# design 1

==> design_1/m1.png <==
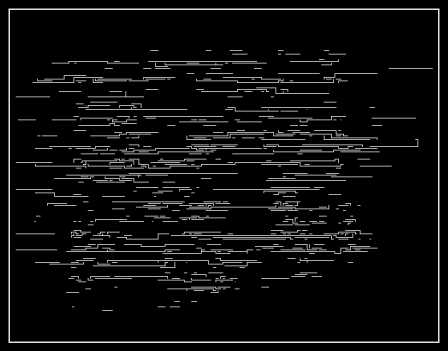

[src/rtl/range_reducer_pkg.sv]
// Shared types and defaults for the range reducer.
// Holds the FSM state encoding and the default data width.
package range_reducer_pkg;

   localparam int RR_WIDTH = 8;

   typedef enum logic [1:0] {
      ST_IDLE   = 2'd0,
      ST_REDUCE = 2'd1,
      ST_HOLD   = 2'd2
   } rr_state_e;

endpackage

[src/rtl/range_reducer_step.sv]
// One compare-and-conditional-subtract of a remainder against a divisor.
// Subtraction happens only when rem >= divisor, so it never underflows.
module range_reducer_step #(
   parameter int W = 8
) (
   input  logic [W-1:0] rem,
   input  logic [W-1:0] divisor,
   output logic         take,
   output logic [W-1:0] rem_next
);

   always_comb begin
      take     = (rem >= divisor);
      rem_next = take ? (rem - divisor) : rem;
   end

endmodule

[src/rtl/range_reducer.sv]
// value mod modulus over valid/ready handshakes.
// Define RANGE_REDUCER_FAST_EN for fixed-latency restoring shift-subtract.
module range_reducer
   import range_reducer_pkg::*;
#(
   parameter int WIDTH = RR_WIDTH,
   parameter int CNT_W = $clog2(WIDTH + 1)
) (
   input  logic             clk,
   input  logic             rst,
   input  logic             in_valid,
   output logic             in_ready,
   input  logic [WIDTH-1:0] in_value,
   input  logic [WIDTH-1:0] in_modulus,
   output logic             out_valid,
   input  logic             out_ready,
   output logic [WIDTH-1:0] out_index,
   output logic             out_err,
   output logic             busy
);

   rr_state_e        state_q, state_d;
   logic [WIDTH-1:0] rem_q, rem_d;
   logic [WIDTH-1:0] mod_q, mod_d;
   logic [WIDTH-1:0] idx_q, idx_d;
   logic             err_q, err_d;
   logic             vld_q, vld_d;

`ifdef RANGE_REDUCER_FAST_EN
   logic [WIDTH-1:0] div_q, div_d;
   logic [CNT_W-1:0] cnt_q, cnt_d;
   logic             take;
   logic [WIDTH:0]   step_next;

   // partial remainder stays below mod, so one extra bit covers the shift
   range_reducer_step #(.W(WIDTH + 1)) u_step (
      .rem      ({rem_q, div_q[WIDTH-1]}),
      .divisor  ({1'b0, mod_q}),
      .take     (take),
      .rem_next (step_next)
   );
`else
   logic             take;
   logic [WIDTH-1:0] step_next;

   range_reducer_step #(.W(WIDTH)) u_step (
      .rem      (rem_q),
      .divisor  (mod_q),
      .take     (take),
      .rem_next (step_next)
   );
`endif

   always_comb begin
      state_d = state_q;
      rem_d   = rem_q;
      mod_d   = mod_q;
      idx_d   = idx_q;
      err_d   = err_q;
      vld_d   = vld_q;
`ifdef RANGE_REDUCER_FAST_EN
      div_d   = div_q;
      cnt_d   = cnt_q;
`endif
      unique case (state_q)
         ST_IDLE: begin
            if (in_valid) begin
               mod_d   = in_modulus;
               state_d = ST_REDUCE;
`ifdef RANGE_REDUCER_FAST_EN
               rem_d   = '0;
               div_d   = in_value;
               cnt_d   = '0;
`else
               rem_d   = in_value;
`endif
            end
         end
         ST_REDUCE: begin
            // zero modulus still spends one cycle here: uniform 1-edge latency
            if (mod_q == '0) begin
               idx_d   = '0;
               err_d   = 1'b1;
               vld_d   = 1'b1;
               state_d = ST_HOLD;
`ifdef RANGE_REDUCER_FAST_EN
            end else if (cnt_q == CNT_W'(WIDTH)) begin
               idx_d   = rem_q;
               err_d   = 1'b0;
               vld_d   = 1'b1;
               state_d = ST_HOLD;
            end else begin
               rem_d   = step_next[WIDTH-1:0];
               div_d   = {div_q[WIDTH-2:0], 1'b0};
               cnt_d   = cnt_q + 1'b1;
            end
`else
            end else if (take) begin
               rem_d   = step_next;
            end else begin
               idx_d   = rem_q;
               err_d   = 1'b0;
               vld_d   = 1'b1;
               state_d = ST_HOLD;
            end
`endif
         end
         ST_HOLD: begin
            if (out_ready) begin
               vld_d   = 1'b0;
               state_d = ST_IDLE;
            end
         end
         default: begin
            state_d = ST_IDLE;
            vld_d   = 1'b0;
         end
      endcase
   end

   always_ff @(posedge clk) begin
      if (rst) begin
         state_q <= ST_IDLE;
         rem_q   <= '0;
         mod_q   <= '0;
         idx_q   <= '0;
         err_q   <= 1'b0;
         vld_q   <= 1'b0;
`ifdef RANGE_REDUCER_FAST_EN
         div_q   <= '0;
         cnt_q   <= '0;
`endif
      end else begin
         state_q <= state_d;
         rem_q   <= rem_d;
         mod_q   <= mod_d;
         idx_q   <= idx_d;
         err_q   <= err_d;
         vld_q   <= vld_d;
`ifdef RANGE_REDUCER_FAST_EN
         div_q   <= div_d;
         cnt_q   <= cnt_d;
`endif
      end
   end

   assign in_ready  = (state_q == ST_IDLE);
   assign busy      = (state_q != ST_IDLE);
   assign out_valid = vld_q;
   assign out_index = idx_q;
   assign out_err   = err_q;

endmodule

[config.mk]
export PLATFORM = sky130hd
export DESIGN_NAME = range_reducer
export DESIGN_NICKNAME = d
export VERILOG_FILES = /design/src/rtl/range_reducer_pkg.sv /design/src/rtl/range_reducer_step.sv /design/src/rtl/range_reducer.sv
export SDC_FILE = /design/constraint.sdc
export NUM_CORES = 1
export LEC_CHECK = 0
export CAP_MARGIN = 30
export CORE_ASPECT_RATIO = 0.75
export CORE_MARGIN = 4
export CORE_UTILIZATION = 40
export CTS_BUF_LIST = sky130_fd_sc_hd__clkbuf_2
export DETAILED_ROUTE_END_ITERATION = 12
export PLACE_DENSITY = 0.63
export SYNTH_ARGS = -nofsm -noshare
export SYNTH_HDL_FRONTEND = slang
export SYNTH_HIERARCHICAL = 1
export SYNTH_SLANG_ARGS = --single-unit
[constraint.sdc]
create_clock -name clk -period 5.45 [get_ports clk]
set_clock_uncertainty 0.1 [all_clocks]
set_input_delay 1.3625 -clock clk [delete_from_list [all_inputs] [get_ports clk]]
set_output_delay 1.3625 -clock clk [all_outputs]
set_load 0.01 [all_outputs]
# design 2

<file path="src/rtl/regbus_pkg.sv">
// regbus_pkg: shared FSM state type, slave ID constant and address-error decode
// for the regbus register slave.
package regbus_pkg;

    typedef enum logic [1:0] {
        IDLE   = 2'd0,
        ACCESS = 2'd1,
        RESP   = 2'd2
    } regbus_state_e;

    localparam logic [31:0] REGBUS_SLAVE_ID = 32'h5EB0_0001;

    // Misaligned or past the last register; addresses below the base wrap to huge offsets.
    function automatic logic decode_err(input logic [31:0] offset, input int unsigned num_regs);
        return (offset[1:0] != 2'b00) || ({2'b00, offset[31:2]} >= 32'(num_regs));
    endfunction

endpackage

</file>
<file path="src/rtl/regbus_addr_decode.sv">
// regbus_addr_decode: combinational byte-address to register-index decode
// with error flag for misaligned or out-of-range accesses.
module regbus_addr_decode
    import regbus_pkg::*;
#(
    parameter int          NUM_REGS  = 8,
    parameter logic [31:0] BASE_ADDR = 32'h0000_0000,
    parameter int          IW        = $clog2(NUM_REGS)
) (
    input  logic [31:0]   paddr_i,
    output logic [IW-1:0] index_o,
    output logic          err_o
);

    logic [31:0] offset;

    assign offset  = paddr_i - BASE_ADDR;
    assign index_o = offset[IW+1:2];
    assign err_o   = decode_err(offset, NUM_REGS);

endmodule

</file>
<file path="src/rtl/regbus_reg_slave.sv">
// regbus_reg_slave: APB-style register slave with configurable wait states.
// Define REGBUS_SLAVE_ID_REG_EN to make register 0 a read-only ID register.
module regbus_reg_slave
    import regbus_pkg::*;
#(
    parameter int          NUM_REGS    = 8,
    parameter int          WAIT_STATES = 1,
    parameter logic [31:0] BASE_ADDR   = 32'h0000_0000
) (
    input  logic                     clk,
    input  logic                     rst_n,
    input  logic                     psel,
    input  logic                     penable,
    input  logic                     pwrite,
    input  logic [31:0]              paddr,
    input  logic [31:0]              pwdata,
    output logic                     pready,
    output logic [31:0]              prdata,
    output logic                     pslverr,
    output logic [NUM_REGS*32-1:0]   regs_o,
    output logic [NUM_REGS-1:0]      wr_strobe_o
);

    localparam int IW = $clog2(NUM_REGS);
`ifdef REGBUS_SLAVE_ID_REG_EN
    localparam bit ID_EN = 1'b1;
`else
    localparam bit ID_EN = 1'b0;
`endif

    regbus_state_e        state_q;
    logic [3:0]           cnt_q;
    logic [31:0]          addr_q;
    logic                 write_q;
    logic [31:0]          wdata_q;
    logic                 pready_q;
    logic [31:0]          prdata_q;
    logic                 pslverr_q;
    logic [NUM_REGS-1:0]  strobe_q;

    logic [IW-1:0]        idx;
    logic                 dec_err;
    logic                 err_d;
    logic                 commit_d;
    logic [NUM_REGS-1:0]  wr_d;
    logic [31:0]          rdata_d;
    logic [31:0]          regs_v [NUM_REGS];

    regbus_addr_decode #(
        .NUM_REGS  (NUM_REGS),
        .BASE_ADDR (BASE_ADDR),
        .IW        (IW)
    ) u_decode (
        .paddr_i (addr_q),
        .index_o (idx),
        .err_o   (dec_err)
    );

    assign err_d    = dec_err || (ID_EN && write_q && idx == '0);
    assign commit_d = (state_q == ACCESS) && psel && penable && (cnt_q == 4'd0);
    assign wr_d     = (commit_d && write_q && !err_d) ? NUM_REGS'(1) << idx : '0;
    assign rdata_d  = err_d ? 32'd0 : regs_v[idx];

    for (genvar g = 0; g < NUM_REGS; g++) begin : g_reg
        if (ID_EN && g == 0) begin : g_id
            assign regs_v[g] = REGBUS_SLAVE_ID;
        end else begin : g_rw
            logic [31:0] r_q;
            always_ff @(posedge clk) begin
                if (!rst_n)      r_q <= '0;
                else if (wr_d[g]) r_q <= wdata_q;
            end
            assign regs_v[g] = r_q;
        end
        assign regs_o[32*g +: 32] = regs_v[g];
    end

    always_ff @(posedge clk) begin
        if (!rst_n) begin
            state_q   <= IDLE;
            cnt_q     <= '0;
            addr_q    <= '0;
            write_q   <= 1'b0;
            wdata_q   <= '0;
            pready_q  <= 1'b0;
            prdata_q  <= '0;
            pslverr_q <= 1'b0;
            strobe_q  <= '0;
        end else begin
            strobe_q <= wr_d;
            case (state_q)
                IDLE: if (psel && !penable) begin
                    state_q <= ACCESS;
                    cnt_q   <= 4'(WAIT_STATES);
                    addr_q  <= paddr;
                    write_q <= pwrite;
                    wdata_q <= pwdata;
                end
                ACCESS: if (!psel) begin
                    state_q <= IDLE;
                end else if (penable) begin
                    if (cnt_q != 4'd0) begin
                        cnt_q <= cnt_q - 4'd1;
                    end else begin
                        state_q   <= RESP;
                        pready_q  <= 1'b1;
                        prdata_q  <= rdata_d;
                        pslverr_q <= err_d;
                    end
                end
                RESP: if (!psel) begin
                    state_q   <= IDLE;
                    pready_q  <= 1'b0;
                    prdata_q  <= '0;
                    pslverr_q <= 1'b0;
                end else if (!penable) begin
                    // Back-to-back setup with psel still high starts the next transfer.
                    state_q   <= ACCESS;
                    cnt_q     <= 4'(WAIT_STATES);
                    addr_q    <= paddr;
                    write_q   <= pwrite;
                    wdata_q   <= pwdata;
                    pready_q  <= 1'b0;
                    prdata_q  <= '0;
                    pslverr_q <= 1'b0;
                end
                default: state_q <= IDLE;
            endcase
        end
    end

    assign pready      = pready_q;
    assign prdata      = prdata_q;
    assign pslverr     = pslverr_q;
    assign wr_strobe_o = strobe_q;

endmodule

</file>
<file path="config.mk">
export PLATFORM = sky130hd
export DESIGN_NAME = regbus_reg_slave
export DESIGN_NICKNAME = d
export VERILOG_FILES = /design/src/rtl/regbus_pkg.sv /design/src/rtl/regbus_addr_decode.sv /design/src/rtl/regbus_reg_slave.sv
export SDC_FILE = /design/constraint.sdc
export NUM_CORES = 1
export LEC_CHECK = 0
export CORE_MARGIN = 10
export CORE_UTILIZATION = 54
export DETAILED_ROUTE_END_ITERATION = 8
export GPL_ROUTABILITY_DRIVEN = 0
export GPL_TIMING_DRIVEN = 1
export PLACE_DENSITY = 0.83
export REMOVE_ABC_BUFFERS = 1
export SLEW_MARGIN = 20
export SYNTH_ARGS = -nofsm -noshare
export SYNTH_HDL_FRONTEND = slang
export SYNTH_SLANG_ARGS = --single-unit
</file>
<file path="constraint.sdc">
create_clock -name clk -period 3.5 [get_ports clk]
set_input_delay 0.35 -clock clk [delete_from_list [all_inputs] [get_ports clk]]
set_output_delay 0.35 -clock clk [all_outputs]
set_load 0.01 [all_outputs]
</file>
# design 3

$ cat src/rtl/aes_tag_finalize.sv
// GCM tag finalisation: tag = ((S ^ len) * H) ^ E(K,J0), truncated to TAG_LEN bits.
// Latency: tag valid 128/BITS_PER_CYCLE cycles after the capture edge.
// Backpressure: tag held in DONE until i_tag_ready; i_valid while busy is dropped and flagged.
module aes_tag_finalize #(
    parameter int BITS_PER_CYCLE = 8,
    parameter int TAG_LEN        = 128
) (
    input  logic         clk,
    input  logic         rst_n,
    input  logic         i_valid,
    input  logic [0:127] i_sblock,
    input  logic [0:127] i_len_block,
    input  logic [0:127] i_h,
    input  logic [0:127] i_encrypted_j0,
    input  logic         i_tag_ready,
    output logic         o_busy,
    output logic         o_tag_valid,
    output logic [0:127] o_tag,
    output logic         o_overrun
);
    localparam int           NUM_CYCLES = 128 / BITS_PER_CYCLE;
    localparam logic [7:0]   LAST_CNT   = 8'(NUM_CYCLES - 1);
    // Bit 0 is the MSB (GCM bit order), so 0xE1 lands in bits 0..7.
    localparam logic [0:127] R_POLY     = 128'hE1 << 120;
    localparam logic [0:127] ONES       = '1;
    // Keeps bits 0..TAG_LEN-1, zeroes the truncated tail.
    localparam logic [0:127] TAG_MASK   = ~(ONES >> TAG_LEN);

    typedef enum logic [1:0] {IDLE, MULT, DONE} state_t;

    state_t       state;
    state_t       state_nxt;
    logic         capture;
    logic         finish;
    logic         release_tag;
    logic [0:127] x;
    logic [0:127] v;
    logic [0:127] z;
    logic [0:127] j;
    logic [7:0]   cnt;
    logic [0:127] z_step;
    logic [0:127] v_step;

    // State register.
    always_ff @(posedge clk or negedge rst_n) begin
        if (!rst_n) begin
            state <= IDLE;
        end else begin
            state <= state_nxt;
        end
    end

    // Next-state logic and the one-cycle event strobes that drive the datapath.
    always_comb begin
        state_nxt   = state;
        capture     = 1'b0;
        finish      = 1'b0;
        release_tag = 1'b0;
        case (state)
            IDLE: begin
                if (i_valid) begin
                    state_nxt = MULT;
                    capture   = 1'b1;
                end
            end
            MULT: begin
                if (cnt == LAST_CNT) begin
                    state_nxt = DONE;
                    finish    = 1'b1;
                end
            end
            DONE: begin
                if (i_tag_ready) begin
                    state_nxt   = IDLE;
                    release_tag = 1'b1;
                end
            end
            default: state_nxt = IDLE;
        endcase
    end

    assign o_busy = (state != IDLE);

    // BITS_PER_CYCLE shift-and-add steps of the GF(2^128) multiply; x is pre-shifted so
    // the bits for this cycle are always x[0 .. BITS_PER_CYCLE-1].
    always_comb begin
        z_step = z;
        v_step = v;
        for (int i = 0; i < BITS_PER_CYCLE; i++) begin
            if (x[i]) begin
                z_step = z_step ^ v_step;
            end
            if (v_step[127]) begin
                v_step = (v_step >> 1) ^ R_POLY;
            end else begin
                v_step = v_step >> 1;
            end
        end
    end

    // Multiplier operands: loaded on capture, advanced every MULT cycle, frozen otherwise.
    always_ff @(posedge clk or negedge rst_n) begin
        if (!rst_n) begin
            x   <= '0;
            v   <= '0;
            z   <= '0;
            j   <= '0;
            cnt <= '0;
        end else if (capture) begin
            x   <= i_sblock ^ i_len_block;
            v   <= i_h;
            z   <= '0;
            j   <= i_encrypted_j0;
            cnt <= '0;
        end else if (state == MULT) begin
            x   <= x << BITS_PER_CYCLE;
            v   <= v_step;
            z   <= z_step;
            cnt <= cnt + 8'd1;
        end
    end

    // Output tag register, its valid flag, and the sticky overrun flag.
    always_ff @(posedge clk or negedge rst_n) begin
        if (!rst_n) begin
            o_tag       <= '0;
            o_tag_valid <= 1'b0;
            o_overrun   <= 1'b0;
        end else begin
            if (finish) begin
                o_tag       <= (z_step ^ j) & TAG_MASK;
                o_tag_valid <= 1'b1;
            end else if (release_tag) begin
                o_tag_valid <= 1'b0;
            end
            if (i_valid && (state != IDLE)) begin
                o_overrun <= 1'b1;
            end
        end
    end

endmodule
$ cat config.mk
export PLATFORM = sky130hd
export DESIGN_NAME = aes_tag_finalize
export DESIGN_NICKNAME = d
export VERILOG_FILES = /design/src/rtl/aes_tag_finalize.sv
export SDC_FILE = /design/constraint.sdc
export NUM_CORES = 2
export LEC_CHECK = 0
export ABC_CLOCK_PERIOD_IN_PS = 2500
export CORE_ASPECT_RATIO = 0.7
export CORE_MARGIN = 2
export CORE_UTILIZATION = 33
export DETAILED_ROUTE_END_ITERATION = 12
export GPL_ROUTABILITY_DRIVEN = 0
export PLACE_DENSITY_LB_ADDON = 0.12
export SLEW_MARGIN = 20
export SYNTH_ARGS = -nofsm -noshare
export SYNTH_HDL_FRONTEND = slang
export SYNTH_SLANG_ARGS = --single-unit
export TNS_END_PERCENT = 50
$ cat constraint.sdc
create_clock -name clk -period 2.5 [get_ports clk]
set_input_delay 0.625 -clock clk [delete_from_list [all_inputs] [get_ports clk]]
set_output_delay 0.625 -clock clk [all_outputs]
set_load 0.02 [all_outputs]
==> design_2/m2.png <==
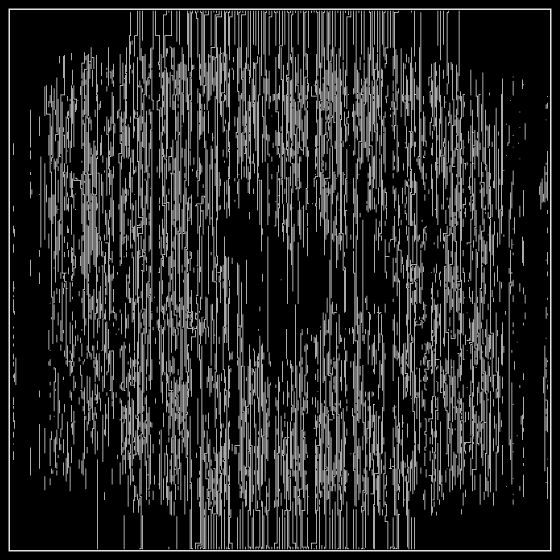
wire length on this layer	24.2 mm
main direction	vertical
share of all routed wire	49%
nets with wire on the layer	1,622
longest straight run	69.5 um
Via Count: 12,500
M2 GR Usage: 45.9%
final WL: 49,700 um

==> metrics.cfg, design 2 <==
[outcome]
status=complete, no violations

[layout]
regArea_um2=7400
clock_buffers=52
fillers=1915
buf_share_pct=19.3
largest_cell_class=combinational gates
mi_logic_area_um2=7440

[floorplan]
die_h_um=188
tapCellCount=378

[setup_path]
cp-endpoint=g_reg[5].g_rw.r_q[11]$_SDFFE_PN0P_

[power]
power.group.top=sequential cells
vdd_drop_max_v=0.000316
power.leakage_nw=8.65

[global_route]
grt_max_degree=141
antenna_found_initial=0

[route]
drc_errors=0
wl_per_cell_um=22.9
viasPerCell=5.75

[clocking]
holdBufCountCts=0

[synthesis]
synth_cells=1444
ys_types=40

## design 2: cell usage after synthesis (all sizes together) (2+ instances only)
cell type  number  area [um2]
a311oi          2        17.5
ha              2        25.0
nand2b          5        31.3
nor2b           3        18.8
nor2           13        56.3
nand4           9         176
nor3            6        30.0
mux2i         290        2900
o21ai           2        10.0
and2            4        25.0
inv             3        11.3
dfxtp         369        7390
or4             4        37.5
and4            8        70.1
buf            50         262
o2bb2ai        32         468
a31oi           2        12.5
nand2         427        1600
a21oi          68         340
nor4            4        25.0
mux4           64        1440
nand3           4        20.0
or3             2        12.5
clkbuf         61         229
o21a            2        15.0
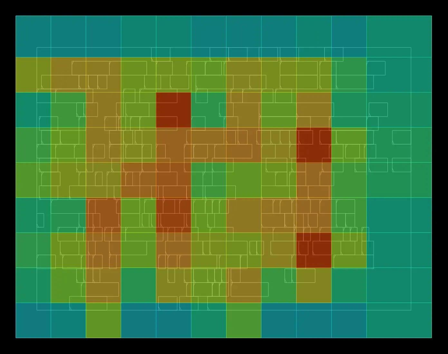
(design_1/congestion_map.png)
Routed WL per cell: 14.5 um
final core utilization: 52.7%
M2 GR Usage: 26.8%
M1 GR Usage: 21.8%

About design_1/m1.png:
nets with wire on the layer	229
longest straight run	30.6 um
share of all routed wire	47%
wire length on this layer	1,840 um
Via Count: 1,490
final WL: 3900 um

==> metrics.cfg, design 1 <==
[outcome]
status=complete, no violations

[global_route]
grt_busiest_layer=met2

[synthesis]
avgSynthCellArea_um2=8.65
synthTopCellsByArea=dfxtp_1 34%, a211oi_1 7.4%, ha_1 6.1%
yosys_area_um2=1630
yosysSeqAreaShare_pct=34.3

[clocking]
clk_pin_slew_ns=0.23
cts_resized=0
holdBufCountCts=0

[power]
vdd_drop_max_v=0.000172
totalPowerFinal_uw=783
switching_share_pct=41.3

[timing]
finalSetupViolCount=0
setup_ws_ns=1.92

[placement]
io_buffers=31

[route]
wl_met2_um=1840

## design 1: area by class of cell
type	count	area [um2]
clock buffer	3	15.0
sequential	28	561
fill	379	1800
inverter	13	48.8
tap	52	65.1
timing repair buffer	32	318
multi-input combinational	141	996
## design 1: critical path: stages (launching register included)
cell and delay [ns]:
dfxtp_1 0.88, nor2_1 0.19, inv_1 0.10, clkdlybuf4s50_1 0.54
## design 1: state kept, by name, indices dropped and copies added (netlist names)
name       flops
mod_q          8
out_index      8
rem_q          8
state_q        2
out_err        1
out_valid      1
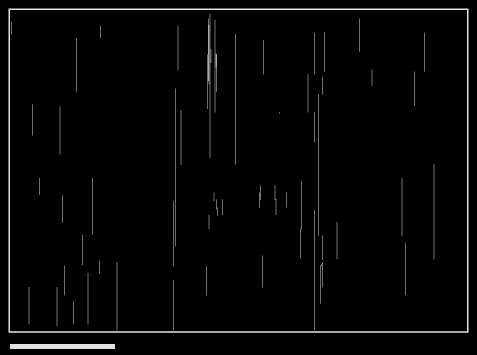
(design_3/m4.png)
Scale bar: 100 um.
wire length on this layer	2,580 um
longest straight run	150 um
share of all routed wire	1.7%
final WL: 149,000 um
Via Count: 34,700

==> metrics.cfg, design 3 <==
[placement]
dp_slack_ns=0.106

[power]
p_clk_mw=11.7
vdd_drop_max_v=0.000804
switching_share_pct=43.7
pwr-share-seq_pct=21.1

[synthesis]
adder_share_pct=0.0293
synth_cells=4887
async_flop_share_pct=100
yosys_area_um2=42700
synth_area_um2=42700
ys.flops=652
ys_types=46

[setup_path]
rr_worst_depth=8
r2r_end=o_tag[4]$_DFFE_PN0P_
crit_slowest_cell=xnor3_1
cp-endpoint=o_tag[4]$_DFFE_PN0P_
path_common_cell=buf_12

[timing]
fmax_ghz=0.413

[layout]
fin_nets=5964
fillers=12700
num-multi-input-gates=3803

[outcome]
status=complete, no violations

[global_route]
grt.total_usage_pct=22.4

[clocking]
clock_path_buffers=3
htree_num_levels=3
clk_pin_slew_ns=0.06

[run]
drv_cap=0

## design 3: metrics by stage
step	utilization (%)	hold slack [ns]	setup TNS, ns	power [mW]	cell area (um2)
after floorplan	-	0.329	0	72.3	42700
after global placement	40.9	0.442	0	96.2	52500
after detailed placement	40.9	0.447	0	97.0	52500
after CTS	42.9	0.393	0	109	55000
after global routing	42.9	0.425	-0.00239	117	55100
final	42.9	0.449	0	109	55100
## design 3: layer usage
layer | global-route usage, % | wire length, um
met3 | 3.34 | 7620
met4 | 5.32 | 2580
met2 | 33.8 | 66000
met1 | 33.6 | 72500
met5 | 0 | 13

# design 4

==> design_4/m3.png <==
Scale bar: 20 um.
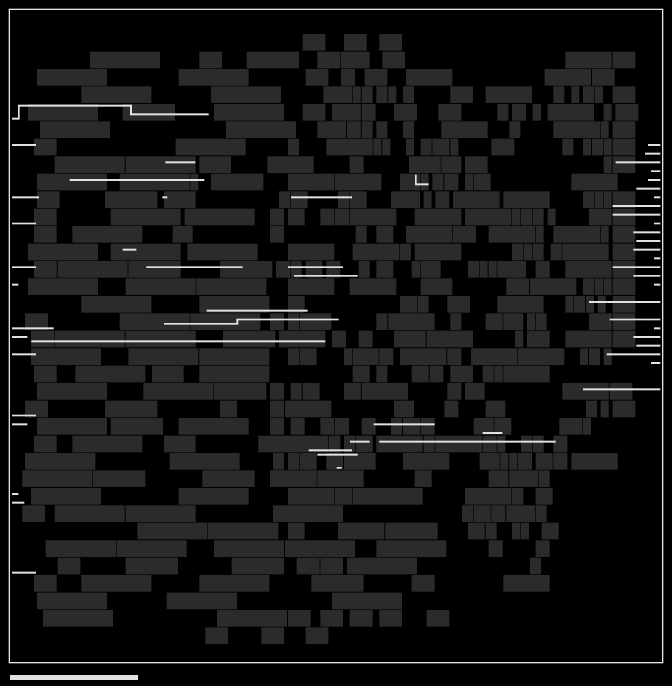

File: src/rtl/add_serial_sched_pkg.sv
`default_nettype none
// +----------------------------------------------------------------------------+
// | Module  : add_serial_sched_pkg                                             |
// | Purpose : Shared widths, latencies and FSM state encoding for the          |
// |           add_serial operand scheduler.                                    |
// | Rev     : 1.0  initial release                                             |
// +----------------------------------------------------------------------------+
package add_serial_sched_pkg;

  localparam int W       = 8;                  // operand/result width, matches add_serial
  localparam int DEPTH   = 4;                  // operand FIFO entries (power of 2, >=2)
  localparam int ADD_LAT = 9;                  // en-sample edge to final out (1 load + 8 add)
  localparam int SEQ_W   = 4;                  // result sequence tag width
  localparam int LVL_W   = $clog2(DEPTH) + 1;  // FIFO occupancy width

  typedef enum logic [2:0] {
    S_IDLE    = 3'd0,
    S_ISSUE   = 3'd1,
    S_WAIT    = 3'd2,
    S_CAPTURE = 3'd3,
    S_GAP     = 3'd4
  } state_e;

endpackage
`default_nettype wire

File: src/rtl/add_serial_sched_if.sv
`default_nettype none
// +----------------------------------------------------------------------------+
// | Module  : add_serial_sched_if                                              |
// | Purpose : Bundles the operand input port, the add_serial drive/return      |
// |           signals, the result output port and status of the scheduler.     |
// |   in_valid/in_ready/in_a/in_b     : operand pair handshake                 |
// |   add_en/add_a/add_b/add_out      : link to add_serial                     |
// |   res_valid/res_ready/res_data/res_seq : tagged result handshake           |
// |   busy/level                      : status                                 |
// |   slave  : scheduler view    master : environment view                     |
// | Rev     : 1.0  initial release                                             |
// +----------------------------------------------------------------------------+
interface add_serial_sched_if;
  import add_serial_sched_pkg::*;

  logic             in_valid;
  logic             in_ready;
  logic [W-1:0]     in_a;
  logic [W-1:0]     in_b;
  logic             add_en;
  logic [W-1:0]     add_a;
  logic [W-1:0]     add_b;
  logic [W-1:0]     add_out;
  logic             res_valid;
  logic             res_ready;
  logic [W-1:0]     res_data;
  logic [SEQ_W-1:0] res_seq;
  logic             busy;
  logic [LVL_W-1:0] level;

  modport slave (
    input  in_valid, in_a, in_b, add_out, res_ready,
    output in_ready, add_en, add_a, add_b, res_valid, res_data, res_seq, busy, level
  );

  modport master (
    output in_valid, in_a, in_b, add_out, res_ready,
    input  in_ready, add_en, add_a, add_b, res_valid, res_data, res_seq, busy, level
  );

endinterface
`default_nettype wire

File: src/rtl/add_serial_sched_sync_fifo.sv
`default_nettype none
// +----------------------------------------------------------------------------+
// | Module  : sync_fifo                                                        |
// | Purpose : Single-clock FIFO with valid/ready push, pop strobe and level.   |
// |   push_valid/push_ready/push_data : write side (ready = not full)          |
// |   pop/pop_data                    : read strobe, head is look-ahead        |
// |   empty/level                     : status                                 |
// | Rev     : 1.0  initial release                                             |
// +----------------------------------------------------------------------------+
module sync_fifo #(
  parameter int WIDTH = 16,
  parameter int DEPTH = 4
) (
  input  wire logic                     clk,
  input  wire logic                     rst,
  input  wire logic                     push_valid,
  output logic                          push_ready,
  input  wire logic [WIDTH-1:0]         push_data,
  input  wire logic                     pop,
  output logic      [WIDTH-1:0]         pop_data,
  output logic                          empty,
  output logic      [$clog2(DEPTH):0]   level
);

  localparam int AW = $clog2(DEPTH);

  logic [WIDTH-1:0] mem_q [DEPTH];
  logic [AW-1:0]    wr_ptr_q, wr_ptr_d;
  logic [AW-1:0]    rd_ptr_q, rd_ptr_d;
  logic [AW:0]      level_q,  level_d;
  logic             do_push;
  logic             do_pop;

  assign push_ready = (level_q != (AW+1)'(DEPTH));
  assign empty      = (level_q == '0);
  assign level      = level_q;
  assign pop_data   = mem_q[rd_ptr_q];
  assign do_push    = push_valid && push_ready;
  assign do_pop     = pop && !empty;

  // Pointers wrap naturally because DEPTH is a power of two.
  always_comb begin
    wr_ptr_d = wr_ptr_q;
    rd_ptr_d = rd_ptr_q;
    level_d  = level_q;
    if (do_push) wr_ptr_d = wr_ptr_q + 1'b1;
    if (do_pop)  rd_ptr_d = rd_ptr_q + 1'b1;
    if (do_push && !do_pop)      level_d = level_q + 1'b1;
    else if (!do_push && do_pop) level_d = level_q - 1'b1;
  end

  always_ff @(posedge clk) begin
    if (rst) begin
      wr_ptr_q <= '0;
      rd_ptr_q <= '0;
      level_q  <= '0;
    end else begin
      wr_ptr_q <= wr_ptr_d;
      rd_ptr_q <= rd_ptr_d;
      level_q  <= level_d;
    end
  end

  // Storage needs no reset: entries are only read after being written.
  always_ff @(posedge clk) begin
    if (do_push) mem_q[wr_ptr_q] <= push_data;
  end

endmodule
`default_nettype wire

File: src/rtl/add_serial_sched.sv
`default_nettype none
// +----------------------------------------------------------------------------+
// | Module  : add_serial_sched                                                 |
// | Purpose : Operand scheduler / result collector in front of add_serial.     |
// |           Buffers operand pairs, issues one add per serial-adder slot with |
// |           a one-cycle en pulse and stable a/b, captures out at fixed       |
// |           latency and returns it with an issue-order sequence tag.         |
// |   clk, rst : clock, synchronous active-high reset (shared with add_serial) |
// |   bus      : add_serial_sched_if.slave (operands, adder link, results,     |
// |              busy, level)                                                  |
// | Rev     : 1.0  initial release                                             |
// +----------------------------------------------------------------------------+
module add_serial_sched
  import add_serial_sched_pkg::*;
(
  input  wire logic clk,
  input  wire logic rst,
  add_serial_sched_if.slave bus
);

  localparam int WAIT_W = $clog2(ADD_LAT + 1);

  state_e           state_q,     state_d;
  logic             add_en_q,    add_en_d;
  logic [W-1:0]     add_a_q,     add_a_d;
  logic [W-1:0]     add_b_q,     add_b_d;
  logic [WAIT_W-1:0] wait_q,     wait_d;
  logic [SEQ_W-1:0] seq_q,       seq_d;
  logic             res_valid_q, res_valid_d;
  logic [W-1:0]     res_data_q,  res_data_d;
  logic [SEQ_W-1:0] res_seq_q,   res_seq_d;

  logic             fifo_push_ready;
  logic             fifo_empty;
  logic [2*W-1:0]   fifo_head;
  logic [LVL_W-1:0] fifo_level;
  logic             slot_free;
  logic             issue;

  sync_fifo #(
    .WIDTH (2*W),
    .DEPTH (DEPTH)
  ) u_fifo (
    .clk        (clk),
    .rst        (rst),
    .push_valid (bus.in_valid),
    .push_ready (fifo_push_ready),
    .push_data  ({bus.in_a, bus.in_b}),
    .pop        (issue),
    .pop_data   (fifo_head),
    .empty      (fifo_empty),
    .level      (fifo_level)
  );

  // The result slot counts as free in the cycle its current contents are
  // being taken; the next capture is ADD_LAT cycles away, so nothing is lost.
  assign slot_free = !res_valid_q || bus.res_ready;

  // Issue is decided in IDLE or directly from GAP (GAP already gives add_serial
  // its en-low return cycle), which keeps back-to-back ops 11 cycles apart.
  assign issue = ((state_q == S_IDLE) || (state_q == S_GAP)) && !fifo_empty && slot_free;

  always_comb begin
    state_d     = state_q;
    add_en_d    = 1'b0;
    add_a_d     = add_a_q;
    add_b_d     = add_b_q;
    wait_d      = wait_q;
    seq_d       = seq_q;
    res_valid_d = res_valid_q && !bus.res_ready;
    res_data_d  = res_data_q;
    res_seq_d   = res_seq_q;

    // Operands and en are registered on entry to ISSUE so they are visible
    // to add_serial during the ISSUE cycle itself.
    if (issue) begin
      add_en_d = 1'b1;
      add_a_d  = fifo_head[2*W-1:W];
      add_b_d  = fifo_head[W-1:0];
    end

    case (state_q)
      S_IDLE: begin
        if (issue) state_d = S_ISSUE;
      end
      S_ISSUE: begin
        wait_d  = WAIT_W'(ADD_LAT - 1);
        state_d = S_WAIT;
      end
      S_WAIT: begin
        wait_d = wait_q - 1'b1;
        if (wait_q == WAIT_W'(1)) state_d = S_CAPTURE;
      end
      S_CAPTURE: begin
        res_data_d  = bus.add_out;
        res_seq_d   = seq_q;
        seq_d       = seq_q + 1'b1;
        res_valid_d = 1'b1;
        state_d     = S_GAP;
      end
      S_GAP: begin
        state_d = issue ? S_ISSUE : S_IDLE;
      end
      default: state_d = S_IDLE;
    endcase
  end

  always_ff @(posedge clk) begin
    if (rst) begin
      state_q     <= S_IDLE;
      add_en_q    <= 1'b0;
      add_a_q     <= '0;
      add_b_q     <= '0;
      wait_q      <= '0;
      seq_q       <= '0;
      res_valid_q <= 1'b0;
      res_data_q  <= '0;
      res_seq_q   <= '0;
    end else begin
      state_q     <= state_d;
      add_en_q    <= add_en_d;
      add_a_q     <= add_a_d;
      add_b_q     <= add_b_d;
      wait_q      <= wait_d;
      seq_q       <= seq_d;
      res_valid_q <= res_valid_d;
      res_data_q  <= res_data_d;
      res_seq_q   <= res_seq_d;
    end
  end

  assign bus.in_ready  = fifo_push_ready;
  assign bus.add_en    = add_en_q;
  assign bus.add_a     = add_a_q;
  assign bus.add_b     = add_b_q;
  assign bus.res_valid = res_valid_q;
  assign bus.res_data  = res_data_q;
  assign bus.res_seq   = res_seq_q;
  assign bus.busy      = (state_q != S_IDLE) || !fifo_empty;
  assign bus.level     = fifo_level;

endmodule
`default_nettype wire

File: src/flat_wrapper.sv
// flat-port wrapper written by rule: the top's interface ports become plain ports
module add_serial_sched_flat import add_serial_sched_pkg::*;
  (clk, rst, bus_in_valid, bus_in_a, bus_in_b, bus_add_out, bus_res_ready, bus_in_ready, bus_add_en, bus_add_a, bus_add_b, bus_res_valid, bus_res_data, bus_res_seq, bus_busy, bus_level);
  add_serial_sched_if bus_i ();
  input  wire logic clk;
  input  wire logic rst;
  input wire logic [$bits(bus_i.in_valid)-1:0] bus_in_valid;
  input wire logic [$bits(bus_i.in_a)-1:0] bus_in_a;
  input wire logic [$bits(bus_i.in_b)-1:0] bus_in_b;
  input wire logic [$bits(bus_i.add_out)-1:0] bus_add_out;
  input wire logic [$bits(bus_i.res_ready)-1:0] bus_res_ready;
  output wire logic [$bits(bus_i.in_ready)-1:0] bus_in_ready;
  output wire logic [$bits(bus_i.add_en)-1:0] bus_add_en;
  output wire logic [$bits(bus_i.add_a)-1:0] bus_add_a;
  output wire logic [$bits(bus_i.add_b)-1:0] bus_add_b;
  output wire logic [$bits(bus_i.res_valid)-1:0] bus_res_valid;
  output wire logic [$bits(bus_i.res_data)-1:0] bus_res_data;
  output wire logic [$bits(bus_i.res_seq)-1:0] bus_res_seq;
  output wire logic [$bits(bus_i.busy)-1:0] bus_busy;
  output wire logic [$bits(bus_i.level)-1:0] bus_level;
  assign bus_i.in_valid = bus_in_valid;
  assign bus_i.in_a = bus_in_a;
  assign bus_i.in_b = bus_in_b;
  assign bus_i.add_out = bus_add_out;
  assign bus_i.res_ready = bus_res_ready;
  assign bus_in_ready = bus_i.in_ready;
  assign bus_add_en = bus_i.add_en;
  assign bus_add_a = bus_i.add_a;
  assign bus_add_b = bus_i.add_b;
  assign bus_res_valid = bus_i.res_valid;
  assign bus_res_data = bus_i.res_data;
  assign bus_res_seq = bus_i.res_seq;
  assign bus_busy = bus_i.busy;
  assign bus_level = bus_i.level;
  add_serial_sched u_core (.clk(clk), .rst(rst), .bus(bus_i));
endmodule
File: config.mk
export PLATFORM = sky130hd
export DESIGN_NAME = add_serial_sched_flat
export DESIGN_NICKNAME = d
export VERILOG_FILES = /design/src/rtl/add_serial_sched_pkg.sv /design/src/rtl/add_serial_sched_if.sv /design/src/rtl/add_serial_sched_sync_fifo.sv /design/src/rtl/add_serial_sched.sv /design/src/flat_wrapper.sv
export SDC_FILE = /design/constraint.sdc
export NUM_CORES = 1
export LEC_CHECK = 0
export CAP_MARGIN = 5
export CORE_UTILIZATION = 45
export DETAILED_ROUTE_END_ITERATION = 8
export PLACE_DENSITY = 0.67
export SLEW_MARGIN = 10
export SYNTH_ARGS = -nofsm -noshare
export SYNTH_HDL_FRONTEND = slang
export SYNTH_SLANG_ARGS = --single-unit
File: constraint.sdc
create_clock -name clk -period 4.8 [get_ports clk]
set_clock_uncertainty 0.15 [all_clocks]
set_input_delay 0.48 -clock clk [delete_from_list [all_inputs] [get_ports clk]]
set_output_delay 0.48 -clock clk [all_outputs]
set_load 0.01 [all_outputs]
# design 5

### src/rtl/pong_if.sv
// Host-side bundle for pong_engine: frame strobe and buttons in, registered display state out.
interface pong_if;
    // frame_tick is a one-cycle valid with no ready: the engine accepts every tick and
    // presents the new frame on its registered outputs right after the sampling edge.
    logic       frame_tick;
    logic       launch;
    logic       p1_up;
    logic       p1_down;
    logic       p2_up;
    logic       p2_down;
    logic [9:0] ball_x;
    logic [9:0] ball_y;
    logic [9:0] p1_y;
    logic [9:0] p2_y;
    logic [3:0] score_p1;
    logic [3:0] score_p2;
    logic [1:0] state;
    logic       winner;
    logic       point_pulse;

    modport master (
        output frame_tick, launch, p1_up, p1_down, p2_up, p2_down,
        input  ball_x, ball_y, p1_y, p2_y, score_p1, score_p2, state, winner, point_pulse
    );

    modport slave (
        input  frame_tick, launch, p1_up, p1_down, p2_up, p2_down,
        output ball_x, ball_y, p1_y, p2_y, score_p1, score_p2, state, winner, point_pulse
    );
endinterface

### src/rtl/pong_engine.sv
// Frame-rate pong engine: serve/play/point/game-over FSM, ball and paddle kinematics,
// exact-coordinate collision, rally speed-up and scoring. All outputs are registered.
module pong_engine #(
    parameter int H_SCREEN      = 640,
    parameter int V_SCREEN      = 480,
    parameter int BORDER        = 10,
    parameter int BALL_SIZE     = 10,
    parameter int P_WIDTH       = 8,
    parameter int P_HIGH        = 96,
    parameter int P_OFFSET      = 20,
    parameter int P_SPEED       = 2,
    parameter int SPEED_INIT    = 2,
    parameter int SPEED_MAX     = 6,
    parameter int HITS_PER_STEP = 4,
    parameter int WIN_SCORE     = 9,
    parameter int POINT_FRAMES  = 60
) (
    input  logic  clk,
    input  logic  reset,
    pong_if.slave bus
);
    typedef enum logic [1:0] {
        ST_SERVE = 2'd0,
        ST_PLAY  = 2'd1,
        ST_POINT = 2'd2,
        ST_OVER  = 2'd3
    } state_e;

    localparam logic [9:0] P1_FACE   = 10'(BORDER + P_OFFSET + P_WIDTH);
    localparam logic [9:0] P2_FACE   = 10'(H_SCREEN - BORDER - P_OFFSET - P_WIDTH - BALL_SIZE);
    localparam logic [9:0] X_WALL    = 10'(H_SCREEN - BORDER - BALL_SIZE);
    localparam logic [9:0] Y_MAX     = 10'(V_SCREEN - BORDER - BALL_SIZE);
    localparam logic [9:0] PY_MAX    = 10'(V_SCREEN - BORDER - P_HIGH);
    localparam logic [9:0] PY_MID    = 10'((V_SCREEN - P_HIGH) / 2);
    localparam logic [9:0] SERVE_OFS = 10'((P_HIGH - BALL_SIZE) / 2);
    localparam logic [9:0] WALL      = 10'(BORDER);
    localparam logic [9:0] BALL      = 10'(BALL_SIZE);
    localparam logic [9:0] PAD_H     = 10'(P_HIGH);
    localparam logic [9:0] PAD_STEP  = 10'(P_SPEED);
    localparam logic [3:0] SPD_INIT  = 4'(SPEED_INIT);
    localparam logic [3:0] SPD_MAX   = 4'(SPEED_MAX);
    localparam logic [3:0] HIT_STEP  = 4'(HITS_PER_STEP);
    localparam logic [3:0] WIN       = 4'(WIN_SCORE);
    localparam logic [7:0] PT_LAST   = 8'(POINT_FRAMES - 1);

    state_e     state_q, state_d;
    logic       server_q, server_d;      // 0 = p1 serves, 1 = p2 serves
    logic [9:0] ball_x_q, ball_x_d, ball_y_q, ball_y_d;
    logic [9:0] p1_y_q, p1_y_d, p2_y_q, p2_y_d;
    logic       dx_q, dx_d, dy_q, dy_d;  // dx 1 = right, dy 1 = down
    logic [3:0] speed_q, speed_d, hit_q, hit_d;
    logic [3:0] score_p1_q, score_p1_d, score_p2_q, score_p2_d;
    logic       winner_q, winner_d, point_pulse_q, point_pulse_d;
    logic [7:0] pt_cnt_q, pt_cnt_d;

    logic [9:0] p1_n, p2_n, sp, serve_py;
    logic       ov1, ov2, hit_event, miss, p2_scores, load_serve, serve_side;

    function automatic logic [9:0] paddle_step(input logic [9:0] py, input logic up, input logic dn);
        if (up) return (py < WALL + PAD_STEP) ? WALL : py - PAD_STEP;
        if (dn) return (py + PAD_STEP > PY_MAX) ? PY_MAX : py + PAD_STEP;
        return py;
    endfunction

    always_comb begin
        state_d       = state_q;
        server_d      = server_q;
        ball_x_d      = ball_x_q;
        ball_y_d      = ball_y_q;
        p1_y_d        = p1_y_q;
        p2_y_d        = p2_y_q;
        dx_d          = dx_q;
        dy_d          = dy_q;
        speed_d       = speed_q;
        hit_d         = hit_q;
        score_p1_d    = score_p1_q;
        score_p2_d    = score_p2_q;
        winner_d      = winner_q;
        point_pulse_d = 1'b0;
        pt_cnt_d      = pt_cnt_q;
        hit_event     = 1'b0;
        miss          = 1'b0;
        p2_scores     = 1'b0;
        load_serve    = 1'b0;
        serve_side    = server_q;
        serve_py      = p1_y_q;
        sp            = {6'd0, speed_q};
        p1_n          = paddle_step(p1_y_q, bus.p1_up, bus.p1_down);
        p2_n          = paddle_step(p2_y_q, bus.p2_up, bus.p2_down);
        ov1           = (ball_y_q + BALL > p1_y_q) && (ball_y_q < p1_y_q + PAD_H);
        ov2           = (ball_y_q + BALL > p2_y_q) && (ball_y_q < p2_y_q + PAD_H);

        if (bus.frame_tick) begin
            unique case (state_q)
                ST_SERVE: begin
                    p1_y_d     = p1_n;
                    p2_y_d     = p2_n;
                    load_serve = 1'b1;
                    serve_py   = server_q ? p2_n : p1_n;
                    if (bus.launch) state_d = ST_PLAY;
                end
                ST_PLAY: begin
                    p1_y_d = p1_n;
                    p2_y_d = p2_n;
                    // Collision tests use this frame's pre-update paddle positions.
                    if (!dx_q) begin
                        if (ball_x_q <= P1_FACE + sp && ball_x_q >= P1_FACE && ov1) begin
                            ball_x_d  = P1_FACE;
                            dx_d      = 1'b1;
                            hit_event = 1'b1;
                        end else if (ball_x_q < WALL + sp) begin
                            miss      = 1'b1;
                            p2_scores = 1'b1;
                        end else begin
                            ball_x_d = ball_x_q - sp;
                        end
                    end else begin
                        if (ball_x_q + sp >= P2_FACE && ball_x_q <= P2_FACE && ov2) begin
                            ball_x_d  = P2_FACE;
                            dx_d      = 1'b0;
                            hit_event = 1'b1;
                        end else if (ball_x_q + sp > X_WALL) begin
                            miss = 1'b1;
                        end else begin
                            ball_x_d = ball_x_q + sp;
                        end
                    end
                    if (!dy_q) begin
                        if (ball_y_q < WALL + sp) begin
                            ball_y_d = WALL;
                            dy_d     = 1'b1;
                        end else begin
                            ball_y_d = ball_y_q - sp;
                        end
                    end else begin
                        if (ball_y_q + sp > Y_MAX) begin
                            ball_y_d = Y_MAX;
                            dy_d     = 1'b0;
                        end else begin
                            ball_y_d = ball_y_q + sp;
                        end
                    end
                end
                ST_POINT: begin
                    if (pt_cnt_q == PT_LAST) begin
                        if (score_p1_q == WIN) begin
                            state_d  = ST_OVER;
                            winner_d = 1'b0;
                        end else if (score_p2_q == WIN) begin
                            state_d  = ST_OVER;
                            winner_d = 1'b1;
                        end else begin
                            state_d    = ST_SERVE;
                            load_serve = 1'b1;
                            serve_py   = server_q ? p2_y_q : p1_y_q;
                        end
                    end else begin
                        pt_cnt_d = pt_cnt_q + 8'd1;
                    end
                end
                ST_OVER: begin
                    if (bus.launch) begin
                        state_d    = ST_SERVE;
                        score_p1_d = '0;
                        score_p2_d = '0;
                        p1_y_d     = PY_MID;
                        p2_y_d     = PY_MID;
                        server_d   = ~winner_q;
                        load_serve = 1'b1;
                        serve_side = ~winner_q;
                        serve_py   = PY_MID;
                    end
                end
            endcase
        end

        if (hit_event) begin
            if (hit_q + 4'd1 >= HIT_STEP) begin
                hit_d   = '0;
                speed_d = (speed_q < SPD_MAX) ? speed_q + 4'd1 : SPD_MAX;
            end else begin
                hit_d = hit_q + 4'd1;
            end
        end

        // On a miss the ball holds its column; the vertical step above still applies.
        if (miss) begin
            state_d       = ST_POINT;
            pt_cnt_d      = '0;
            point_pulse_d = 1'b1;
            if (p2_scores) begin
                score_p2_d = score_p2_q + 4'd1;
                server_d   = 1'b0;
            end else begin
                score_p1_d = score_p1_q + 4'd1;
                server_d   = 1'b1;
            end
        end

        if (load_serve) begin
            ball_x_d = serve_side ? P2_FACE : P1_FACE;
            ball_y_d = serve_py + SERVE_OFS;
            dx_d     = ~serve_side;
            dy_d     = 1'b1;
            speed_d  = SPD_INIT;
            hit_d    = '0;
        end
    end

    always_ff @(posedge clk) begin
        if (reset) begin
            state_q       <= ST_SERVE;
            server_q      <= 1'b0;
            ball_x_q      <= P1_FACE;
            ball_y_q      <= PY_MID + SERVE_OFS;
            p1_y_q        <= PY_MID;
            p2_y_q        <= PY_MID;
            dx_q          <= 1'b1;
            dy_q          <= 1'b1;
            speed_q       <= SPD_INIT;
            hit_q         <= '0;
            score_p1_q    <= '0;
            score_p2_q    <= '0;
            winner_q      <= 1'b0;
            point_pulse_q <= 1'b0;
            pt_cnt_q      <= '0;
        end else begin
            state_q       <= state_d;
            server_q      <= server_d;
            ball_x_q      <= ball_x_d;
            ball_y_q      <= ball_y_d;
            p1_y_q        <= p1_y_d;
            p2_y_q        <= p2_y_d;
            dx_q          <= dx_d;
            dy_q          <= dy_d;
            speed_q       <= speed_d;
            hit_q         <= hit_d;
            score_p1_q    <= score_p1_d;
            score_p2_q    <= score_p2_d;
            winner_q      <= winner_d;
            point_pulse_q <= point_pulse_d;
            pt_cnt_q      <= pt_cnt_d;
        end
    end

    assign bus.ball_x      = ball_x_q;
    assign bus.ball_y      = ball_y_q;
    assign bus.p1_y        = p1_y_q;
    assign bus.p2_y        = p2_y_q;
    assign bus.score_p1    = score_p1_q;
    assign bus.score_p2    = score_p2_q;
    assign bus.state       = state_q;
    assign bus.winner      = winner_q;
    assign bus.point_pulse = point_pulse_q;
endmodule

### src/flat_wrapper.sv
// flat-port wrapper written by rule: the top's interface ports become plain ports
module pong_engine_flat 
#(
    parameter int H_SCREEN      = 640,
    parameter int V_SCREEN      = 480,
    parameter int BORDER        = 10,
    parameter int BALL_SIZE     = 10,
    parameter int P_WIDTH       = 8,
    parameter int P_HIGH        = 96,
    parameter int P_OFFSET      = 20,
    parameter int P_SPEED       = 2,
    parameter int SPEED_INIT    = 2,
    parameter int SPEED_MAX     = 6,
    parameter int HITS_PER_STEP = 4,
    parameter int WIN_SCORE     = 9,
    parameter int POINT_FRAMES  = 60
)
  (clk, reset, bus_frame_tick, bus_launch, bus_p1_up, bus_p1_down, bus_p2_up, bus_p2_down, bus_ball_x, bus_ball_y, bus_p1_y, bus_p2_y, bus_score_p1, bus_score_p2, bus_state, bus_winner, bus_point_pulse);
  pong_if bus_i ();
  input  logic clk;
  input  logic reset;
  input wire logic [$bits(bus_i.frame_tick)-1:0] bus_frame_tick;
  input wire logic [$bits(bus_i.launch)-1:0] bus_launch;
  input wire logic [$bits(bus_i.p1_up)-1:0] bus_p1_up;
  input wire logic [$bits(bus_i.p1_down)-1:0] bus_p1_down;
  input wire logic [$bits(bus_i.p2_up)-1:0] bus_p2_up;
  input wire logic [$bits(bus_i.p2_down)-1:0] bus_p2_down;
  output wire logic [$bits(bus_i.ball_x)-1:0] bus_ball_x;
  output wire logic [$bits(bus_i.ball_y)-1:0] bus_ball_y;
  output wire logic [$bits(bus_i.p1_y)-1:0] bus_p1_y;
  output wire logic [$bits(bus_i.p2_y)-1:0] bus_p2_y;
  output wire logic [$bits(bus_i.score_p1)-1:0] bus_score_p1;
  output wire logic [$bits(bus_i.score_p2)-1:0] bus_score_p2;
  output wire logic [$bits(bus_i.state)-1:0] bus_state;
  output wire logic [$bits(bus_i.winner)-1:0] bus_winner;
  output wire logic [$bits(bus_i.point_pulse)-1:0] bus_point_pulse;
  assign bus_i.frame_tick = bus_frame_tick;
  assign bus_i.launch = bus_launch;
  assign bus_i.p1_up = bus_p1_up;
  assign bus_i.p1_down = bus_p1_down;
  assign bus_i.p2_up = bus_p2_up;
  assign bus_i.p2_down = bus_p2_down;
  assign bus_ball_x = bus_i.ball_x;
  assign bus_ball_y = bus_i.ball_y;
  assign bus_p1_y = bus_i.p1_y;
  assign bus_p2_y = bus_i.p2_y;
  assign bus_score_p1 = bus_i.score_p1;
  assign bus_score_p2 = bus_i.score_p2;
  assign bus_state = bus_i.state;
  assign bus_winner = bus_i.winner;
  assign bus_point_pulse = bus_i.point_pulse;
  pong_engine #(.H_SCREEN(H_SCREEN), .V_SCREEN(V_SCREEN), .BORDER(BORDER), .BALL_SIZE(BALL_SIZE), .P_WIDTH(P_WIDTH), .P_HIGH(P_HIGH), .P_OFFSET(P_OFFSET), .P_SPEED(P_SPEED), .SPEED_INIT(SPEED_INIT), .SPEED_MAX(SPEED_MAX), .HITS_PER_STEP(HITS_PER_STEP), .WIN_SCORE(WIN_SCORE), .POINT_FRAMES(POINT_FRAMES)) u_core (.clk(clk), .reset(reset), .bus(bus_i));
endmodule
### config.mk
export PLATFORM = sky130hd
export DESIGN_NAME = pong_engine_flat
export DESIGN_NICKNAME = d
export VERILOG_FILES = /design/src/rtl/pong_if.sv /design/src/rtl/pong_engine.sv /design/src/flat_wrapper.sv
export SDC_FILE = /design/constraint.sdc
export NUM_CORES = 1
export LEC_CHECK = 0
export CAP_MARGIN = 20
export CORE_MARGIN = 5
export CORE_UTILIZATION = 50
export CTS_CLUSTER_SIZE = 8
export DETAILED_ROUTE_END_ITERATION = 8
export HOLD_SLACK_MARGIN = 0.05
export MAX_ROUTING_LAYER = met4
export PLACE_DENSITY = 0.73
export SKIP_LAST_GASP = 1
export SLEW_MARGIN = 20
export SYNTH_ARGS = -nofsm -noshare
export SYNTH_HDL_FRONTEND = slang
export SYNTH_SLANG_ARGS = --single-unit
### constraint.sdc
create_clock -name clk -period 5.15 [get_ports clk]
set_input_delay 1.2875 -clock clk [delete_from_list [all_inputs] [get_ports clk]]
set_output_delay 1.2875 -clock clk [all_outputs]
set_load 0.03 [all_outputs]
# design 6

### src/rtl/bru_pkg.sv
// Shared types and constants for the EX-stage branch resolve unit.
package bru_pkg;

  typedef enum logic {
    S_IDLE  = 1'b0,
    S_FLUSH = 1'b1
  } state_e;

  localparam logic [4:0] LINK_RA = 5'd1;
  localparam logic [4:0] LINK_T0 = 5'd5;
  localparam int INSTR_BYTES = 4;

  // x1 (ra) and x5 (t0) are the link registers for call/return hints.
  function automatic logic is_link(input logic [4:0] r);
    return (r == LINK_RA) || (r == LINK_T0);
  endfunction

endpackage

### src/rtl/bru_link_classify.sv
// Classifies JAL/JALR as call, return or plain jump from link-register usage.
module bru_link_classify
  import bru_pkg::*;
(
  input  logic       jal,
  input  logic       jalr,
  input  logic [4:0] rd,
  input  logic [4:0] rs1,
  output logic       call,
  output logic       ret,
  output logic       jump
);

  logic rd_link;
  logic rs1_link;

  assign rd_link  = is_link(rd);
  assign rs1_link = is_link(rs1);

  assign call = (jal | jalr) & rd_link;
  assign ret  = jalr & rs1_link & ~rd_link;
  assign jump = (jal | jalr) & ~call & ~ret;

endmodule

### src/rtl/branch_resolve_unit.sv
// EX-stage branch resolution: predictor training, redirect and IF/ID flush.
// Optional BRU_PERF_CNT_EN adds saturating branch/miss counters.
module branch_resolve_unit
  import bru_pkg::*;
#(
  parameter int WIDTH        = 32,
  parameter int FLUSH_CYCLES = 2
) (
  input  logic             clk,
  input  logic             rst_n,
  input  logic             ex_valid,
  input  logic [WIDTH-1:0] ex_pc,
  input  logic             ex_is_branch,
  input  logic             ex_is_jal,
  input  logic             ex_is_jalr,
  input  logic [4:0]       ex_rd,
  input  logic [4:0]       ex_rs1,
  input  logic             ex_cond_true,
  input  logic [WIDTH-1:0] ex_target,
  input  logic             ex_pred_taken,
  input  logic [WIDTH-1:0] ex_pred_pc,
  input  logic             ctrl_stall,
  output logic             branch_ex_req,
  output logic [WIDTH-1:0] branch_ex_pc,
  output logic             branch_ex_taken,
  output logic             branch_ex_jump,
  output logic             branch_ex_call,
  output logic             branch_ex_ret,
  output logic [WIDTH-1:0] branch_ex_next_pc,
  output logic             branch_miss,
  output logic             redirect_valid,
  output logic [WIDTH-1:0] redirect_pc,
  output logic             flush_if_id
`ifdef BRU_PERF_CNT_EN
  ,
  output logic [31:0]      perf_branches,
  output logic [31:0]      perf_misses
`endif
);

  localparam logic [3:0] FLUSH_LOAD = 4'(FLUSH_CYCLES - 1);

  logic             cls_call;
  logic             cls_ret;
  logic             cls_jump;
  logic             ctl;
  logic             fire;
  logic             act_taken;
  logic [WIDTH-1:0] act_next;
  logic             miss;

  state_e           state_q,    state_d;
  logic [3:0]       cnt_q,      cnt_d;
  logic             flush_q,    flush_d;
  logic             req_q,      req_d;
  logic [WIDTH-1:0] pc_q,       pc_d;
  logic             taken_q,    taken_d;
  logic             jump_q,     jump_d;
  logic             call_q,     call_d;
  logic             ret_q,      ret_d;
  logic [WIDTH-1:0] next_pc_q,  next_pc_d;
  logic             miss_q,     miss_d;
  logic [WIDTH-1:0] rpc_q,      rpc_d;

  bru_link_classify u_classify (
    .jal  (ex_is_jal),
    .jalr (ex_is_jalr),
    .rd   (ex_rd),
    .rs1  (ex_rs1),
    .call (cls_call),
    .ret  (cls_ret),
    .jump (cls_jump)
  );

  always_comb begin
    ctl       = ex_is_branch | ex_is_jal | ex_is_jalr;
    fire      = ex_valid & ~ctrl_stall & (state_q == S_IDLE);
    act_taken = ex_is_jal | ex_is_jalr | (ex_is_branch & ex_cond_true);
    if (act_taken)
      act_next = ex_is_jalr ? {ex_target[WIDTH-1:1], 1'b0} : ex_target;
    else
      act_next = ex_pc + WIDTH'(INSTR_BYTES);
    // Non-control instructions still miss when a BTB alias predicted taken.
    miss = fire & ((ex_pred_taken != act_taken) | (ex_pred_pc != act_next));

    req_d     = fire & ctl;
    pc_d      = pc_q;
    taken_d   = taken_q;
    jump_d    = jump_q;
    call_d    = call_q;
    ret_d     = ret_q;
    next_pc_d = next_pc_q;
    if (fire && ctl) begin
      pc_d      = ex_pc;
      taken_d   = act_taken;
      jump_d    = cls_jump;
      call_d    = cls_call;
      ret_d     = cls_ret;
      next_pc_d = act_next;
    end
    miss_d = miss;
    rpc_d  = miss ? act_next : rpc_q;

    state_d = state_q;
    cnt_d   = cnt_q;
    flush_d = flush_q;
    case (state_q)
      S_IDLE: begin
        if (miss) begin
          state_d = S_FLUSH;
          cnt_d   = FLUSH_LOAD;
          flush_d = 1'b1;
        end
      end
      S_FLUSH: begin
        // Counts down through stalls too; wrong-path EX contents are ignored.
        if (cnt_q == 4'd0) begin
          state_d = S_IDLE;
          flush_d = 1'b0;
        end else begin
          cnt_d   = cnt_q - 4'd1;
          flush_d = 1'b1;
        end
      end
      default: begin
        state_d = S_IDLE;
        cnt_d   = 4'd0;
        flush_d = 1'b0;
      end
    endcase
  end

  always_ff @(posedge clk or negedge rst_n) begin
    if (!rst_n) begin
      state_q   <= S_IDLE;
      cnt_q     <= 4'd0;
      flush_q   <= 1'b0;
      req_q     <= 1'b0;
      pc_q      <= '0;
      taken_q   <= 1'b0;
      jump_q    <= 1'b0;
      call_q    <= 1'b0;
      ret_q     <= 1'b0;
      next_pc_q <= '0;
      miss_q    <= 1'b0;
      rpc_q     <= '0;
    end else begin
      state_q   <= state_d;
      cnt_q     <= cnt_d;
      flush_q   <= flush_d;
      req_q     <= req_d;
      pc_q      <= pc_d;
      taken_q   <= taken_d;
      jump_q    <= jump_d;
      call_q    <= call_d;
      ret_q     <= ret_d;
      next_pc_q <= next_pc_d;
      miss_q    <= miss_d;
      rpc_q     <= rpc_d;
    end
  end

  assign branch_ex_req     = req_q;
  assign branch_ex_pc      = pc_q;
  assign branch_ex_taken   = taken_q;
  assign branch_ex_jump    = jump_q;
  assign branch_ex_call    = call_q;
  assign branch_ex_ret     = ret_q;
  assign branch_ex_next_pc = next_pc_q;
  assign branch_miss       = miss_q;
  assign redirect_valid    = miss_q;
  assign redirect_pc       = rpc_q;
  assign flush_if_id       = flush_q;

`ifdef BRU_PERF_CNT_EN
  logic [31:0] perf_br_q,   perf_br_d;
  logic [31:0] perf_miss_q, perf_miss_d;

  always_comb begin
    perf_br_d   = perf_br_q;
    perf_miss_d = perf_miss_q;
    if (req_d && perf_br_q != 32'hFFFF_FFFF)
      perf_br_d = perf_br_q + 32'd1;
    if (miss_d && perf_miss_q != 32'hFFFF_FFFF)
      perf_miss_d = perf_miss_q + 32'd1;
  end

  always_ff @(posedge clk or negedge rst_n) begin
    if (!rst_n) begin
      perf_br_q   <= 32'd0;
      perf_miss_q <= 32'd0;
    end else begin
      perf_br_q   <= perf_br_d;
      perf_miss_q <= perf_miss_d;
    end
  end

  assign perf_branches = perf_br_q;
  assign perf_misses   = perf_miss_q;
`endif

  a_ctl_onehot: assert property (@(posedge clk) disable iff (!rst_n)
    ex_valid |-> $onehot0({ex_is_branch, ex_is_jal, ex_is_jalr}));

endmodule

### config.mk
export PLATFORM = sky130hd
export DESIGN_NAME = branch_resolve_unit
export DESIGN_NICKNAME = d
export VERILOG_FILES = /design/src/rtl/bru_pkg.sv /design/src/rtl/bru_link_classify.sv /design/src/rtl/branch_resolve_unit.sv
export SDC_FILE = /design/constraint.sdc
export NUM_CORES = 1
export LEC_CHECK = 0
export ABC_AREA = 1
export CAP_MARGIN = 30
export CORE_MARGIN = 2
export CORE_UTILIZATION = 46
export DETAILED_ROUTE_END_ITERATION = 16
export GPL_ROUTABILITY_DRIVEN = 0
export PLACE_DENSITY = 0.82
export SETUP_SLACK_MARGIN = 0.02
export SLEW_MARGIN = 20
export SYNTH_ARGS = -nofsm -noshare
export SYNTH_HDL_FRONTEND = slang
export SYNTH_SLANG_ARGS = --single-unit
### constraint.sdc
create_clock -name clk -period 2.18 [get_ports clk]
set_input_delay 0.327 -clock clk [delete_from_list [all_inputs] [get_ports clk]]
set_output_delay 0.327 -clock clk [all_outputs]
set_load 0.05 [all_outputs]
==> design_6/m1.png <==
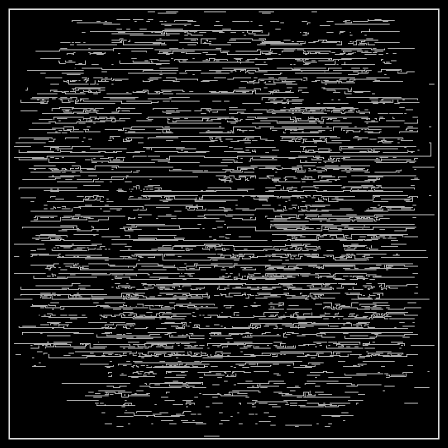
longest straight run	36.3 um
share of all routed wire	39%
wire length on this layer	9,040 um
main direction	horizontal
nets with wire on the layer	1,172
M1 GR Usage: 39.0%
Via Count: 7,297

==> metrics.cfg, design 6 <==
[outcome]
status=finished with violations
violations=setup timing

[route]
wl_met3_um=1800
drc_errors=0

[floorplan]
die_h_um=119

[synthesis]
simple_gate_share_pct=38.3
synth_stat.cells=852

[worst_hold_path]
hold_start=ex_pc[3]
worstHoldEndpoint=branch_ex_pc[3]$_DFFE_PN0P_

[global_route]
grt.total_usage_pct=32.1

[timing]
finalSetupViolCount=39
setup_ws_ns=-0.289

[power]
power_frac_clock_pct=13.9
pwr-share-seq_pct=27.6
power.leakage_nw=5.11
vdd_drop_max_v=0.00110

[setup_path]
required_ns=2.43

[layout]
final_cell_mix=305 x nand2_1, 181 x clkdlybuf4s50_1, 117 x buf_4, 108 x dfrtp_1
final_util_pct=78.3
diodes=0

==> design 6: worst max-delay path, stage by stage <==
cell and delay [ns]:
clkdlybuf4s50_1 0.42, nand2_1 0.09, nand2_1 0.05, o21ai_1 0.13, inv_1 0.06, nand2_1 0.06, nand2_1 0.05, nor2_1 0.11
nand2_1 0.10, nor2_2 0.14, nand2_1 0.10, nor2_1 0.14, nand2_1 0.08, nor2_2 0.09, nand3_2 0.13, nand2_8 0.11
buf_12 0.11, buf_12 0.10, buf_12 0.12, nand2_8 0.06, nand2_2 0.10, nand2_1 0.05
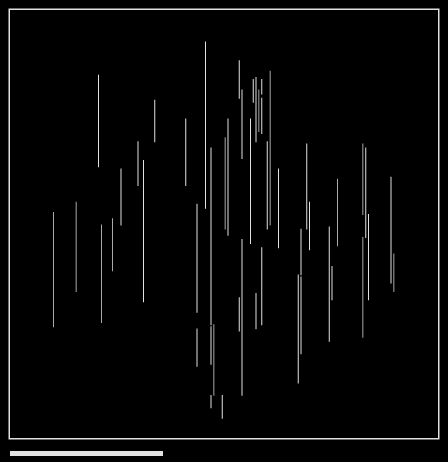
(design_5/m4.png)
Scale bar: 50 um.
longest straight run	57.8 um
main direction	vertical
final WL: 29,400 um
Via Count: 9,305

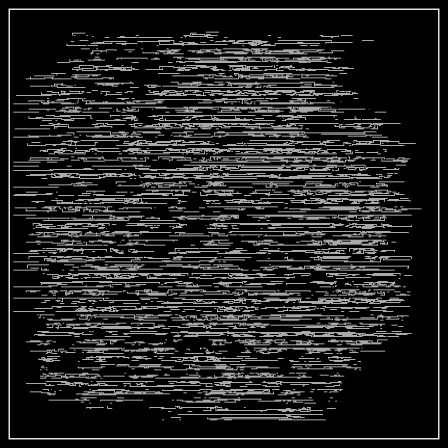
(design_5/m1.png)
nets with wire on the layer	1,169
share of all routed wire	42%
wire length on this layer	12,500 um
main direction	horizontal
longest straight run	57.5 um
M1 GR Usage: 41.0%

==> metrics.cfg, design 5 <==
[setup_path]
cp-endpoint=u_core.bus.ball_x[7]$_SDFFE_PP0P_
cp-end-kind=flip-flop
crit_fanout=11
rr_worst_depth=12
cp_top_family=AND-OR/OR-AND gates

[power]
vdd_drop_max_v=0.000178
power_density_nw_per_um2=220

[synthesis]
synthTopCellsByCount=110 x nor2_1, 85 x a21oi_1, 84 x ha_1, 84 x nand2_1, 73 x o21ai_0
synth.most_common_cell=nor2_1
synthTopCellsByArea=dfxtp_1 17%, ha_1 12%, a21oi_1 5.0%
ys.flops=71
xor_area_share_pct=4.97

[placement]
routabilityCongestion=1.02
io_buffers=59
placed_area_um2=9210

[layout]
fin_nets=1272
layout_top_cell=nor2_1
n_all_buffers=94
final_util_pct=57.3
inverters_excl_clock=60
clock_area_share_pct=3.02

[floorplan]
io_pins=60
tapCellCount=220

[global_route]
grt.total_usage_pct=30.2
antenna_found_initial=0

[route]
wl_met3_um=2810
drc_errors=0
drt-pass1-iter-count=6

[timing]
tightest_slew_ns=1.19

[outcome]
status=complete, no violations

design 5: metal layers:
| layer | GRT usage (%) | vias to the layer above |
|---|---|---|
| met5 | - | - |
| met2 | 45.4 | 522 |
| met4 | 12.4 | 0 |
| met1 | 41.0 | 4339 |
| li1 | - | 4332 |
| met3 | 4.12 | 112 |
design 5: per-stage QoR:
stage | setup WS, ns | total power [mW] | std cells
finish | 0.638 | 2.09 | 1399
global route | 0.423 | 2.20 | 1399
CTS | 0.769 | 2.07 | 1399
detailed placement | 0.451 | 1.45 | 1383
global placement | 0.599 | 1.44 | 1383
floorplan | 1.26 | 1.20 | 1139
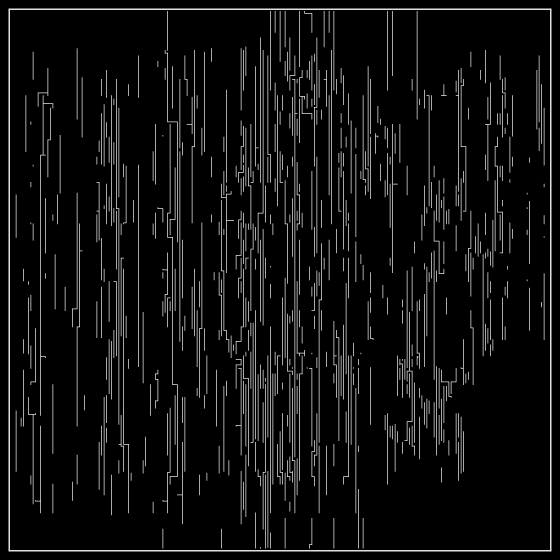
(design_4/m2.png)
main direction	vertical
nets with wire on the layer	360
wire length on this layer	4,470 um
share of all routed wire	52%
longest straight run	71.1 um
Via Count: 2,799
final WL: 8650 um

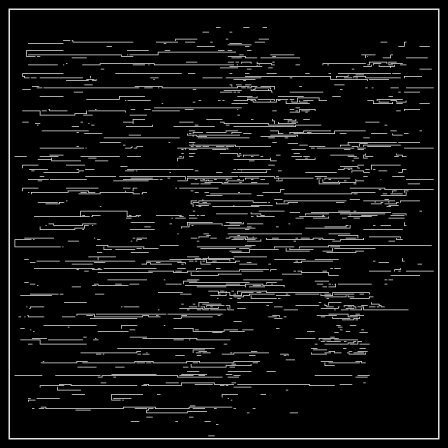
(design_4/m1.png)
main direction	horizontal
longest straight run	24.4 um
share of all routed wire	43%
M1 GR Usage: 22.8%

## Picture notes: design_4/m3.png
longest straight run	45.5 um
wire length on this layer	391 um
M3 GR Usage: 2.76%

==> metrics.cfg, design 4 <==
[setup_path]
r2r_end=u_core.u_fifo.level[2]$_SDFFE_PP0P_
cp-endpoint=u_core.u_fifo.level[2]$_SDFFE_PP0P_
path_cells=clkdlybuf4s50_1, nand2b_1, nand3_1, ha_1, inv_1, fa_1, xor2_1, or3_1, a21oi_1
worst-path-stages=9

[global_route]
antenna_found_initial=0
grt.total_usage_pct=18.0
first_global_vias=2747
gr-usage-met2_pct=31.2

[timing]
finalSetupTns_ns=0
rsz0062_at_grt=false
fmax_ghz=0.352

[route]
top_layer_used=met4

[layout]
diodes=0
final_cell_mix=64 x edfxtp_1, 62 x clkdlybuf4s50_1, 48 x dfxtp_1, 40 x a21oi_1, 26 x nand2_1
fin_cells=521
sh_seq_area_pct=53.9
regArea_um2=2880
drive_above_1_share_pct=9.69

[placement]
dp.cells=505

[outcome]
status=complete, no violations

[power]
p_comb_uw=916
power.group.top=sequential cells
power_frac_clock_pct=19.6

[synthesis]
synthTopLogicFamily=simple AND/OR/NAND/NOR gates
ff_type=edfxtp_1
synth_cells=335

[clocking]
cts_resized=0

[floorplan]
die-width_um=102

-- design 4: flip-flops by register name, indices dropped and copies added (netlist names) --
name	flops
u_core.state_q	3
u_core.bus.add_a	8
u_core.u_fifo.mem_q	64
u_core.u_fifo.wr_ptr_q	2
u_core.seq_q	4
u_core.wait_q	4
u_core.bus.res_seq	4
u_core.bus.add_b	8
u_core.u_fifo.rd_ptr_q	2
u_core.bus.res_valid	1
u_core.bus.res_data	8
u_core.bus.add_en	1
u_core.u_fifo.level	3

==> screenshots <==
Congestion heat map.
image #1
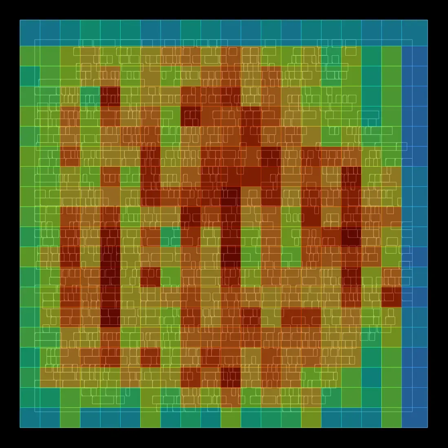
image #2
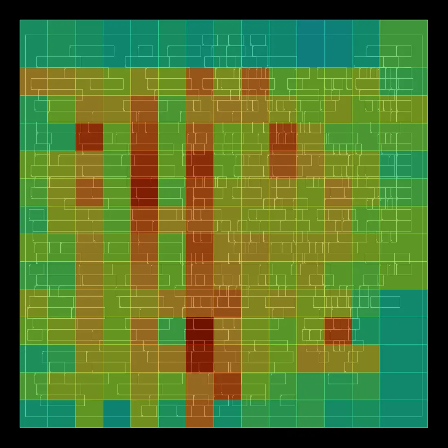
image #3
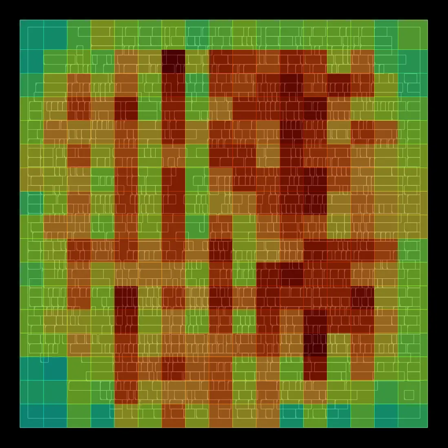
Of these, highest utilization: image #3
Of these, lowest track usage: image #2
- image #2 = design 4
- image #1 = design 5
- image #3 = design 6


# design 7

==> design_7/m1.png <==
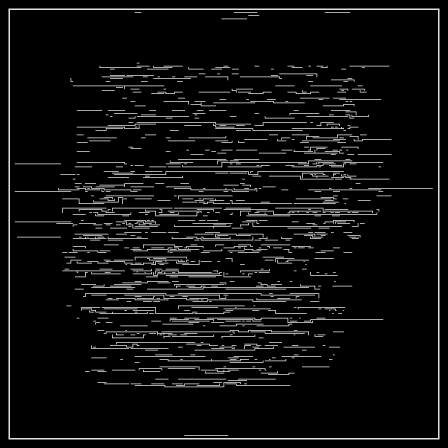

$ cat config.mk
export PLATFORM = sky130hd
export DESIGN_NAME = queue_cmd_sequencer
export DESIGN_NICKNAME = d
export VERILOG_FILES = /design/src/rtl/calc_q_pkg.sv /design/src/rtl/calc_q_alu.sv /design/src/rtl/queue_cmd_sequencer.sv
export SDC_FILE = /design/constraint.sdc
export NUM_CORES = 1
export LEC_CHECK = 0
export CORE_MARGIN = 10
export CORE_UTILIZATION = 53
export DETAILED_ROUTE_END_ITERATION = 12
export PLACE_DENSITY_LB_ADDON = 0.25
export SLEW_MARGIN = 5
export SYNTH_ARGS = -nofsm -noshare
export SYNTH_HDL_FRONTEND = slang
export SYNTH_SLANG_ARGS = --single-unit
export TNS_END_PERCENT = 1
$ cat constraint.sdc
create_clock -name clk -period 6.9 [get_ports clk]
set_input_delay 1.38 -clock clk [delete_from_list [all_inputs] [get_ports clk]]
set_output_delay 1.38 -clock clk [all_outputs]
set_load 0.02 [all_outputs]
$ cat src/rtl/calc_q_pkg.sv
// Shared definitions for the calculator operand queue and its command sequencer.
package calc_q_pkg;

    localparam int unsigned QUEUE_DEPTH = 5;

    // Queue command encodings
    localparam logic [1:0] OP_PUSH = 2'b00;
    localparam logic [1:0] OP_NOP  = 2'b01;
    localparam logic [1:0] OP_PAIR = 2'b10;
    localparam logic [1:0] OP_POP  = 2'b11;

    // ALU function codes carried in tok_data[1:0] of operator tokens
    localparam logic [1:0] ALU_ADD = 2'b00;
    localparam logic [1:0] ALU_SUB = 2'b01;
    localparam logic [1:0] ALU_MUL = 2'b10;
    localparam logic [1:0] ALU_XOR = 2'b11;

    typedef enum logic [2:0] {
        StIdle,
        StPush,
        StExec,
        StResult,
        StErr
    } state_e;

endpackage

$ cat src/rtl/calc_q_alu.sv
// Combinational W-bit ALU; all results wrap modulo 2^W.
module calc_q_alu
    import calc_q_pkg::*;
#(
    parameter int unsigned W = 8
) (
    input  logic [W-1:0] a,
    input  logic [W-1:0] b,
    input  logic [1:0]   func,
    output logic [W-1:0] y
);

    always_comb begin
        y = '0;
        unique case (func)
            ALU_ADD: y = a + b;
            ALU_SUB: y = a - b;
            ALU_MUL: y = a * b;
            ALU_XOR: y = a ^ b;
            default: y = '0;
        endcase
    end

endmodule

$ cat src/rtl/queue_cmd_sequencer.sv
// Translates number/operator tokens into operand-queue commands and reports the
// final value of each program, or a sticky error.
module queue_cmd_sequencer
    import calc_q_pkg::*;
#(
    parameter int unsigned W     = 8,
    parameter int unsigned DEPTH = QUEUE_DEPTH
) (
    input  logic           clk,
    input  logic           rst,
    input  logic           tok_valid,
    input  logic           tok_is_op,
    input  logic [W-1:0]   tok_data,
    input  logic           tok_last,
    output logic           tok_ready,
    output logic [1:0]     q_opcode,
    output logic [W-1:0]   q_back,
    input  logic [2*W-1:0] q_top_conc,
    input  logic [W-1:0]   q_tail,
    input  logic           q_is_err,
    output logic           res_valid,
    output logic [W-1:0]   res_data,
    output logic           err
);

    localparam int unsigned CW = $clog2(DEPTH + 1);
    localparam logic [CW-1:0] CntFull = CW'(DEPTH);
    localparam logic [CW-1:0] CntOne  = CW'(1);
    localparam logic [CW-1:0] CntTwo  = CW'(2);

    state_e        state_q, state_d;
    logic [CW-1:0] cnt_q, cnt_d;
    logic [1:0]    opcode_q, opcode_d;
    logic [W-1:0]  back_q, back_d;
    logic [1:0]    op_q, op_d;
    logic          last_q, last_d;
    logic          res_valid_q, res_valid_d;
    logic [W-1:0]  res_data_q, res_data_d;
    logic          err_q, err_d;
    logic [W-1:0]  alu_y;

    calc_q_alu #(
        .W (W)
    ) u_alu (
        .a    (q_top_conc[2*W-1:W]),
        .b    (q_top_conc[W-1:0]),
        .func (op_q),
        .y    (alu_y)
    );

    always_comb begin
        state_d     = state_q;
        cnt_d       = cnt_q;
        opcode_d    = OP_NOP;
        back_d      = back_q;
        op_d        = op_q;
        last_d      = last_q;
        res_valid_d = 1'b0;
        res_data_d  = res_data_q;

        unique case (state_q)
            StIdle: begin
                if (tok_valid) begin
                    last_d = tok_last;
                    if (tok_is_op) begin
                        op_d = tok_data[1:0];
                        if (cnt_q < CntTwo) begin
                            state_d = StErr;
                        end else begin
                            state_d  = StExec;
                            opcode_d = OP_PAIR;
                        end
                    end else begin
                        back_d = tok_data;
                        if (cnt_q == CntFull) begin
                            state_d = StErr;
                        end else begin
                            state_d  = StPush;
                            opcode_d = OP_PUSH;
                        end
                    end
                end
            end
            StPush: begin
                cnt_d   = cnt_q + CntOne;
                state_d = last_q ? StResult : StIdle;
            end
            StExec: begin
                cnt_d   = cnt_q - CntOne;
                state_d = last_q ? StResult : StIdle;
            end
            StResult: begin
                if (cnt_q == CntOne) begin
                    cnt_d      = '0;
                    state_d    = StIdle;
                    res_data_d = q_tail;
                end else begin
                    state_d = StErr;
                end
            end
            StErr: state_d = StErr;
            default: state_d = StErr;
        endcase

        // The drain pop and result strobe are registered so they coincide with RESULT.
        if (state_d == StResult && cnt_d == CntOne) begin
            opcode_d    = OP_POP;
            res_valid_d = 1'b1;
        end

        if (q_is_err) begin
            state_d     = StErr;
            opcode_d    = OP_NOP;
            res_valid_d = 1'b0;
        end

        err_d = err_q | (state_d == StErr);
    end

    always_ff @(posedge clk or posedge rst) begin
        if (rst) begin
            state_q     <= StIdle;
            cnt_q       <= '0;
            opcode_q    <= OP_NOP;
            back_q      <= '0;
            op_q        <= ALU_ADD;
            last_q      <= 1'b0;
            res_valid_q <= 1'b0;
            res_data_q  <= '0;
            err_q       <= 1'b0;
        end else begin
            state_q     <= state_d;
            cnt_q       <= cnt_d;
            opcode_q    <= opcode_d;
            back_q      <= back_d;
            op_q        <= op_d;
            last_q      <= last_d;
            res_valid_q <= res_valid_d;
            res_data_q  <= res_data_d;
            err_q       <= err_d;
        end
    end

    assign tok_ready = (state_q == StIdle);
    assign q_opcode  = opcode_q;
    // The pair-replace value follows the live queue front, not a snapshot.
    assign q_back    = (state_q == StExec) ? alu_y : back_q;
    assign res_valid = res_valid_q;
    // During the strobe the result is read straight from the queue tail.
    assign res_data  = res_valid_q ? q_tail : res_data_q;
    assign err       = err_q;

endmodule

# design 8

## config.mk

```make
export PLATFORM = sky130hd
export DESIGN_NAME = stack_control
export DESIGN_NICKNAME = d
export VERILOG_FILES = /design/src/rtl/stack_control.sv
export SDC_FILE = /design/constraint.sdc
export NUM_CORES = 1
export LEC_CHECK = 0
export ABC_CLOCK_PERIOD_IN_PS = 8590
export CORE_UTILIZATION = 55
export DETAILED_ROUTE_END_ITERATION = 7
export HOLD_SLACK_MARGIN = 0.05
export MAX_ROUTING_LAYER = met4
export PLACE_DENSITY = 0.71
export SLEW_MARGIN = 15
export SYNTH_ARGS = -nofsm -noshare
export SYNTH_HDL_FRONTEND = slang
export SYNTH_SLANG_ARGS = --single-unit
```

## constraint.sdc

```tcl
create_clock -name clk -period 8.59 [get_ports clk]
set_input_delay 0.859 -clock clk [delete_from_list [all_inputs] [get_ports clk]]
set_output_delay 0.859 -clock clk [all_outputs]
set_load 0.02 [all_outputs]
```

## src/rtl/stack_control.sv

```systemverilog
// rtl/stack_control.sv - block-stacking game sequencer: load, draw, wait, erase, place, game over
//
// Ports:
//   clk                  sole clock, rising edge
//   resetn               asynchronous active-low reset
//   go                   place/start pulse (single cycle, debounced)
//   done_load            coordinate loader finished its position update
//   ld_x, ld_y           step / row-update requests to the coordinate loader (LOAD only)
//   colour_erase_enable  force drawn colour to black (ERASE only)
//   plot                 VGA write enable (DRAW and ERASE)
//   x_offset, y_offset   pixel position inside the 4x4 block, row-major sweep
//   curr_level           rows placed so far
//   game_over            high while in OVER
module stack_control #(
    parameter logic [23:0] DELAY_BASE = 24'd5_000_000,
    parameter logic [23:0] DELAY_STEP = 24'd150_000,
    parameter logic [23:0] DELAY_MIN  = 24'd500_000,
    parameter logic [5:0]  MAX_LEVEL  = 6'd30
) (
    input  logic       clk,
    input  logic       resetn,
    input  logic       go,
    input  logic       done_load,
    output logic       ld_x,
    output logic       ld_y,
    output logic       colour_erase_enable,
    output logic       plot,
    output logic [1:0] x_offset,
    output logic [1:0] y_offset,
    output logic [5:0] curr_level,
    output logic       game_over
);

    typedef enum logic [2:0] {
        S_IDLE, S_LOAD, S_DRAW, S_WAIT, S_ERASE, S_PLACE, S_OVER
    } state_t;

    state_t      state_q, state_d;
    logic [3:0]  sweep_q, sweep_d;
    logic [23:0] wait_q, wait_d;
    logic [5:0]  level_q, level_d;
    logic        pend_q, pend_d;
    logic        ld_q, ld_d;
    logic        erase_q, erase_d;
    logic        plot_q, plot_d;
    logic        over_q, over_d;

    // WAIT length: base minus per-level reduction, floored at DELAY_MIN.
    // The product is formed at 30 bits so a large level*step can never wrap
    // back into a small positive difference.
    logic [29:0] step_total;
    logic [23:0] diff;
    logic [23:0] wait_len;

    assign step_total = 30'(level_q) * 30'(DELAY_STEP);

    always_comb begin
        diff     = '0;
        wait_len = DELAY_MIN;
        if (step_total < {6'd0, DELAY_BASE}) begin
            diff = DELAY_BASE - step_total[23:0];
            if (diff >= DELAY_MIN) begin
                wait_len = diff;
            end
        end
    end

    always_comb begin
        state_d = state_q;
        sweep_d = sweep_q;
        wait_d  = wait_q;
        level_d = level_q;
        pend_d  = pend_q;

        // A go while the block is in flight arms one placement; repeats merge.
        if (go && (state_q == S_LOAD || state_q == S_DRAW ||
                   state_q == S_WAIT || state_q == S_ERASE)) begin
            pend_d = 1'b1;
        end

        case (state_q)
            S_IDLE: begin
                if (go) state_d = S_LOAD;
            end
            S_LOAD: begin
                if (done_load) begin
                    state_d = S_DRAW;
                    sweep_d = 4'd0;
                end
            end
            S_DRAW: begin
                sweep_d = sweep_q + 4'd1;
                if (sweep_q == 4'd15) begin
                    state_d = S_WAIT;
                    wait_d  = (wait_len == 24'd0) ? 24'd0 : wait_len - 24'd1;
                end
            end
            S_WAIT: begin
                if (wait_q == 24'd0) begin
                    if (pend_q) begin
                        state_d = S_PLACE;
                        pend_d  = 1'b0;
                    end else begin
                        state_d = S_ERASE;
                        sweep_d = 4'd0;
                    end
                end else begin
                    wait_d = wait_q - 24'd1;
                end
            end
            S_ERASE: begin
                sweep_d = sweep_q + 4'd1;
                if (sweep_q == 4'd15) state_d = S_LOAD;
            end
            S_PLACE: begin
                if (level_q < MAX_LEVEL) level_d = level_q + 6'd1;
                if (level_d >= MAX_LEVEL) state_d = S_OVER;
                else                      state_d = S_LOAD;
            end
            S_OVER: begin
                state_d = S_OVER;
            end
            default: state_d = S_IDLE;
        endcase

        // Strobes are registered from the next state so they line up with it.
        ld_d    = (state_d == S_LOAD);
        erase_d = (state_d == S_ERASE);
        plot_d  = (state_d == S_DRAW) || (state_d == S_ERASE);
        over_d  = (state_d == S_OVER);
    end

    always_ff @(posedge clk or negedge resetn) begin
        if (!resetn) begin
            state_q <= S_IDLE;
            sweep_q <= '0;
            wait_q  <= '0;
            level_q <= '0;
            pend_q  <= 1'b0;
            ld_q    <= 1'b0;
            erase_q <= 1'b0;
            plot_q  <= 1'b0;
            over_q  <= 1'b0;
        end else begin
            state_q <= state_d;
            sweep_q <= sweep_d;
            wait_q  <= wait_d;
            level_q <= level_d;
            pend_q  <= pend_d;
            ld_q    <= ld_d;
            erase_q <= erase_d;
            plot_q  <= plot_d;
            over_q  <= over_d;
        end
    end

    // The sweep counter rests at 0 outside DRAW/ERASE, so it drives the offsets directly.
    assign ld_x                = ld_q;
    assign ld_y                = ld_q;
    assign colour_erase_enable = erase_q;
    assign plot                = plot_q;
    assign x_offset            = sweep_q[1:0];
    assign y_offset            = sweep_q[3:2];
    assign curr_level          = level_q;
    assign game_over           = over_q;

endmodule

```

==> design_8/m4.png <==
Scale bar: 20 um.
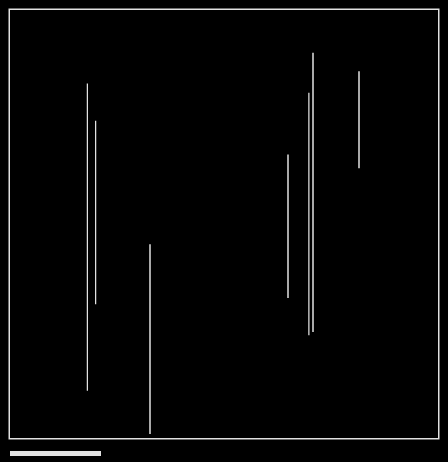
main direction	vertical
share of all routed wire	2.9%
Via Count: 4,186
final WL: 11,000 um

==> metrics.cfg, design 8 <==
[outcome]
status=complete, no violations

[synthesis]
adder_share_pct=16.2
synthTopCellsByCount=44 x nand2_1, 43 x ha_1, 43 x nor2_1, 43 x o21ai_0, 42 x dfrtp_1
ys.flops=42
top_cell_area_share_pct=22.5
synthTopLogicFamily=AND-OR/OR-AND gates
synthTopCellsByArea=dfrtp_1 22%, ha_1 12%, xnor2_1 5.1%
syn-num-nets=625
synth.most_common_cell=nand2_1

[clocking]
holdBufCountCts=0
cts_resized=0

[route]
drc_errors=0

[layout]
syn2layout_area_growth_pct=6.66
final_cell_mix=44 x nand2_1, 43 x o21ai_0, 43 x nor2_1, 43 x ha_1, 42 x dfrtp_1
final_util_pct=60.7
diodes=0

[setup_path]
rr_worst_depth=27
cp_data_arrival_time_ns=7.80
path_common_cell=inv_1
critPathMaxStageDelay_ns=0.63
cp_top_family=adder cells
crit_fanout=11

[run]
drv_cap=0

[global_route]
grt_use_met1_pct=36.3

[placement]
dp.cells=670

[power]
pwr-share-seq_pct=32.3

[timing]
min_period_over_period_pct=88.7

## design 8: state kept, by name, indices dropped and copies added (netlist names)
register	cells
pend_q	1
sweep_q	4
curr_level	6
state_q	3
ld_x	1
colour_erase_enable	1
game_over	1
plot	1
wait_q	24
## design 8: layout make-up
cell class / instances / area (um2) / share of cell area, %
Sequential cell: 42 / 1050 / 21.1
Tap cell: 105 / 131 / 2.63
Timing Repair Buffer: 18 / 175 / 3.51
Clock inverter: 3 / 23.8 / 0.477
Inverter: 32 / 120 / 2.41
Multi-Input combinational cell: 473 / 3420 / 68.5
Clock buffer: 5 / 68.8 / 1.38
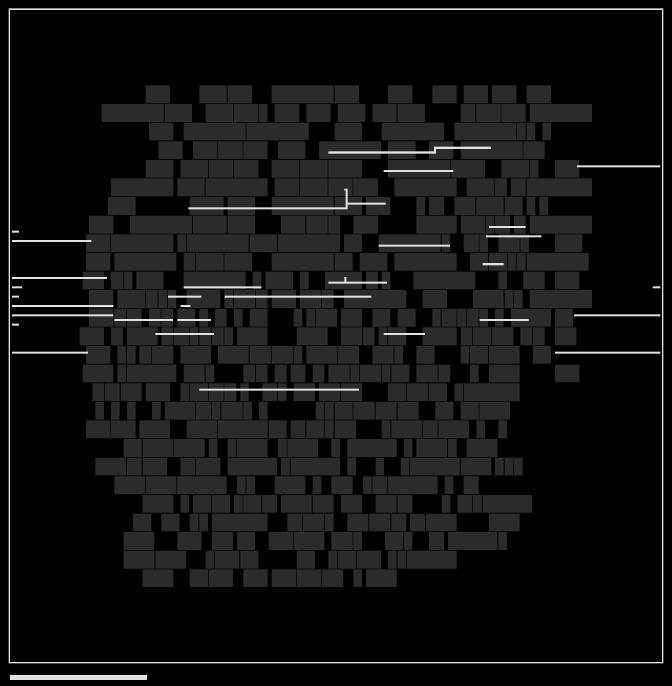
(design_7/m3.png)
Scale bar: 20 um.
longest straight run	23.0 um
wire length on this layer	303 um
main direction	horizontal
share of all routed wire	4.2%
nets with wire on the layer	25
M3 GR Usage: 3.38%
Via Count: 2,447

Notes on design_7/m1.png above:
longest straight run	23.5 um
share of all routed wire	44%
M1 GR Usage: 22.3%
final WL: 7290 um

==> metrics.cfg, design 7 <==
[power]
p_clk_uw=143
power.group.top=combinational logic
switching_share_pct=33.5

[synthesis]
top_cell_area_share_pct=23.3
async_flop_share_pct=100

[placement]
dp.cells=465
placed_area_um2=3740

[setup_path]
critical_path.startpoint=q_top_conc[8]
critPathMaxStageDelay_ns=0.53

[worst_hold_path]
min_path_cells=1

[layout]
fin_cells=473
largest_cell_class=combinational gates
diodes=0
clock_buffers=8

[global_route]
grt_pass1_wl_um=12300
grt_busiest_layer=met2

[timing]
hold_viol_final=0
fmax_ghz=0.151
whs_ns=0.472

[clocking]
cts-buffers-inserted=5

[outcome]
status=complete, no violations

[design 7: worst register-to-register path: cells and delay by family, from the launching register on]
kind                       cells  cell delay (ns)
adders and majority gates      1             0.18
buffers and inverters          1             0.11
DFF                            1             0.42
muxes                          1             0.42
and+or+nand+nor                2             0.71
[design 7: registers in the layout (all words and copies together) (netlist names)]
signal	flops
back_q	8
last_q	1
err	1
state_q	3
q_opcode	2
op_q	2
cnt_q	3
res_data_q	8
res_valid	1

# design 9

==> design_9/class_map.png <==
Scale bar: 10 um.
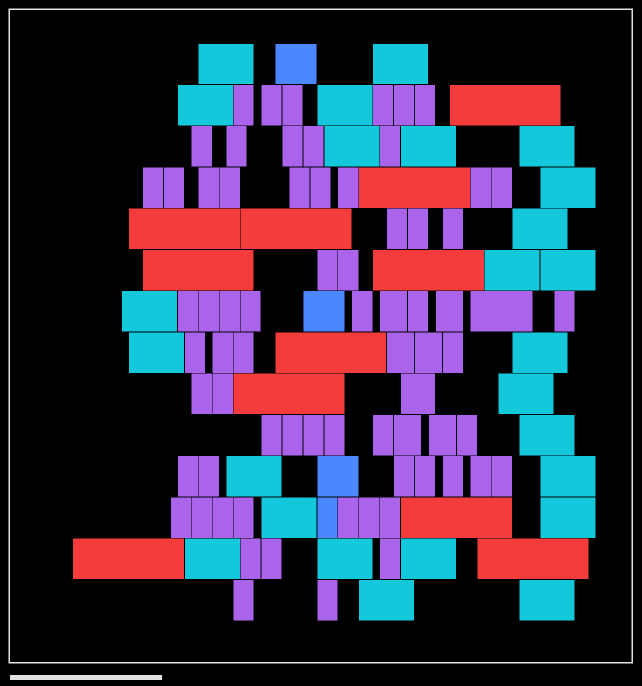

--- src/rtl/prim_chain_pkg.sv ---
`timescale 1ns/1ps
// prim_chain_pkg
// Shared definitions for the pipelined XOR/NOT primitive chain.
//   MAX_W       widest data word the helper function handles (32 pairs)
//   data_width  data width in bits for a given number of 2-bit lanes
//   prim_apply  one application of the per-pair primitive (h,l) -> (h^l, ~l)
// Optional feature macro used by the top: PRIM_CHAIN_PERF_EN.
package prim_chain_pkg;

  localparam int MAX_W = 64;

  function automatic int data_width(input int pairs);
    return 2 * pairs;
  endfunction

  // Pairs at index >= pairs pass through untouched, so callers can
  // zero-extend a narrower word and truncate the result.
  function automatic logic [MAX_W-1:0] prim_apply(input logic [MAX_W-1:0] word,
                                                  input int pairs);
    logic [MAX_W-1:0] r;
    r = word;
    for (int j = 0; j < MAX_W / 2; j++) begin
      if (j < pairs) begin
        r[2*j+1] = word[2*j+1] ^ word[2*j];
        r[2*j]   = ~word[2*j];
      end
    end
    return r;
  endfunction

endpackage

--- src/rtl/prim_chain_stage.sv ---
`timescale 1ns/1ps
// prim_chain_stage
// One primitive application followed by a valid/ready register slice.
// Ports:
//   clk, rst     clock, synchronous active-high reset
//   up_valid     word offered by the previous stage (or the block input)
//   up_data      word before this stage's primitive
//   dn_ready     next stage (or block output) can take this stage's word
//   dn_valid     this stage holds a word
//   dn_data      held word, primitive already applied
// The matching up_ready (!v || dn_ready) is computed by the top from all
// stage valids, which keeps the ready path free of a stage-to-stage loop.
module prim_chain_stage
  import prim_chain_pkg::*;
#(
  parameter  int IO_PAIRS = 5,
  localparam int W        = data_width(IO_PAIRS)
) (
  input  logic         clk,
  input  logic         rst,
  input  logic         up_valid,
  input  logic [W-1:0] up_data,
  input  logic         dn_ready,
  output logic         dn_valid,
  output logic [W-1:0] dn_data
);

  logic         v;
  logic [W-1:0] d;
  logic         ready;
  logic [W-1:0] d_next;

  // Empty, or our word leaves this cycle.
  assign ready  = !v || dn_ready;
  assign d_next = W'(prim_apply(MAX_W'(up_data), IO_PAIRS));

  always_ff @(posedge clk) begin
    if (rst) begin
      v <= 1'b0;
      d <= '0;
    end else if (ready) begin
      v <= up_valid;
      // Data only captured for a real word, so X on an idle input never lands.
      if (up_valid) d <= d_next;
    end
  end

  assign dn_valid = v;
  assign dn_data  = d;

endmodule

--- src/rtl/pipelined_prim_chain.sv ---
`timescale 1ns/1ps
// pipelined_prim_chain
// DEPTH serial primitive stages, each followed by an elastic register slice.
// One word per cycle at full throughput; capacity DEPTH words.
// Ports:
//   clk, rst            clock, synchronous active-high reset
//   in_valid/in_ready   upstream handshake, in_data W bits
//   out_valid/out_ready downstream handshake, out_data W bits
//   perf_in_cnt, perf_out_cnt  (only with PRIM_CHAIN_PERF_EN) transfer counters
// Optional feature macro: PRIM_CHAIN_PERF_EN.
module pipelined_prim_chain
  import prim_chain_pkg::*;
#(
  parameter  int IO_PAIRS = 5,
  parameter  int DEPTH    = 1,
  localparam int W        = data_width(IO_PAIRS)
) (
  input  logic         clk,
  input  logic         rst,
  input  logic         in_valid,
  output logic         in_ready,
  input  logic [W-1:0] in_data,
  output logic         out_valid,
  input  logic         out_ready,
  output logic [W-1:0] out_data
`ifdef PRIM_CHAIN_PERF_EN
  ,
  output logic [31:0]  perf_in_cnt,
  output logic [31:0]  perf_out_cnt
`endif
);

  // vld[k]/dat[k] feed stage k; vld[DEPTH]/dat[DEPTH] is the block output.
  // rdy[k] is the ready seen by whoever drives stage k.
  logic [DEPTH:0]        vld;
  logic [DEPTH:0]        rdy;
  logic [DEPTH:0][W-1:0] dat;

  assign vld[0]     = in_valid;
  assign dat[0]     = in_data;
  assign rdy[DEPTH] = out_ready;

  for (genvar k = 0; k < DEPTH; k++) begin : g_stage
    // Unrolled ready chain: stage k can load if any stage at or after it is
    // empty (the whole tail shifts along) or the output is being taken.
    assign rdy[k] = out_ready | ~(&vld[DEPTH:k+1]);

    prim_chain_stage #(.IO_PAIRS(IO_PAIRS)) u_stage (
      .clk      (clk),
      .rst      (rst),
      .up_valid (vld[k]),
      .up_data  (dat[k]),
      .dn_ready (rdy[k+1]),
      .dn_valid (vld[k+1]),
      .dn_data  (dat[k+1])
    );
  end

  assign in_ready  = rdy[0];
  assign out_valid = vld[DEPTH];
  assign out_data  = dat[DEPTH];

`ifdef PRIM_CHAIN_PERF_EN
  always_ff @(posedge clk) begin
    if (rst) begin
      perf_in_cnt  <= '0;
      perf_out_cnt <= '0;
    end else begin
      if (in_valid && in_ready)   perf_in_cnt  <= perf_in_cnt + 32'd1;
      if (out_valid && out_ready) perf_out_cnt <= perf_out_cnt + 32'd1;
    end
  end
`endif

endmodule

--- config.mk ---
export PLATFORM = sky130hd
export DESIGN_NAME = pipelined_prim_chain
export DESIGN_NICKNAME = d
export VERILOG_FILES = /design/src/rtl/prim_chain_pkg.sv /design/src/rtl/prim_chain_stage.sv /design/src/rtl/pipelined_prim_chain.sv
export SDC_FILE = /design/constraint.sdc
export NUM_CORES = 1
export LEC_CHECK = 0
export ABC_AREA = 1
export CORE_AREA = 2 2 39 41
export DETAILED_ROUTE_END_ITERATION = 8
export DIE_AREA = 0 0 41 43
export GPL_ROUTABILITY_DRIVEN = 0
export HOLD_SLACK_MARGIN = 0.02
export PLACE_DENSITY = 0.78
export SYNTH_ARGS = -nofsm -noshare
export SYNTH_HDL_FRONTEND = slang
export SYNTH_SLANG_ARGS = --single-unit
--- constraint.sdc ---
create_clock -name clk -period 2.05 [get_ports clk]
set_input_delay 0.41 -clock clk [delete_from_list [all_inputs] [get_ports clk]]
set_output_delay 0.41 -clock clk [all_outputs]
set_load 0.005 [all_outputs]
# design 10

==> src/rtl/ro_scan_controller.sv <==
// Ring-oscillator scan sequencer: selects each oscillator/tap, settles, gates a rising-edge count of the mux output.
// Optional scan skip mask enabled by defining RO_SCAN_SKIP_MASK_EN.
module ro_scan_controller #(
   parameter int NUM_RO        = 16,
   parameter int NUM_TAP       = 5,
   parameter int SETTLE_CYCLES = 16,
   parameter int GATE_CYCLES   = 1024,
   parameter int CNT_W         = 16,
   parameter int RO_W          = $clog2(NUM_RO)
) (
   input  logic               wb_clk_i,
   input  logic               wb_rst_i,
   input  logic               scan_start_i,
   input  logic               single_i,
   input  logic [RO_W-1:0]    cfg_ro_i,
   input  logic [2:0]         cfg_tap_i,
`ifdef RO_SCAN_SKIP_MASK_EN
   input  logic [NUM_RO-1:0]  ro_mask_i,
`endif
   input  logic               ro_in,
   output logic [RO_W-1:0]    ro_sel_o,
   output logic [NUM_TAP-1:0] tap_o,
   output logic               ro_start_o,
   output logic               res_valid_o,
   input  logic               res_ready_i,
   output logic [RO_W-1:0]    res_ro_o,
   output logic [2:0]         res_tap_o,
   output logic [CNT_W-1:0]   res_count_o,
   output logic               busy_o,
   output logic               done_o
);

   typedef enum logic [2:0] {
      S_IDLE, S_SETUP, S_SETTLE, S_GATE, S_REPORT, S_NEXT, S_DONE
   } state_t;

   localparam int TMR_MAX = (GATE_CYCLES > SETTLE_CYCLES) ? GATE_CYCLES : SETTLE_CYCLES;
   localparam int TMR_W   = $clog2(TMR_MAX + 1);
   localparam logic [2:0]      TAP_LAST = 3'(NUM_TAP - 1);
   localparam logic [RO_W-1:0] RO_LAST  = RO_W'(NUM_RO - 1);

   state_t            state, state_d;
   logic [RO_W-1:0]   ro_q, ro_d;
   logic [2:0]        tap_q, tap_d;
   logic              single_q, single_d;
   logic [TMR_W-1:0]  tmr_q, tmr_d;
   logic [CNT_W-1:0]  cnt_q, cnt_d;
   logic              ro_sync1, ro_sync2, ro_prev, ro_rise;
   logic [NUM_RO-1:0] skip_mask;
   logic              first_found, after_found;
   logic [RO_W-1:0]   first_ro, after_ro;
   logic [2:0]        cfg_tap_clamped;

`ifdef RO_SCAN_SKIP_MASK_EN
   assign skip_mask = ro_mask_i;
`else
   assign skip_mask = '0;
`endif

   assign ro_rise         = ro_sync2 & ~ro_prev;
   assign cfg_tap_clamped = (int'(cfg_tap_i) >= NUM_TAP) ? TAP_LAST : cfg_tap_i;

   // Lowest unmasked oscillator overall, and lowest unmasked one above the current index.
   always_comb begin
      first_found = 1'b0;
      first_ro    = '0;
      after_found = 1'b0;
      after_ro    = '0;
      for (int i = NUM_RO - 1; i >= 0; i--) begin
         if (!skip_mask[i]) begin
            first_found = 1'b1;
            first_ro    = RO_W'(i);
            if (i > int'(ro_q)) begin
               after_found = 1'b1;
               after_ro    = RO_W'(i);
            end
         end
      end
   end

   always_comb begin
      state_d     = state;
      ro_d        = ro_q;
      tap_d       = tap_q;
      single_d    = single_q;
      tmr_d       = tmr_q;
      cnt_d       = cnt_q;
      busy_o      = (state != S_IDLE);
      ro_start_o  = 1'b0;
      res_valid_o = 1'b0;
      done_o      = 1'b0;
      unique case (state)
         S_IDLE: begin
            if (scan_start_i) begin
               single_d = single_i;
               state_d  = S_SETUP;
               if (single_i) begin
                  ro_d  = cfg_ro_i;
                  tap_d = cfg_tap_clamped;
               end else if (first_found) begin
                  ro_d  = first_ro;
                  tap_d = '0;
               end else begin
                  // Nothing to scan: park on the last index so NEXT finishes the run.
                  ro_d    = RO_LAST;
                  tap_d   = TAP_LAST;
                  state_d = S_NEXT;
               end
            end
         end
         S_SETUP: begin
            tmr_d   = '0;
            cnt_d   = '0;
            state_d = (SETTLE_CYCLES == 0) ? S_GATE : S_SETTLE;
         end
         S_SETTLE: begin
            ro_start_o = 1'b1;
            if (tmr_q == TMR_W'(SETTLE_CYCLES - 1)) begin
               tmr_d   = '0;
               state_d = S_GATE;
            end else begin
               tmr_d = tmr_q + 1'b1;
            end
         end
         S_GATE: begin
            ro_start_o = 1'b1;
            if (ro_rise && (cnt_q != '1))
               cnt_d = cnt_q + 1'b1;
            if (tmr_q == TMR_W'(GATE_CYCLES - 1))
               state_d = S_REPORT;
            else
               tmr_d = tmr_q + 1'b1;
         end
         S_REPORT: begin
            res_valid_o = 1'b1;
            if (res_ready_i)
               state_d = S_NEXT;
         end
         S_NEXT: begin
            if (single_q) begin
               state_d = S_DONE;
            end else if (tap_q < TAP_LAST) begin
               tap_d   = tap_q + 1'b1;
               state_d = S_SETUP;
            end else if (after_found) begin
               ro_d    = after_ro;
               tap_d   = '0;
               state_d = S_SETUP;
            end else begin
               state_d = S_DONE;
            end
         end
         S_DONE: begin
            done_o  = 1'b1;
            state_d = S_IDLE;
         end
         default: state_d = S_IDLE;
      endcase
   end

   always_ff @(posedge wb_clk_i) begin
      if (wb_rst_i) begin
         state    <= S_IDLE;
         ro_q     <= '0;
         tap_q    <= '0;
         single_q <= 1'b0;
         tmr_q    <= '0;
         cnt_q    <= '0;
         ro_sync1 <= 1'b0;
         ro_sync2 <= 1'b0;
         ro_prev  <= 1'b0;
      end else begin
         state    <= state_d;
         ro_q     <= ro_d;
         tap_q    <= tap_d;
         single_q <= single_d;
         tmr_q    <= tmr_d;
         cnt_q    <= cnt_d;
         ro_sync1 <= ro_in;
         ro_sync2 <= ro_sync1;
         ro_prev  <= ro_sync2;
      end
   end

   assign ro_sel_o    = ro_q;
   assign tap_o       = NUM_TAP'(1) << tap_q;
   assign res_ro_o    = ro_q;
   assign res_tap_o   = tap_q;
   assign res_count_o = cnt_q;

endmodule

==> config.mk <==
export PLATFORM = sky130hd
export DESIGN_NAME = ro_scan_controller
export DESIGN_NICKNAME = d
export VERILOG_FILES = /design/src/rtl/ro_scan_controller.sv
export SDC_FILE = /design/constraint.sdc
export NUM_CORES = 1
export LEC_CHECK = 0
export CAP_MARGIN = 20
export CORE_ASPECT_RATIO = 0.8
export CORE_MARGIN = 2
export CORE_UTILIZATION = 50
export CTS_BUF_LIST = sky130_fd_sc_hd__clkbuf_4 sky130_fd_sc_hd__clkbuf_8
export DETAILED_ROUTE_END_ITERATION = 8
export HOLD_SLACK_MARGIN = 0.1
export PLACE_DENSITY = 0.81
export RECOVER_POWER = 100
export REMOVE_ABC_BUFFERS = 1
export SETUP_SLACK_MARGIN = 0.1
export SYNTH_ARGS = -nofsm -noshare
export SYNTH_HDL_FRONTEND = slang
export SYNTH_SLANG_ARGS = --single-unit
==> constraint.sdc <==
create_clock -name wb_clk_i -period 6 [get_ports wb_clk_i]
set_input_delay 1.5 -clock wb_clk_i [delete_from_list [all_inputs] [get_ports wb_clk_i]]
set_output_delay 1.5 -clock wb_clk_i [all_outputs]
set_load 0.1 [all_outputs]
==> design_10/m2.png <==
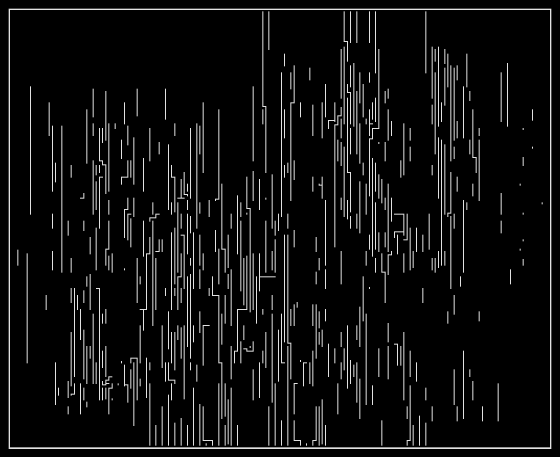
longest straight run	21.4 um
wire length on this layer	2,100 um
nets with wire on the layer	276
share of all routed wire	43%
main direction	vertical
M2 GR Usage: 31.6%
final WL: 4880 um
Via Count: 2,051

==> metrics.cfg, design 10 <==
[setup_path]
worst-path-stages=3
cp-start-kind=flip-flop
critical_path.startpoint=state[0]$_SDFFE_PP0P_
critPathKind=reg2out

[power]
pwr-share-comb_pct=44.5
switching_share_pct=47.3
vdd_drop_max_v=0.000319
powerSeq_uw=337
power.group.top=combinational logic

[placement]
dp_slack_ns=2.43
placed_area_um2=2750

[timing]
finalSetupTns_ns=0
slew_violations=0
setup_ws_ns=2.08

[synthesis]
synth_area_um2=2260
synth.most_common_cell=dfxtp_1
ys.flops=41

[worst_hold_path]
worstHoldEndpoint=ro_sync2$_SDFF_PP0_

[layout]
syn2layout_area_growth_pct=26.5

[global_route]
grt-ovfl-total=0
first_global_vias=1853
antenna_found_initial=0

[outcome]
status=complete, no violations

[clocking]
cts-buffers-inserted=5
cts_sinks=41

-- design 10: cell type report --
class                           instances  share of cell area (%)
Timing Repair Buffer                   50                    17.2
Multi-Input combinational cell        216                    46.3
Sequential cell                        41                    28.7
Clock buffer                            6                    2.89
Tap cell                               57                    2.50
Clock inverter                          2                    1.31
Inverter                                8                    1.05
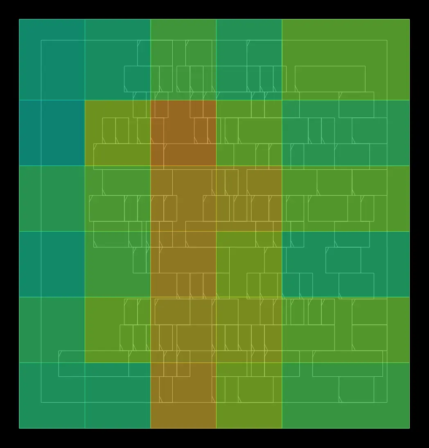
(design_9/congestion_map.png)
M3 GR Usage: 4.71%
gr usage total: 15.3%

About design_9/class_map.png:
class	colour	cells
remaining buffers and delay cells	cyan	25
clock drivers and dummy loads	blue	4
remaining logic cells	purple	71
sequential cells	red	11
Rows: 14
final instance area: 801 um2
CORE AREA: 1380 um2
fraction of area in registers: 27.5%

==> metrics.cfg, design 9 <==
[outcome]
status=complete, no violations

[layout]
diodes=0
fin_nets=126
clock_area_share_pct=3.28
final_util_pct=57.9
fillers=131

[global_route]
first_global_vias=441

[clocking]
clk_pin_slew_ns=0.07
post_cts_buffers=0

[power]
power.group.top=sequential cells
power.leakage_nw=0.406

[setup_path]
rr_worst_depth=5
required_ns=1.64
crit_fanout=8
r2r_end=g_stage[0].u_stage.dn_data[6]$_SDFFE_PP0P_

[timing]
slew_violations=0
hold_viol_final=0

[synthesis]
synthTopCellsByArea=dfxtp_1 43%, nor2_1 22%, nand2_1 15%
avgSynthCellArea_um2=6.21

[floorplan]
initCoreUtil_pct=37.3
io_pins=26
tapCellCount=16

[placement]
dp.cells=123

[worst_hold_path]
min_path_cells=2

[run]
drv_cap=0

-- design 9: state kept, by name, summed over array words and instances (netlist names) --
| register | cells |
|---|---|
| g_stage.u_stage.dn_data | 10 |
| g_stage.u_stage.dn_valid | 1 |
-- design 9: metal layers --
layer  vias to the layer above  GRT usage [%]  wire [um]
li1                        298              -          -
met1                       222           20.5        518
met2                        16           21.3        532
met3                         0           4.71         73
met4                         0           8.00          0
met5                         -              0          0
-- design 9: critical path, delay by kind of cell --
| kind | cells | cell delay (ns) |
|---|---|---|
| buffers and inverters | 3 | 1.01 |
| AND/OR/NAND/NOR | 1 | 0.09 |

# design 11

==> design_11/ff_map.png <==
Scale bar: 20 um.
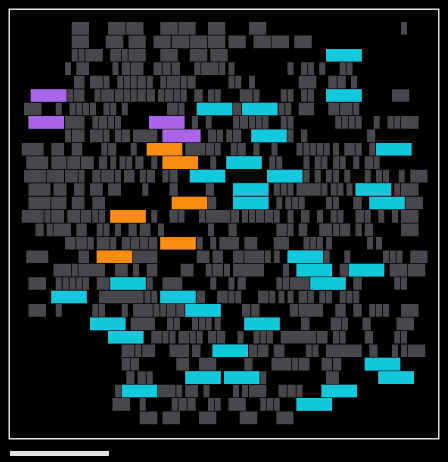

**src/rtl/multicycle_control.sv**
```systemverilog
// Multicycle MIPS-style control FSM with retired-instruction counter.
// Optional jump support is enabled by defining MC_JUMP_EN.
module multicycle_control (
    input  logic        clk,
    input  logic        reset,
    input  logic [5:0]  opcode,
    input  logic        mem_ready,
    output logic        PCWrite,
    output logic        PCWriteCond,
    output logic        IorD,
    output logic        MemRead,
    output logic        MemWrite,
    output logic        IRWrite,
    output logic        MemtoReg,
    output logic        RegWrite,
    output logic        RegDst,
    output logic        ALUSrcA,
    output logic [1:0]  ALUSrcB,
    output logic [1:0]  ALUOp,
    output logic [1:0]  PCSource,
    output logic [3:0]  state,
    output logic        instr_done,
    output logic        illegal_op,
    output logic [31:0] instr_count
);

    typedef enum logic [3:0] {
        FETCH   = 4'd0,
        DECODE  = 4'd1,
        MEMADDR = 4'd2,
        MEMRD   = 4'd3,
        MEMWB   = 4'd4,
        MEMWR   = 4'd5,
        EXEC    = 4'd6,
        RWB     = 4'd7,
        BRANCH  = 4'd8,
        ADDI_EX = 4'd9,
        ADDI_WB = 4'd10,
        JUMP    = 4'd11
    } state_e;

    localparam logic [5:0] OP_LW   = 6'b100011;
    localparam logic [5:0] OP_SW   = 6'b101011;
    localparam logic [5:0] OP_R    = 6'b000000;
    localparam logic [5:0] OP_BEQ  = 6'b000100;
    localparam logic [5:0] OP_ADDI = 6'b001000;
`ifdef MC_JUMP_EN
    localparam logic [5:0] OP_J    = 6'b000010;
`endif

    state_e      state_q, state_d;
    logic [5:0]  opcode_q, opcode_d;
    logic [31:0] count_q, count_d;

    // Next state, opcode latch and Moore outputs; everything forced low in reset
    always_comb begin
        state_d     = FETCH;
        opcode_d    = opcode_q;
        PCWrite     = 1'b0;
        PCWriteCond = 1'b0;
        IorD        = 1'b0;
        MemRead     = 1'b0;
        MemWrite    = 1'b0;
        IRWrite     = 1'b0;
        MemtoReg    = 1'b0;
        RegWrite    = 1'b0;
        RegDst      = 1'b0;
        ALUSrcA     = 1'b0;
        ALUSrcB     = 2'b00;
        ALUOp       = 2'b00;
        PCSource    = 2'b00;
        instr_done  = 1'b0;
        illegal_op  = 1'b0;
        case (state_q)
            FETCH: begin
                MemRead = 1'b1;
                ALUSrcB = 2'b01;
                IRWrite = mem_ready;
                PCWrite = mem_ready;
                state_d = mem_ready ? DECODE : FETCH;
            end
            DECODE: begin
                ALUSrcB  = 2'b11;
                opcode_d = opcode;
                case (opcode)
                    OP_LW, OP_SW: state_d = MEMADDR;
                    OP_R:         state_d = EXEC;
                    OP_BEQ:       state_d = BRANCH;
                    OP_ADDI:      state_d = ADDI_EX;
`ifdef MC_JUMP_EN
                    OP_J:         state_d = JUMP;
`endif
                    default: begin
                        illegal_op = 1'b1;
                        instr_done = 1'b1;
                        state_d    = FETCH;
                    end
                endcase
            end
            MEMADDR: begin
                ALUSrcA = 1'b1;
                ALUSrcB = 2'b10;
                state_d = (opcode_q == OP_LW) ? MEMRD : MEMWR;
            end
            MEMRD: begin
                MemRead = 1'b1;
                IorD    = 1'b1;
                state_d = mem_ready ? MEMWB : MEMRD;
            end
            MEMWB: begin
                RegWrite   = 1'b1;
                MemtoReg   = 1'b1;
                instr_done = 1'b1;
            end
            MEMWR: begin
                MemWrite   = 1'b1;
                IorD       = 1'b1;
                instr_done = mem_ready;
                state_d    = mem_ready ? FETCH : MEMWR;
            end
            EXEC: begin
                ALUSrcA = 1'b1;
                ALUOp   = 2'b10;
                state_d = RWB;
            end
            RWB: begin
                RegWrite   = 1'b1;
                RegDst     = 1'b1;
                instr_done = 1'b1;
            end
            BRANCH: begin
                ALUSrcA     = 1'b1;
                ALUOp       = 2'b01;
                PCWriteCond = 1'b1;
                PCSource    = 2'b01;
                instr_done  = 1'b1;
            end
            ADDI_EX: begin
                ALUSrcA = 1'b1;
                ALUSrcB = 2'b10;
                state_d = ADDI_WB;
            end
            ADDI_WB: begin
                RegWrite   = 1'b1;
                instr_done = 1'b1;
            end
`ifdef MC_JUMP_EN
            JUMP: begin
                PCWrite    = 1'b1;
                PCSource   = 2'b10;
                instr_done = 1'b1;
            end
`endif
            default: state_d = FETCH;
        endcase
        if (reset) begin
            PCWrite     = 1'b0;
            PCWriteCond = 1'b0;
            IorD        = 1'b0;
            MemRead     = 1'b0;
            MemWrite    = 1'b0;
            IRWrite     = 1'b0;
            MemtoReg    = 1'b0;
            RegWrite    = 1'b0;
            RegDst      = 1'b0;
            ALUSrcA     = 1'b0;
            ALUSrcB     = 2'b00;
            ALUOp       = 2'b00;
            PCSource    = 2'b00;
            instr_done  = 1'b0;
            illegal_op  = 1'b0;
        end
        count_d = count_q + {31'd0, instr_done};
    end

    // State, latched opcode and retired-instruction counter
    always_ff @(posedge clk) begin
        if (reset) begin
            state_q  <= FETCH;
            opcode_q <= 6'd0;
            count_q  <= 32'd0;
        end else begin
            state_q  <= state_d;
            opcode_q <= opcode_d;
            count_q  <= count_d;
        end
    end

    assign state       = reset ? 4'd0 : state_q;
    assign instr_count = reset ? 32'd0 : count_q;

endmodule
```
**config.mk**
```make
export PLATFORM = sky130hd
export DESIGN_NAME = multicycle_control
export DESIGN_NICKNAME = d
export VERILOG_FILES = /design/src/rtl/multicycle_control.sv
export SDC_FILE = /design/constraint.sdc
export NUM_CORES = 1
export LEC_CHECK = 0
export ABC_AREA = 1
export CORE_MARGIN = 2
export CORE_UTILIZATION = 39
export DETAILED_ROUTE_END_ITERATION = 6
export PLACE_DENSITY_LB_ADDON = 0.2
export SLEW_MARGIN = 25
export SYNTH_ARGS = -nofsm -noshare
export SYNTH_HDL_FRONTEND = slang
export SYNTH_SLANG_ARGS = --single-unit
```
**constraint.sdc**
```tcl
create_clock -name clk -period 2.7 [get_ports clk]
set_clock_uncertainty 0.15 [all_clocks]
set_input_delay 0.405 -clock clk [delete_from_list [all_inputs] [get_ports clk]]
set_output_delay 0.405 -clock clk [all_outputs]
set_load 0.005 [all_outputs]
```
# design 12

File: src/rtl/inst_mem_loadable.sv
// Loadable instruction memory: a byte-serial boot loader fills it, then it serves
// single-cycle-latency fetches with stall hold; unloaded addresses read as NOP_WORD.
module inst_mem_loadable #(
  parameter int unsigned ADDR_W   = 6,
  parameter int unsigned DATA_W   = 32,
  parameter logic [DATA_W-1:0] NOP_WORD = '0
) (
  input  logic              clk_i,
  input  logic              rst_ni,
  input  logic              load_valid_i,
  input  logic [7:0]        load_byte_i,
  input  logic              load_last_i,
  output logic              load_ready_o,
  output logic              load_done_o,
  input  logic              reload_i,
  input  logic              fetch_req_i,
  input  logic [ADDR_W-1:0] fetch_addr_i,
  input  logic              fetch_stall_i,
  output logic              inst_valid_o,
  output logic [DATA_W-1:0] inst_out_o,
  output logic [ADDR_W-1:0] inst_addr_o,
  output logic [ADDR_W:0]   word_cnt_o
);

  localparam int unsigned BYTES  = DATA_W / 8;
  localparam int unsigned BIDX_W = (BYTES > 1) ? $clog2(BYTES) : 1;
  localparam int unsigned DEPTH  = 1 << ADDR_W;
  localparam logic [BIDX_W-1:0] LastIdx = BIDX_W'(BYTES - 1);
  localparam logic [ADDR_W:0]   Full    = (ADDR_W + 1)'(DEPTH);

  typedef enum logic [0:0] {StLoad, StRun} state_e;

  state_e              state_q;
  logic [ADDR_W-1:0]   wr_addr_q;
  logic [BIDX_W-1:0]   byte_idx_q;
  logic [DATA_W-1:0]   asm_q;
  logic [ADDR_W:0]     word_cnt_q;
  logic                inst_valid_q;
  logic [DATA_W-1:0]   inst_out_q;
  logic [ADDR_W-1:0]   inst_addr_q;

  logic [DATA_W-1:0]   mem_q [DEPTH];
  logic [DATA_W-1:0]   asm_word;
  logic                accept;
  logic                commit;
  logic                hit;

  // Current byte merged into its lane; upper lanes remain zero for a short last word.
  always_comb begin
    asm_word = asm_q;
    for (int unsigned i = 0; i < BYTES; i++) begin
      if (BIDX_W'(i) == byte_idx_q) begin
        asm_word[8*i +: 8] = load_byte_i;
      end
    end
  end

  assign accept = (state_q == StLoad) && load_valid_i;
  assign commit = accept && ((byte_idx_q == LastIdx) || load_last_i);
  assign hit    = ({1'b0, fetch_addr_i} < word_cnt_q);

  // Storage is deliberately not reset; word_cnt alone decides what is valid.
  always_ff @(posedge clk_i) begin
    if (commit) begin
      mem_q[wr_addr_q] <= asm_word;
    end
  end

  always_ff @(posedge clk_i or negedge rst_ni) begin
    if (!rst_ni) begin
      state_q      <= StLoad;
      wr_addr_q    <= '0;
      byte_idx_q   <= '0;
      asm_q        <= '0;
      word_cnt_q   <= '0;
      inst_valid_q <= 1'b0;
      inst_out_q   <= NOP_WORD;
      inst_addr_q  <= '0;
    end else begin
      unique case (state_q)
        StLoad: begin
          if (commit) begin
            word_cnt_q <= word_cnt_q + 1'b1;
            byte_idx_q <= '0;
            asm_q      <= '0;
            if (word_cnt_q + 1'b1 == Full) begin
              state_q <= StRun;  // full: wr_addr stays on the last word
            end else begin
              wr_addr_q <= wr_addr_q + 1'b1;
              if (load_last_i) begin
                state_q <= StRun;
              end
            end
          end else if (accept) begin
            asm_q      <= asm_word;
            byte_idx_q <= byte_idx_q + 1'b1;
          end
        end
        StRun: begin
          if (reload_i) begin
            state_q      <= StLoad;
            word_cnt_q   <= '0;
            wr_addr_q    <= '0;
            byte_idx_q   <= '0;
            asm_q        <= '0;
            inst_valid_q <= 1'b0;
            inst_out_q   <= NOP_WORD;
          end else if (!fetch_stall_i) begin
            if (fetch_req_i) begin
              inst_valid_q <= 1'b1;
              inst_addr_q  <= fetch_addr_i;
              inst_out_q   <= hit ? mem_q[fetch_addr_i] : NOP_WORD;
            end else begin
              inst_valid_q <= 1'b0;
              inst_out_q   <= NOP_WORD;
            end
          end
        end
        default: state_q <= StLoad;
      endcase
    end
  end

  assign load_ready_o = (state_q == StLoad);
  assign load_done_o  = (state_q == StRun);
  assign inst_valid_o = inst_valid_q;
  assign inst_out_o   = inst_out_q;
  assign inst_addr_o  = inst_addr_q;
  assign word_cnt_o   = word_cnt_q;

endmodule

File: config.mk
export PLATFORM = sky130hd
export DESIGN_NAME = inst_mem_loadable
export DESIGN_NICKNAME = d
export VERILOG_FILES = /design/src/rtl/inst_mem_loadable.sv
export SDC_FILE = /design/constraint.sdc
export NUM_CORES = 2
export LEC_CHECK = 0
export ABC_AREA = 1
export CORE_UTILIZATION = 49
export CTS_BUF_LIST = sky130_fd_sc_hd__clkbuf_8
export DETAILED_ROUTE_END_ITERATION = 12
export GPL_ROUTABILITY_DRIVEN = 1
export PLACE_DENSITY = 0.75
export SLEW_MARGIN = 20
export SYNTH_ARGS = -nofsm -noshare
export SYNTH_HDL_FRONTEND = slang
export SYNTH_SLANG_ARGS = --single-unit
File: constraint.sdc
create_clock -name clk_i -period 11.6 [get_ports clk_i]
set_input_delay 2.32 -clock clk_i [delete_from_list [all_inputs] [get_ports clk_i]]
set_output_delay 2.32 -clock clk_i [all_outputs]
set_load 0.01 [all_outputs]
# design 13

<file path="src/rtl/uap_uart_rx_if.sv">
`default_nettype none
// ============================================================================
// Module  : uap_uart_rx_if
// Brief   : Received-byte stream plus status pulses of the UART receiver.
// Revision: 1.0 - initial release
// ============================================================================
interface uap_uart_rx_if;
  logic [7:0] rx_data;
  logic       rx_valid;
  logic       rx_ready;
  logic       rx_frame_err;
  logic       rx_overflow;
  logic       rx_parity_err;

  modport master (
    output rx_data,
    output rx_valid,
    output rx_frame_err,
    output rx_overflow,
    output rx_parity_err,
    input  rx_ready
  );

  modport slave (
    input  rx_data,
    input  rx_valid,
    input  rx_frame_err,
    input  rx_overflow,
    input  rx_parity_err,
    output rx_ready
  );
endinterface
`default_nettype wire

</file>
<file path="src/rtl/uap_uart_rx.sv">
`default_nettype none
// ============================================================================
// Module  : uap_uart_rx
// Brief   : Oversampling UART receiver (8N1, or 8E1 with UAP_UART_RX_PARITY_EN)
//           feeding a small ready/valid byte FIFO.
// Revision: 1.0 - initial release
// ============================================================================
module uap_uart_rx #(
  parameter int BIT_CYCLES = 868,
  parameter int FIFO_DEPTH = 4
) (
  input  wire logic     clk,
  input  wire logic     aresetn,
  input  wire logic     uart_rx,
  uap_uart_rx_if.master rx_if
);

  localparam int c_CNT_W = (BIT_CYCLES > 1) ? $clog2(BIT_CYCLES) : 1;
  localparam int c_AW    = (FIFO_DEPTH > 1) ? $clog2(FIFO_DEPTH) : 1;
  localparam int c_PTR_W = c_AW + 1;
  localparam logic [c_CNT_W-1:0] c_HALF = c_CNT_W'(BIT_CYCLES / 2 - 1);
  localparam logic [c_CNT_W-1:0] c_FULL = c_CNT_W'(BIT_CYCLES - 1);
  localparam logic [c_CNT_W-1:0] c_ONE  = c_CNT_W'(1);

`ifdef UAP_UART_RX_PARITY_EN
  typedef enum logic [2:0] {
    S_IDLE   = 3'd0,
    S_START  = 3'd1,
    S_DATA   = 3'd2,
    S_PARITY = 3'd3,
    S_STOP   = 3'd4
  } state_t;
`else
  typedef enum logic [2:0] {
    S_IDLE  = 3'd0,
    S_START = 3'd1,
    S_DATA  = 3'd2,
    S_STOP  = 3'd4
  } state_t;
`endif

  // ---------------------------------------------------------------- sync
  logic [1:0] sync_q;
  logic       prev_q;
  logic       line_w;

  assign line_w = sync_q[1];

  always_ff @(posedge clk or negedge aresetn) begin
    if (!aresetn) begin
      sync_q <= 2'b11;
      prev_q <= 1'b1;
    end else begin
      sync_q <= {sync_q[0], uart_rx};
      prev_q <= line_w;
    end
  end

  // ---------------------------------------------------------------- FSM
  state_t             state_q, state_d;
  logic [c_CNT_W-1:0] cnt_q, cnt_d;
  logic [2:0]         idx_q, idx_d;
  logic [7:0]         shift_q, shift_d;
  logic               frame_err_q, frame_err_d;
  logic               par_err_q, par_err_d;
  logic               par_bad_q, par_bad_d;
  logic               push_w;
  logic               cnt_zero_w;

  assign cnt_zero_w = (cnt_q == '0);

  always_ff @(posedge clk or negedge aresetn) begin
    if (!aresetn) begin
      state_q     <= S_IDLE;
      cnt_q       <= '0;
      idx_q       <= 3'd0;
      shift_q     <= 8'h00;
      frame_err_q <= 1'b0;
      par_err_q   <= 1'b0;
      par_bad_q   <= 1'b0;
    end else begin
      state_q     <= state_d;
      cnt_q       <= cnt_d;
      idx_q       <= idx_d;
      shift_q     <= shift_d;
      frame_err_q <= frame_err_d;
      par_err_q   <= par_err_d;
      par_bad_q   <= par_bad_d;
    end
  end

  always_comb begin
    state_d     = state_q;
    cnt_d       = cnt_q;
    idx_d       = idx_q;
    shift_d     = shift_q;
    par_bad_d   = par_bad_q;
    frame_err_d = 1'b0;
    par_err_d   = 1'b0;
    push_w      = 1'b0;

    // Every non-idle state counts down and acts only on the terminal count,
    // so the counter is reloaded before it could wrap.
    if (state_q != S_IDLE && !cnt_zero_w) begin
      cnt_d = cnt_q - c_ONE;
    end else begin
      unique case (state_q)
        S_IDLE: begin
          if (prev_q && !line_w) begin
            state_d   = S_START;
            cnt_d     = c_HALF;
            par_bad_d = 1'b0;
          end
        end
        S_START: begin
          if (!line_w) begin
            state_d = S_DATA;
            cnt_d   = c_FULL;
            idx_d   = 3'd0;
          end else begin
            state_d = S_IDLE;
          end
        end
        S_DATA: begin
          shift_d = {line_w, shift_q[7:1]};
          cnt_d   = c_FULL;
          if (idx_q == 3'd7) begin
`ifdef UAP_UART_RX_PARITY_EN
            state_d = S_PARITY;
`else
            state_d = S_STOP;
`endif
          end else begin
            idx_d = idx_q + 3'd1;
          end
        end
`ifdef UAP_UART_RX_PARITY_EN
        S_PARITY: begin
          par_bad_d = line_w ^ (^shift_q);
          cnt_d     = c_FULL;
          state_d   = S_STOP;
        end
`endif
        S_STOP: begin
          state_d     = S_IDLE;
          frame_err_d = !line_w;
          par_err_d   = par_bad_q;
          push_w      = line_w && !par_bad_q;
        end
        default: state_d = S_IDLE;
      endcase
    end
  end

  // ---------------------------------------------------------------- FIFO
  logic [7:0]         mem_q [FIFO_DEPTH];
  logic [c_PTR_W-1:0] wr_q, rd_q;
  logic               ovf_q;
  logic               empty_w, full_w, pop_w, wr_en_w;

  assign empty_w = (wr_q == rd_q);
  assign full_w  = (wr_q[c_PTR_W-1] != rd_q[c_PTR_W-1]) &&
                   (wr_q[c_AW-1:0] == rd_q[c_AW-1:0]);
  assign pop_w   = !empty_w && rx_if.rx_ready;
  // A pop in the same cycle frees the head slot, so a full FIFO still accepts.
  assign wr_en_w = push_w && (!full_w || pop_w);

  always_ff @(posedge clk or negedge aresetn) begin
    if (!aresetn) begin
      wr_q  <= '0;
      rd_q  <= '0;
      ovf_q <= 1'b0;
      for (int i = 0; i < FIFO_DEPTH; i++) begin
        mem_q[i] <= 8'h00;
      end
    end else begin
      ovf_q <= push_w && !wr_en_w;
      if (wr_en_w) begin
        mem_q[wr_q[c_AW-1:0]] <= shift_q;
        wr_q                  <= wr_q + c_PTR_W'(1);
      end
      if (pop_w) begin
        rd_q <= rd_q + c_PTR_W'(1);
      end
    end
  end

  assign rx_if.rx_valid     = !empty_w;
  assign rx_if.rx_data      = empty_w ? 8'h00 : mem_q[rd_q[c_AW-1:0]];
  assign rx_if.rx_frame_err = frame_err_q;
  assign rx_if.rx_overflow  = ovf_q;
`ifdef UAP_UART_RX_PARITY_EN
  assign rx_if.rx_parity_err = par_err_q;
`else
  assign rx_if.rx_parity_err = 1'b0;
`endif

endmodule
`default_nettype wire
</file>
<file path="src/flat_wrapper.sv">
// flat-port wrapper written by rule: the top's interface ports become plain ports
module uap_uart_rx_flat 
#(
  parameter int BIT_CYCLES = 868,
  parameter int FIFO_DEPTH = 4
)
  (clk, aresetn, uart_rx, rx_if_rx_data, rx_if_rx_valid, rx_if_rx_frame_err, rx_if_rx_overflow, rx_if_rx_parity_err, rx_if_rx_ready);
  uap_uart_rx_if rx_if_i ();
  input  wire logic clk;
  input  wire logic aresetn;
  input  wire logic uart_rx;
  output wire logic [$bits(rx_if_i.rx_data)-1:0] rx_if_rx_data;
  output wire logic [$bits(rx_if_i.rx_valid)-1:0] rx_if_rx_valid;
  output wire logic [$bits(rx_if_i.rx_frame_err)-1:0] rx_if_rx_frame_err;
  output wire logic [$bits(rx_if_i.rx_overflow)-1:0] rx_if_rx_overflow;
  output wire logic [$bits(rx_if_i.rx_parity_err)-1:0] rx_if_rx_parity_err;
  input wire logic [$bits(rx_if_i.rx_ready)-1:0] rx_if_rx_ready;
  assign rx_if_rx_data = rx_if_i.rx_data;
  assign rx_if_rx_valid = rx_if_i.rx_valid;
  assign rx_if_rx_frame_err = rx_if_i.rx_frame_err;
  assign rx_if_rx_overflow = rx_if_i.rx_overflow;
  assign rx_if_rx_parity_err = rx_if_i.rx_parity_err;
  assign rx_if_i.rx_ready = rx_if_rx_ready;
  uap_uart_rx #(.BIT_CYCLES(BIT_CYCLES), .FIFO_DEPTH(FIFO_DEPTH)) u_core (.clk(clk), .aresetn(aresetn), .uart_rx(uart_rx), .rx_if(rx_if_i));
endmodule
</file>
<file path="config.mk">
export PLATFORM = sky130hd
export DESIGN_NAME = uap_uart_rx_flat
export DESIGN_NICKNAME = d
export VERILOG_FILES = /design/src/rtl/uap_uart_rx_if.sv /design/src/rtl/uap_uart_rx.sv /design/src/flat_wrapper.sv
export SDC_FILE = /design/constraint.sdc
export NUM_CORES = 1
export LEC_CHECK = 0
export CORE_UTILIZATION = 60
export DETAILED_ROUTE_END_ITERATION = 12
export GPL_ROUTABILITY_DRIVEN = 0
export PLACE_DENSITY = 0.82
export SYNTH_ARGS = -nofsm -noshare
export SYNTH_HDL_FRONTEND = slang
export SYNTH_SLANG_ARGS = --single-unit
</file>
<file path="constraint.sdc">
create_clock -name clk -period 3.1 [get_ports clk]
set_input_delay 0.465 -clock clk [delete_from_list [all_inputs] [get_ports clk]]
set_output_delay 0.465 -clock clk [all_outputs]
set_load 0.01 [all_outputs]
</file>
# design 14

$ cat src/rtl/peridot_flashread_pkg.sv
// Shared types and constants for the PERIDOT SPI flash read sequencer.
// Build option: PERIDOT_FLASHREAD_FASTREAD_EN selects FAST READ (0x0B plus one dummy byte).
package peridot_flashread_pkg;

    typedef enum logic [3:0] {
        ST_IDLE,
        ST_CFG,
        ST_WAIT_SEND,
        ST_SEND,
        ST_WAIT_POLL,
        ST_POLL_A,
        ST_POLL_B,
        ST_PUSH,
        ST_RELEASE,
        ST_DONE
    } seq_state_t;

    localparam logic [7:0] CMD_READ      = 8'h03;
    localparam logic [7:0] CMD_FAST_READ = 8'h0B;

`ifdef PERIDOT_FLASHREAD_FASTREAD_EN
    localparam logic [7:0] READ_CMD  = CMD_FAST_READ;
    localparam logic [2:0] CMD_BYTES = 3'd5;
`else
    localparam logic [7:0] READ_CMD  = CMD_READ;
    localparam logic [2:0] CMD_BYTES = 3'd4;
`endif

    localparam int SPI_START_BIT  = 9;
    localparam int SPI_SELECT_BIT = 8;
    localparam int SPI_READY_BIT  = 9;
    localparam int SPI_DEVSEL_LSB = 10;
    localparam int SPI_DEVSEL_MSB = 14;

    localparam logic [1:0] REG_CTRL = 2'd0;
    localparam logic [1:0] REG_ADDR = 2'd1;
    localparam logic [1:0] REG_LEN  = 2'd2;
    localparam logic [1:0] REG_RSVD = 2'd3;

    localparam int CTRL_START_BIT  = 0;
    localparam int CTRL_IRQENA_BIT = 1;
    localparam int CTRL_DONE_BIT   = 2;

    function automatic logic [31:0] spi_ctrl_word(input logic [4:0] devsel, input logic start,
                                                  input logic sel, input logic [7:0] tx);
        logic [31:0] w;
        w = '0;
        w[SPI_DEVSEL_MSB:SPI_DEVSEL_LSB] = devsel;
        w[SPI_START_BIT]  = start;
        w[SPI_SELECT_BIT] = sel;
        w[7:0] = tx;
        return w;
    endfunction

endpackage

$ cat src/rtl/peridot_spi_flashread_seq_if.sv
// Bus bundle for the flash read sequencer: host CSR slave, SPI master port, stream source, irq.
// The slave modport is the sequencer's view; master is the surrounding system's view.
interface peridot_spi_flashread_seq_if;
    logic [1:0]  avs_address;
    logic        avs_read;
    logic [31:0] avs_readdata;
    logic        avs_write;
    logic [31:0] avs_writedata;
    logic        ins_irq;

    logic        avm_address;
    logic        avm_read;
    logic [31:0] avm_readdata;
    logic        avm_write;
    logic [31:0] avm_writedata;

    logic [7:0]  aso_data;
    logic        aso_valid;
    logic        aso_ready;
    logic        aso_startofpacket;
    logic        aso_endofpacket;

    modport slave (
        input  avs_address, avs_read, avs_write, avs_writedata, avm_readdata, aso_ready,
        output avs_readdata, ins_irq, avm_address, avm_read, avm_write, avm_writedata,
        output aso_data, aso_valid, aso_startofpacket, aso_endofpacket
    );

    modport master (
        output avs_address, avs_read, avs_write, avs_writedata, avm_readdata, aso_ready,
        input  avs_readdata, ins_irq, avm_address, avm_read, avm_write, avm_writedata,
        input  aso_data, aso_valid, aso_startofpacket, aso_endofpacket
    );
endinterface

$ cat src/rtl/peridot_flashread_csr.sv
// Host register file: start/busy handshake, done W1C flag, irq enable, address/length latches.
module peridot_flashread_csr
    import peridot_flashread_pkg::*;
(
    input  logic        clk,
    input  logic        rst,
    input  logic [1:0]  address,
    input  logic        read,
    output logic [31:0] readdata,
    input  logic        write,
    input  logic [23:0] writedata,
    input  logic        done_set,
    output logic        start,
    output logic [23:0] seq_addr,
    output logic [15:0] seq_len,
    output logic        irq
);

    logic        busy;
    logic        done;
    logic        irqena;
    logic [23:0] addr_reg;
    logic [15:0] len_reg;
    logic        ctrl_wr;

    assign ctrl_wr = write && (address == REG_CTRL);
    assign start   = ctrl_wr && writedata[CTRL_START_BIT] && !busy;
    assign irq     = irqena && done;

    always_ff @(posedge clk or posedge rst) begin
        if (rst) begin
            busy     <= 1'b0;
            done     <= 1'b0;
            irqena   <= 1'b0;
            addr_reg <= '0;
            len_reg  <= '0;
            seq_addr <= '0;
            seq_len  <= '0;
        end else begin
            if (ctrl_wr)
                irqena <= writedata[CTRL_IRQENA_BIT];
            if (write && (address == REG_ADDR) && !busy)
                addr_reg <= writedata[23:0];
            if (write && (address == REG_LEN) && !busy)
                len_reg <= writedata[15:0];
            if (start) begin
                busy     <= 1'b1;
                seq_addr <= addr_reg;
                seq_len  <= len_reg;
            end else if (done_set) begin
                busy <= 1'b0;
            end
            // A completion in the same cycle as a host W1C keeps done set.
            if (done_set)
                done <= 1'b1;
            else if (ctrl_wr && writedata[CTRL_DONE_BIT])
                done <= 1'b0;
        end
    end

    always_comb begin
        readdata = '0;
        if (read) begin
            case (address)
                REG_CTRL: readdata = {29'd0, done, irqena, busy};
                REG_ADDR: readdata = {8'd0, addr_reg};
                REG_LEN:  readdata = {16'd0, len_reg};
                default:  readdata = '0;
            endcase
        end
    end

endmodule

$ cat src/rtl/peridot_spi_flashread_seq.sv
// Autonomous SPI-flash read sequencer driving the PERIDOT SPI master CSR port and an Avalon-ST source.
// Build option: PERIDOT_FLASHREAD_FASTREAD_EN switches to FAST READ with one discarded dummy byte.
module peridot_spi_flashread_seq
    import peridot_flashread_pkg::*;
#(
    parameter int unsigned DEVSEL = 0,
    parameter int unsigned CLKDIV = 1
) (
    input logic                        csi_clk,
    input logic                        rsi_reset,
    peridot_spi_flashread_seq_if.slave bus
);

    seq_state_t  state;
    seq_state_t  state_nx;
    logic        start;
    logic        done_set;
    logic [23:0] seq_addr;
    logic [15:0] seq_len;
    logic [2:0]  cmd_cnt;
    logic        data_byte;
    logic [16:0] remaining;
    logic        first_beat;
    logic [7:0]  rx_byte;
    logic [7:0]  tx_byte;
    logic        spi_ready;
    logic        avm_address;
    logic        avm_read;
    logic        avm_write;
    logic [31:0] avm_writedata;
    logic        aso_valid;
    logic        unused_bits;

    localparam logic [4:0] DEVSEL_F = 5'(DEVSEL);
    localparam logic [7:0] CLKDIV_F = 8'(CLKDIV);

    assign unused_bits = ^{bus.avs_writedata[31:24], bus.avm_readdata[31:10], bus.avm_readdata[8]};
    assign spi_ready   = bus.avm_readdata[SPI_READY_BIT];

    peridot_flashread_csr u_csr (
        .clk       (csi_clk),
        .rst       (rsi_reset),
        .address   (bus.avs_address),
        .read      (bus.avs_read),
        .readdata  (bus.avs_readdata),
        .write     (bus.avs_write),
        .writedata (bus.avs_writedata[23:0]),
        .done_set  (done_set),
        .start     (start),
        .seq_addr  (seq_addr),
        .seq_len   (seq_len),
        .irq       (bus.ins_irq)
    );

    always_comb begin
        case (cmd_cnt)
            3'd0:    tx_byte = READ_CMD;
            3'd1:    tx_byte = seq_addr[23:16];
            3'd2:    tx_byte = seq_addr[15:8];
            3'd3:    tx_byte = seq_addr[7:0];
            default: tx_byte = 8'h00;
        endcase
    end

    always_ff @(posedge csi_clk or posedge rsi_reset) begin
        if (rsi_reset) begin
            state      <= ST_IDLE;
            cmd_cnt    <= '0;
            data_byte  <= 1'b0;
            remaining  <= '0;
            first_beat <= 1'b0;
            rx_byte    <= '0;
        end else begin
            state <= state_nx;
            case (state)
                ST_CFG: begin
                    cmd_cnt    <= '0;
                    first_beat <= 1'b1;
                    remaining  <= (seq_len == 16'd0) ? 17'h1_0000 : {1'b0, seq_len};
                end
                // Bytes past the command/address/dummy prefix are data bytes.
                ST_SEND: begin
                    data_byte <= (cmd_cnt == CMD_BYTES);
                    if (cmd_cnt != CMD_BYTES)
                        cmd_cnt <= cmd_cnt + 3'd1;
                end
                ST_POLL_B: begin
                    if (spi_ready && data_byte)
                        rx_byte <= bus.avm_readdata[7:0];
                end
                ST_PUSH: begin
                    if (bus.aso_ready) begin
                        remaining  <= remaining - 17'd1;
                        first_beat <= 1'b0;
                    end
                end
                default: ;
            endcase
        end
    end

    always_comb begin
        state_nx      = state;
        avm_address   = 1'b0;
        avm_read      = 1'b0;
        avm_write     = 1'b0;
        avm_writedata = '0;
        aso_valid     = 1'b0;
        done_set      = 1'b0;
        case (state)
            ST_IDLE: if (start) state_nx = ST_CFG;
            ST_CFG: begin
                avm_address   = 1'b1;
                avm_write     = 1'b1;
                avm_writedata = {24'd0, CLKDIV_F};
                state_nx      = ST_WAIT_SEND;
            end
            ST_WAIT_SEND: state_nx = ST_SEND;
            ST_SEND: begin
                avm_write     = 1'b1;
                avm_writedata = spi_ctrl_word(DEVSEL_F, 1'b1, 1'b1, tx_byte);
                state_nx      = ST_WAIT_POLL;
            end
            ST_WAIT_POLL: state_nx = ST_POLL_A;
            ST_POLL_A: begin
                avm_read = 1'b1;
                state_nx = ST_POLL_B;
            end
            ST_POLL_B: begin
                avm_read = 1'b1;
                if (!spi_ready)
                    state_nx = ST_WAIT_POLL;
                else if (data_byte)
                    state_nx = ST_PUSH;
                else
                    state_nx = ST_WAIT_SEND;
            end
            ST_PUSH: begin
                aso_valid = 1'b1;
                if (bus.aso_ready)
                    state_nx = (remaining == 17'd1) ? ST_RELEASE : ST_SEND;
            end
            ST_RELEASE: begin
                avm_write     = 1'b1;
                avm_writedata = spi_ctrl_word(DEVSEL_F, 1'b0, 1'b0, 8'h00);
                state_nx      = ST_DONE;
            end
            ST_DONE: begin
                done_set = 1'b1;
                state_nx = ST_IDLE;
            end
            default: state_nx = ST_IDLE;
        endcase
    end

    assign bus.avm_address       = avm_address;
    assign bus.avm_read          = avm_read;
    assign bus.avm_write         = avm_write;
    assign bus.avm_writedata     = avm_writedata;
    assign bus.aso_valid         = aso_valid;
    assign bus.aso_data          = rx_byte;
    assign bus.aso_startofpacket = aso_valid && first_beat;
    assign bus.aso_endofpacket   = aso_valid && (remaining == 17'd1);

endmodule

$ cat src/flat_wrapper.sv
// flat-port wrapper written by rule: the top's interface ports become plain ports
module peridot_spi_flashread_seq_flat import peridot_flashread_pkg::*;
#(
    parameter int unsigned DEVSEL = 0,
    parameter int unsigned CLKDIV = 1
)
  (csi_clk, rsi_reset, bus_avs_address, bus_avs_read, bus_avs_write, bus_avs_writedata, bus_avm_readdata, bus_aso_ready, bus_avs_readdata, bus_ins_irq, bus_avm_address, bus_avm_read, bus_avm_write, bus_avm_writedata, bus_aso_data, bus_aso_valid, bus_aso_startofpacket, bus_aso_endofpacket);
  peridot_spi_flashread_seq_if bus_i ();
  input logic csi_clk;
  input logic rsi_reset;
  input wire logic [$bits(bus_i.avs_address)-1:0] bus_avs_address;
  input wire logic [$bits(bus_i.avs_read)-1:0] bus_avs_read;
  input wire logic [$bits(bus_i.avs_write)-1:0] bus_avs_write;
  input wire logic [$bits(bus_i.avs_writedata)-1:0] bus_avs_writedata;
  input wire logic [$bits(bus_i.avm_readdata)-1:0] bus_avm_readdata;
  input wire logic [$bits(bus_i.aso_ready)-1:0] bus_aso_ready;
  output wire logic [$bits(bus_i.avs_readdata)-1:0] bus_avs_readdata;
  output wire logic [$bits(bus_i.ins_irq)-1:0] bus_ins_irq;
  output wire logic [$bits(bus_i.avm_address)-1:0] bus_avm_address;
  output wire logic [$bits(bus_i.avm_read)-1:0] bus_avm_read;
  output wire logic [$bits(bus_i.avm_write)-1:0] bus_avm_write;
  output wire logic [$bits(bus_i.avm_writedata)-1:0] bus_avm_writedata;
  output wire logic [$bits(bus_i.aso_data)-1:0] bus_aso_data;
  output wire logic [$bits(bus_i.aso_valid)-1:0] bus_aso_valid;
  output wire logic [$bits(bus_i.aso_startofpacket)-1:0] bus_aso_startofpacket;
  output wire logic [$bits(bus_i.aso_endofpacket)-1:0] bus_aso_endofpacket;
  assign bus_i.avs_address = bus_avs_address;
  assign bus_i.avs_read = bus_avs_read;
  assign bus_i.avs_write = bus_avs_write;
  assign bus_i.avs_writedata = bus_avs_writedata;
  assign bus_i.avm_readdata = bus_avm_readdata;
  assign bus_i.aso_ready = bus_aso_ready;
  assign bus_avs_readdata = bus_i.avs_readdata;
  assign bus_ins_irq = bus_i.ins_irq;
  assign bus_avm_address = bus_i.avm_address;
  assign bus_avm_read = bus_i.avm_read;
  assign bus_avm_write = bus_i.avm_write;
  assign bus_avm_writedata = bus_i.avm_writedata;
  assign bus_aso_data = bus_i.aso_data;
  assign bus_aso_valid = bus_i.aso_valid;
  assign bus_aso_startofpacket = bus_i.aso_startofpacket;
  assign bus_aso_endofpacket = bus_i.aso_endofpacket;
  peridot_spi_flashread_seq #(.DEVSEL(DEVSEL), .CLKDIV(CLKDIV)) u_core (.csi_clk(csi_clk), .rsi_reset(rsi_reset), .bus(bus_i));
endmodule
$ cat config.mk
export PLATFORM = sky130hd
export DESIGN_NAME = peridot_spi_flashread_seq_flat
export DESIGN_NICKNAME = d
export VERILOG_FILES = /design/src/rtl/peridot_flashread_pkg.sv /design/src/rtl/peridot_spi_flashread_seq_if.sv /design/src/rtl/peridot_flashread_csr.sv /design/src/rtl/peridot_spi_flashread_seq.sv /design/src/flat_wrapper.sv
export SDC_FILE = /design/constraint.sdc
export NUM_CORES = 1
export LEC_CHECK = 0
export CAP_MARGIN = 20
export CORE_UTILIZATION = 40
export DETAILED_ROUTE_END_ITERATION = 6
export PLACE_DENSITY = 0.68
export SYNTH_ARGS = -nofsm -noshare
export SYNTH_HDL_FRONTEND = slang
export SYNTH_SLANG_ARGS = --single-unit
$ cat constraint.sdc
create_clock -name csi_clk -period 10.3 [get_ports csi_clk]
set_input_delay 3.09 -clock csi_clk [delete_from_list [all_inputs] [get_ports csi_clk]]
set_output_delay 3.09 -clock csi_clk [all_outputs]
set_load 0.005 [all_outputs]

==> gallery <==
M2 wires.
(a)
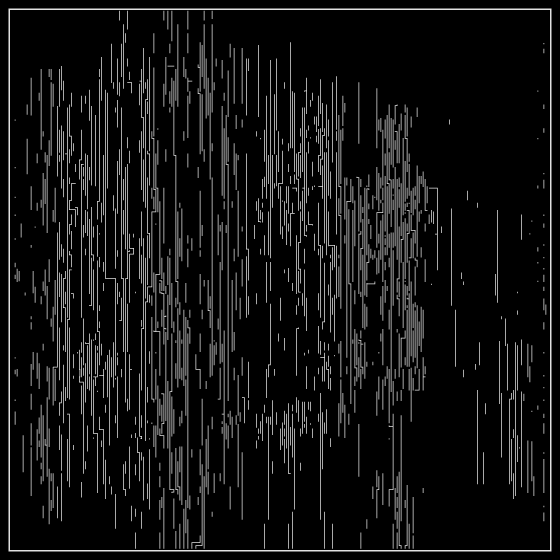
(b)
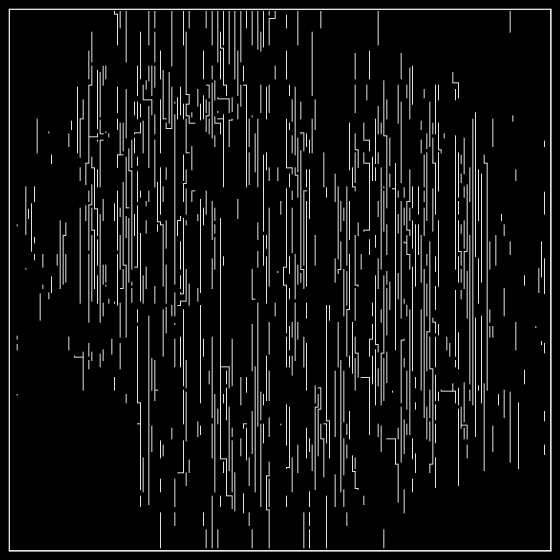
(c)
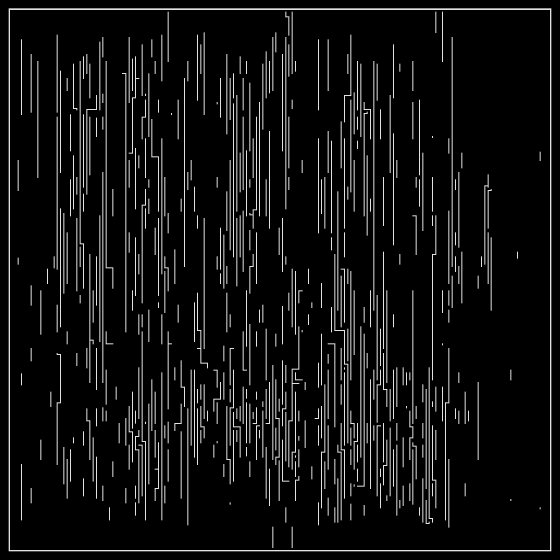
(d)
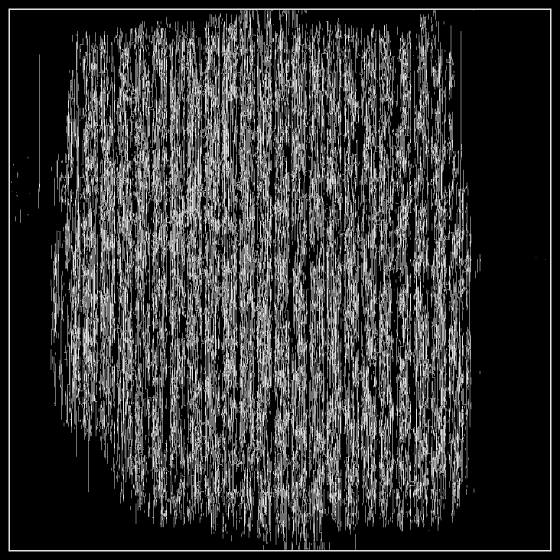
(a) is design 14.
(b) is design 11.
(c) is design 13.
(d) is design 12.

==> design_12/m4.png <==
Scale bar: 100 um.
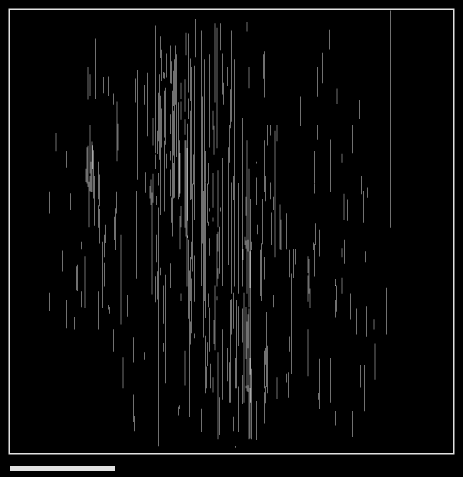
share of all routed wire	5.3%
main direction	vertical
wire length on this layer	12,700 um
nets with wire on the layer	198
longest straight run	242 um
final WL: 240,000 um
Via Count: 58,800

==> metrics.cfg, design 12 <==
[synthesis]
adder_share_pct=0.160
synthTopCellsByCount=2,250 x nand2_1, 2,048 x edfxtp_1, 2,017 x nand3_1
top_cell_area_share_pct=71.7
avgSynthCellArea_um2=12.1

[power]
power.leakage_nw=33.9
p_sw_mw=4.50

[setup_path]
rrSetupSlack_ns=7.67
crit_fanout=109
critPathBufInv=4

[route]
drt_iter0_markers=9045
drc_errors=0
wl_met2_um=109000

[run]
drv_cap=0

[global_route]
gr-usage-met2_pct=41.6

[clocking]
clock-root-buffer=clkbuf_8

[placement]
placed_area_um2=89200
routabilityCongestion=0.887
dp_slack_ns=5.23

[floorplan]
io_pins=69

[layout]
sh_seq_area_pct=67.2
clock_area_share_pct=5.89

[timing]
fin_crit_ns=5.54
whs_ns=0.486

[outcome]
status=complete, no violations

[design 12: how the worst min path moves through the flow]
stage | slack (ns) | endpoint
6_report | 0.49 | inst_out_o[7]$_DFFE_PN0P_
4_1_cts | 0.49 | inst_out_o[7]$_DFFE_PN0P_
3_5_place_dp | 0.47 | inst_out_o[7]$_DFFE_PN0P_
3_3_place_gp | 0.47 | inst_addr_o[1]$_DFFE_PN0P_
2_1_floorplan | 0.48 | asm_q[10]$_DFFE_PN0P_
5_1_grt | 0.53 | inst_addr_o[0]$_DFFE_PN0P_
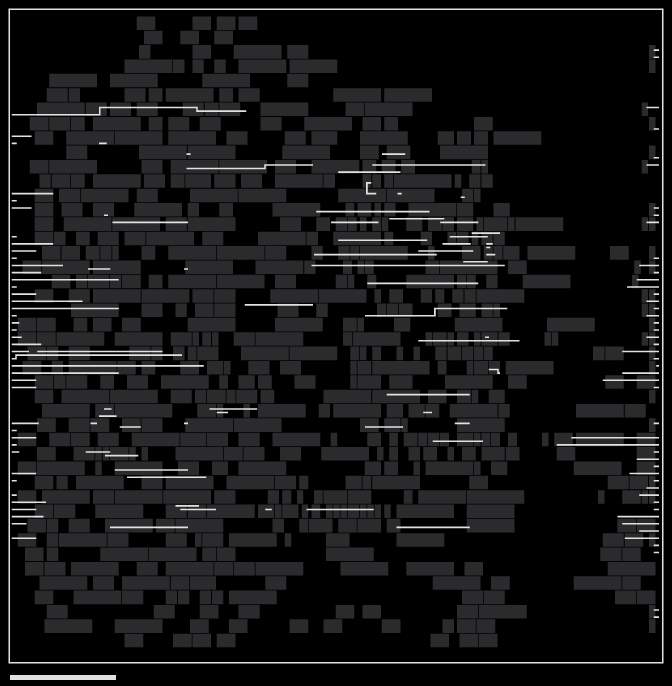
(design_14/m3.png)
Scale bar: 20 um.
nets with wire on the layer	124
share of all routed wire	6.4%
wire length on this layer	934 um
longest straight run	36.3 um
M3 GR Usage: 4.98%
Via Count: 4,405

==> metrics.cfg, design 14 <==
[route]
drc_errors=0
drt-met1-wl_um=6470

[timing]
finalSetupViolCount=0
whs_ns=0.471
fmax_ghz=0.117
tightest_slew_ns=1.02
setup_ws_ns=1.77

[floorplan]
coreArea_um2=14500
die_h_um=124
io_pins=150
dieArea_um2=15300

[synthesis]
top_cell_area_share_pct=49.6
synth_stat.cells=522
synthTopCellsByCount=117 x dfrtp_1, 89 x mux2_2, 31 x buf_4, 31 x nor2_1, 23 x clkbuf_1
avgSynthCellArea_um2=11.3

[setup_path]
cp-end-kind=primary output
path_common_cell=clkdlybuf4s50_1
rr_worst_depth=5

[outcome]
status=complete, no violations

[global_route]
first_global_vias=4518
grt-ovfl-total=0
grt_use_met1_pct=26.3

[clocking]
clk_pin_slew_ns=0.05
cts_tree=yes
cts-buffers-inserted=17

[layout]
diodes=0
fin_cells=796
regArea_um2=2930
syn2layout_area_growth_pct=26.8

design 14: cells by family after synthesis:
group	count (synthesis)	synth area share, %
compound gates	90	10.9
mux	93	17.6
flops	117	49.6
fa+ha+maj	7	1.48
xor+xnor	2	0.297
other cells	1	0.0635
simple gates	140	13.3
buf+inv	72	6.73
design 14: layout make-up:
cell class	count	share of cell area, %
clock inverters	8	2.61
repair buffers	94	12.4
multi-input cells	362	35.9
clock buffers	22	6.46
well taps	184	3.07
flip-flops and latches	117	39.1
inverters	9	0.484
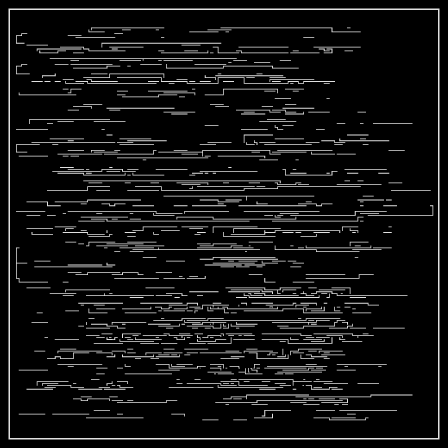
(design_13/m1.png)
longest straight run	35.0 um
nets with wire on the layer	260
share of all routed wire	47%
wire length on this layer	2,950 um
main direction	horizontal
final WL: 6250 um
Via Count: 2,166

==> metrics.cfg, design 13 <==
[synthesis]
top_cell_area_share_pct=48.6
yosysSeqAreaShare_pct=51.0
synth_area_um2=3300
synth_stat.cells=256

[setup_path]
r2r_end=u_core.mem_q[1]$_DFFE_PN0P_
critical_path.startpoint=u_core.rd_q[1]$_DFFE_PN0P_
rr_startpoint=u_core.cnt_q[0]$_DFFE_PN0P_

[layout]
mi_logic_area_um2=1550
fillers=371
fin_cells=351

[timing]
hold_viol_final=0
finalSetupTns_ns=0
fin_crit_ns=2.87

[floorplan]
io_pins=16
rows=26
die_h_um=76.1

[outcome]
status=complete, no violations

[clocking]
clock_path_buffers=2
clk_pin_slew_ns=0.07

[global_route]
grt-ovfl-total=0

==> design 13: metal layers <==
layer | track usage, % | vias up | wire length (um)
li1 | - | 989 | -
met1 | 35.2 | 1108 | 2950
met2 | 36.7 | 62 | 2910
met3 | 7.78 | 7 | 301
met4 | 9.04 | 0 | 82
met5 | 0 | - | 0
==> design 13: logic make-up after synthesis <==
group | share of synthesized area (%)
buf+inv | 2.01
compound gates | 7.70
fa+ha+maj | 3.04
other cells | 0.114
flops | 51.0
simple gates | 13.2
xor+xnor | 2.13
mux | 20.8
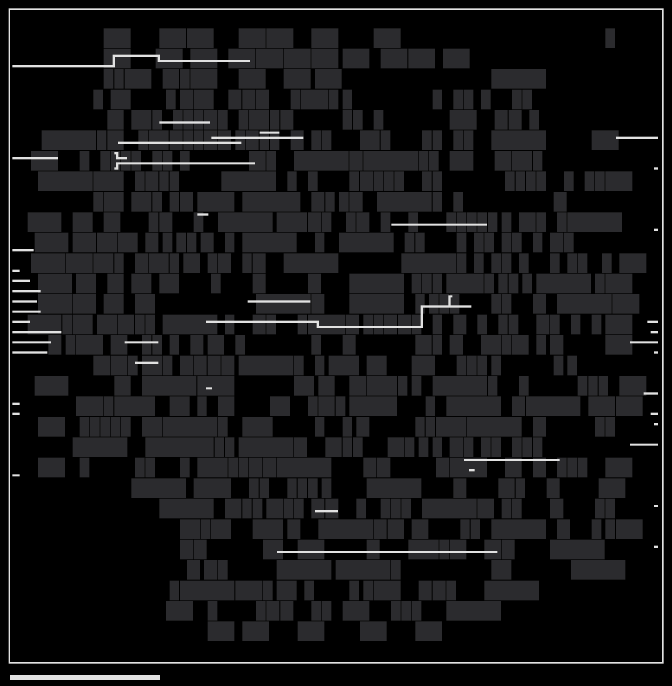
(design_11/m3.png)
Scale bar: 20 um.
nets with wire on the layer	41
share of all routed wire	3.7%
Via Count: 2,911
final WL: 7080 um
M3 GR Usage: 2.86%

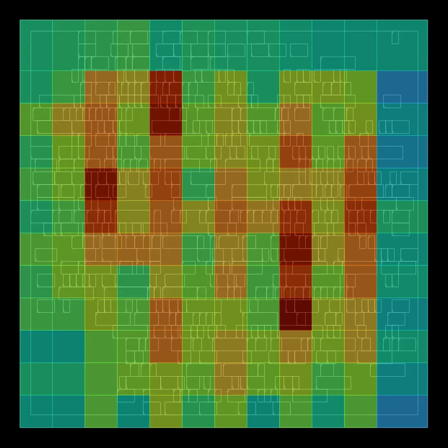
(design_11/congestion_map.png)
gr usage total: 18.4%
final core utilization: 54.7%
Routed WL per cell: 11.7 um

## Picture notes: design_11/ff_map.png
signal	colour	flops
`state_q`	purple	4
`count_q`	cyan	32
`opcode_q`	orange	6
Reg area: 842 um2
P_seq: 633 uW

==> metrics.cfg, design 11 <==
[synthesis]
avgSynthCellArea_um2=6.05
synth.most_common_cell=nor2_1
edf_count=0

[clocking]
clock_path_buffers=2
post_cts_buffers=0

[setup_path]
cp-endpoint=count_q[21]$_SDFF_PP0_
cp-start-kind=flip-flop
rr_worst_depth=17

[placement]
routabilityCongestion=0.863
dp_slack_ns=-0.261
dp.cells=593

[worst_hold_path]
worstHoldEndpoint=opcode_q[5]$_SDFFE_PP0N_

[outcome]
status=complete, no violations

[run]
warnings=26

[floorplan]
rows=30
die-width_um=86.7
io_pins=63

[layout]
finalInstanceArea_um2=3670

[route]
drt-pass1-iter-count=5

[design 11: sequential cells by signal (all words and copies together), names as in the netlist]
name      count
count_q      32
state_q       4
opcode_q      6
[design 11: layer usage]
| metal | routed length (um) | GRT usage (%) | vias to the layer above |
|---|---|---|---|
| met5 | 0 | 0 | - |
| met4 | 76 | 5.11 | 0 |
| met3 | 262 | 2.86 | 7 |
| met2 | 3410 | 31.0 | 59 |
| met1 | 3320 | 24.5 | 1323 |
| li1 | - | - | 1522 |

# design 15

[config.mk]
export PLATFORM = sky130hd
export DESIGN_NAME = lane_scheduler
export DESIGN_NICKNAME = d
export VERILOG_FILES = /design/src/rtl/lane_scheduler.sv
export SDC_FILE = /design/constraint.sdc
export NUM_CORES = 1
export LEC_CHECK = 0
export CAP_MARGIN = 20
export CORE_MARGIN = 3
export CORE_UTILIZATION = 50
export CTS_BUF_LIST = sky130_fd_sc_hd__clkbuf_2
export CTS_CLUSTER_DIAMETER = 150
export DETAILED_ROUTE_END_ITERATION = 10
export HOLD_SLACK_MARGIN = 0.03
export PLACE_DENSITY = 0.81
export SYNTH_ARGS = -nofsm -noshare
export SYNTH_HDL_FRONTEND = slang
export SYNTH_SLANG_ARGS = --single-unit
[constraint.sdc]
create_clock -name clk -period 3.38 [get_ports clk]
set_input_delay 0.338 -clock clk [delete_from_list [all_inputs] [get_ports clk]]
set_output_delay 0.338 -clock clk [all_outputs]
set_load 0.02 [all_outputs]
[src/rtl/lane_scheduler.sv]
// Four-lane traffic scheduler: round-robin green bursts per lane,
// each followed by a yellow phase and an all-red gap.
module lane_scheduler #(
    parameter int GREEN_PER_CAR = 4,
    parameter int YELLOW_CYCLES = 2,
    parameter int ALLRED_CYCLES = 1,
    parameter int MAX_BURST     = 3
) (
    input  logic       clk,
    input  logic       rst,
    input  logic       load,
    input  logic [1:0] lane_sel,
    input  logic [3:0] lane_cap,
    input  logic       start,
    output logic [3:0] green,
    output logic [3:0] yellow,
    output logic [4:0] state_ae,
    output logic [3:0] remaining,
    output logic [3:0] lane_empty,
    output logic       busy,
    output logic       done
);

    localparam int TMAX_GY = (GREEN_PER_CAR > YELLOW_CYCLES) ? GREEN_PER_CAR : YELLOW_CYCLES;
    localparam int TMAX    = (TMAX_GY > ALLRED_CYCLES) ? TMAX_GY : ALLRED_CYCLES;
    localparam int TW      = (TMAX > 1) ? $clog2(TMAX) : 1;
    localparam int BW      = $clog2(MAX_BURST + 1);

    typedef enum logic [1:0] {
        S_IDLE,
        S_GREEN,
        S_YELLOW,
        S_ALLRED
    } state_t;

    state_t          state_q;
    logic [1:0]      cur_q;
    logic [3:0]      cnt_q [4];
    logic [TW-1:0]   timer_q;
    logic [BW-1:0]   burst_q;
    logic            done_q;

    logic            sel_found;
    logic [1:0]      sel_lane;

    // Search for the next nonzero lane after cur, visiting cur itself last
    always_comb begin
        logic [1:0] idx;
        sel_found = 1'b0;
        sel_lane  = cur_q;
        idx       = cur_q;
        for (int k = 1; k <= 4; k++) begin
            idx = cur_q + 2'(k);
            if (!sel_found && cnt_q[idx] != 4'd0) begin
                sel_found = 1'b1;
                sel_lane  = idx;
            end
        end
    end

    // Phase sequencer, lane counts, timer and burst tracking
    always_ff @(posedge clk or posedge rst) begin
        if (rst) begin
            state_q <= S_IDLE;
            cur_q   <= 2'd3;
            for (int i = 0; i < 4; i++) cnt_q[i] <= 4'd0;
            timer_q <= '0;
            burst_q <= '0;
            done_q  <= 1'b0;
        end else begin
            done_q <= 1'b0;
            unique case (state_q)
                S_IDLE: begin
                    if (load) begin
                        cnt_q[lane_sel] <= lane_cap;
                    end else if (start) begin
                        if (sel_found) begin
                            state_q <= S_GREEN;
                            cur_q   <= sel_lane;
                            timer_q <= '0;
                            burst_q <= '0;
                        end else begin
                            done_q <= 1'b1;
                        end
                    end
                end
                S_GREEN: begin
                    if (timer_q == TW'(GREEN_PER_CAR - 1)) begin
                        timer_q <= '0;
                        burst_q <= burst_q + BW'(1);
                        if (cnt_q[cur_q] != 4'd0) begin
                            cnt_q[cur_q] <= cnt_q[cur_q] - 4'd1;
                        end
                        if (cnt_q[cur_q] <= 4'd1 ||
                            burst_q == BW'(MAX_BURST - 1)) begin
                            state_q <= S_YELLOW;
                        end
                    end else begin
                        timer_q <= timer_q + TW'(1);
                    end
                end
                S_YELLOW: begin
                    if (timer_q == TW'(YELLOW_CYCLES - 1)) begin
                        timer_q <= '0;
                        state_q <= S_ALLRED;
                    end else begin
                        timer_q <= timer_q + TW'(1);
                    end
                end
                S_ALLRED: begin
                    if (timer_q == TW'(ALLRED_CYCLES - 1)) begin
                        timer_q <= '0;
                        if (sel_found) begin
                            state_q <= S_GREEN;
                            cur_q   <= sel_lane;
                            burst_q <= '0;
                        end else begin
                            state_q <= S_IDLE;
                            done_q  <= 1'b1;
                        end
                    end else begin
                        timer_q <= timer_q + TW'(1);
                    end
                end
                default: state_q <= S_IDLE;
            endcase
        end
    end

    // Per-lane empty flags straight from the count registers
    always_comb begin
        for (int i = 0; i < 4; i++) begin
            lane_empty[i] = (cnt_q[i] == 4'd0);
        end
    end

    assign green     = (state_q == S_GREEN)  ? (4'b0001 << cur_q) : 4'b0000;
    assign yellow    = (state_q == S_YELLOW) ? (4'b0001 << cur_q) : 4'b0000;
    assign state_ae  = (state_q == S_IDLE) ? 5'b00001
                                           : {(4'b0001 << cur_q), 1'b0};
    assign remaining = (state_q == S_IDLE) ? 4'd0 : cnt_q[cur_q];
    assign busy      = (state_q != S_IDLE);
    assign done      = done_q;

endmodule
# design 16

<file path="src/rtl/mult_arbiter.sv">
// mult_arbiter: round-robin arbiter that shares one iterative multiplier between two
// requesters, latching operands, capturing HI/LO and aborting hung operations.
module mult_arbiter #(
    parameter int TIMEOUT_CYCLES = 64
) (
    input  logic        clk,
    input  logic        reset,
    input  logic        req0,
    input  logic        req1,
    input  logic [31:0] x0,
    input  logic [31:0] y0,
    input  logic [31:0] x1,
    input  logic [31:0] y1,
    output logic        done0,
    output logic        done1,
    output logic [31:0] hi_out,
    output logic [31:0] lo_out,
    output logic        busy,
    output logic        err,
    output logic [31:0] mul_x,
    output logic [31:0] mul_y,
    output logic        mul_start,
    input  logic        mul_busy,
    input  logic [31:0] mul_hi,
    input  logic [31:0] mul_lo
);
    typedef enum logic [1:0] { IDLE, LAUNCH, RUN, DONE } state_t;

    localparam int              WD_W    = $clog2(TIMEOUT_CYCLES + 1);
    localparam logic [WD_W-1:0] WD_LAST = WD_W'(TIMEOUT_CYCLES - 1);

    state_t          state;
    logic            owner;     // requester currently being served
    logic            prio;      // requester that wins when both ask at once
    logic [WD_W-1:0] wdog;

    logic grant_any;
    logic grant_id;
    logic finished;
    logic expired;

    assign grant_any = req0 | req1;
    assign grant_id  = (req0 && req1) ? prio : req1;
    assign finished  = (state == RUN) && !mul_busy;
    assign expired   = (wdog == WD_LAST);

    // NOTE: every state bit and output is a flop updated with <=, so all
    // branches below read the pre-edge values and outputs never glitch.
    always_ff @(posedge clk) begin
        if (reset) begin
            state     <= IDLE;
            owner     <= 1'b0;
            prio      <= 1'b0;
            wdog      <= '0;
            err       <= 1'b0;
            busy      <= 1'b0;
            mul_start <= 1'b0;
            done0     <= 1'b0;
            done1     <= 1'b0;
            hi_out    <= '0;
            lo_out    <= '0;
            mul_x     <= '0;
            mul_y     <= '0;
        end else begin
            // NOTE: done pulses default low here so each lasts exactly one cycle.
            done0 <= 1'b0;
            done1 <= 1'b0;
            case (state)
                IDLE: begin
                    if (grant_any) begin
                        owner     <= grant_id;
                        mul_x     <= grant_id ? x1 : x0;
                        mul_y     <= grant_id ? y1 : y0;
                        wdog      <= '0;
                        busy      <= 1'b1;
                        mul_start <= 1'b1;
                        state     <= LAUNCH;
                    end
                end
                LAUNCH, RUN: begin
                    wdog <= wdog + 1'b1;
                    // A result arriving on the watchdog's last cycle is still kept.
                    if (finished || expired) begin
                        state     <= DONE;
                        mul_start <= 1'b0;
                        done0     <= ~owner;
                        done1     <= owner;
                        if (finished) begin
                            hi_out <= mul_hi;
                            lo_out <= mul_lo;
                        end else begin
                            err    <= 1'b1;
                            hi_out <= '0;
                            lo_out <= '0;
                        end
                    end else if (state == LAUNCH && mul_busy) begin
                        state     <= RUN;
                        mul_start <= 1'b0;
                    end
                end
                DONE: begin
                    state <= IDLE;
                    busy  <= 1'b0;
                    prio  <= ~owner;
                end
                default: state <= IDLE;
            endcase
        end
    end

endmodule

</file>
<file path="config.mk">
export PLATFORM = sky130hd
export DESIGN_NAME = mult_arbiter
export DESIGN_NICKNAME = d
export VERILOG_FILES = /design/src/rtl/mult_arbiter.sv
export SDC_FILE = /design/constraint.sdc
export NUM_CORES = 1
export LEC_CHECK = 0
export ABC_AREA = 1
export CAP_MARGIN = 10
export CORE_AREA = 2 2 135 137
export CTS_CLUSTER_SIZE = 28
export DETAILED_ROUTE_END_ITERATION = 12
export DIE_AREA = 0 0 137 139
export PLACE_DENSITY_LB_ADDON = 0.25
export SLEW_MARGIN = 20
export SYNTH_ARGS = -nofsm -noshare
export SYNTH_HDL_FRONTEND = slang
export SYNTH_SLANG_ARGS = --single-unit
</file>
<file path="constraint.sdc">
create_clock -name clk -period 1.9 [get_ports clk]
set_input_delay 0.38 -clock clk [delete_from_list [all_inputs] [get_ports clk]]
set_output_delay 0.38 -clock clk [all_outputs]
set_load 0.1 [all_outputs]
</file>
# design 17

`src/rtl/fp_add_sequencer_pkg.sv`:
```
// Shared float helpers and sequencer state encoding for the adder issue/capture controller.
package fp_add_sequencer_pkg;

    typedef struct packed {
        logic        sign;
        logic [7:0]  exponent;
        logic [22:0] mantissa;
    } float_t;

    typedef enum logic [1:0] {
        SEQ_IDLE,
        SEQ_ISSUE,
        SEQ_WAIT,
        SEQ_DONE
    } seq_state_t;

    localparam logic [7:0]  FP_EXP_MAX = 8'hFF;
    localparam logic [31:0] FP_QNAN    = 32'h7FC00000;

    function automatic logic fp_is_nan(input float_t f);
        return (f.exponent == FP_EXP_MAX) && (f.mantissa != '0);
    endfunction

    function automatic logic fp_is_inf(input float_t f);
        return (f.exponent == FP_EXP_MAX) && (f.mantissa == '0);
    endfunction

endpackage

```
`src/rtl/fp_special_resolve.sv`:
```
// Combinational NaN/Inf resolution: decides whether an operand pair can skip the adder
// and, if so, what the result and flags are.
module fp_special_resolve (
    input  logic [31:0] a,
    input  logic [31:0] b,
    output logic        bypass,
    output logic [31:0] result,
    output logic        res_inf,
    output logic        res_nan
);
    import fp_add_sequencer_pkg::*;

    logic a_nan, b_nan, a_inf, b_inf;

    assign a_nan = fp_is_nan(a);
    assign b_nan = fp_is_nan(b);
    assign a_inf = fp_is_inf(a);
    assign b_inf = fp_is_inf(b);

    always_comb begin
        bypass  = 1'b0;
        result  = '0;
        res_inf = 1'b0;
        res_nan = 1'b0;
        if (a_nan || b_nan) begin
            bypass  = 1'b1;
            result  = FP_QNAN;
            res_nan = 1'b1;
        end else if (a_inf && b_inf) begin
            bypass = 1'b1;
            // Opposite infinities have no defined sum
            if (a[31] == b[31]) begin
                result  = a;
                res_inf = 1'b1;
            end else begin
                result  = FP_QNAN;
                res_nan = 1'b1;
            end
        end else if (a_inf) begin
            bypass  = 1'b1;
            result  = a;
            res_inf = 1'b1;
        end else if (b_inf) begin
            bypass  = 1'b1;
            result  = b;
            res_inf = 1'b1;
        end
    end

endmodule

```
`src/rtl/fp_add_sequencer.sv`:
```
// Issue/capture controller for an external floating-point adder: accepts an operand pair,
// pulses go, waits the adder latency and holds the registered result on a valid/ready output.
module fp_add_sequencer #(
    parameter int ADDER_LATENCY = 0
) (
    input  logic        clock,
    input  logic        reset,
    input  logic        in_valid,
    output logic        in_ready,
    input  logic [31:0] in_a,
    input  logic [31:0] in_b,
    input  logic        in_sub,
    output logic [31:0] addend_a,
    output logic [31:0] addend_b,
    output logic        go,
    input  logic [31:0] result,
    input  logic        zero,
    input  logic        inf,
    input  logic        nan,
    output logic        out_valid,
    input  logic        out_ready,
    output logic [31:0] out_result,
    output logic        out_zero,
    output logic        out_inf,
    output logic        out_nan
);
    import fp_add_sequencer_pkg::*;

    localparam int CW = (ADDER_LATENCY > 0) ? $clog2(ADDER_LATENCY + 1) : 1;
    localparam logic [CW-1:0] CNT_LOAD = (ADDER_LATENCY > 0) ? CW'(ADDER_LATENCY - 1) : CW'(0);

    if (ADDER_LATENCY < 0) begin : g_bad_latency
        $error("fp_add_sequencer: ADDER_LATENCY must be >= 0");
    end

    seq_state_t    state_reg, state_next;
    logic [CW-1:0] count_reg;
    logic [31:0]   addend_a_reg, addend_b_reg;
    logic [31:0]   out_result_reg;
    logic          out_zero_reg, out_inf_reg, out_nan_reg;

    logic          accept, capture_adder, load_bypass;
    logic          byp, byp_inf, byp_nan;
    logic [31:0]   byp_result;

    // Special-case resolution runs on the registered (sign-fixed) operands during ISSUE
    fp_special_resolve u_resolve (
        .a       (addend_a_reg),
        .b       (addend_b_reg),
        .bypass  (byp),
        .result  (byp_result),
        .res_inf (byp_inf),
        .res_nan (byp_nan)
    );

    assign in_ready = (state_reg == SEQ_IDLE) && !reset;

    always_comb begin
        state_next    = state_reg;
        go            = 1'b0;
        accept        = 1'b0;
        capture_adder = 1'b0;
        load_bypass   = 1'b0;
        case (state_reg)
            SEQ_IDLE: begin
                if (in_valid && in_ready) begin
                    accept     = 1'b1;
                    state_next = SEQ_ISSUE;
                end
            end
            SEQ_ISSUE: begin
                if (byp) begin
                    load_bypass = 1'b1;
                    state_next  = SEQ_DONE;
                end else begin
                    go = 1'b1;
                    if (ADDER_LATENCY == 0) begin
                        capture_adder = 1'b1;
                        state_next    = SEQ_DONE;
                    end else begin
                        state_next = SEQ_WAIT;
                    end
                end
            end
            SEQ_WAIT: begin
                if (count_reg == '0) begin
                    capture_adder = 1'b1;
                    state_next    = SEQ_DONE;
                end
            end
            SEQ_DONE: begin
                if (out_ready) begin
                    state_next = SEQ_IDLE;
                end
            end
            default: state_next = SEQ_IDLE;
        endcase
    end

    always_ff @(posedge clock) begin
        if (reset) begin
            state_reg      <= SEQ_IDLE;
            count_reg      <= '0;
            addend_a_reg   <= '0;
            addend_b_reg   <= '0;
            out_result_reg <= '0;
            out_zero_reg   <= 1'b0;
            out_inf_reg    <= 1'b0;
            out_nan_reg    <= 1'b0;
        end else begin
            state_reg <= state_next;
            if (accept) begin
                addend_a_reg <= in_a;
                addend_b_reg <= {in_b[31] ^ in_sub, in_b[30:0]};
            end
            if (state_reg == SEQ_ISSUE && !byp) begin
                count_reg <= CNT_LOAD;
            end else if (state_reg == SEQ_WAIT && count_reg != '0) begin
                count_reg <= count_reg - CW'(1);
            end
            if (capture_adder) begin
                out_result_reg <= result;
                out_zero_reg   <= zero;
                out_inf_reg    <= inf;
                out_nan_reg    <= nan;
            end else if (load_bypass) begin
                out_result_reg <= byp_result;
                out_zero_reg   <= 1'b0;
                out_inf_reg    <= byp_inf;
                out_nan_reg    <= byp_nan;
            end
        end
    end

    assign addend_a   = addend_a_reg;
    assign addend_b   = addend_b_reg;
    assign out_valid  = (state_reg == SEQ_DONE);
    assign out_result = out_result_reg;
    assign out_zero   = out_zero_reg;
    assign out_inf    = out_inf_reg;
    assign out_nan    = out_nan_reg;

endmodule

```
`config.mk`:
```
export PLATFORM = sky130hd
export DESIGN_NAME = fp_add_sequencer
export DESIGN_NICKNAME = d
export VERILOG_FILES = /design/src/rtl/fp_add_sequencer_pkg.sv /design/src/rtl/fp_special_resolve.sv /design/src/rtl/fp_add_sequencer.sv
export SDC_FILE = /design/constraint.sdc
export NUM_CORES = 1
export LEC_CHECK = 0
export CAP_MARGIN = 10
export CORE_ASPECT_RATIO = 1.5
export CORE_UTILIZATION = 40
export CTS_CLUSTER_SIZE = 12
export DETAILED_ROUTE_END_ITERATION = 7
export PLACE_DENSITY_LB_ADDON = 0.15
export SLEW_MARGIN = 10
export SYNTH_ARGS = -nofsm -noshare
export SYNTH_HDL_FRONTEND = slang
export SYNTH_SLANG_ARGS = --single-unit
```
`constraint.sdc`:
```
create_clock -name clock -period 1.9 [get_ports clock]
set_input_delay 0.475 -clock clock [delete_from_list [all_inputs] [get_ports clock]]
set_output_delay 0.475 -clock clock [all_outputs]
set_load 0.05 [all_outputs]
```
# design 18

[src/rtl/useq_dispatch.sv]
// useq_dispatch: microprogram sequencer owning the uPC register.
// Each cycle the current microword's seq_op steps the uPC (increment,
// opcode dispatch, return to fetch, hold). Dispatch decodes the opcode
// class into a microcode entry address and flags illegal opcodes.
//
// Ports:
//   clk, reset     rising-edge clock, asynchronous active-high reset
//   instr_valid    opcode on 'opcode' is valid
//   instr_ready    combinational: opcode is consumed this cycle
//   opcode         instruction opcode field (7 bits)
//   seq_op         00 INC, 01 DISPATCH, 10 FETCH, 11 HOLD
//   stall          freezes the whole sequencer
//   clr_ill        clears the sticky illegal flag
//   upc            current microprogram counter (registered)
//   dispatch_fire  one-cycle pulse after each accepted dispatch
//   illegal        sticky: an illegal opcode was dispatched
//   icount         retired-instruction count, bumped by FETCH
module useq_dispatch #(
    parameter int unsigned UPC_W      = 5,
    parameter int unsigned CNT_W      = 16,
    parameter int unsigned FETCH_ADDR = 0,
    parameter int unsigned R_ADDR     = 3,
    parameter int unsigned I_ADDR     = 6,
    parameter int unsigned LD_ADDR    = 9,
    parameter int unsigned ST_ADDR    = 12,
    parameter int unsigned ILL_ADDR   = (32'd1 << UPC_W) - 32'd1
) (
    input  logic             clk,
    input  logic             reset,
    input  logic             instr_valid,
    output logic             instr_ready,
    input  logic [6:0]       opcode,
    input  logic [1:0]       seq_op,
    input  logic             stall,
    input  logic             clr_ill,
    output logic [UPC_W-1:0] upc,
    output logic             dispatch_fire,
    output logic             illegal,
    output logic [CNT_W-1:0] icount
);

    localparam int unsigned DEPTH = 32'd1 << UPC_W;

    localparam logic [6:0] OP_R  = 7'b0110011;
    localparam logic [6:0] OP_I  = 7'b0010011;
    localparam logic [6:0] OP_LD = 7'b0000011;
    localparam logic [6:0] OP_ST = 7'b0100011;

    typedef enum logic [1:0] {
        SEQ_INC      = 2'b00,
        SEQ_DISPATCH = 2'b01,
        SEQ_FETCH    = 2'b10,
        SEQ_HOLD     = 2'b11
    } seq_op_e;

    // Every table entry must address a real ROM word.
    if (FETCH_ADDR >= DEPTH || R_ADDR >= DEPTH || I_ADDR >= DEPTH ||
        LD_ADDR >= DEPTH || ST_ADDR >= DEPTH || ILL_ADDR >= DEPTH) begin : g_addr_range_chk
        $error("useq_dispatch: address parameter does not fit in UPC_W bits");
    end

    logic [UPC_W-1:0] upc_n;
    logic             fire_n;
    logic             ill_n;
    logic [CNT_W-1:0] icount_n;
    logic [UPC_W-1:0] disp_addr;
    logic             op_legal;
    logic             accept;

    // Opcode class decode into microcode entry point.
    always_comb begin
        op_legal  = 1'b1;
        disp_addr = UPC_W'(ILL_ADDR);
        case (opcode)
            OP_R:    disp_addr = UPC_W'(R_ADDR);
            OP_I:    disp_addr = UPC_W'(I_ADDR);
            OP_LD:   disp_addr = UPC_W'(LD_ADDR);
            OP_ST:   disp_addr = UPC_W'(ST_ADDR);
            default: op_legal  = 1'b0;
        endcase
    end

    // Ready is offered whenever the microword asks for a dispatch, independent of valid.
    assign instr_ready = (seq_op == SEQ_DISPATCH) && !stall;
    assign accept      = instr_ready && instr_valid;

    // Next-state: stall freezes everything, including the illegal-flag clear.
    always_comb begin
        upc_n    = upc;
        fire_n   = 1'b0;
        ill_n    = illegal;
        icount_n = icount;
        if (!stall) begin
            if (clr_ill) begin
                ill_n = 1'b0;
            end
            case (seq_op)
                SEQ_INC: begin
                    upc_n = upc + UPC_W'(1);
                end
                SEQ_DISPATCH: begin
                    if (accept) begin
                        upc_n  = disp_addr;
                        fire_n = 1'b1;
                        // Setting wins over a coincident clear.
                        if (!op_legal) begin
                            ill_n = 1'b1;
                        end
                    end
                end
                SEQ_FETCH: begin
                    upc_n    = UPC_W'(FETCH_ADDR);
                    icount_n = icount + CNT_W'(1);
                end
                SEQ_HOLD: begin
                    upc_n = upc;
                end
                default: begin
                    upc_n = upc;
                end
            endcase
        end
    end

    // Sequencer state registers.
    always_ff @(posedge clk or posedge reset) begin
        if (reset) begin
            upc           <= UPC_W'(FETCH_ADDR);
            dispatch_fire <= 1'b0;
            illegal       <= 1'b0;
            icount        <= '0;
        end else begin
            upc           <= upc_n;
            dispatch_fire <= fire_n;
            illegal       <= ill_n;
            icount        <= icount_n;
        end
    end

endmodule

[config.mk]
export PLATFORM = sky130hd
export DESIGN_NAME = useq_dispatch
export DESIGN_NICKNAME = d
export VERILOG_FILES = /design/src/rtl/useq_dispatch.sv
export SDC_FILE = /design/constraint.sdc
export NUM_CORES = 1
export LEC_CHECK = 0
export ABC_CLOCK_PERIOD_IN_PS = 1250
export CAP_MARGIN = 15
export CORE_ASPECT_RATIO = 0.7
export CORE_MARGIN = 2
export CORE_UTILIZATION = 38
export DETAILED_ROUTE_END_ITERATION = 8
export PLACE_DENSITY_LB_ADDON = 0.3
export SYNTH_ARGS = -nofsm -noshare
export SYNTH_HDL_FRONTEND = slang
export SYNTH_SLANG_ARGS = --single-unit
[constraint.sdc]
create_clock -name clk -period 1.25 [get_ports clk]
set_clock_uncertainty 0.05 [all_clocks]
set_input_delay 0.25 -clock clk [delete_from_list [all_inputs] [get_ports clk]]
set_output_delay 0.25 -clock clk [all_outputs]
set_load 0.05 [all_outputs]
==> design_16/m2.png <==
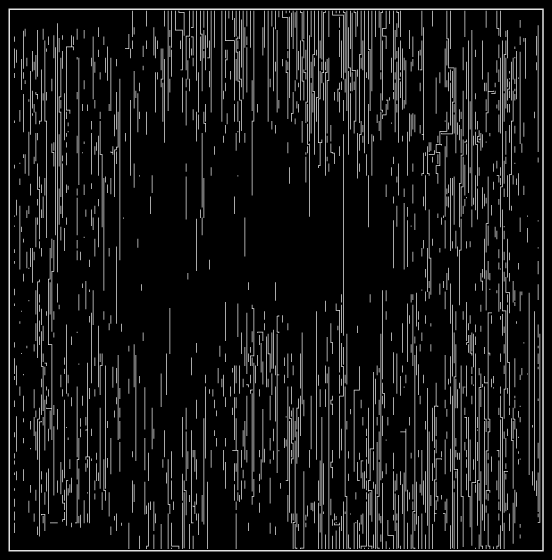
longest straight run	63.9 um
share of all routed wire	46%
main direction	vertical
nets with wire on the layer	1,032
wire length on this layer	9,030 um
final WL: 19,800 um
Via Count: 6,361

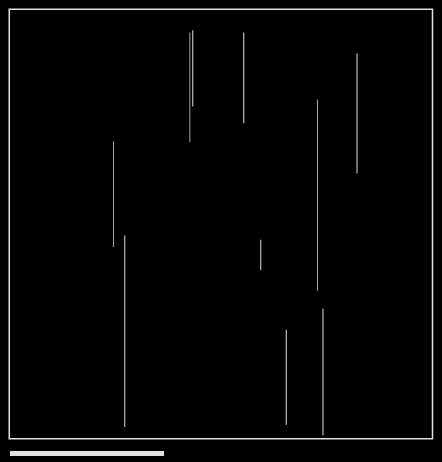
(design_16/m4.png)
Scale bar: 50 um.
main direction	vertical
longest straight run	61.9 um
nets with wire on the layer	8
share of all routed wire	1.8%
wire length on this layer	367 um

==> metrics.cfg, design 16 <==
[power]
pwr-share-comb_pct=52.8
powerSeq_mw=4.04
pwr-share-seq_pct=25.4

[synthesis]
ff_type=dfxtp_1
syn-num-nets=1017
ys.flops=144
synth_stat.cells=814

[clocking]
cts_tree=yes
cts_resized=0

[timing]
tightest_slew_ns=0.332
min_period_over_period_pct=87.4

[layout]
buf_share_pct=33.5
fillers=1700

[setup_path]
critPathMaxStageDelay_ns=0.41

[outcome]
status=complete, no violations

[route]
drc_errors=0

[worst_hold_path]
worstHoldEndpoint=lo_out[30]$_SDFFE_PP0P_

[design 16: registers in the layout, indices dropped and copies added (netlist names)]
name / count
wdog: 7
mul_x: 32
mul_start: 1
busy: 1
lo_out: 32
owner: 1
hi_out: 32
prio: 1
done1: 1
state: 2
err: 1
done0: 1
mul_y: 32
[design 16: logic make-up (layout without fill, tap and decap cells)]
kind of cell | count (synthesis) | after routing
buffers and inverters | 142 | 469
AND-OR/OR-AND | 147 | 147
other | 0 | 1
AND/OR/NAND/NOR | 375 | 375
adder cells (fa/ha/maj) | 6 | 6
flip-flops | 144 | 144
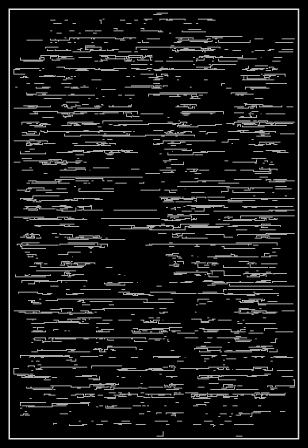
(design_17/m1.png)
longest straight run	29.0 um
share of all routed wire	39%
final WL: 11,800 um
M1 GR Usage: 24.7%
Via Count: 4,214

==> metrics.cfg, design 17 <==
[route]
top_layer_used=met4

[timing]
setup_ws_ns=-0.0203
min_period_over_period_pct=101
finalSetupViolCount=1

[clocking]
clock-root-buffer=clkbuf_16
cts_sinks=102
htree_num_levels=3

[layout]
diodes=0
fin_nets=822
fillers=829

[outcome]
status=finished with violations
violations=setup timing

[global_route]
grt.total_usage_pct=22.4

[synthesis]
yosys_warnings=0
synthTopLogicFamily=simple AND/OR/NAND/NOR gates
synthTopCellsByArea=dfxtp_1 51%, nand2_1 14%, o21ai_0 8.2%
yosysSeqAreaShare_pct=51.3

[worst_hold_path]
worstHoldEndpoint=addend_a[30]$_SDFFE_PP0P_
min_path_cells=2

[setup_path]
critPathBufInv=1
crit_slowest_cell=dfxtp_2
worst-path-stages=4
cp-end-kind=primary output
required_ns=1.42

[placement]
io_buffers=205

[floorplan]
dieArea_um2=10400

[design 17: what timing repair did]
item                       CTS  global route
setup endpoints to repair    4            25
gates cloned                 0             0
gates resized                4             7
setup buffers                7             3
pin swaps                    4             5
[design 17: cell usage after synthesis, drive strengths merged, types with 5 or more instances]
master,instances
inv,5
clkbuf,23
nor4,10
nor3,19
nand4,6
a21oi,27
dfxtp,102
buf,12
ha,6
o21ai,66
nand3,27
nand2,152
nor2,17
[design 17: power by group]
group          total (mW)  leakage, nW  internal [mW]  switching (mW)
clock network        1.80        0.142           1.08           0.725
registers            3.08        0.842           2.71           0.371
logic                5.06         1.66           1.78            3.28
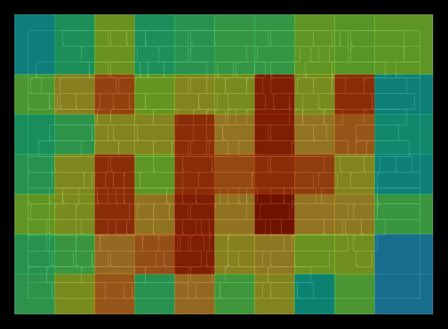
(design_18/congestion_map.png)
gr usage total: 19.9%
final core utilization: 81.7%

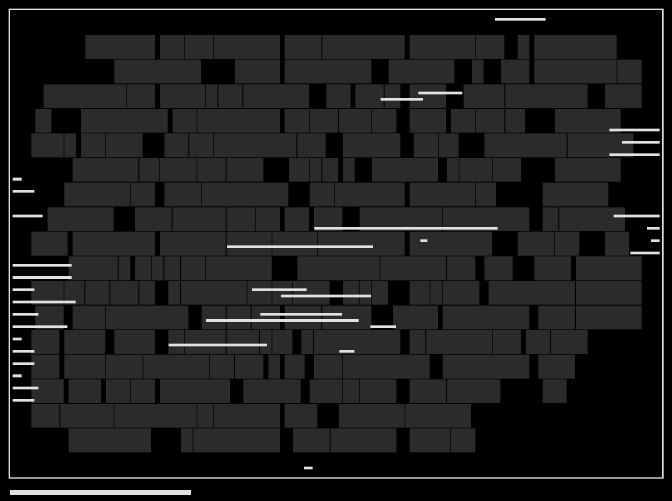
(design_18/m3.png)
Scale bar: 20 um.
nets with wire on the layer	32
share of all routed wire	4.0%
main direction	horizontal
Via Count: 1,252
final WL: 4350 um
M3 GR Usage: 4.84%

==> metrics.cfg, design 18 <==
[floorplan]
coreArea_um2=3130

[synthesis]
yosysTopAreaCell=dfrtp_1
adder_share_pct=5.07

[timing]
finalSetupViolCount=21
setup_ws_ns=-0.142

[layout]
sh_seq_area_pct=23.1
largest_reg_flops=16
fin_cells=236
clock_buffers=3

[power]
switching_share_pct=39.4

[outcome]
status=finished with violations
violations=setup timing

[route]
wl_per_cell_um=18.4
top_layer_used=met4

[setup_path]
rr_startpoint=icount[0]$_DFFE_PP0P_
critPathMaxStageDelay_ns=0.40

[clocking]
clock-root-buffer=clkbuf_8

## design 18: placed cells by master (no fill, tap or decap), types with 2 or more instances in the layout
cell type        count
clkdlybuf4s50_1      4
xor2_1               8
and4_4               2
clkbuf_8             3
buf_12              26
nand3_1              4
nand2b_1             2
nand4_4              2
dfrtp_2             12
nand2_1              7
nor3_1               3
nor2_1               5
nor2_2               4
dfrtp_1             11
a21oi_1              2
nand2_2              2
buf_6               14
inv_1                3
dlymetal6s2s_1       2
buf_4               27
nand3_4              2
nor2_4               2
dlygate4sd2_1        4
nor3_2               4
a21oi_2              2
ha_4                 4
xnor2_1              6
o21ai_0              2
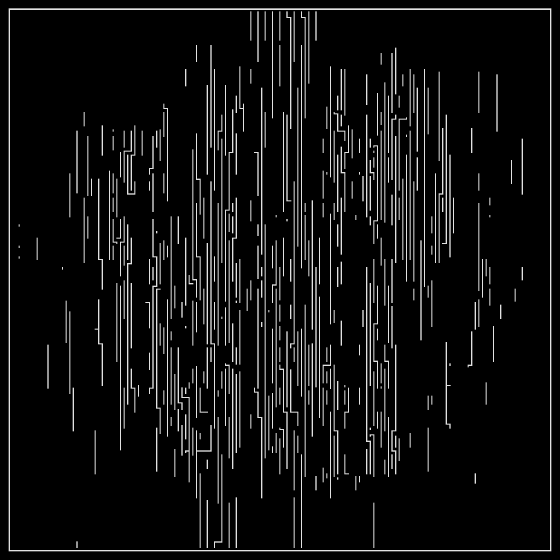
(design_15/m2.png)
longest straight run	29.6 um
wire length on this layer	2,260 um
main direction	vertical
Via Count: 1,781
final WL: 4900 um

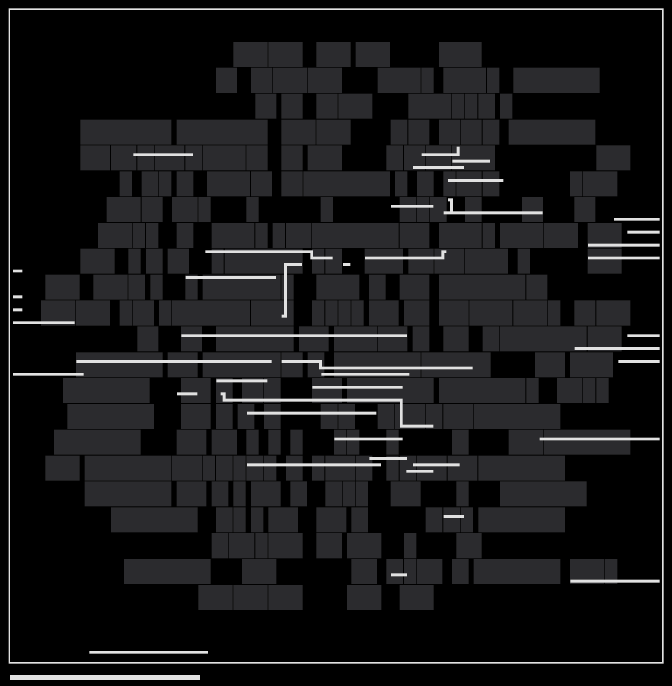
(design_15/m3.png)
Scale bar: 20 um.
longest straight run	23.5 um
wire length on this layer	330 um
main direction	horizontal
share of all routed wire	6.7%
nets with wire on the layer	38
M3 GR Usage: 3.89%

==> metrics.cfg, design 15 <==
[route]
drc_errors=0
viasPerCell=5.92

[layout]
fillers=326
final_util_pct=62.7
sh_seq_area_pct=26.9

[synthesis]
synthTopCellsByArea=dfrtp_1 29%, ha_1 10%, o21ai_0 6.4%
async_flop_share_pct=100
synthTopLogicFamily=AND-OR/OR-AND gates
synth_stat.cells=222

[timing]
fin_worst_skew_ns=0.00423
whs_ns=0.456

[placement]
dp_slack_ns=0.749
dpl.hpwl_um=3820

[clocking]
htree_num_levels=1
clk_pin_slew_ns=0.22

[floorplan]
dieArea_um2=4710
io_pins=33

[power]
powerSeq_uw=612

[setup_path]
cp-endpoint=green[1]

[outcome]
status=complete, no violations

==> design 15: flip-flops by register name, indices dropped and copies added (netlist names) <==
register,flops
done,1
state_q,2
timer_q,2
burst_q,2
cur_q,2
cnt_q,16
==> design 15: per-layer routing <==
layer	track usage (%)	vias up	wire, um
met5	0	-	0
met4	7.44	0	66
met3	3.89	6	329
li1	-	861	-
met1	31.7	844	2240
met2	34.3	70	2260

# design 19

File: config.mk
export PLATFORM = sky130hd
export DESIGN_NAME = uart_prog_loader
export DESIGN_NICKNAME = d
export VERILOG_FILES = /design/src/rtl/loader_pkg.sv /design/src/rtl/word_assembler.sv /design/src/rtl/uart_prog_loader.sv
export SDC_FILE = /design/constraint.sdc
export NUM_CORES = 1
export LEC_CHECK = 0
export CORE_ASPECT_RATIO = 1.1
export CORE_MARGIN = 3
export CORE_UTILIZATION = 26
export DETAILED_ROUTE_END_ITERATION = 8
export DONT_BUFFER_PORTS = 1
export PLACE_DENSITY = 0.51
export RECOVER_POWER = 25
export SYNTH_ARGS = -nofsm -noshare
export SYNTH_HDL_FRONTEND = slang
export SYNTH_HIERARCHICAL = 1
export SYNTH_SLANG_ARGS = --single-unit
export TNS_END_PERCENT = 1
File: constraint.sdc
create_clock -name clk -period 4.2 [get_ports clk]
set_input_delay 1.26 -clock clk [delete_from_list [all_inputs] [get_ports clk]]
set_output_delay 1.26 -clock clk [all_outputs]
set_load 0.02 [all_outputs]
File: src/rtl/loader_pkg.sv
// rtl/loader_pkg.sv - shared types and constants for the UART program loader
//
// Purpose: loader FSM state encoding and err_code values.
// Ports:   none (package).

package loader_pkg;

   typedef enum logic [2:0] {
      ST_IDLE   = 3'd0,
      ST_LEN_HI = 3'd1,
      ST_DATA   = 3'd2,
      ST_CSUM   = 3'd3,
      ST_DONE   = 3'd4,
      ST_ERR    = 3'd5
   } loader_state_t;

   localparam logic [1:0] ERR_NONE    = 2'b00;
   localparam logic [1:0] ERR_LEN     = 2'b01;
   localparam logic [1:0] ERR_CSUM    = 2'b10;
   localparam logic [1:0] ERR_TIMEOUT = 2'b11;

endpackage

File: src/rtl/word_assembler.sv
// rtl/word_assembler.sv - packs a byte stream into WORD_BYTES-wide words
//
// Purpose: places each accepted byte into its lane of the word and flags the
//          cycle in which the final byte of a word arrives.
// Ports:
//   clk, rst_n      clock, asynchronous active-low reset
//   clear_i         restart at byte 0 and zero the partial word
//   byte_valid_i    byte_i is accepted this cycle
//   byte_i          incoming byte
//   word_valid_o    final byte of a word accepted this cycle (combinational)
//   word_o          assembled word including the byte accepted this cycle

module word_assembler #(
   parameter int WORD_BYTES = 4,
   parameter bit BIG_ENDIAN = 1'b0
) (
   input  logic                    clk,
   input  logic                    rst_n,
   input  logic                    clear_i,
   input  logic                    byte_valid_i,
   input  logic [7:0]              byte_i,
   output logic                    word_valid_o,
   output logic [8*WORD_BYTES-1:0] word_o
);

   localparam int WORD_W = 8 * WORD_BYTES;
   localparam int IDX_W  = (WORD_BYTES > 1) ? $clog2(WORD_BYTES) : 1;
   localparam logic [IDX_W-1:0] LAST_IDX = IDX_W'(WORD_BYTES - 1);

   logic [WORD_W-1:0] word_q, word_d;
   logic [IDX_W-1:0]  idx_q, idx_d;
   int                shift;

   always_comb begin
      // Lane 0 is the first byte; big-endian puts lane 0 at the top of the word.
      shift        = BIG_ENDIAN ? 8 * (WORD_BYTES - 1 - int'(idx_q)) : 8 * int'(idx_q);
      word_d       = word_q;
      idx_d        = idx_q;
      word_valid_o = 1'b0;
      if (byte_valid_i) begin
         word_d = (word_q & ~(WORD_W'(8'hFF) << shift)) | (WORD_W'(byte_i) << shift);
         if (idx_q == LAST_IDX) begin
            idx_d        = '0;
            word_valid_o = 1'b1;
         end else begin
            idx_d = idx_q + 1'b1;
         end
      end
      word_o = word_d;
   end

   always_ff @(posedge clk or negedge rst_n) begin
      if (!rst_n) begin
         word_q <= '0;
         idx_q  <= '0;
      end else if (clear_i) begin
         word_q <= '0;
         idx_q  <= '0;
      end else begin
         word_q <= word_d;
         idx_q  <= idx_d;
      end
   end

endmodule

File: src/rtl/uart_prog_loader.sv
// rtl/uart_prog_loader.sv - framed UART image loader into instruction memory
//
// Purpose: parses <len lo><len hi><payload words><sum8> from the receiver
//          byte stream, writes each assembled word to memory and reports
//          done or a coded error.
// Ports:
//   clk, rst_n      clock, asynchronous active-low reset
//   rx_data         received byte, valid when rx_valid is high
//   rx_valid        one-cycle byte strobe
//   clr             synchronous return to IDLE, clears done/error/count
//   wr_en           one-cycle memory write strobe
//   wr_addr         word address of the write
//   wr_data         assembled word
//   busy            frame in progress (LEN_HI, DATA, CSUM)
//   load_done       sticky, frame ended with a good checksum
//   load_err        sticky, frame aborted; err_code says why
//   err_code        00 none, 01 length, 10 checksum, 11 timeout
//   words_loaded    words written in the current frame

module uart_prog_loader
   import loader_pkg::*;
#(
   parameter int WORD_BYTES     = 4,
   parameter int ADDR_W         = 8,
   parameter int TIMEOUT_CYCLES = 100000,
   parameter bit BIG_ENDIAN     = 1'b0
) (
   input  logic                    clk,
   input  logic                    rst_n,
   input  logic [7:0]              rx_data,
   input  logic                    rx_valid,
   input  logic                    clr,
   output logic                    wr_en,
   output logic [ADDR_W-1:0]       wr_addr,
   output logic [8*WORD_BYTES-1:0] wr_data,
   output logic                    busy,
   output logic                    load_done,
   output logic                    load_err,
   output logic [1:0]              err_code,
   output logic [ADDR_W:0]         words_loaded
);

   localparam int WORD_W = 8 * WORD_BYTES;
   localparam int TO_W   = $clog2(TIMEOUT_CYCLES + 1);
   localparam logic [TO_W-1:0] TO_LAST = TO_W'(TIMEOUT_CYCLES - 1);
   localparam logic [TO_W-1:0] TO_MAX  = TO_W'(TIMEOUT_CYCLES);
   localparam logic [16:0]     MAX_LEN = 17'd1 << ADDR_W;

   loader_state_t     state_q, state_d;
   logic [1:0]        err_code_q, err_code_d;
   logic [7:0]        len_lo_q;
   logic [15:0]       len_q;
   logic [15:0]       len_full;
   logic [ADDR_W:0]   words_q;
   logic [7:0]        csum_q;
   logic [TO_W-1:0]   to_cnt_q;
   logic              wr_en_q;
   logic [ADDR_W-1:0] wr_addr_q;
   logic [WORD_W-1:0] wr_data_q;

   logic              byte_in_data;
   logic              asm_valid;
   logic [WORD_W-1:0] asm_word;
   logic              last_word;
   logic              timed_out;

   assign len_full     = {rx_data, len_lo_q};
   assign byte_in_data = rx_valid && !clr && (state_q == ST_DATA);
   assign last_word    = asm_valid && ((17'(words_q) + 17'd1) == {1'b0, len_q});
   // Counter holds clocks elapsed since the last byte minus one, so the
   // T-th silent clock is the one that trips; a strobe in it still wins.
   assign timed_out    = busy && !rx_valid && (to_cnt_q >= TO_LAST);

   word_assembler #(
      .WORD_BYTES (WORD_BYTES),
      .BIG_ENDIAN (BIG_ENDIAN)
   ) u_asm (
      .clk          (clk),
      .rst_n        (rst_n),
      .clear_i      (clr || (state_q != ST_DATA)),
      .byte_valid_i (byte_in_data),
      .byte_i       (rx_data),
      .word_valid_o (asm_valid),
      .word_o       (asm_word)
   );

   always_ff @(posedge clk or negedge rst_n) begin
      if (!rst_n) begin
         state_q    <= ST_IDLE;
         err_code_q <= ERR_NONE;
      end else begin
         state_q    <= state_d;
         err_code_q <= err_code_d;
      end
   end

   always_comb begin
      state_d    = state_q;
      err_code_d = err_code_q;
      if (clr) begin
         state_d    = ST_IDLE;
         err_code_d = ERR_NONE;
      end else begin
         case (state_q)
            ST_IDLE: begin
               if (rx_valid) state_d = ST_LEN_HI;
            end
            ST_LEN_HI: begin
               if (rx_valid) begin
                  if ({1'b0, len_full} > MAX_LEN) begin
                     state_d    = ST_ERR;
                     err_code_d = ERR_LEN;
                  end else if (len_full == 16'd0) begin
                     state_d = ST_CSUM;
                  end else begin
                     state_d = ST_DATA;
                  end
               end else if (timed_out) begin
                  state_d    = ST_ERR;
                  err_code_d = ERR_TIMEOUT;
               end
            end
            ST_DATA: begin
               if (last_word) begin
                  state_d = ST_CSUM;
               end else if (timed_out) begin
                  state_d    = ST_ERR;
                  err_code_d = ERR_TIMEOUT;
               end
            end
            ST_CSUM: begin
               if (rx_valid) begin
                  if (rx_data == csum_q) begin
                     state_d = ST_DONE;
                  end else begin
                     state_d    = ST_ERR;
                     err_code_d = ERR_CSUM;
                  end
               end else if (timed_out) begin
                  state_d    = ST_ERR;
                  err_code_d = ERR_TIMEOUT;
               end
            end
            default: ;
         endcase
      end
   end

   always_comb begin
      busy      = (state_q == ST_LEN_HI) || (state_q == ST_DATA) || (state_q == ST_CSUM);
      load_done = (state_q == ST_DONE);
      load_err  = (state_q == ST_ERR);
   end

   always_ff @(posedge clk or negedge rst_n) begin
      if (!rst_n) begin
         len_lo_q  <= '0;
         len_q     <= '0;
         words_q   <= '0;
         csum_q    <= '0;
         to_cnt_q  <= '0;
         wr_en_q   <= 1'b0;
         wr_addr_q <= '0;
         wr_data_q <= '0;
      end else begin
         wr_en_q <= 1'b0;
         if (clr) begin
            words_q  <= '0;
            csum_q   <= '0;
            to_cnt_q <= '0;
         end else begin
            if ((state_q == ST_IDLE) && rx_valid) len_lo_q <= rx_data;
            if ((state_q == ST_LEN_HI) && rx_valid) len_q <= len_full;
            if (byte_in_data) csum_q <= csum_q + rx_data;
            if (asm_valid) begin
               wr_en_q   <= 1'b1;
               wr_addr_q <= words_q[ADDR_W-1:0];
               wr_data_q <= asm_word;
               words_q   <= words_q + 1'b1;
            end
            if (!busy || rx_valid) begin
               to_cnt_q <= '0;
            end else if (to_cnt_q != TO_MAX) begin
               to_cnt_q <= to_cnt_q + 1'b1;
            end
         end
      end
   end

   assign wr_en        = wr_en_q;
   assign wr_addr      = wr_addr_q;
   assign wr_data      = wr_data_q;
   assign err_code     = err_code_q;
   assign words_loaded = words_q;

endmodule

# design 20

## src/rtl/cpu_sequencer.sv

```systemverilog
// Control-state sequencer for the 16-bit CPU: one-hot phase strobes, instruction
// register, ALU flag register, JCX condition evaluation and retired-instruction counter.
module cpu_sequencer (
   input  logic        CLK,
   input  logic        RESET,
   input  logic        ena,
   input  logic [15:0] instr_in,
   input  logic        E2,
   input  logic [3:0]  flags_in,
   input  logic        flags_we,
   output logic        FETCH,
   output logic        EXEC1,
   output logic        EXEC2,
   output logic        HALT,
   output logic [15:0] instr,
   output logic [3:0]  flags,
   output logic        COND_result,
   output logic [15:0] retired
);

   typedef enum logic [3:0] {
      S_FETCH = 4'b0001,
      S_EXEC1 = 4'b0010,
      S_EXEC2 = 4'b0100,
      S_HALT  = 4'b1000
   } state_t;

   localparam logic [15:0] NOP_INSTR = 16'h7C00;

   state_t      state;
   logic [15:0] instr_q;
   logic [3:0]  flags_q;
   logic [15:0] retired_q;

   logic [5:0]  op;
   logic        is_stp;
   logic        is_jcx;
   logic [2:0]  cc;

   assign op     = instr_q[14:9];
   assign is_stp = !instr_q[15] && (op == 6'b111111);
   assign is_jcx = !instr_q[15] && (op >= 6'd4) && (op <= 6'd11);
   assign cc     = {op[3], op[1:0]};

   always_ff @(posedge CLK) begin
      if (RESET) begin
         state     <= S_FETCH;
         instr_q   <= NOP_INSTR;
         flags_q   <= '0;
         retired_q <= '0;
      end else if (ena) begin
         case (state)
            S_FETCH: begin
               state   <= S_EXEC1;
               instr_q <= instr_in;
            end
            S_EXEC1: begin
               // STP wins over a pending E2 request; both STP and single-cycle ops retire here
               if (is_stp) begin
                  state     <= S_HALT;
                  retired_q <= retired_q + 16'd1;
               end else if (E2) begin
                  state <= S_EXEC2;
               end else begin
                  state     <= S_FETCH;
                  retired_q <= retired_q + 16'd1;
               end
               if (flags_we) flags_q <= flags_in;
            end
            S_EXEC2: begin
               state     <= S_FETCH;
               retired_q <= retired_q + 16'd1;
               if (flags_we) flags_q <= flags_in;
            end
            S_HALT:  state <= S_HALT;
            default: state <= S_FETCH;
         endcase
      end
   end

   always_comb begin
      COND_result = 1'b0;
      if (is_jcx) begin
         case (cc)
            3'd0: COND_result =  flags_q[2];
            3'd1: COND_result = ~flags_q[2];
            3'd2: COND_result =  flags_q[1];
            3'd3: COND_result = ~flags_q[1];
            3'd4: COND_result =  flags_q[3];
            3'd5: COND_result = ~flags_q[3];
            3'd6: COND_result =  flags_q[0];
            default: COND_result = ~flags_q[0];
         endcase
      end
   end

   assign {HALT, EXEC2, EXEC1, FETCH} = state;
   assign instr   = instr_q;
   assign flags   = flags_q;
   assign retired = retired_q;

endmodule

```

## config.mk

```make
export PLATFORM = sky130hd
export DESIGN_NAME = cpu_sequencer
export DESIGN_NICKNAME = d
export VERILOG_FILES = /design/src/rtl/cpu_sequencer.sv
export SDC_FILE = /design/constraint.sdc
export NUM_CORES = 1
export LEC_CHECK = 0
export CORE_MARGIN = 2
export CORE_UTILIZATION = 40
export CTS_CLUSTER_DIAMETER = 80
export CTS_CLUSTER_SIZE = 24
export DETAILED_ROUTE_END_ITERATION = 10
export GPL_TIMING_DRIVEN = 1
export PLACE_DENSITY = 0.73
export SLEW_MARGIN = 10
export SYNTH_ARGS = -nofsm -noshare
export SYNTH_HDL_FRONTEND = slang
export SYNTH_SLANG_ARGS = --single-unit
```

## constraint.sdc

```tcl
create_clock -name CLK -period 1.9 [get_ports CLK]
set_input_delay 0.475 -clock CLK [delete_from_list [all_inputs] [get_ports CLK]]
set_output_delay 0.475 -clock CLK [all_outputs]
set_load 0.03 [all_outputs]
```

# design 21

`src/rtl/ber_align.sv`:
```
// BER monitor that hunts for the reference delay matching the link latency,
// locks to it, and then accumulates saturating bit and error counts.
`timescale 1ns/1ps

module ber_align #(
    parameter int MAX_DELAY     = 64,
    parameter int WIN_LOG2      = 10,
    parameter int LOCK_THRESH   = 0,
    parameter int UNLOCK_THRESH = 256,
    parameter int CNT_W         = 32
) (
    input  logic                         clk,
    input  logic                         rst,
    input  logic                         enable,
    input  logic                         clear,
    input  logic                         sx,
    input  logic                         dx,
    output logic                         o_locked,
    output logic [$clog2(MAX_DELAY)-1:0] o_delay,
    output logic [CNT_W-1:0]             o_bit_count,
    output logic [CNT_W-1:0]             o_err_count,
    output logic                         error_flag
);

    localparam int DW = $clog2(MAX_DELAY);
    localparam int EW = WIN_LOG2 + 1;
    localparam logic [31:0] LOCK_T   = 32'(LOCK_THRESH);
    localparam logic [31:0] UNLOCK_T = 32'(UNLOCK_THRESH);

    typedef enum logic {
        SEARCH = 1'b0,
        LOCKED = 1'b1
    } state_t;

    state_t                state;
    state_t                state_n;
    logic [MAX_DELAY-2:0]  sr;
    logic [MAX_DELAY-1:0]  taps;
    logic                  err;
    logic                  win_last;
    logic [31:0]           tot;
    logic [WIN_LOG2-1:0]   wcnt;
    logic [WIN_LOG2-1:0]   wcnt_n;
    logic [EW-1:0]         werr;
    logic [EW-1:0]         werr_n;
    logic [DW-1:0]         delay_n;
    logic [CNT_W-1:0]      bit_n;
    logic [CNT_W-1:0]      errc_n;
    logic                  locked_n;
    logic                  flag_n;

    // Tap 0 is the live reference bit; tap d reads the line before it shifts.
    assign taps     = {sr, sx};
    assign err      = dx ^ taps[o_delay];
    assign win_last = &wcnt;
    assign tot      = 32'(werr) + 32'(err);

    // The delay line survives clear so a restarted search sees valid history.
    always_ff @(posedge clk) begin
        if (!rst) begin
            sr <= '0;
        end else if (enable && !clear) begin
            sr <= {sr[MAX_DELAY-3:0], sx};
        end
    end

    always_comb begin
        state_n  = state;
        delay_n  = o_delay;
        wcnt_n   = wcnt;
        werr_n   = werr;
        bit_n    = o_bit_count;
        errc_n   = o_err_count;
        locked_n = o_locked;
        flag_n   = error_flag;

        if (clear) begin
            state_n  = SEARCH;
            delay_n  = '0;
            wcnt_n   = '0;
            werr_n   = '0;
            bit_n    = '0;
            errc_n   = '0;
            locked_n = 1'b0;
            flag_n   = 1'b1;
        end else if (enable) begin
            wcnt_n = wcnt + WIN_LOG2'(1);
            werr_n = (&werr) ? werr : werr + EW'(err);
            if (win_last) begin
                wcnt_n = '0;
                werr_n = '0;
            end

            if (state == SEARCH) begin
                flag_n = 1'b1;
                if (win_last) begin
                    if (tot <= LOCK_T) begin
                        state_n  = LOCKED;
                        locked_n = 1'b1;
                    end else begin
                        delay_n = o_delay + DW'(1);
                    end
                end
            end else begin
                flag_n = err;
                if (!(&o_bit_count)) begin
                    bit_n = o_bit_count + CNT_W'(1);
                end
                if (err && !(&o_err_count)) begin
                    errc_n = o_err_count + CNT_W'(1);
                end
                // Leaving lock moves straight on to the next candidate delay.
                if (win_last && (tot > UNLOCK_T)) begin
                    state_n  = SEARCH;
                    locked_n = 1'b0;
                    delay_n  = o_delay + DW'(1);
                    flag_n   = 1'b1;
                end
            end
        end
    end

    always_ff @(posedge clk) begin
        if (!rst) begin
            state       <= SEARCH;
            o_delay     <= '0;
            wcnt        <= '0;
            werr        <= '0;
            o_bit_count <= '0;
            o_err_count <= '0;
            o_locked    <= 1'b0;
            error_flag  <= 1'b1;
        end else begin
            state       <= state_n;
            o_delay     <= delay_n;
            wcnt        <= wcnt_n;
            werr        <= werr_n;
            o_bit_count <= bit_n;
            o_err_count <= errc_n;
            o_locked    <= locked_n;
            error_flag  <= flag_n;
        end
    end

endmodule

```
`config.mk`:
```
export PLATFORM = sky130hd
export DESIGN_NAME = ber_align
export DESIGN_NICKNAME = d
export VERILOG_FILES = /design/src/rtl/ber_align.sv
export SDC_FILE = /design/constraint.sdc
export NUM_CORES = 1
export LEC_CHECK = 0
export CORE_MARGIN = 8
export CORE_UTILIZATION = 55
export DETAILED_ROUTE_END_ITERATION = 6
export DONT_BUFFER_PORTS = 1
export PLACE_DENSITY = 0.7
export SETUP_SLACK_MARGIN = 0.02
export SYNTH_ARGS = -nofsm -noshare
export SYNTH_HDL_FRONTEND = slang
export SYNTH_SLANG_ARGS = --single-unit
```
`constraint.sdc`:
```
create_clock -name clk -period 6.9 [get_ports clk]
set_input_delay 1.725 -clock clk [delete_from_list [all_inputs] [get_ports clk]]
set_output_delay 1.725 -clock clk [all_outputs]
set_load 0.03 [all_outputs]
```
==> design_19/congestion_map.png <==
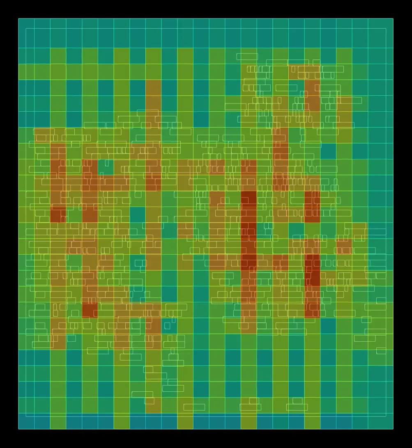
GRT busiest layer: met2
M3 GR Usage: 2.95%
Routed WL per cell: 16.9 um
final core utilization: 30.3%

==> metrics.cfg, design 19 <==
[layout]
largest_cell_class=flip-flops and latches
finalInstanceArea_um2=8000
final_cell_mix=138 x dfrtp_1, 64 x mux2_2, 58 x nand2_1, 49 x nor2_1, 47 x a21oi_1
fillers=2726
fin_nets=662
n_all_buffers=9
mi_logic_area_um2=3320

[setup_path]
worst-path-stages=14
critPathKind=in2reg
critical_path.startpoint=clr

[timing]
finalSetupTns_ns=0
whs_ns=0.505
fin_worst_skew_ns=0.0151

[power]
pwr-share-seq_pct=44.0
power.leakage_nw=3.57
p_int_mw=2.61

[synthesis]
yosys_area_um2=7030
synth_cells=649
ff_type=dfrtp_1
synth_stat.cells=649

[outcome]
status=complete, no violations

[global_route]
antenna_found_initial=0

[worst_hold_path]
hold_start=len_q[15]$_DFFE_PN0P_

[placement]
dpl.hpwl_um=10500

design 19: cell families after synthesis:
logic type / after synthesis / synth area share (%)
AND/OR/NAND/NOR: 216 / 16.9
flip-flops: 138 / 49.2
AND-OR/OR-AND: 119 / 12.1
multiplexers: 66 / 10.5
buffers and inverters: 56 / 3.69
XOR/XNOR: 39 / 4.86
adder cells (fa/ha/maj): 15 / 2.78
design 19: metal layers:
metal  up-vias  track usage (%)
li1       2300                -
met1      2374             17.1
met2       102             17.4
met3        15             2.95
met4         0             4.09
met5         -                0
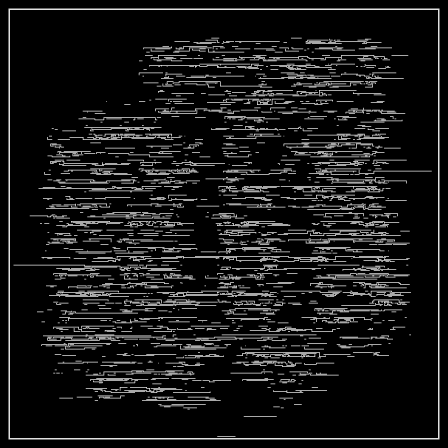
(design_21/m1.png)
wire length on this layer	7,370 um
longest straight run	33.6 um
main direction	horizontal
share of all routed wire	43%
final WL: 17,200 um
M1 GR Usage: 22.5%
Via Count: 6,253

==> metrics.cfg, design 21 <==
[worst_hold_path]
hold_start=sr[62]$_SDFFE_PN0P_

[synthesis]
async_flop_share_pct=0
top_cell_area_share_pct=41.5
yosys_area_um2=7570

[route]
drt-met1-wl_um=7370
wl_met3_um=1010
drt_iter0_markers=364
postRouteAntennaNets=0
wl_per_cell_um=16.2

[setup_path]
crit_fanout=27
rr_worst_depth=16

[floorplan]
rows=43

[timing]
setup_ws_ns=1.91

[placement]
io_buffers=0

[outcome]
status=complete, no violations

[global_route]
grt.total_usage_pct=19.1
grt_busiest_layer=met2
grt_util_met3_pct=5.12
antenna_found_initial=0

[layout]
layout_top_cell=nand2_1

-- design 21: cell type report --
type / count / area share [%]
Clock inverter: 15 / 2.97
Multi-Input combinational cell: 679 / 50.2
Inverter: 9 / 0.411
Clock buffer: 17 / 5.17
Timing Repair Buffer: 3 / 0.274
Tap cell: 180 / 2.74
Sequential cell: 157 / 38.2
-- design 21: flip-flops by register name, indices dropped and copies added, names as in the netlist --
register     cells
state            1
wcnt            10
werr            11
error_flag       1
o_delay          6
o_bit_count     32
o_err_count     32
sr              63
o_locked         1
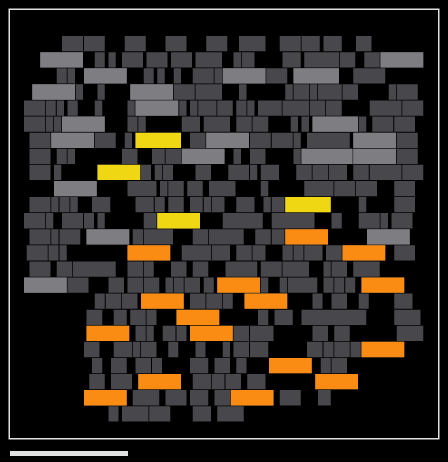
(design_20/ff_map.png)
Scale bar: 20 um.
signal	colour	flops
`retired`	orange	16
`state`	yellow	4
final core utilization: 65.6%
fraction of area in registers: 27.9%
P_seq: 907 uW
Reg area: 810 um2

==> metrics.cfg, design 20 <==
[outcome]
violations=setup timing
status=finished with violations

[timing]
setup_ws_ns=-0.119
finalSetupViolCount=1

[global_route]
grt.total_usage_pct=19.4

[power]
p_comb_uw=348

[synthesis]
syn-num-nets=244

[worst_hold_path]
worstHoldEndpoint=instr[5]$_SDFFE_PP0P_

[floorplan]
die_h_um=72.3
io_pins=66

[setup_path]
required_ns=1.42
cp_top_family=flip-flops

[clocking]
clock-root-buffer=clkbuf_8

[route]
viasPerCell=5.48

[placement]
dp.cells=342

[layout]
diodes=0
syn2layout_area_growth_pct=55.1

==> design 20: cell type report <==
class / instances / share of cell area (%)
sequential: 40 / 27.9
tap: 52 / 2.25
clock inverter: 3 / 1.47
inverter: 4 / 0.518
clock buffer: 5 / 2.37
multi-input combinational: 161 / 35.8
timing repair buffer: 88 / 29.7
==> design 20: timing repair <==
| item | CTS | global route |
|---|---|---|
| gates resized | 19 | 16 |
| buffers inserted | 1 | 1 |
| cloned | 0 | 1 |
| endpoints found under the hold margin | 0 | 0 |
| endpoints found under the setup margin | 15 | 24 |
| pin swaps | 0 | 1 |

==> gallery <==
M2 wires.
panel A
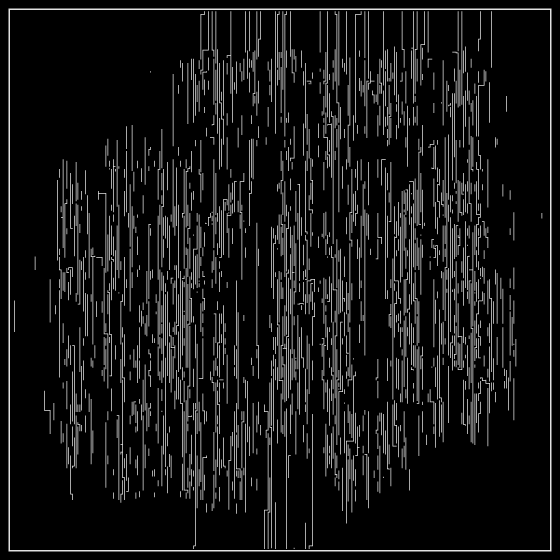
panel B
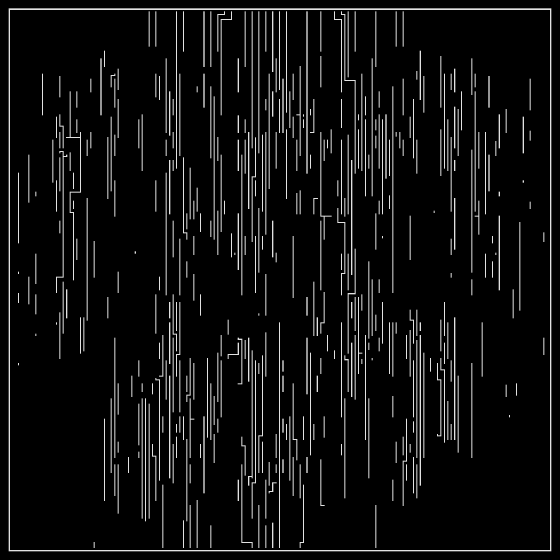
panel C
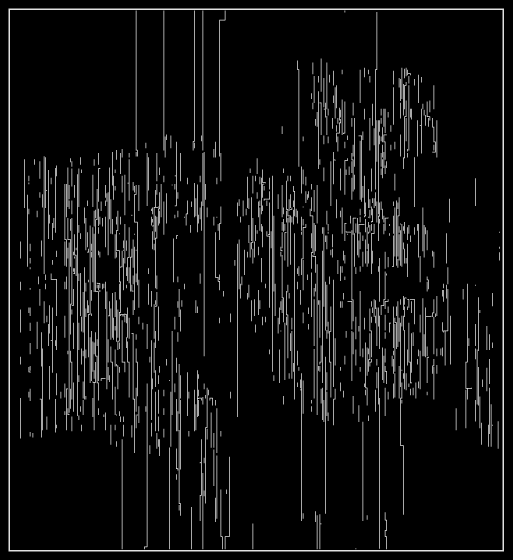
Design 19 is panel C.
Design 20 is panel B.
Design 21 is panel A.

Key to panel A:
nets with wire on the layer	736
longest straight run	35.9 um


# design 22

==> design_22/m1.png <==
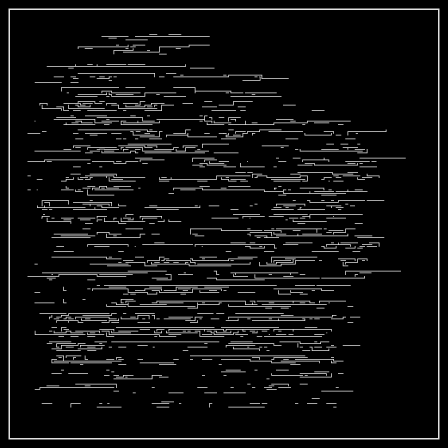

File: src/rtl/display_pkg.sv
// Shared constants and types for the seven-segment scan controller.
// Segment codes are active-low, ordered {g,f,e,d,c,b,a}.
package display_pkg;

  localparam int unsigned SEG_W = 7;
  localparam int unsigned AN_W  = 4;
  localparam int unsigned LOC_W = 2;
  localparam int unsigned BCD_W = 4;

  localparam logic [SEG_W-1:0] SEG_0     = 7'h40;
  localparam logic [SEG_W-1:0] SEG_1     = 7'h79;
  localparam logic [SEG_W-1:0] SEG_2     = 7'h24;
  localparam logic [SEG_W-1:0] SEG_3     = 7'h30;
  localparam logic [SEG_W-1:0] SEG_4     = 7'h19;
  localparam logic [SEG_W-1:0] SEG_5     = 7'h12;
  localparam logic [SEG_W-1:0] SEG_6     = 7'h02;
  localparam logic [SEG_W-1:0] SEG_7     = 7'h78;
  localparam logic [SEG_W-1:0] SEG_8     = 7'h00;
  localparam logic [SEG_W-1:0] SEG_9     = 7'h10;
  localparam logic [SEG_W-1:0] SEG_BLANK = 7'h7F;

  localparam logic [LOC_W-1:0] LOC_MIN_LO = 2'd0;
  localparam logic [LOC_W-1:0] LOC_MIN_HI = 2'd1;
  localparam logic [LOC_W-1:0] LOC_HR_LO  = 2'd2;
  localparam logic [LOC_W-1:0] LOC_HR_HI  = 2'd3;

  localparam logic [AN_W-1:0] AN_OFF = 4'hF;

  typedef enum logic {
    BLANK = 1'b0,
    DRIVE = 1'b1
  } scan_state_e;

endpackage

File: src/rtl/seg7_decode.sv
// BCD to active-low seven-segment glyph; codes above 9 decode to blank.
module seg7_decode
  import display_pkg::*;
(
  input  logic [BCD_W-1:0] i_bcd,
  output logic [SEG_W-1:0] o_seg_c
);

  always_comb begin
    o_seg_c = SEG_BLANK;
    case (i_bcd)
      4'd0:    o_seg_c = SEG_0;
      4'd1:    o_seg_c = SEG_1;
      4'd2:    o_seg_c = SEG_2;
      4'd3:    o_seg_c = SEG_3;
      4'd4:    o_seg_c = SEG_4;
      4'd5:    o_seg_c = SEG_5;
      4'd6:    o_seg_c = SEG_6;
      4'd7:    o_seg_c = SEG_7;
      4'd8:    o_seg_c = SEG_8;
      4'd9:    o_seg_c = SEG_9;
      default: o_seg_c = SEG_BLANK;
    endcase
  end

endmodule

File: src/rtl/display_scan_ctrl.sv
// Four-digit HH:MM multiplexed display driver with anti-ghost blanking and edit blink.
// Optional: define LEAD_ZERO_BLANK_EN to suppress a leading hour zero outside setup.
module display_scan_ctrl
  import display_pkg::*;
#(
  parameter int unsigned SCAN_DIV  = 49999,
  parameter int unsigned BLINK_DIV = 24999999,
  parameter int unsigned BLANK_CYC = 2
) (
  input  logic             clk,
  input  logic             rst_n,
  input  logic             setupMode,
  input  logic [LOC_W-1:0] editDigit,
  input  logic [BCD_W-1:0] hourUpper,
  input  logic [BCD_W-1:0] hourLower,
  input  logic [BCD_W-1:0] minuteUpper,
  input  logic [BCD_W-1:0] minuteLower,
  input  logic [5:0]       secondCounter,
  output logic [AN_W-1:0]  an,
  output logic [SEG_W-1:0] seg,
  output logic             dp,
  output logic [LOC_W-1:0] loc
);

  localparam int unsigned SCAN_W  = (SCAN_DIV  > 0) ? $clog2(SCAN_DIV + 1)  : 1;
  localparam int unsigned BLINK_W = (BLINK_DIV > 0) ? $clog2(BLINK_DIV + 1) : 1;
  localparam int unsigned BLANK_W = $clog2(BLANK_CYC + 1);

  if (BLANK_CYC < 1 || BLANK_CYC >= SCAN_DIV) begin : g_bad_blank
    $error("BLANK_CYC must satisfy 1 <= BLANK_CYC < SCAN_DIV");
  end

  scan_state_e        r_state;
  logic [SCAN_W-1:0]  r_scan_cnt;
  logic [BLANK_W-1:0] r_blank_cnt;
  logic [BLINK_W-1:0] r_blink_cnt;
  logic               r_blink_phase;
  logic [LOC_W-1:0]   r_loc;
  logic [AN_W-1:0]    r_an;
  logic [SEG_W-1:0]   r_seg;
  logic               r_dp;

  scan_state_e        w_next_state;
  logic [SCAN_W-1:0]  w_next_scan_cnt;
  logic [BLANK_W-1:0] w_next_blank_cnt;
  logic [BLINK_W-1:0] w_next_blink_cnt;
  logic               w_next_blink_phase;
  logic [LOC_W-1:0]   w_next_loc;
  logic               w_scan_tick;
  logic [BCD_W-1:0]   w_digit;
  logic [SEG_W-1:0]   w_glyph;
  logic               w_digit_blank;
  logic [AN_W-1:0]    w_next_an;
  logic [SEG_W-1:0]   w_next_seg;
  logic               w_next_dp;
  logic               w_unused_sec;

  assign w_unused_sec = ^secondCounter[5:1];

  // Free-running scan prescaler; the wrap cycle is the scan tick.
  always_comb begin
    w_scan_tick     = (r_scan_cnt == SCAN_W'(SCAN_DIV));
    w_next_scan_cnt = w_scan_tick ? '0 : SCAN_W'(r_scan_cnt + SCAN_W'(1));
  end

  // Slot sequencing: a tick always restarts blanking on the next position.
  always_comb begin
    w_next_state     = r_state;
    w_next_loc       = r_loc;
    w_next_blank_cnt = r_blank_cnt;
    if (w_scan_tick) begin
      w_next_state     = BLANK;
      w_next_loc       = LOC_W'(r_loc + LOC_W'(1));
      w_next_blank_cnt = '0;
    end else if (r_state == BLANK) begin
      if (r_blank_cnt == BLANK_W'(BLANK_CYC - 1)) begin
        w_next_state     = DRIVE;
        w_next_blank_cnt = '0;
      end else begin
        w_next_blank_cnt = BLANK_W'(r_blank_cnt + BLANK_W'(1));
      end
    end
  end

  // Blink timebase only runs in setup so editing starts with the digit visible.
  always_comb begin
    w_next_blink_cnt   = '0;
    w_next_blink_phase = 1'b0;
    if (setupMode) begin
      if (r_blink_cnt == BLINK_W'(BLINK_DIV)) begin
        w_next_blink_cnt   = '0;
        w_next_blink_phase = ~r_blink_phase;
      end else begin
        w_next_blink_cnt   = BLINK_W'(r_blink_cnt + BLINK_W'(1));
        w_next_blink_phase = r_blink_phase;
      end
    end
  end

  always_comb begin
    w_digit = minuteLower;
    case (w_next_loc)
      LOC_MIN_LO: w_digit = minuteLower;
      LOC_MIN_HI: w_digit = minuteUpper;
      LOC_HR_LO:  w_digit = hourLower;
      LOC_HR_HI:  w_digit = hourUpper;
      default:    w_digit = minuteLower;
    endcase
  end

  seg7_decode u_decode (
    .i_bcd   (w_digit),
    .o_seg_c (w_glyph)
  );

  // Output images are built from next-state values so the pins track the registered slot.
  always_comb begin
    w_digit_blank = setupMode && w_next_blink_phase && (w_next_loc == editDigit);
`ifdef LEAD_ZERO_BLANK_EN
    if (!setupMode && (w_next_loc == LOC_HR_HI) && (hourUpper == 4'd0)) begin
      w_digit_blank = 1'b1;
    end
`endif
    w_next_an  = AN_OFF;
    w_next_seg = SEG_BLANK;
    w_next_dp  = 1'b1;
    if (w_next_state == DRIVE) begin
      w_next_an  = AN_W'(~(AN_W'(1) << w_next_loc));
      w_next_seg = w_digit_blank ? SEG_BLANK : w_glyph;
      if (w_next_loc == LOC_HR_LO) begin
        w_next_dp = setupMode ? 1'b0 : secondCounter[0];
      end
    end
  end

  always_ff @(posedge clk) begin
    if (!rst_n) begin
      r_state       <= BLANK;
      r_scan_cnt    <= '0;
      r_blank_cnt   <= '0;
      r_blink_cnt   <= '0;
      r_blink_phase <= 1'b0;
      r_loc         <= LOC_MIN_LO;
      r_an          <= AN_OFF;
      r_seg         <= SEG_BLANK;
      r_dp          <= 1'b1;
    end else begin
      r_state       <= w_next_state;
      r_scan_cnt    <= w_next_scan_cnt;
      r_blank_cnt   <= w_next_blank_cnt;
      r_blink_cnt   <= w_next_blink_cnt;
      r_blink_phase <= w_next_blink_phase;
      r_loc         <= w_next_loc;
      r_an          <= w_next_an;
      r_seg         <= w_next_seg;
      r_dp          <= w_next_dp;
    end
  end

  assign an  = r_an;
  assign seg = r_seg;
  assign dp  = r_dp;
  assign loc = r_loc;

endmodule
File: config.mk
export PLATFORM = sky130hd
export DESIGN_NAME = display_scan_ctrl
export DESIGN_NICKNAME = d
export VERILOG_FILES = /design/src/rtl/display_pkg.sv /design/src/rtl/seg7_decode.sv /design/src/rtl/display_scan_ctrl.sv
export SDC_FILE = /design/constraint.sdc
export NUM_CORES = 1
export LEC_CHECK = 0
export ABC_AREA = 0
export ABC_CLOCK_PERIOD_IN_PS = 4300
export CORE_MARGIN = 3
export CORE_UTILIZATION = 50
export DETAILED_ROUTE_END_ITERATION = 6
export PLACE_DENSITY = 0.81
export SLEW_MARGIN = 25
export SYNTH_ARGS = -nofsm -noshare
export SYNTH_HDL_FRONTEND = slang
export SYNTH_SLANG_ARGS = --single-unit
export TNS_END_PERCENT = 100
File: constraint.sdc
create_clock -name clk -period 4.3 [get_ports clk]
set_clock_uncertainty 0.05 [all_clocks]
set_input_delay 0.86 -clock clk [delete_from_list [all_inputs] [get_ports clk]]
set_output_delay 0.86 -clock clk [all_outputs]
set_load 0.01 [all_outputs]
# design 23

--- config.mk ---
export PLATFORM = sky130hd
export DESIGN_NAME = if_id_stage
export DESIGN_NICKNAME = d
export VERILOG_FILES = /design/src/rtl/if_id_stage.sv
export SDC_FILE = /design/constraint.sdc
export NUM_CORES = 1
export LEC_CHECK = 0
export ABC_AREA = 1
export CAP_MARGIN = 20
export CELL_PAD_IN_SITES_DETAIL_PLACEMENT = 2
export CELL_PAD_IN_SITES_GLOBAL_PLACEMENT = 2
export CORE_MARGIN = 1
export CORE_UTILIZATION = 27
export CTS_CLUSTER_DIAMETER = 50
export CTS_CLUSTER_SIZE = 28
export DETAILED_ROUTE_END_ITERATION = 7
export PLACE_DENSITY = 0.79
export SYNTH_ARGS = -nofsm -noshare
export SYNTH_HDL_FRONTEND = slang
export SYNTH_SLANG_ARGS = --single-unit
--- constraint.sdc ---
create_clock -name i_clk -period 1.9 [get_ports i_clk]
set_input_delay 0.19 -clock i_clk [delete_from_list [all_inputs] [get_ports i_clk]]
set_output_delay 0.19 -clock i_clk [all_outputs]
set_load 0.05 [all_outputs]
--- src/rtl/if_id_stage.sv ---
// IF/ID pipeline stage: registers fetched words for decode, joins a prefixed
// opcode word with the immediate word that follows it, obeys stall/flush from
// the hazard unit and keeps a saturating count of inserted bubbles.
module if_id_stage #(
  parameter int                INST_W  = 16,
  parameter int                PC_W    = 32,
  parameter int                PFX_HI  = 15,
  parameter logic [1:0]        PFX_VAL = 2'b11,
  parameter logic [INST_W-1:0] NOP     = {INST_W{1'b0}}
) (
  input  logic              i_clk,
  input  logic              i_reset,
  input  logic              i_fetch_valid,
  input  logic [INST_W-1:0] i_fetch_inst,
  input  logic [PC_W-1:0]   i_fetch_pc,
  input  logic              i_stall,
  input  logic              i_flush,
  output logic              o_id_valid,
  output logic [INST_W-1:0] o_id_inst,
  output logic [INST_W-1:0] o_id_imm,
  output logic [PC_W-1:0]   o_id_pc,
  output logic              o_id_two_word,
  output logic              o_imm_pending,
  output logic [15:0]       o_bubble_cnt
);

  typedef enum logic {S_NORM = 1'b0, S_IMM = 1'b1} state_t;

  state_t              r_state,       w_state_next;
  logic [INST_W-1:0]   r_hold_inst,   w_hold_inst_next;
  logic [PC_W-1:0]     r_hold_pc,     w_hold_pc_next;
  logic                r_id_valid,    w_id_valid_next;
  logic [INST_W-1:0]   r_id_inst,     w_id_inst_next;
  logic [INST_W-1:0]   r_id_imm,      w_id_imm_next;
  logic [PC_W-1:0]     r_id_pc,       w_id_pc_next;
  logic                r_id_two_word, w_id_two_word_next;
  logic                r_imm_pending;
  logic [15:0]         r_bubble_cnt,  w_bubble_cnt_next;
  logic                w_bubble;
  logic [1:0]          w_prefix;

  assign w_prefix = i_fetch_inst[PFX_HI -: 2];

  // Saturating bubble counter: never wraps past all-ones.
  assign w_bubble_cnt_next = (w_bubble && (r_bubble_cnt != 16'hFFFF))
                             ? r_bubble_cnt + 16'd1 : r_bubble_cnt;

  // Next-state and next-output selection; flush beats stall, stall freezes everything.
  always_comb begin
    w_state_next       = r_state;
    w_hold_inst_next   = r_hold_inst;
    w_hold_pc_next     = r_hold_pc;
    w_id_valid_next    = r_id_valid;
    w_id_inst_next     = r_id_inst;
    w_id_imm_next      = r_id_imm;
    w_id_pc_next       = r_id_pc;
    w_id_two_word_next = r_id_two_word;
    w_bubble           = 1'b0;
    if (i_flush) begin
      // Any half-assembled instruction is dropped by returning to S_NORM.
      w_id_valid_next    = 1'b0;
      w_id_inst_next     = NOP;
      w_id_imm_next      = {INST_W{1'b0}};
      w_id_two_word_next = 1'b0;
      w_state_next       = S_NORM;
      w_bubble           = 1'b1;
    end else if (!i_stall) begin
      case (r_state)
        S_NORM: begin
          if (i_fetch_valid && (w_prefix != PFX_VAL)) begin
            w_id_valid_next    = 1'b1;
            w_id_inst_next     = i_fetch_inst;
            w_id_imm_next      = {INST_W{1'b0}};
            w_id_pc_next       = i_fetch_pc;
            w_id_two_word_next = 1'b0;
          end else if (i_fetch_valid) begin
            // Opcode of a two-word instruction: park it until the immediate arrives.
            w_hold_inst_next = i_fetch_inst;
            w_hold_pc_next   = i_fetch_pc;
            w_id_valid_next  = 1'b0;
            w_id_inst_next   = NOP;
            w_state_next     = S_IMM;
            w_bubble         = 1'b1;
          end else begin
            w_id_valid_next = 1'b0;
            w_id_inst_next  = NOP;
            w_bubble        = 1'b1;
          end
        end
        S_IMM: begin
          if (i_fetch_valid) begin
            // Whatever arrives now is the immediate; its prefix bits are not examined.
            w_id_valid_next    = 1'b1;
            w_id_inst_next     = r_hold_inst;
            w_id_imm_next      = i_fetch_inst;
            w_id_pc_next       = r_hold_pc;
            w_id_two_word_next = 1'b1;
            w_state_next       = S_NORM;
          end else begin
            w_id_valid_next = 1'b0;
            w_bubble        = 1'b1;
          end
        end
        default: w_state_next = S_NORM;
      endcase
    end
  end

  // State and output registers with synchronous reset.
  always_ff @(posedge i_clk) begin
    if (i_reset) begin
      r_state       <= S_NORM;
      r_hold_inst   <= {INST_W{1'b0}};
      r_hold_pc     <= {PC_W{1'b0}};
      r_id_valid    <= 1'b0;
      r_id_inst     <= NOP;
      r_id_imm      <= {INST_W{1'b0}};
      r_id_pc       <= {PC_W{1'b0}};
      r_id_two_word <= 1'b0;
      r_imm_pending <= 1'b0;
      r_bubble_cnt  <= 16'd0;
    end else begin
      r_state       <= w_state_next;
      r_hold_inst   <= w_hold_inst_next;
      r_hold_pc     <= w_hold_pc_next;
      r_id_valid    <= w_id_valid_next;
      r_id_inst     <= w_id_inst_next;
      r_id_imm      <= w_id_imm_next;
      r_id_pc       <= w_id_pc_next;
      r_id_two_word <= w_id_two_word_next;
      r_imm_pending <= (w_state_next == S_IMM);
      r_bubble_cnt  <= w_bubble_cnt_next;
    end
  end

  assign o_id_valid    = r_id_valid;
  assign o_id_inst     = r_id_inst;
  assign o_id_imm      = r_id_imm;
  assign o_id_pc       = r_id_pc;
  assign o_id_two_word = r_id_two_word;
  assign o_imm_pending = r_imm_pending;
  assign o_bubble_cnt  = r_bubble_cnt;

endmodule
# design 24

File: src/rtl/pipe_ctrl_chain.sv
// pipe_ctrl_chain: STAGES-deep control/dest pipeline with bubbles, flush, load-use stall and forward select.
// Define HAZ_COUNT_EN to add saturating bubble_cnt/hazard_cnt outputs.
module pipe_ctrl_chain #(
  parameter int CTRL_W    = 7,
  parameter int DEST_W    = 4,
  parameter int STAGES    = 3,
  parameter int RF_EN_BIT = 0,
  parameter int LOAD_BIT  = 1,
  parameter int PC_REG    = 15
) (
  input  logic                     clk,
  input  logic                     reset,
  input  logic [CTRL_W-1:0]        id_ctrl,
  input  logic [DEST_W-1:0]        id_dest,
  input  logic                     id_valid,
  input  logic                     stall_in,
  input  logic [STAGES-1:0]        flush_vec,
  input  logic [DEST_W-1:0]        src_a,
  input  logic [DEST_W-1:0]        src_b,
  input  logic                     src_a_used,
  input  logic                     src_b_used,
  output logic [STAGES*CTRL_W-1:0] stage_ctrl,
  output logic [STAGES*DEST_W-1:0] stage_dest,
  output logic [STAGES-1:0]        stage_valid,
  output logic [3:0]               fwd_a_sel,
  output logic [3:0]               fwd_b_sel,
  output logic                     load_use_hazard,
  output logic                     if_id_load
`ifdef HAZ_COUNT_EN
  ,
  output logic [15:0]              bubble_cnt,
  output logic [15:0]              hazard_cnt
`endif
);
  localparam logic [DEST_W-1:0] PC = DEST_W'(PC_REG);
  logic [CTRL_W-1:0] ctrl_q [STAGES];
  logic [CTRL_W-1:0] ctrl_d [STAGES];
  logic [DEST_W-1:0] dest_q [STAGES];
  logic [DEST_W-1:0] dest_d [STAGES];
  logic [STAGES-1:0] valid_q, valid_d, wr, fwd_ok;
  logic stall_any, ld0, a_hit, b_hit;
  for (genvar g = 0; g < STAGES; g++) begin : g_stage
    assign wr[g] = valid_q[g] & ctrl_q[g][RF_EN_BIT];
    // a load in stage 0 has no data yet, so it can only stall, never forward
    assign fwd_ok[g] = wr[g] & ~((g == 0) && ctrl_q[g][LOAD_BIT]);
    assign stage_ctrl[g*CTRL_W +: CTRL_W] = ctrl_q[g];
    assign stage_dest[g*DEST_W +: DEST_W] = dest_q[g];
  end
  assign stage_valid = valid_q;
  assign a_hit = src_a_used & (src_a == dest_q[0]);
  assign b_hit = src_b_used & (src_b == dest_q[0]);
  assign load_use_hazard = wr[0] & ctrl_q[0][LOAD_BIT] & (dest_q[0] != PC) & (a_hit | b_hit);
  assign stall_any = stall_in | load_use_hazard;
  assign if_id_load = ~stall_any;
  assign ld0 = ~flush_vec[0] & ~stall_any & id_valid;
  always_comb begin
    ctrl_d[0] = ld0 ? id_ctrl : '0;
    dest_d[0] = ld0 ? id_dest : '0;
    valid_d[0] = ld0;
    for (int k = 1; k < STAGES; k++) begin
      ctrl_d[k] = flush_vec[k] ? '0 : ctrl_q[k-1];
      dest_d[k] = flush_vec[k] ? '0 : dest_q[k-1];
      valid_d[k] = ~flush_vec[k] & valid_q[k-1];
    end
  end
  // scan oldest to youngest so the youngest matching writer wins
  always_comb begin
    fwd_a_sel = '0;
    fwd_b_sel = '0;
    for (int k = STAGES - 1; k >= 0; k--) begin
      if (fwd_ok[k] && src_a_used && src_a == dest_q[k] && src_a != PC) fwd_a_sel = 4'(k + 1);
      if (fwd_ok[k] && src_b_used && src_b == dest_q[k] && src_b != PC) fwd_b_sel = 4'(k + 1);
    end
  end
  always_ff @(posedge clk) begin
    if (reset) begin
      ctrl_q <= '{default: '0};
      dest_q <= '{default: '0};
      valid_q <= '0;
    end else begin
      ctrl_q <= ctrl_d;
      dest_q <= dest_d;
      valid_q <= valid_d;
    end
  end
`ifdef HAZ_COUNT_EN
  logic [15:0] bubble_q, hazard_q;
  always_ff @(posedge clk) begin
    if (reset) begin
      bubble_q <= '0;
      hazard_q <= '0;
    end else begin
      bubble_q <= bubble_q + {15'd0, stall_any & ~&bubble_q};
      hazard_q <= hazard_q + {15'd0, load_use_hazard & ~&hazard_q};
    end
  end
  assign bubble_cnt = bubble_q;
  assign hazard_cnt = hazard_q;
`endif
endmodule

File: config.mk
export PLATFORM = sky130hd
export DESIGN_NAME = pipe_ctrl_chain
export DESIGN_NICKNAME = d
export VERILOG_FILES = /design/src/rtl/pipe_ctrl_chain.sv
export SDC_FILE = /design/constraint.sdc
export NUM_CORES = 1
export LEC_CHECK = 0
export ABC_CLOCK_PERIOD_IN_PS = 1550
export CORE_MARGIN = 5
export CORE_UTILIZATION = 39
export CTS_CLUSTER_SIZE = 24
export DETAILED_ROUTE_END_ITERATION = 6
export GPL_TIMING_DRIVEN = 0
export MAX_ROUTING_LAYER = met4
export PLACE_DENSITY = 0.79
export SYNTH_ARGS = -nofsm -noshare
export SYNTH_HDL_FRONTEND = slang
export SYNTH_SLANG_ARGS = --single-unit
File: constraint.sdc
create_clock -name clk -period 1.55 [get_ports clk]
set_clock_uncertainty 0.15 [all_clocks]
set_input_delay 0.155 -clock clk [delete_from_list [all_inputs] [get_ports clk]]
set_output_delay 0.155 -clock clk [all_outputs]
set_load 0.02 [all_outputs]
==> design_22/m3.png <==
Scale bar: 20 um.
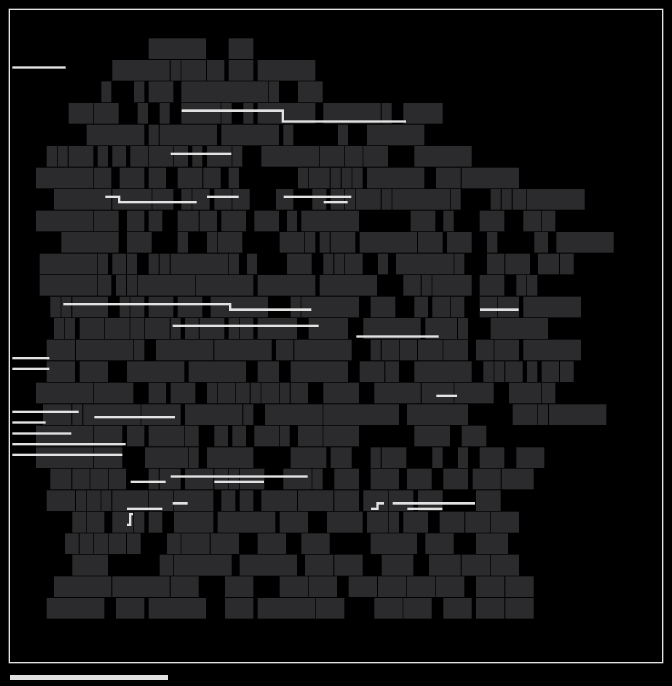
main direction	horizontal
wire length on this layer	253 um
M3 GR Usage: 6.62%
final WL: 5980 um
Via Count: 2,405

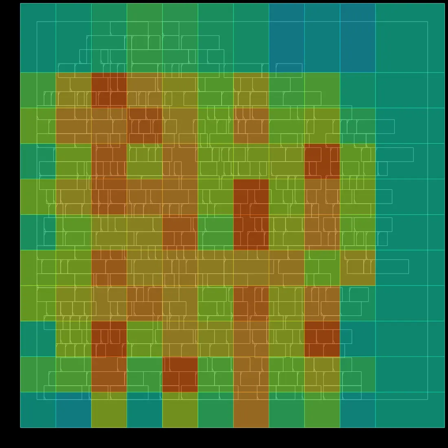
(design_22/congestion_map.png)
gr usage total: 20.4%
M2 GR Usage: 32.9%
final core utilization: 62.9%
M1 GR Usage: 25.4%
Routed WL per cell: 13.8 um

## Picture notes: design_22/m1.png
nets with wire on the layer	360
wire length on this layer	2,760 um
share of all routed wire	46%

==> metrics.cfg, design 22 <==
[outcome]
status=complete, no violations

[layout]
sh_seq_area_pct=33.7
n_all_buffers=36
fillers=467
inverters_excl_clock=8

[global_route]
grt_pass1_wl_um=10600
antenna_found_initial=0

[route]
viasPerCell=5.57

[setup_path]
cp-start-kind=flip-flop

[clocking]
cts_tree=yes

[timing]
rsz0062_at_grt=false
fmax_ghz=0.335
maxSlewHeadroom_pct=38.9

[power]
power.group.top=sequential cells
powerSeq_uw=569

[synthesis]
adder_share_pct=2.14
yosys_warnings=0

[placement]
io_buffers=35

## design 22: critical path, stage by stage (launching register included)
cell and delay, ns:
dfxtp_1 0.36, ha_1 0.21, nand3_1 0.30, or4_4 0.78
xnor2_2 0.21, a41o_1 0.28, a21oi_1 0.44, a32oi_1 0.20
## design 22: layer usage
layer / vias up / part of all wire, %
met5: - / 0
li1: 1217 / -
met1: 1134 / 46
met4: 0 / 1.3
met3: 8 / 4.2
met2: 46 / 48
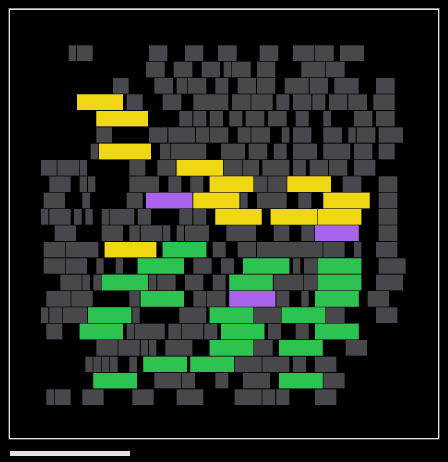
(design_24/ff_map.png)
Scale bar: 20 um.
signal	colour	flops
`stage_dest`	yellow	12
`stage_valid`	purple	3
`stage_ctrl`	green	21
fraction of area in registers: 30.3%
P_seq: 936 uW
final core utilization: 67.8%
Reg area: 746 um2

==> metrics.cfg, design 24 <==
[clocking]
cts_tree=yes
post_cts_buffers=5
holdBufCountCts=0

[setup_path]
critPathKind=reg2out

[synthesis]
synth.most_common_cell=dfxtp_1
ys.flops=36
adder_share_pct=0
xor_area_share_pct=14.4
synth_stat.cells=153

[layout]
buf_share_pct=32.3
fin_nets=266
clock_buffers=5
final_cell_mix=26 x clkdlybuf4s50_1, 24 x and2_1, 23 x dlygate4sd2_1, 22 x dfxtp_1, 16 x nor2_1
layout_top_cell=clkdlybuf4s50_1
clock_area_share_pct=4.52

[floorplan]
rows=22
initCoreUtil_pct=40.0

[timing]
rsz0062_at_grt=true
hold_viol_final=0
finalSetupViolCount=6
setup_ws_ns=-0.221

[route]
wl_per_cell_um=13.9
drc_errors=0

[outcome]
status=finished with violations
violations=setup timing

[global_route]
antenna_found_initial=0

[worst_hold_path]
hold_class=in2reg

## design 24: per-layer routing
layer | vias up | wire length, um
li1 | 662 | -
met1 | 594 | 1640
met2 | 33 | 2170
met3 | 2 | 150
met4 | 0 | 27
met5 | - | 0
## design 24: tightest hold or removal path, delay by kind of cell
| kind | cells | cell delay (ns) |
|---|---|---|
| buffers and inverters | 1 | 0.39 |
| AND/OR/NAND/NOR | 2 | 0.08 |
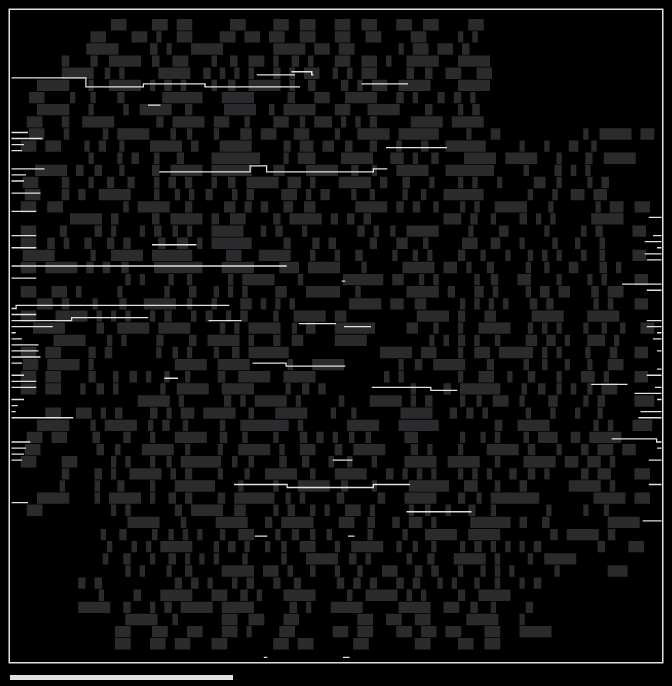
(design_23/m3.png)
Scale bar: 50 um.
nets with wire on the layer	70
wire length on this layer	664 um
longest straight run	61.4 um
share of all routed wire	3.1%
main direction	horizontal
M3 GR Usage: 4.66%
final WL: 21,200 um
Via Count: 5,816

==> metrics.cfg, design 23 <==
[outcome]
status=complete, no violations

[synthesis]
synth_area_um2=5610
synthTopCellsByCount=231 x nand2_1, 131 x dfxtp_1, 124 x nor2_1

[power]
p_sw_mw=1.88
p_comb_uw=781
power_density_nw_per_um2=922

[clocking]
htree_num_levels=4
holdBufCountCts=0

[layout]
syn2layout_area_growth_pct=41.5
inverters_excl_clock=27
final_util_pct=39.1
fillers=2403

[floorplan]
dieArea_um2=21300
io_pins=136
tapCellCount=270

[timing]
setup_ws_ns=0.0624

[route]
top_layer_used=met5

[setup_path]
path_cells=clkdlybuf4s50_1

-- design 23: final timing paths --
kind	startpoint	to	slack, ns	cells past startpoint
worst min-delay path	i_reset	r_hold_inst[14]$_SDFFE_PP0P_	0.12	2
worst max register to register	o_imm_pending$_SDFFE_PP0N_	o_id_imm[10]$_SDFFE_PP0P_	0.25	8
worst max-delay path	o_bubble_cnt[0]$_SDFFE_PP0P_	o_bubble_cnt[0]	0.06	1
worst min register to register	o_id_valid$_SDFFE_PP0N_	o_id_valid$_SDFFE_PP0N_	0.46	2


==> screenshots <==
Met4 routing.
shot_01.png
Scale bar: 50 um.
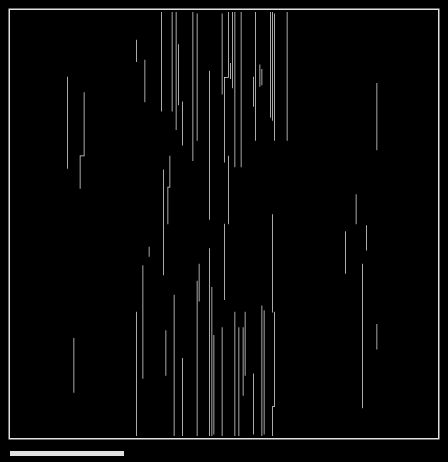
shot_02.png
Scale bar: 20 um.
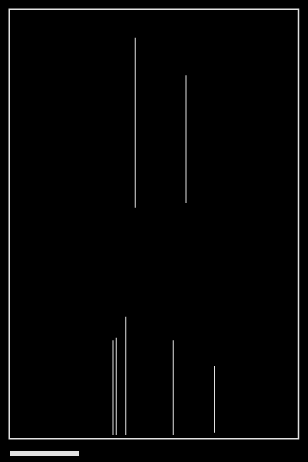
shot_03.png
Scale bar: 50 um.
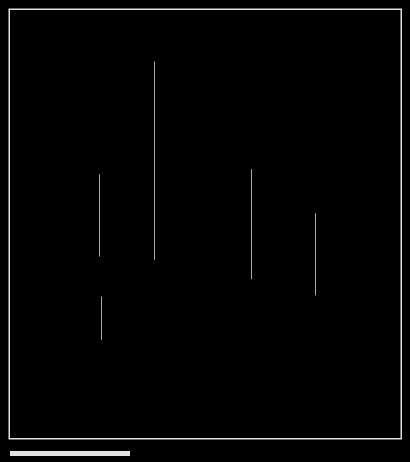
shot_04.png
Scale bar: 20 um.
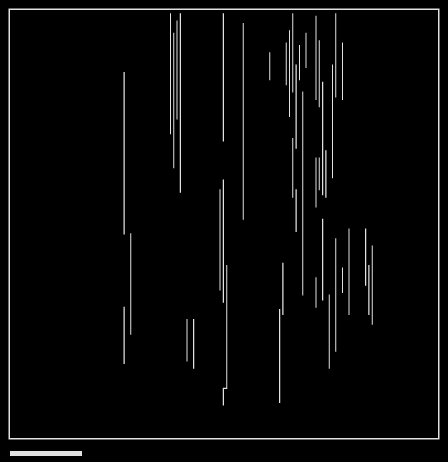
shot_05.png
Scale bar: 20 um.
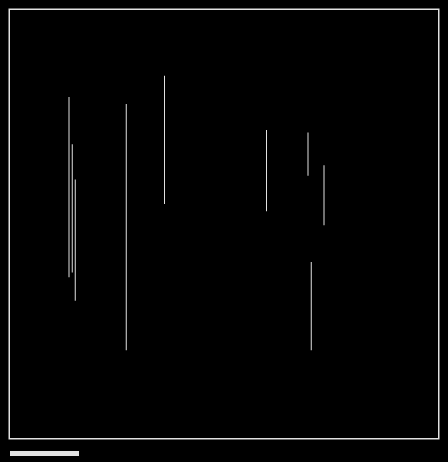
shot_01.png comes from design 2.
shot_02.png comes from design 17.
shot_05.png comes from design 14.
shot_04.png comes from design 6.
shot_03.png comes from design 19.
The one with the largest die is shot_01.png.
The one with the smallest die is shot_02.png.


## Gallery

Congestion heat map.
picture 1
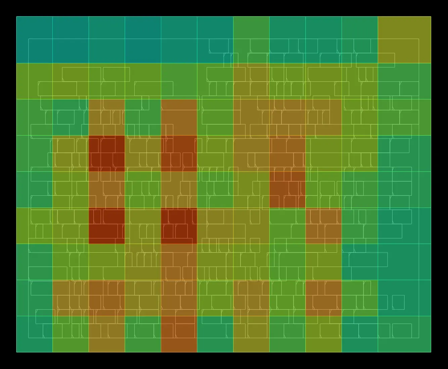
picture 2
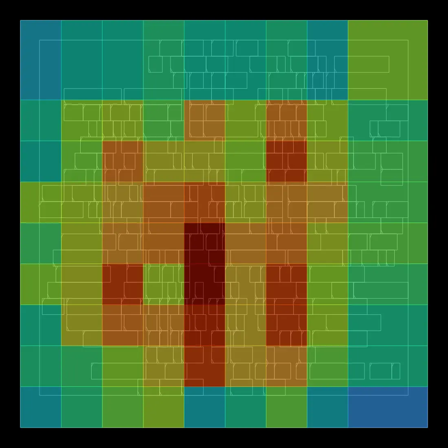
picture 3
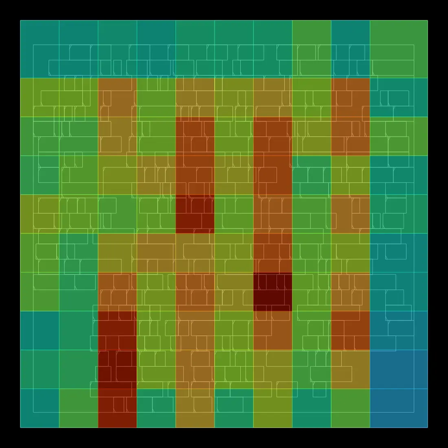
picture 4
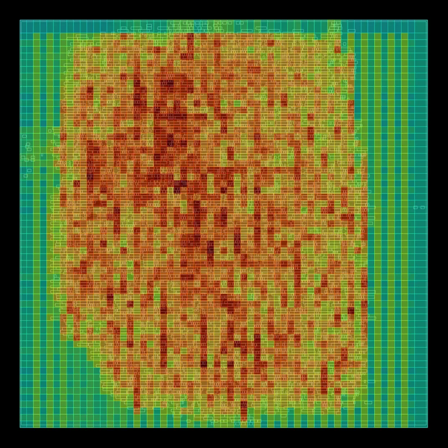
picture 5
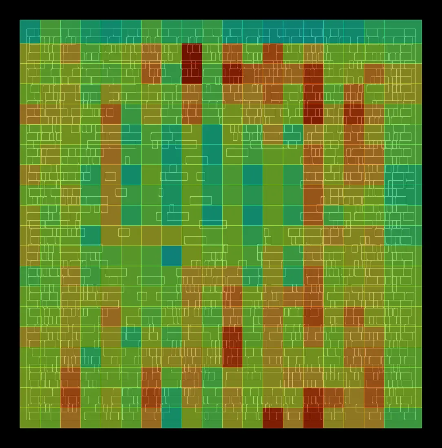
picture 6
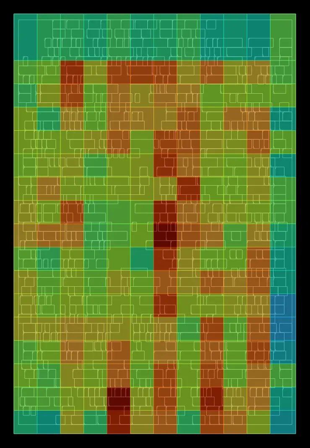
Picture 6 is design 17.
Picture 1 is design 10.
Picture 2 is design 15.
Picture 5 is design 16.
Picture 4 is design 12.
Picture 3 is design 20.
Of these, highest track usage: picture 4
Of these, most wire per cell: picture 4

Power and IR drop assume default switching activity.
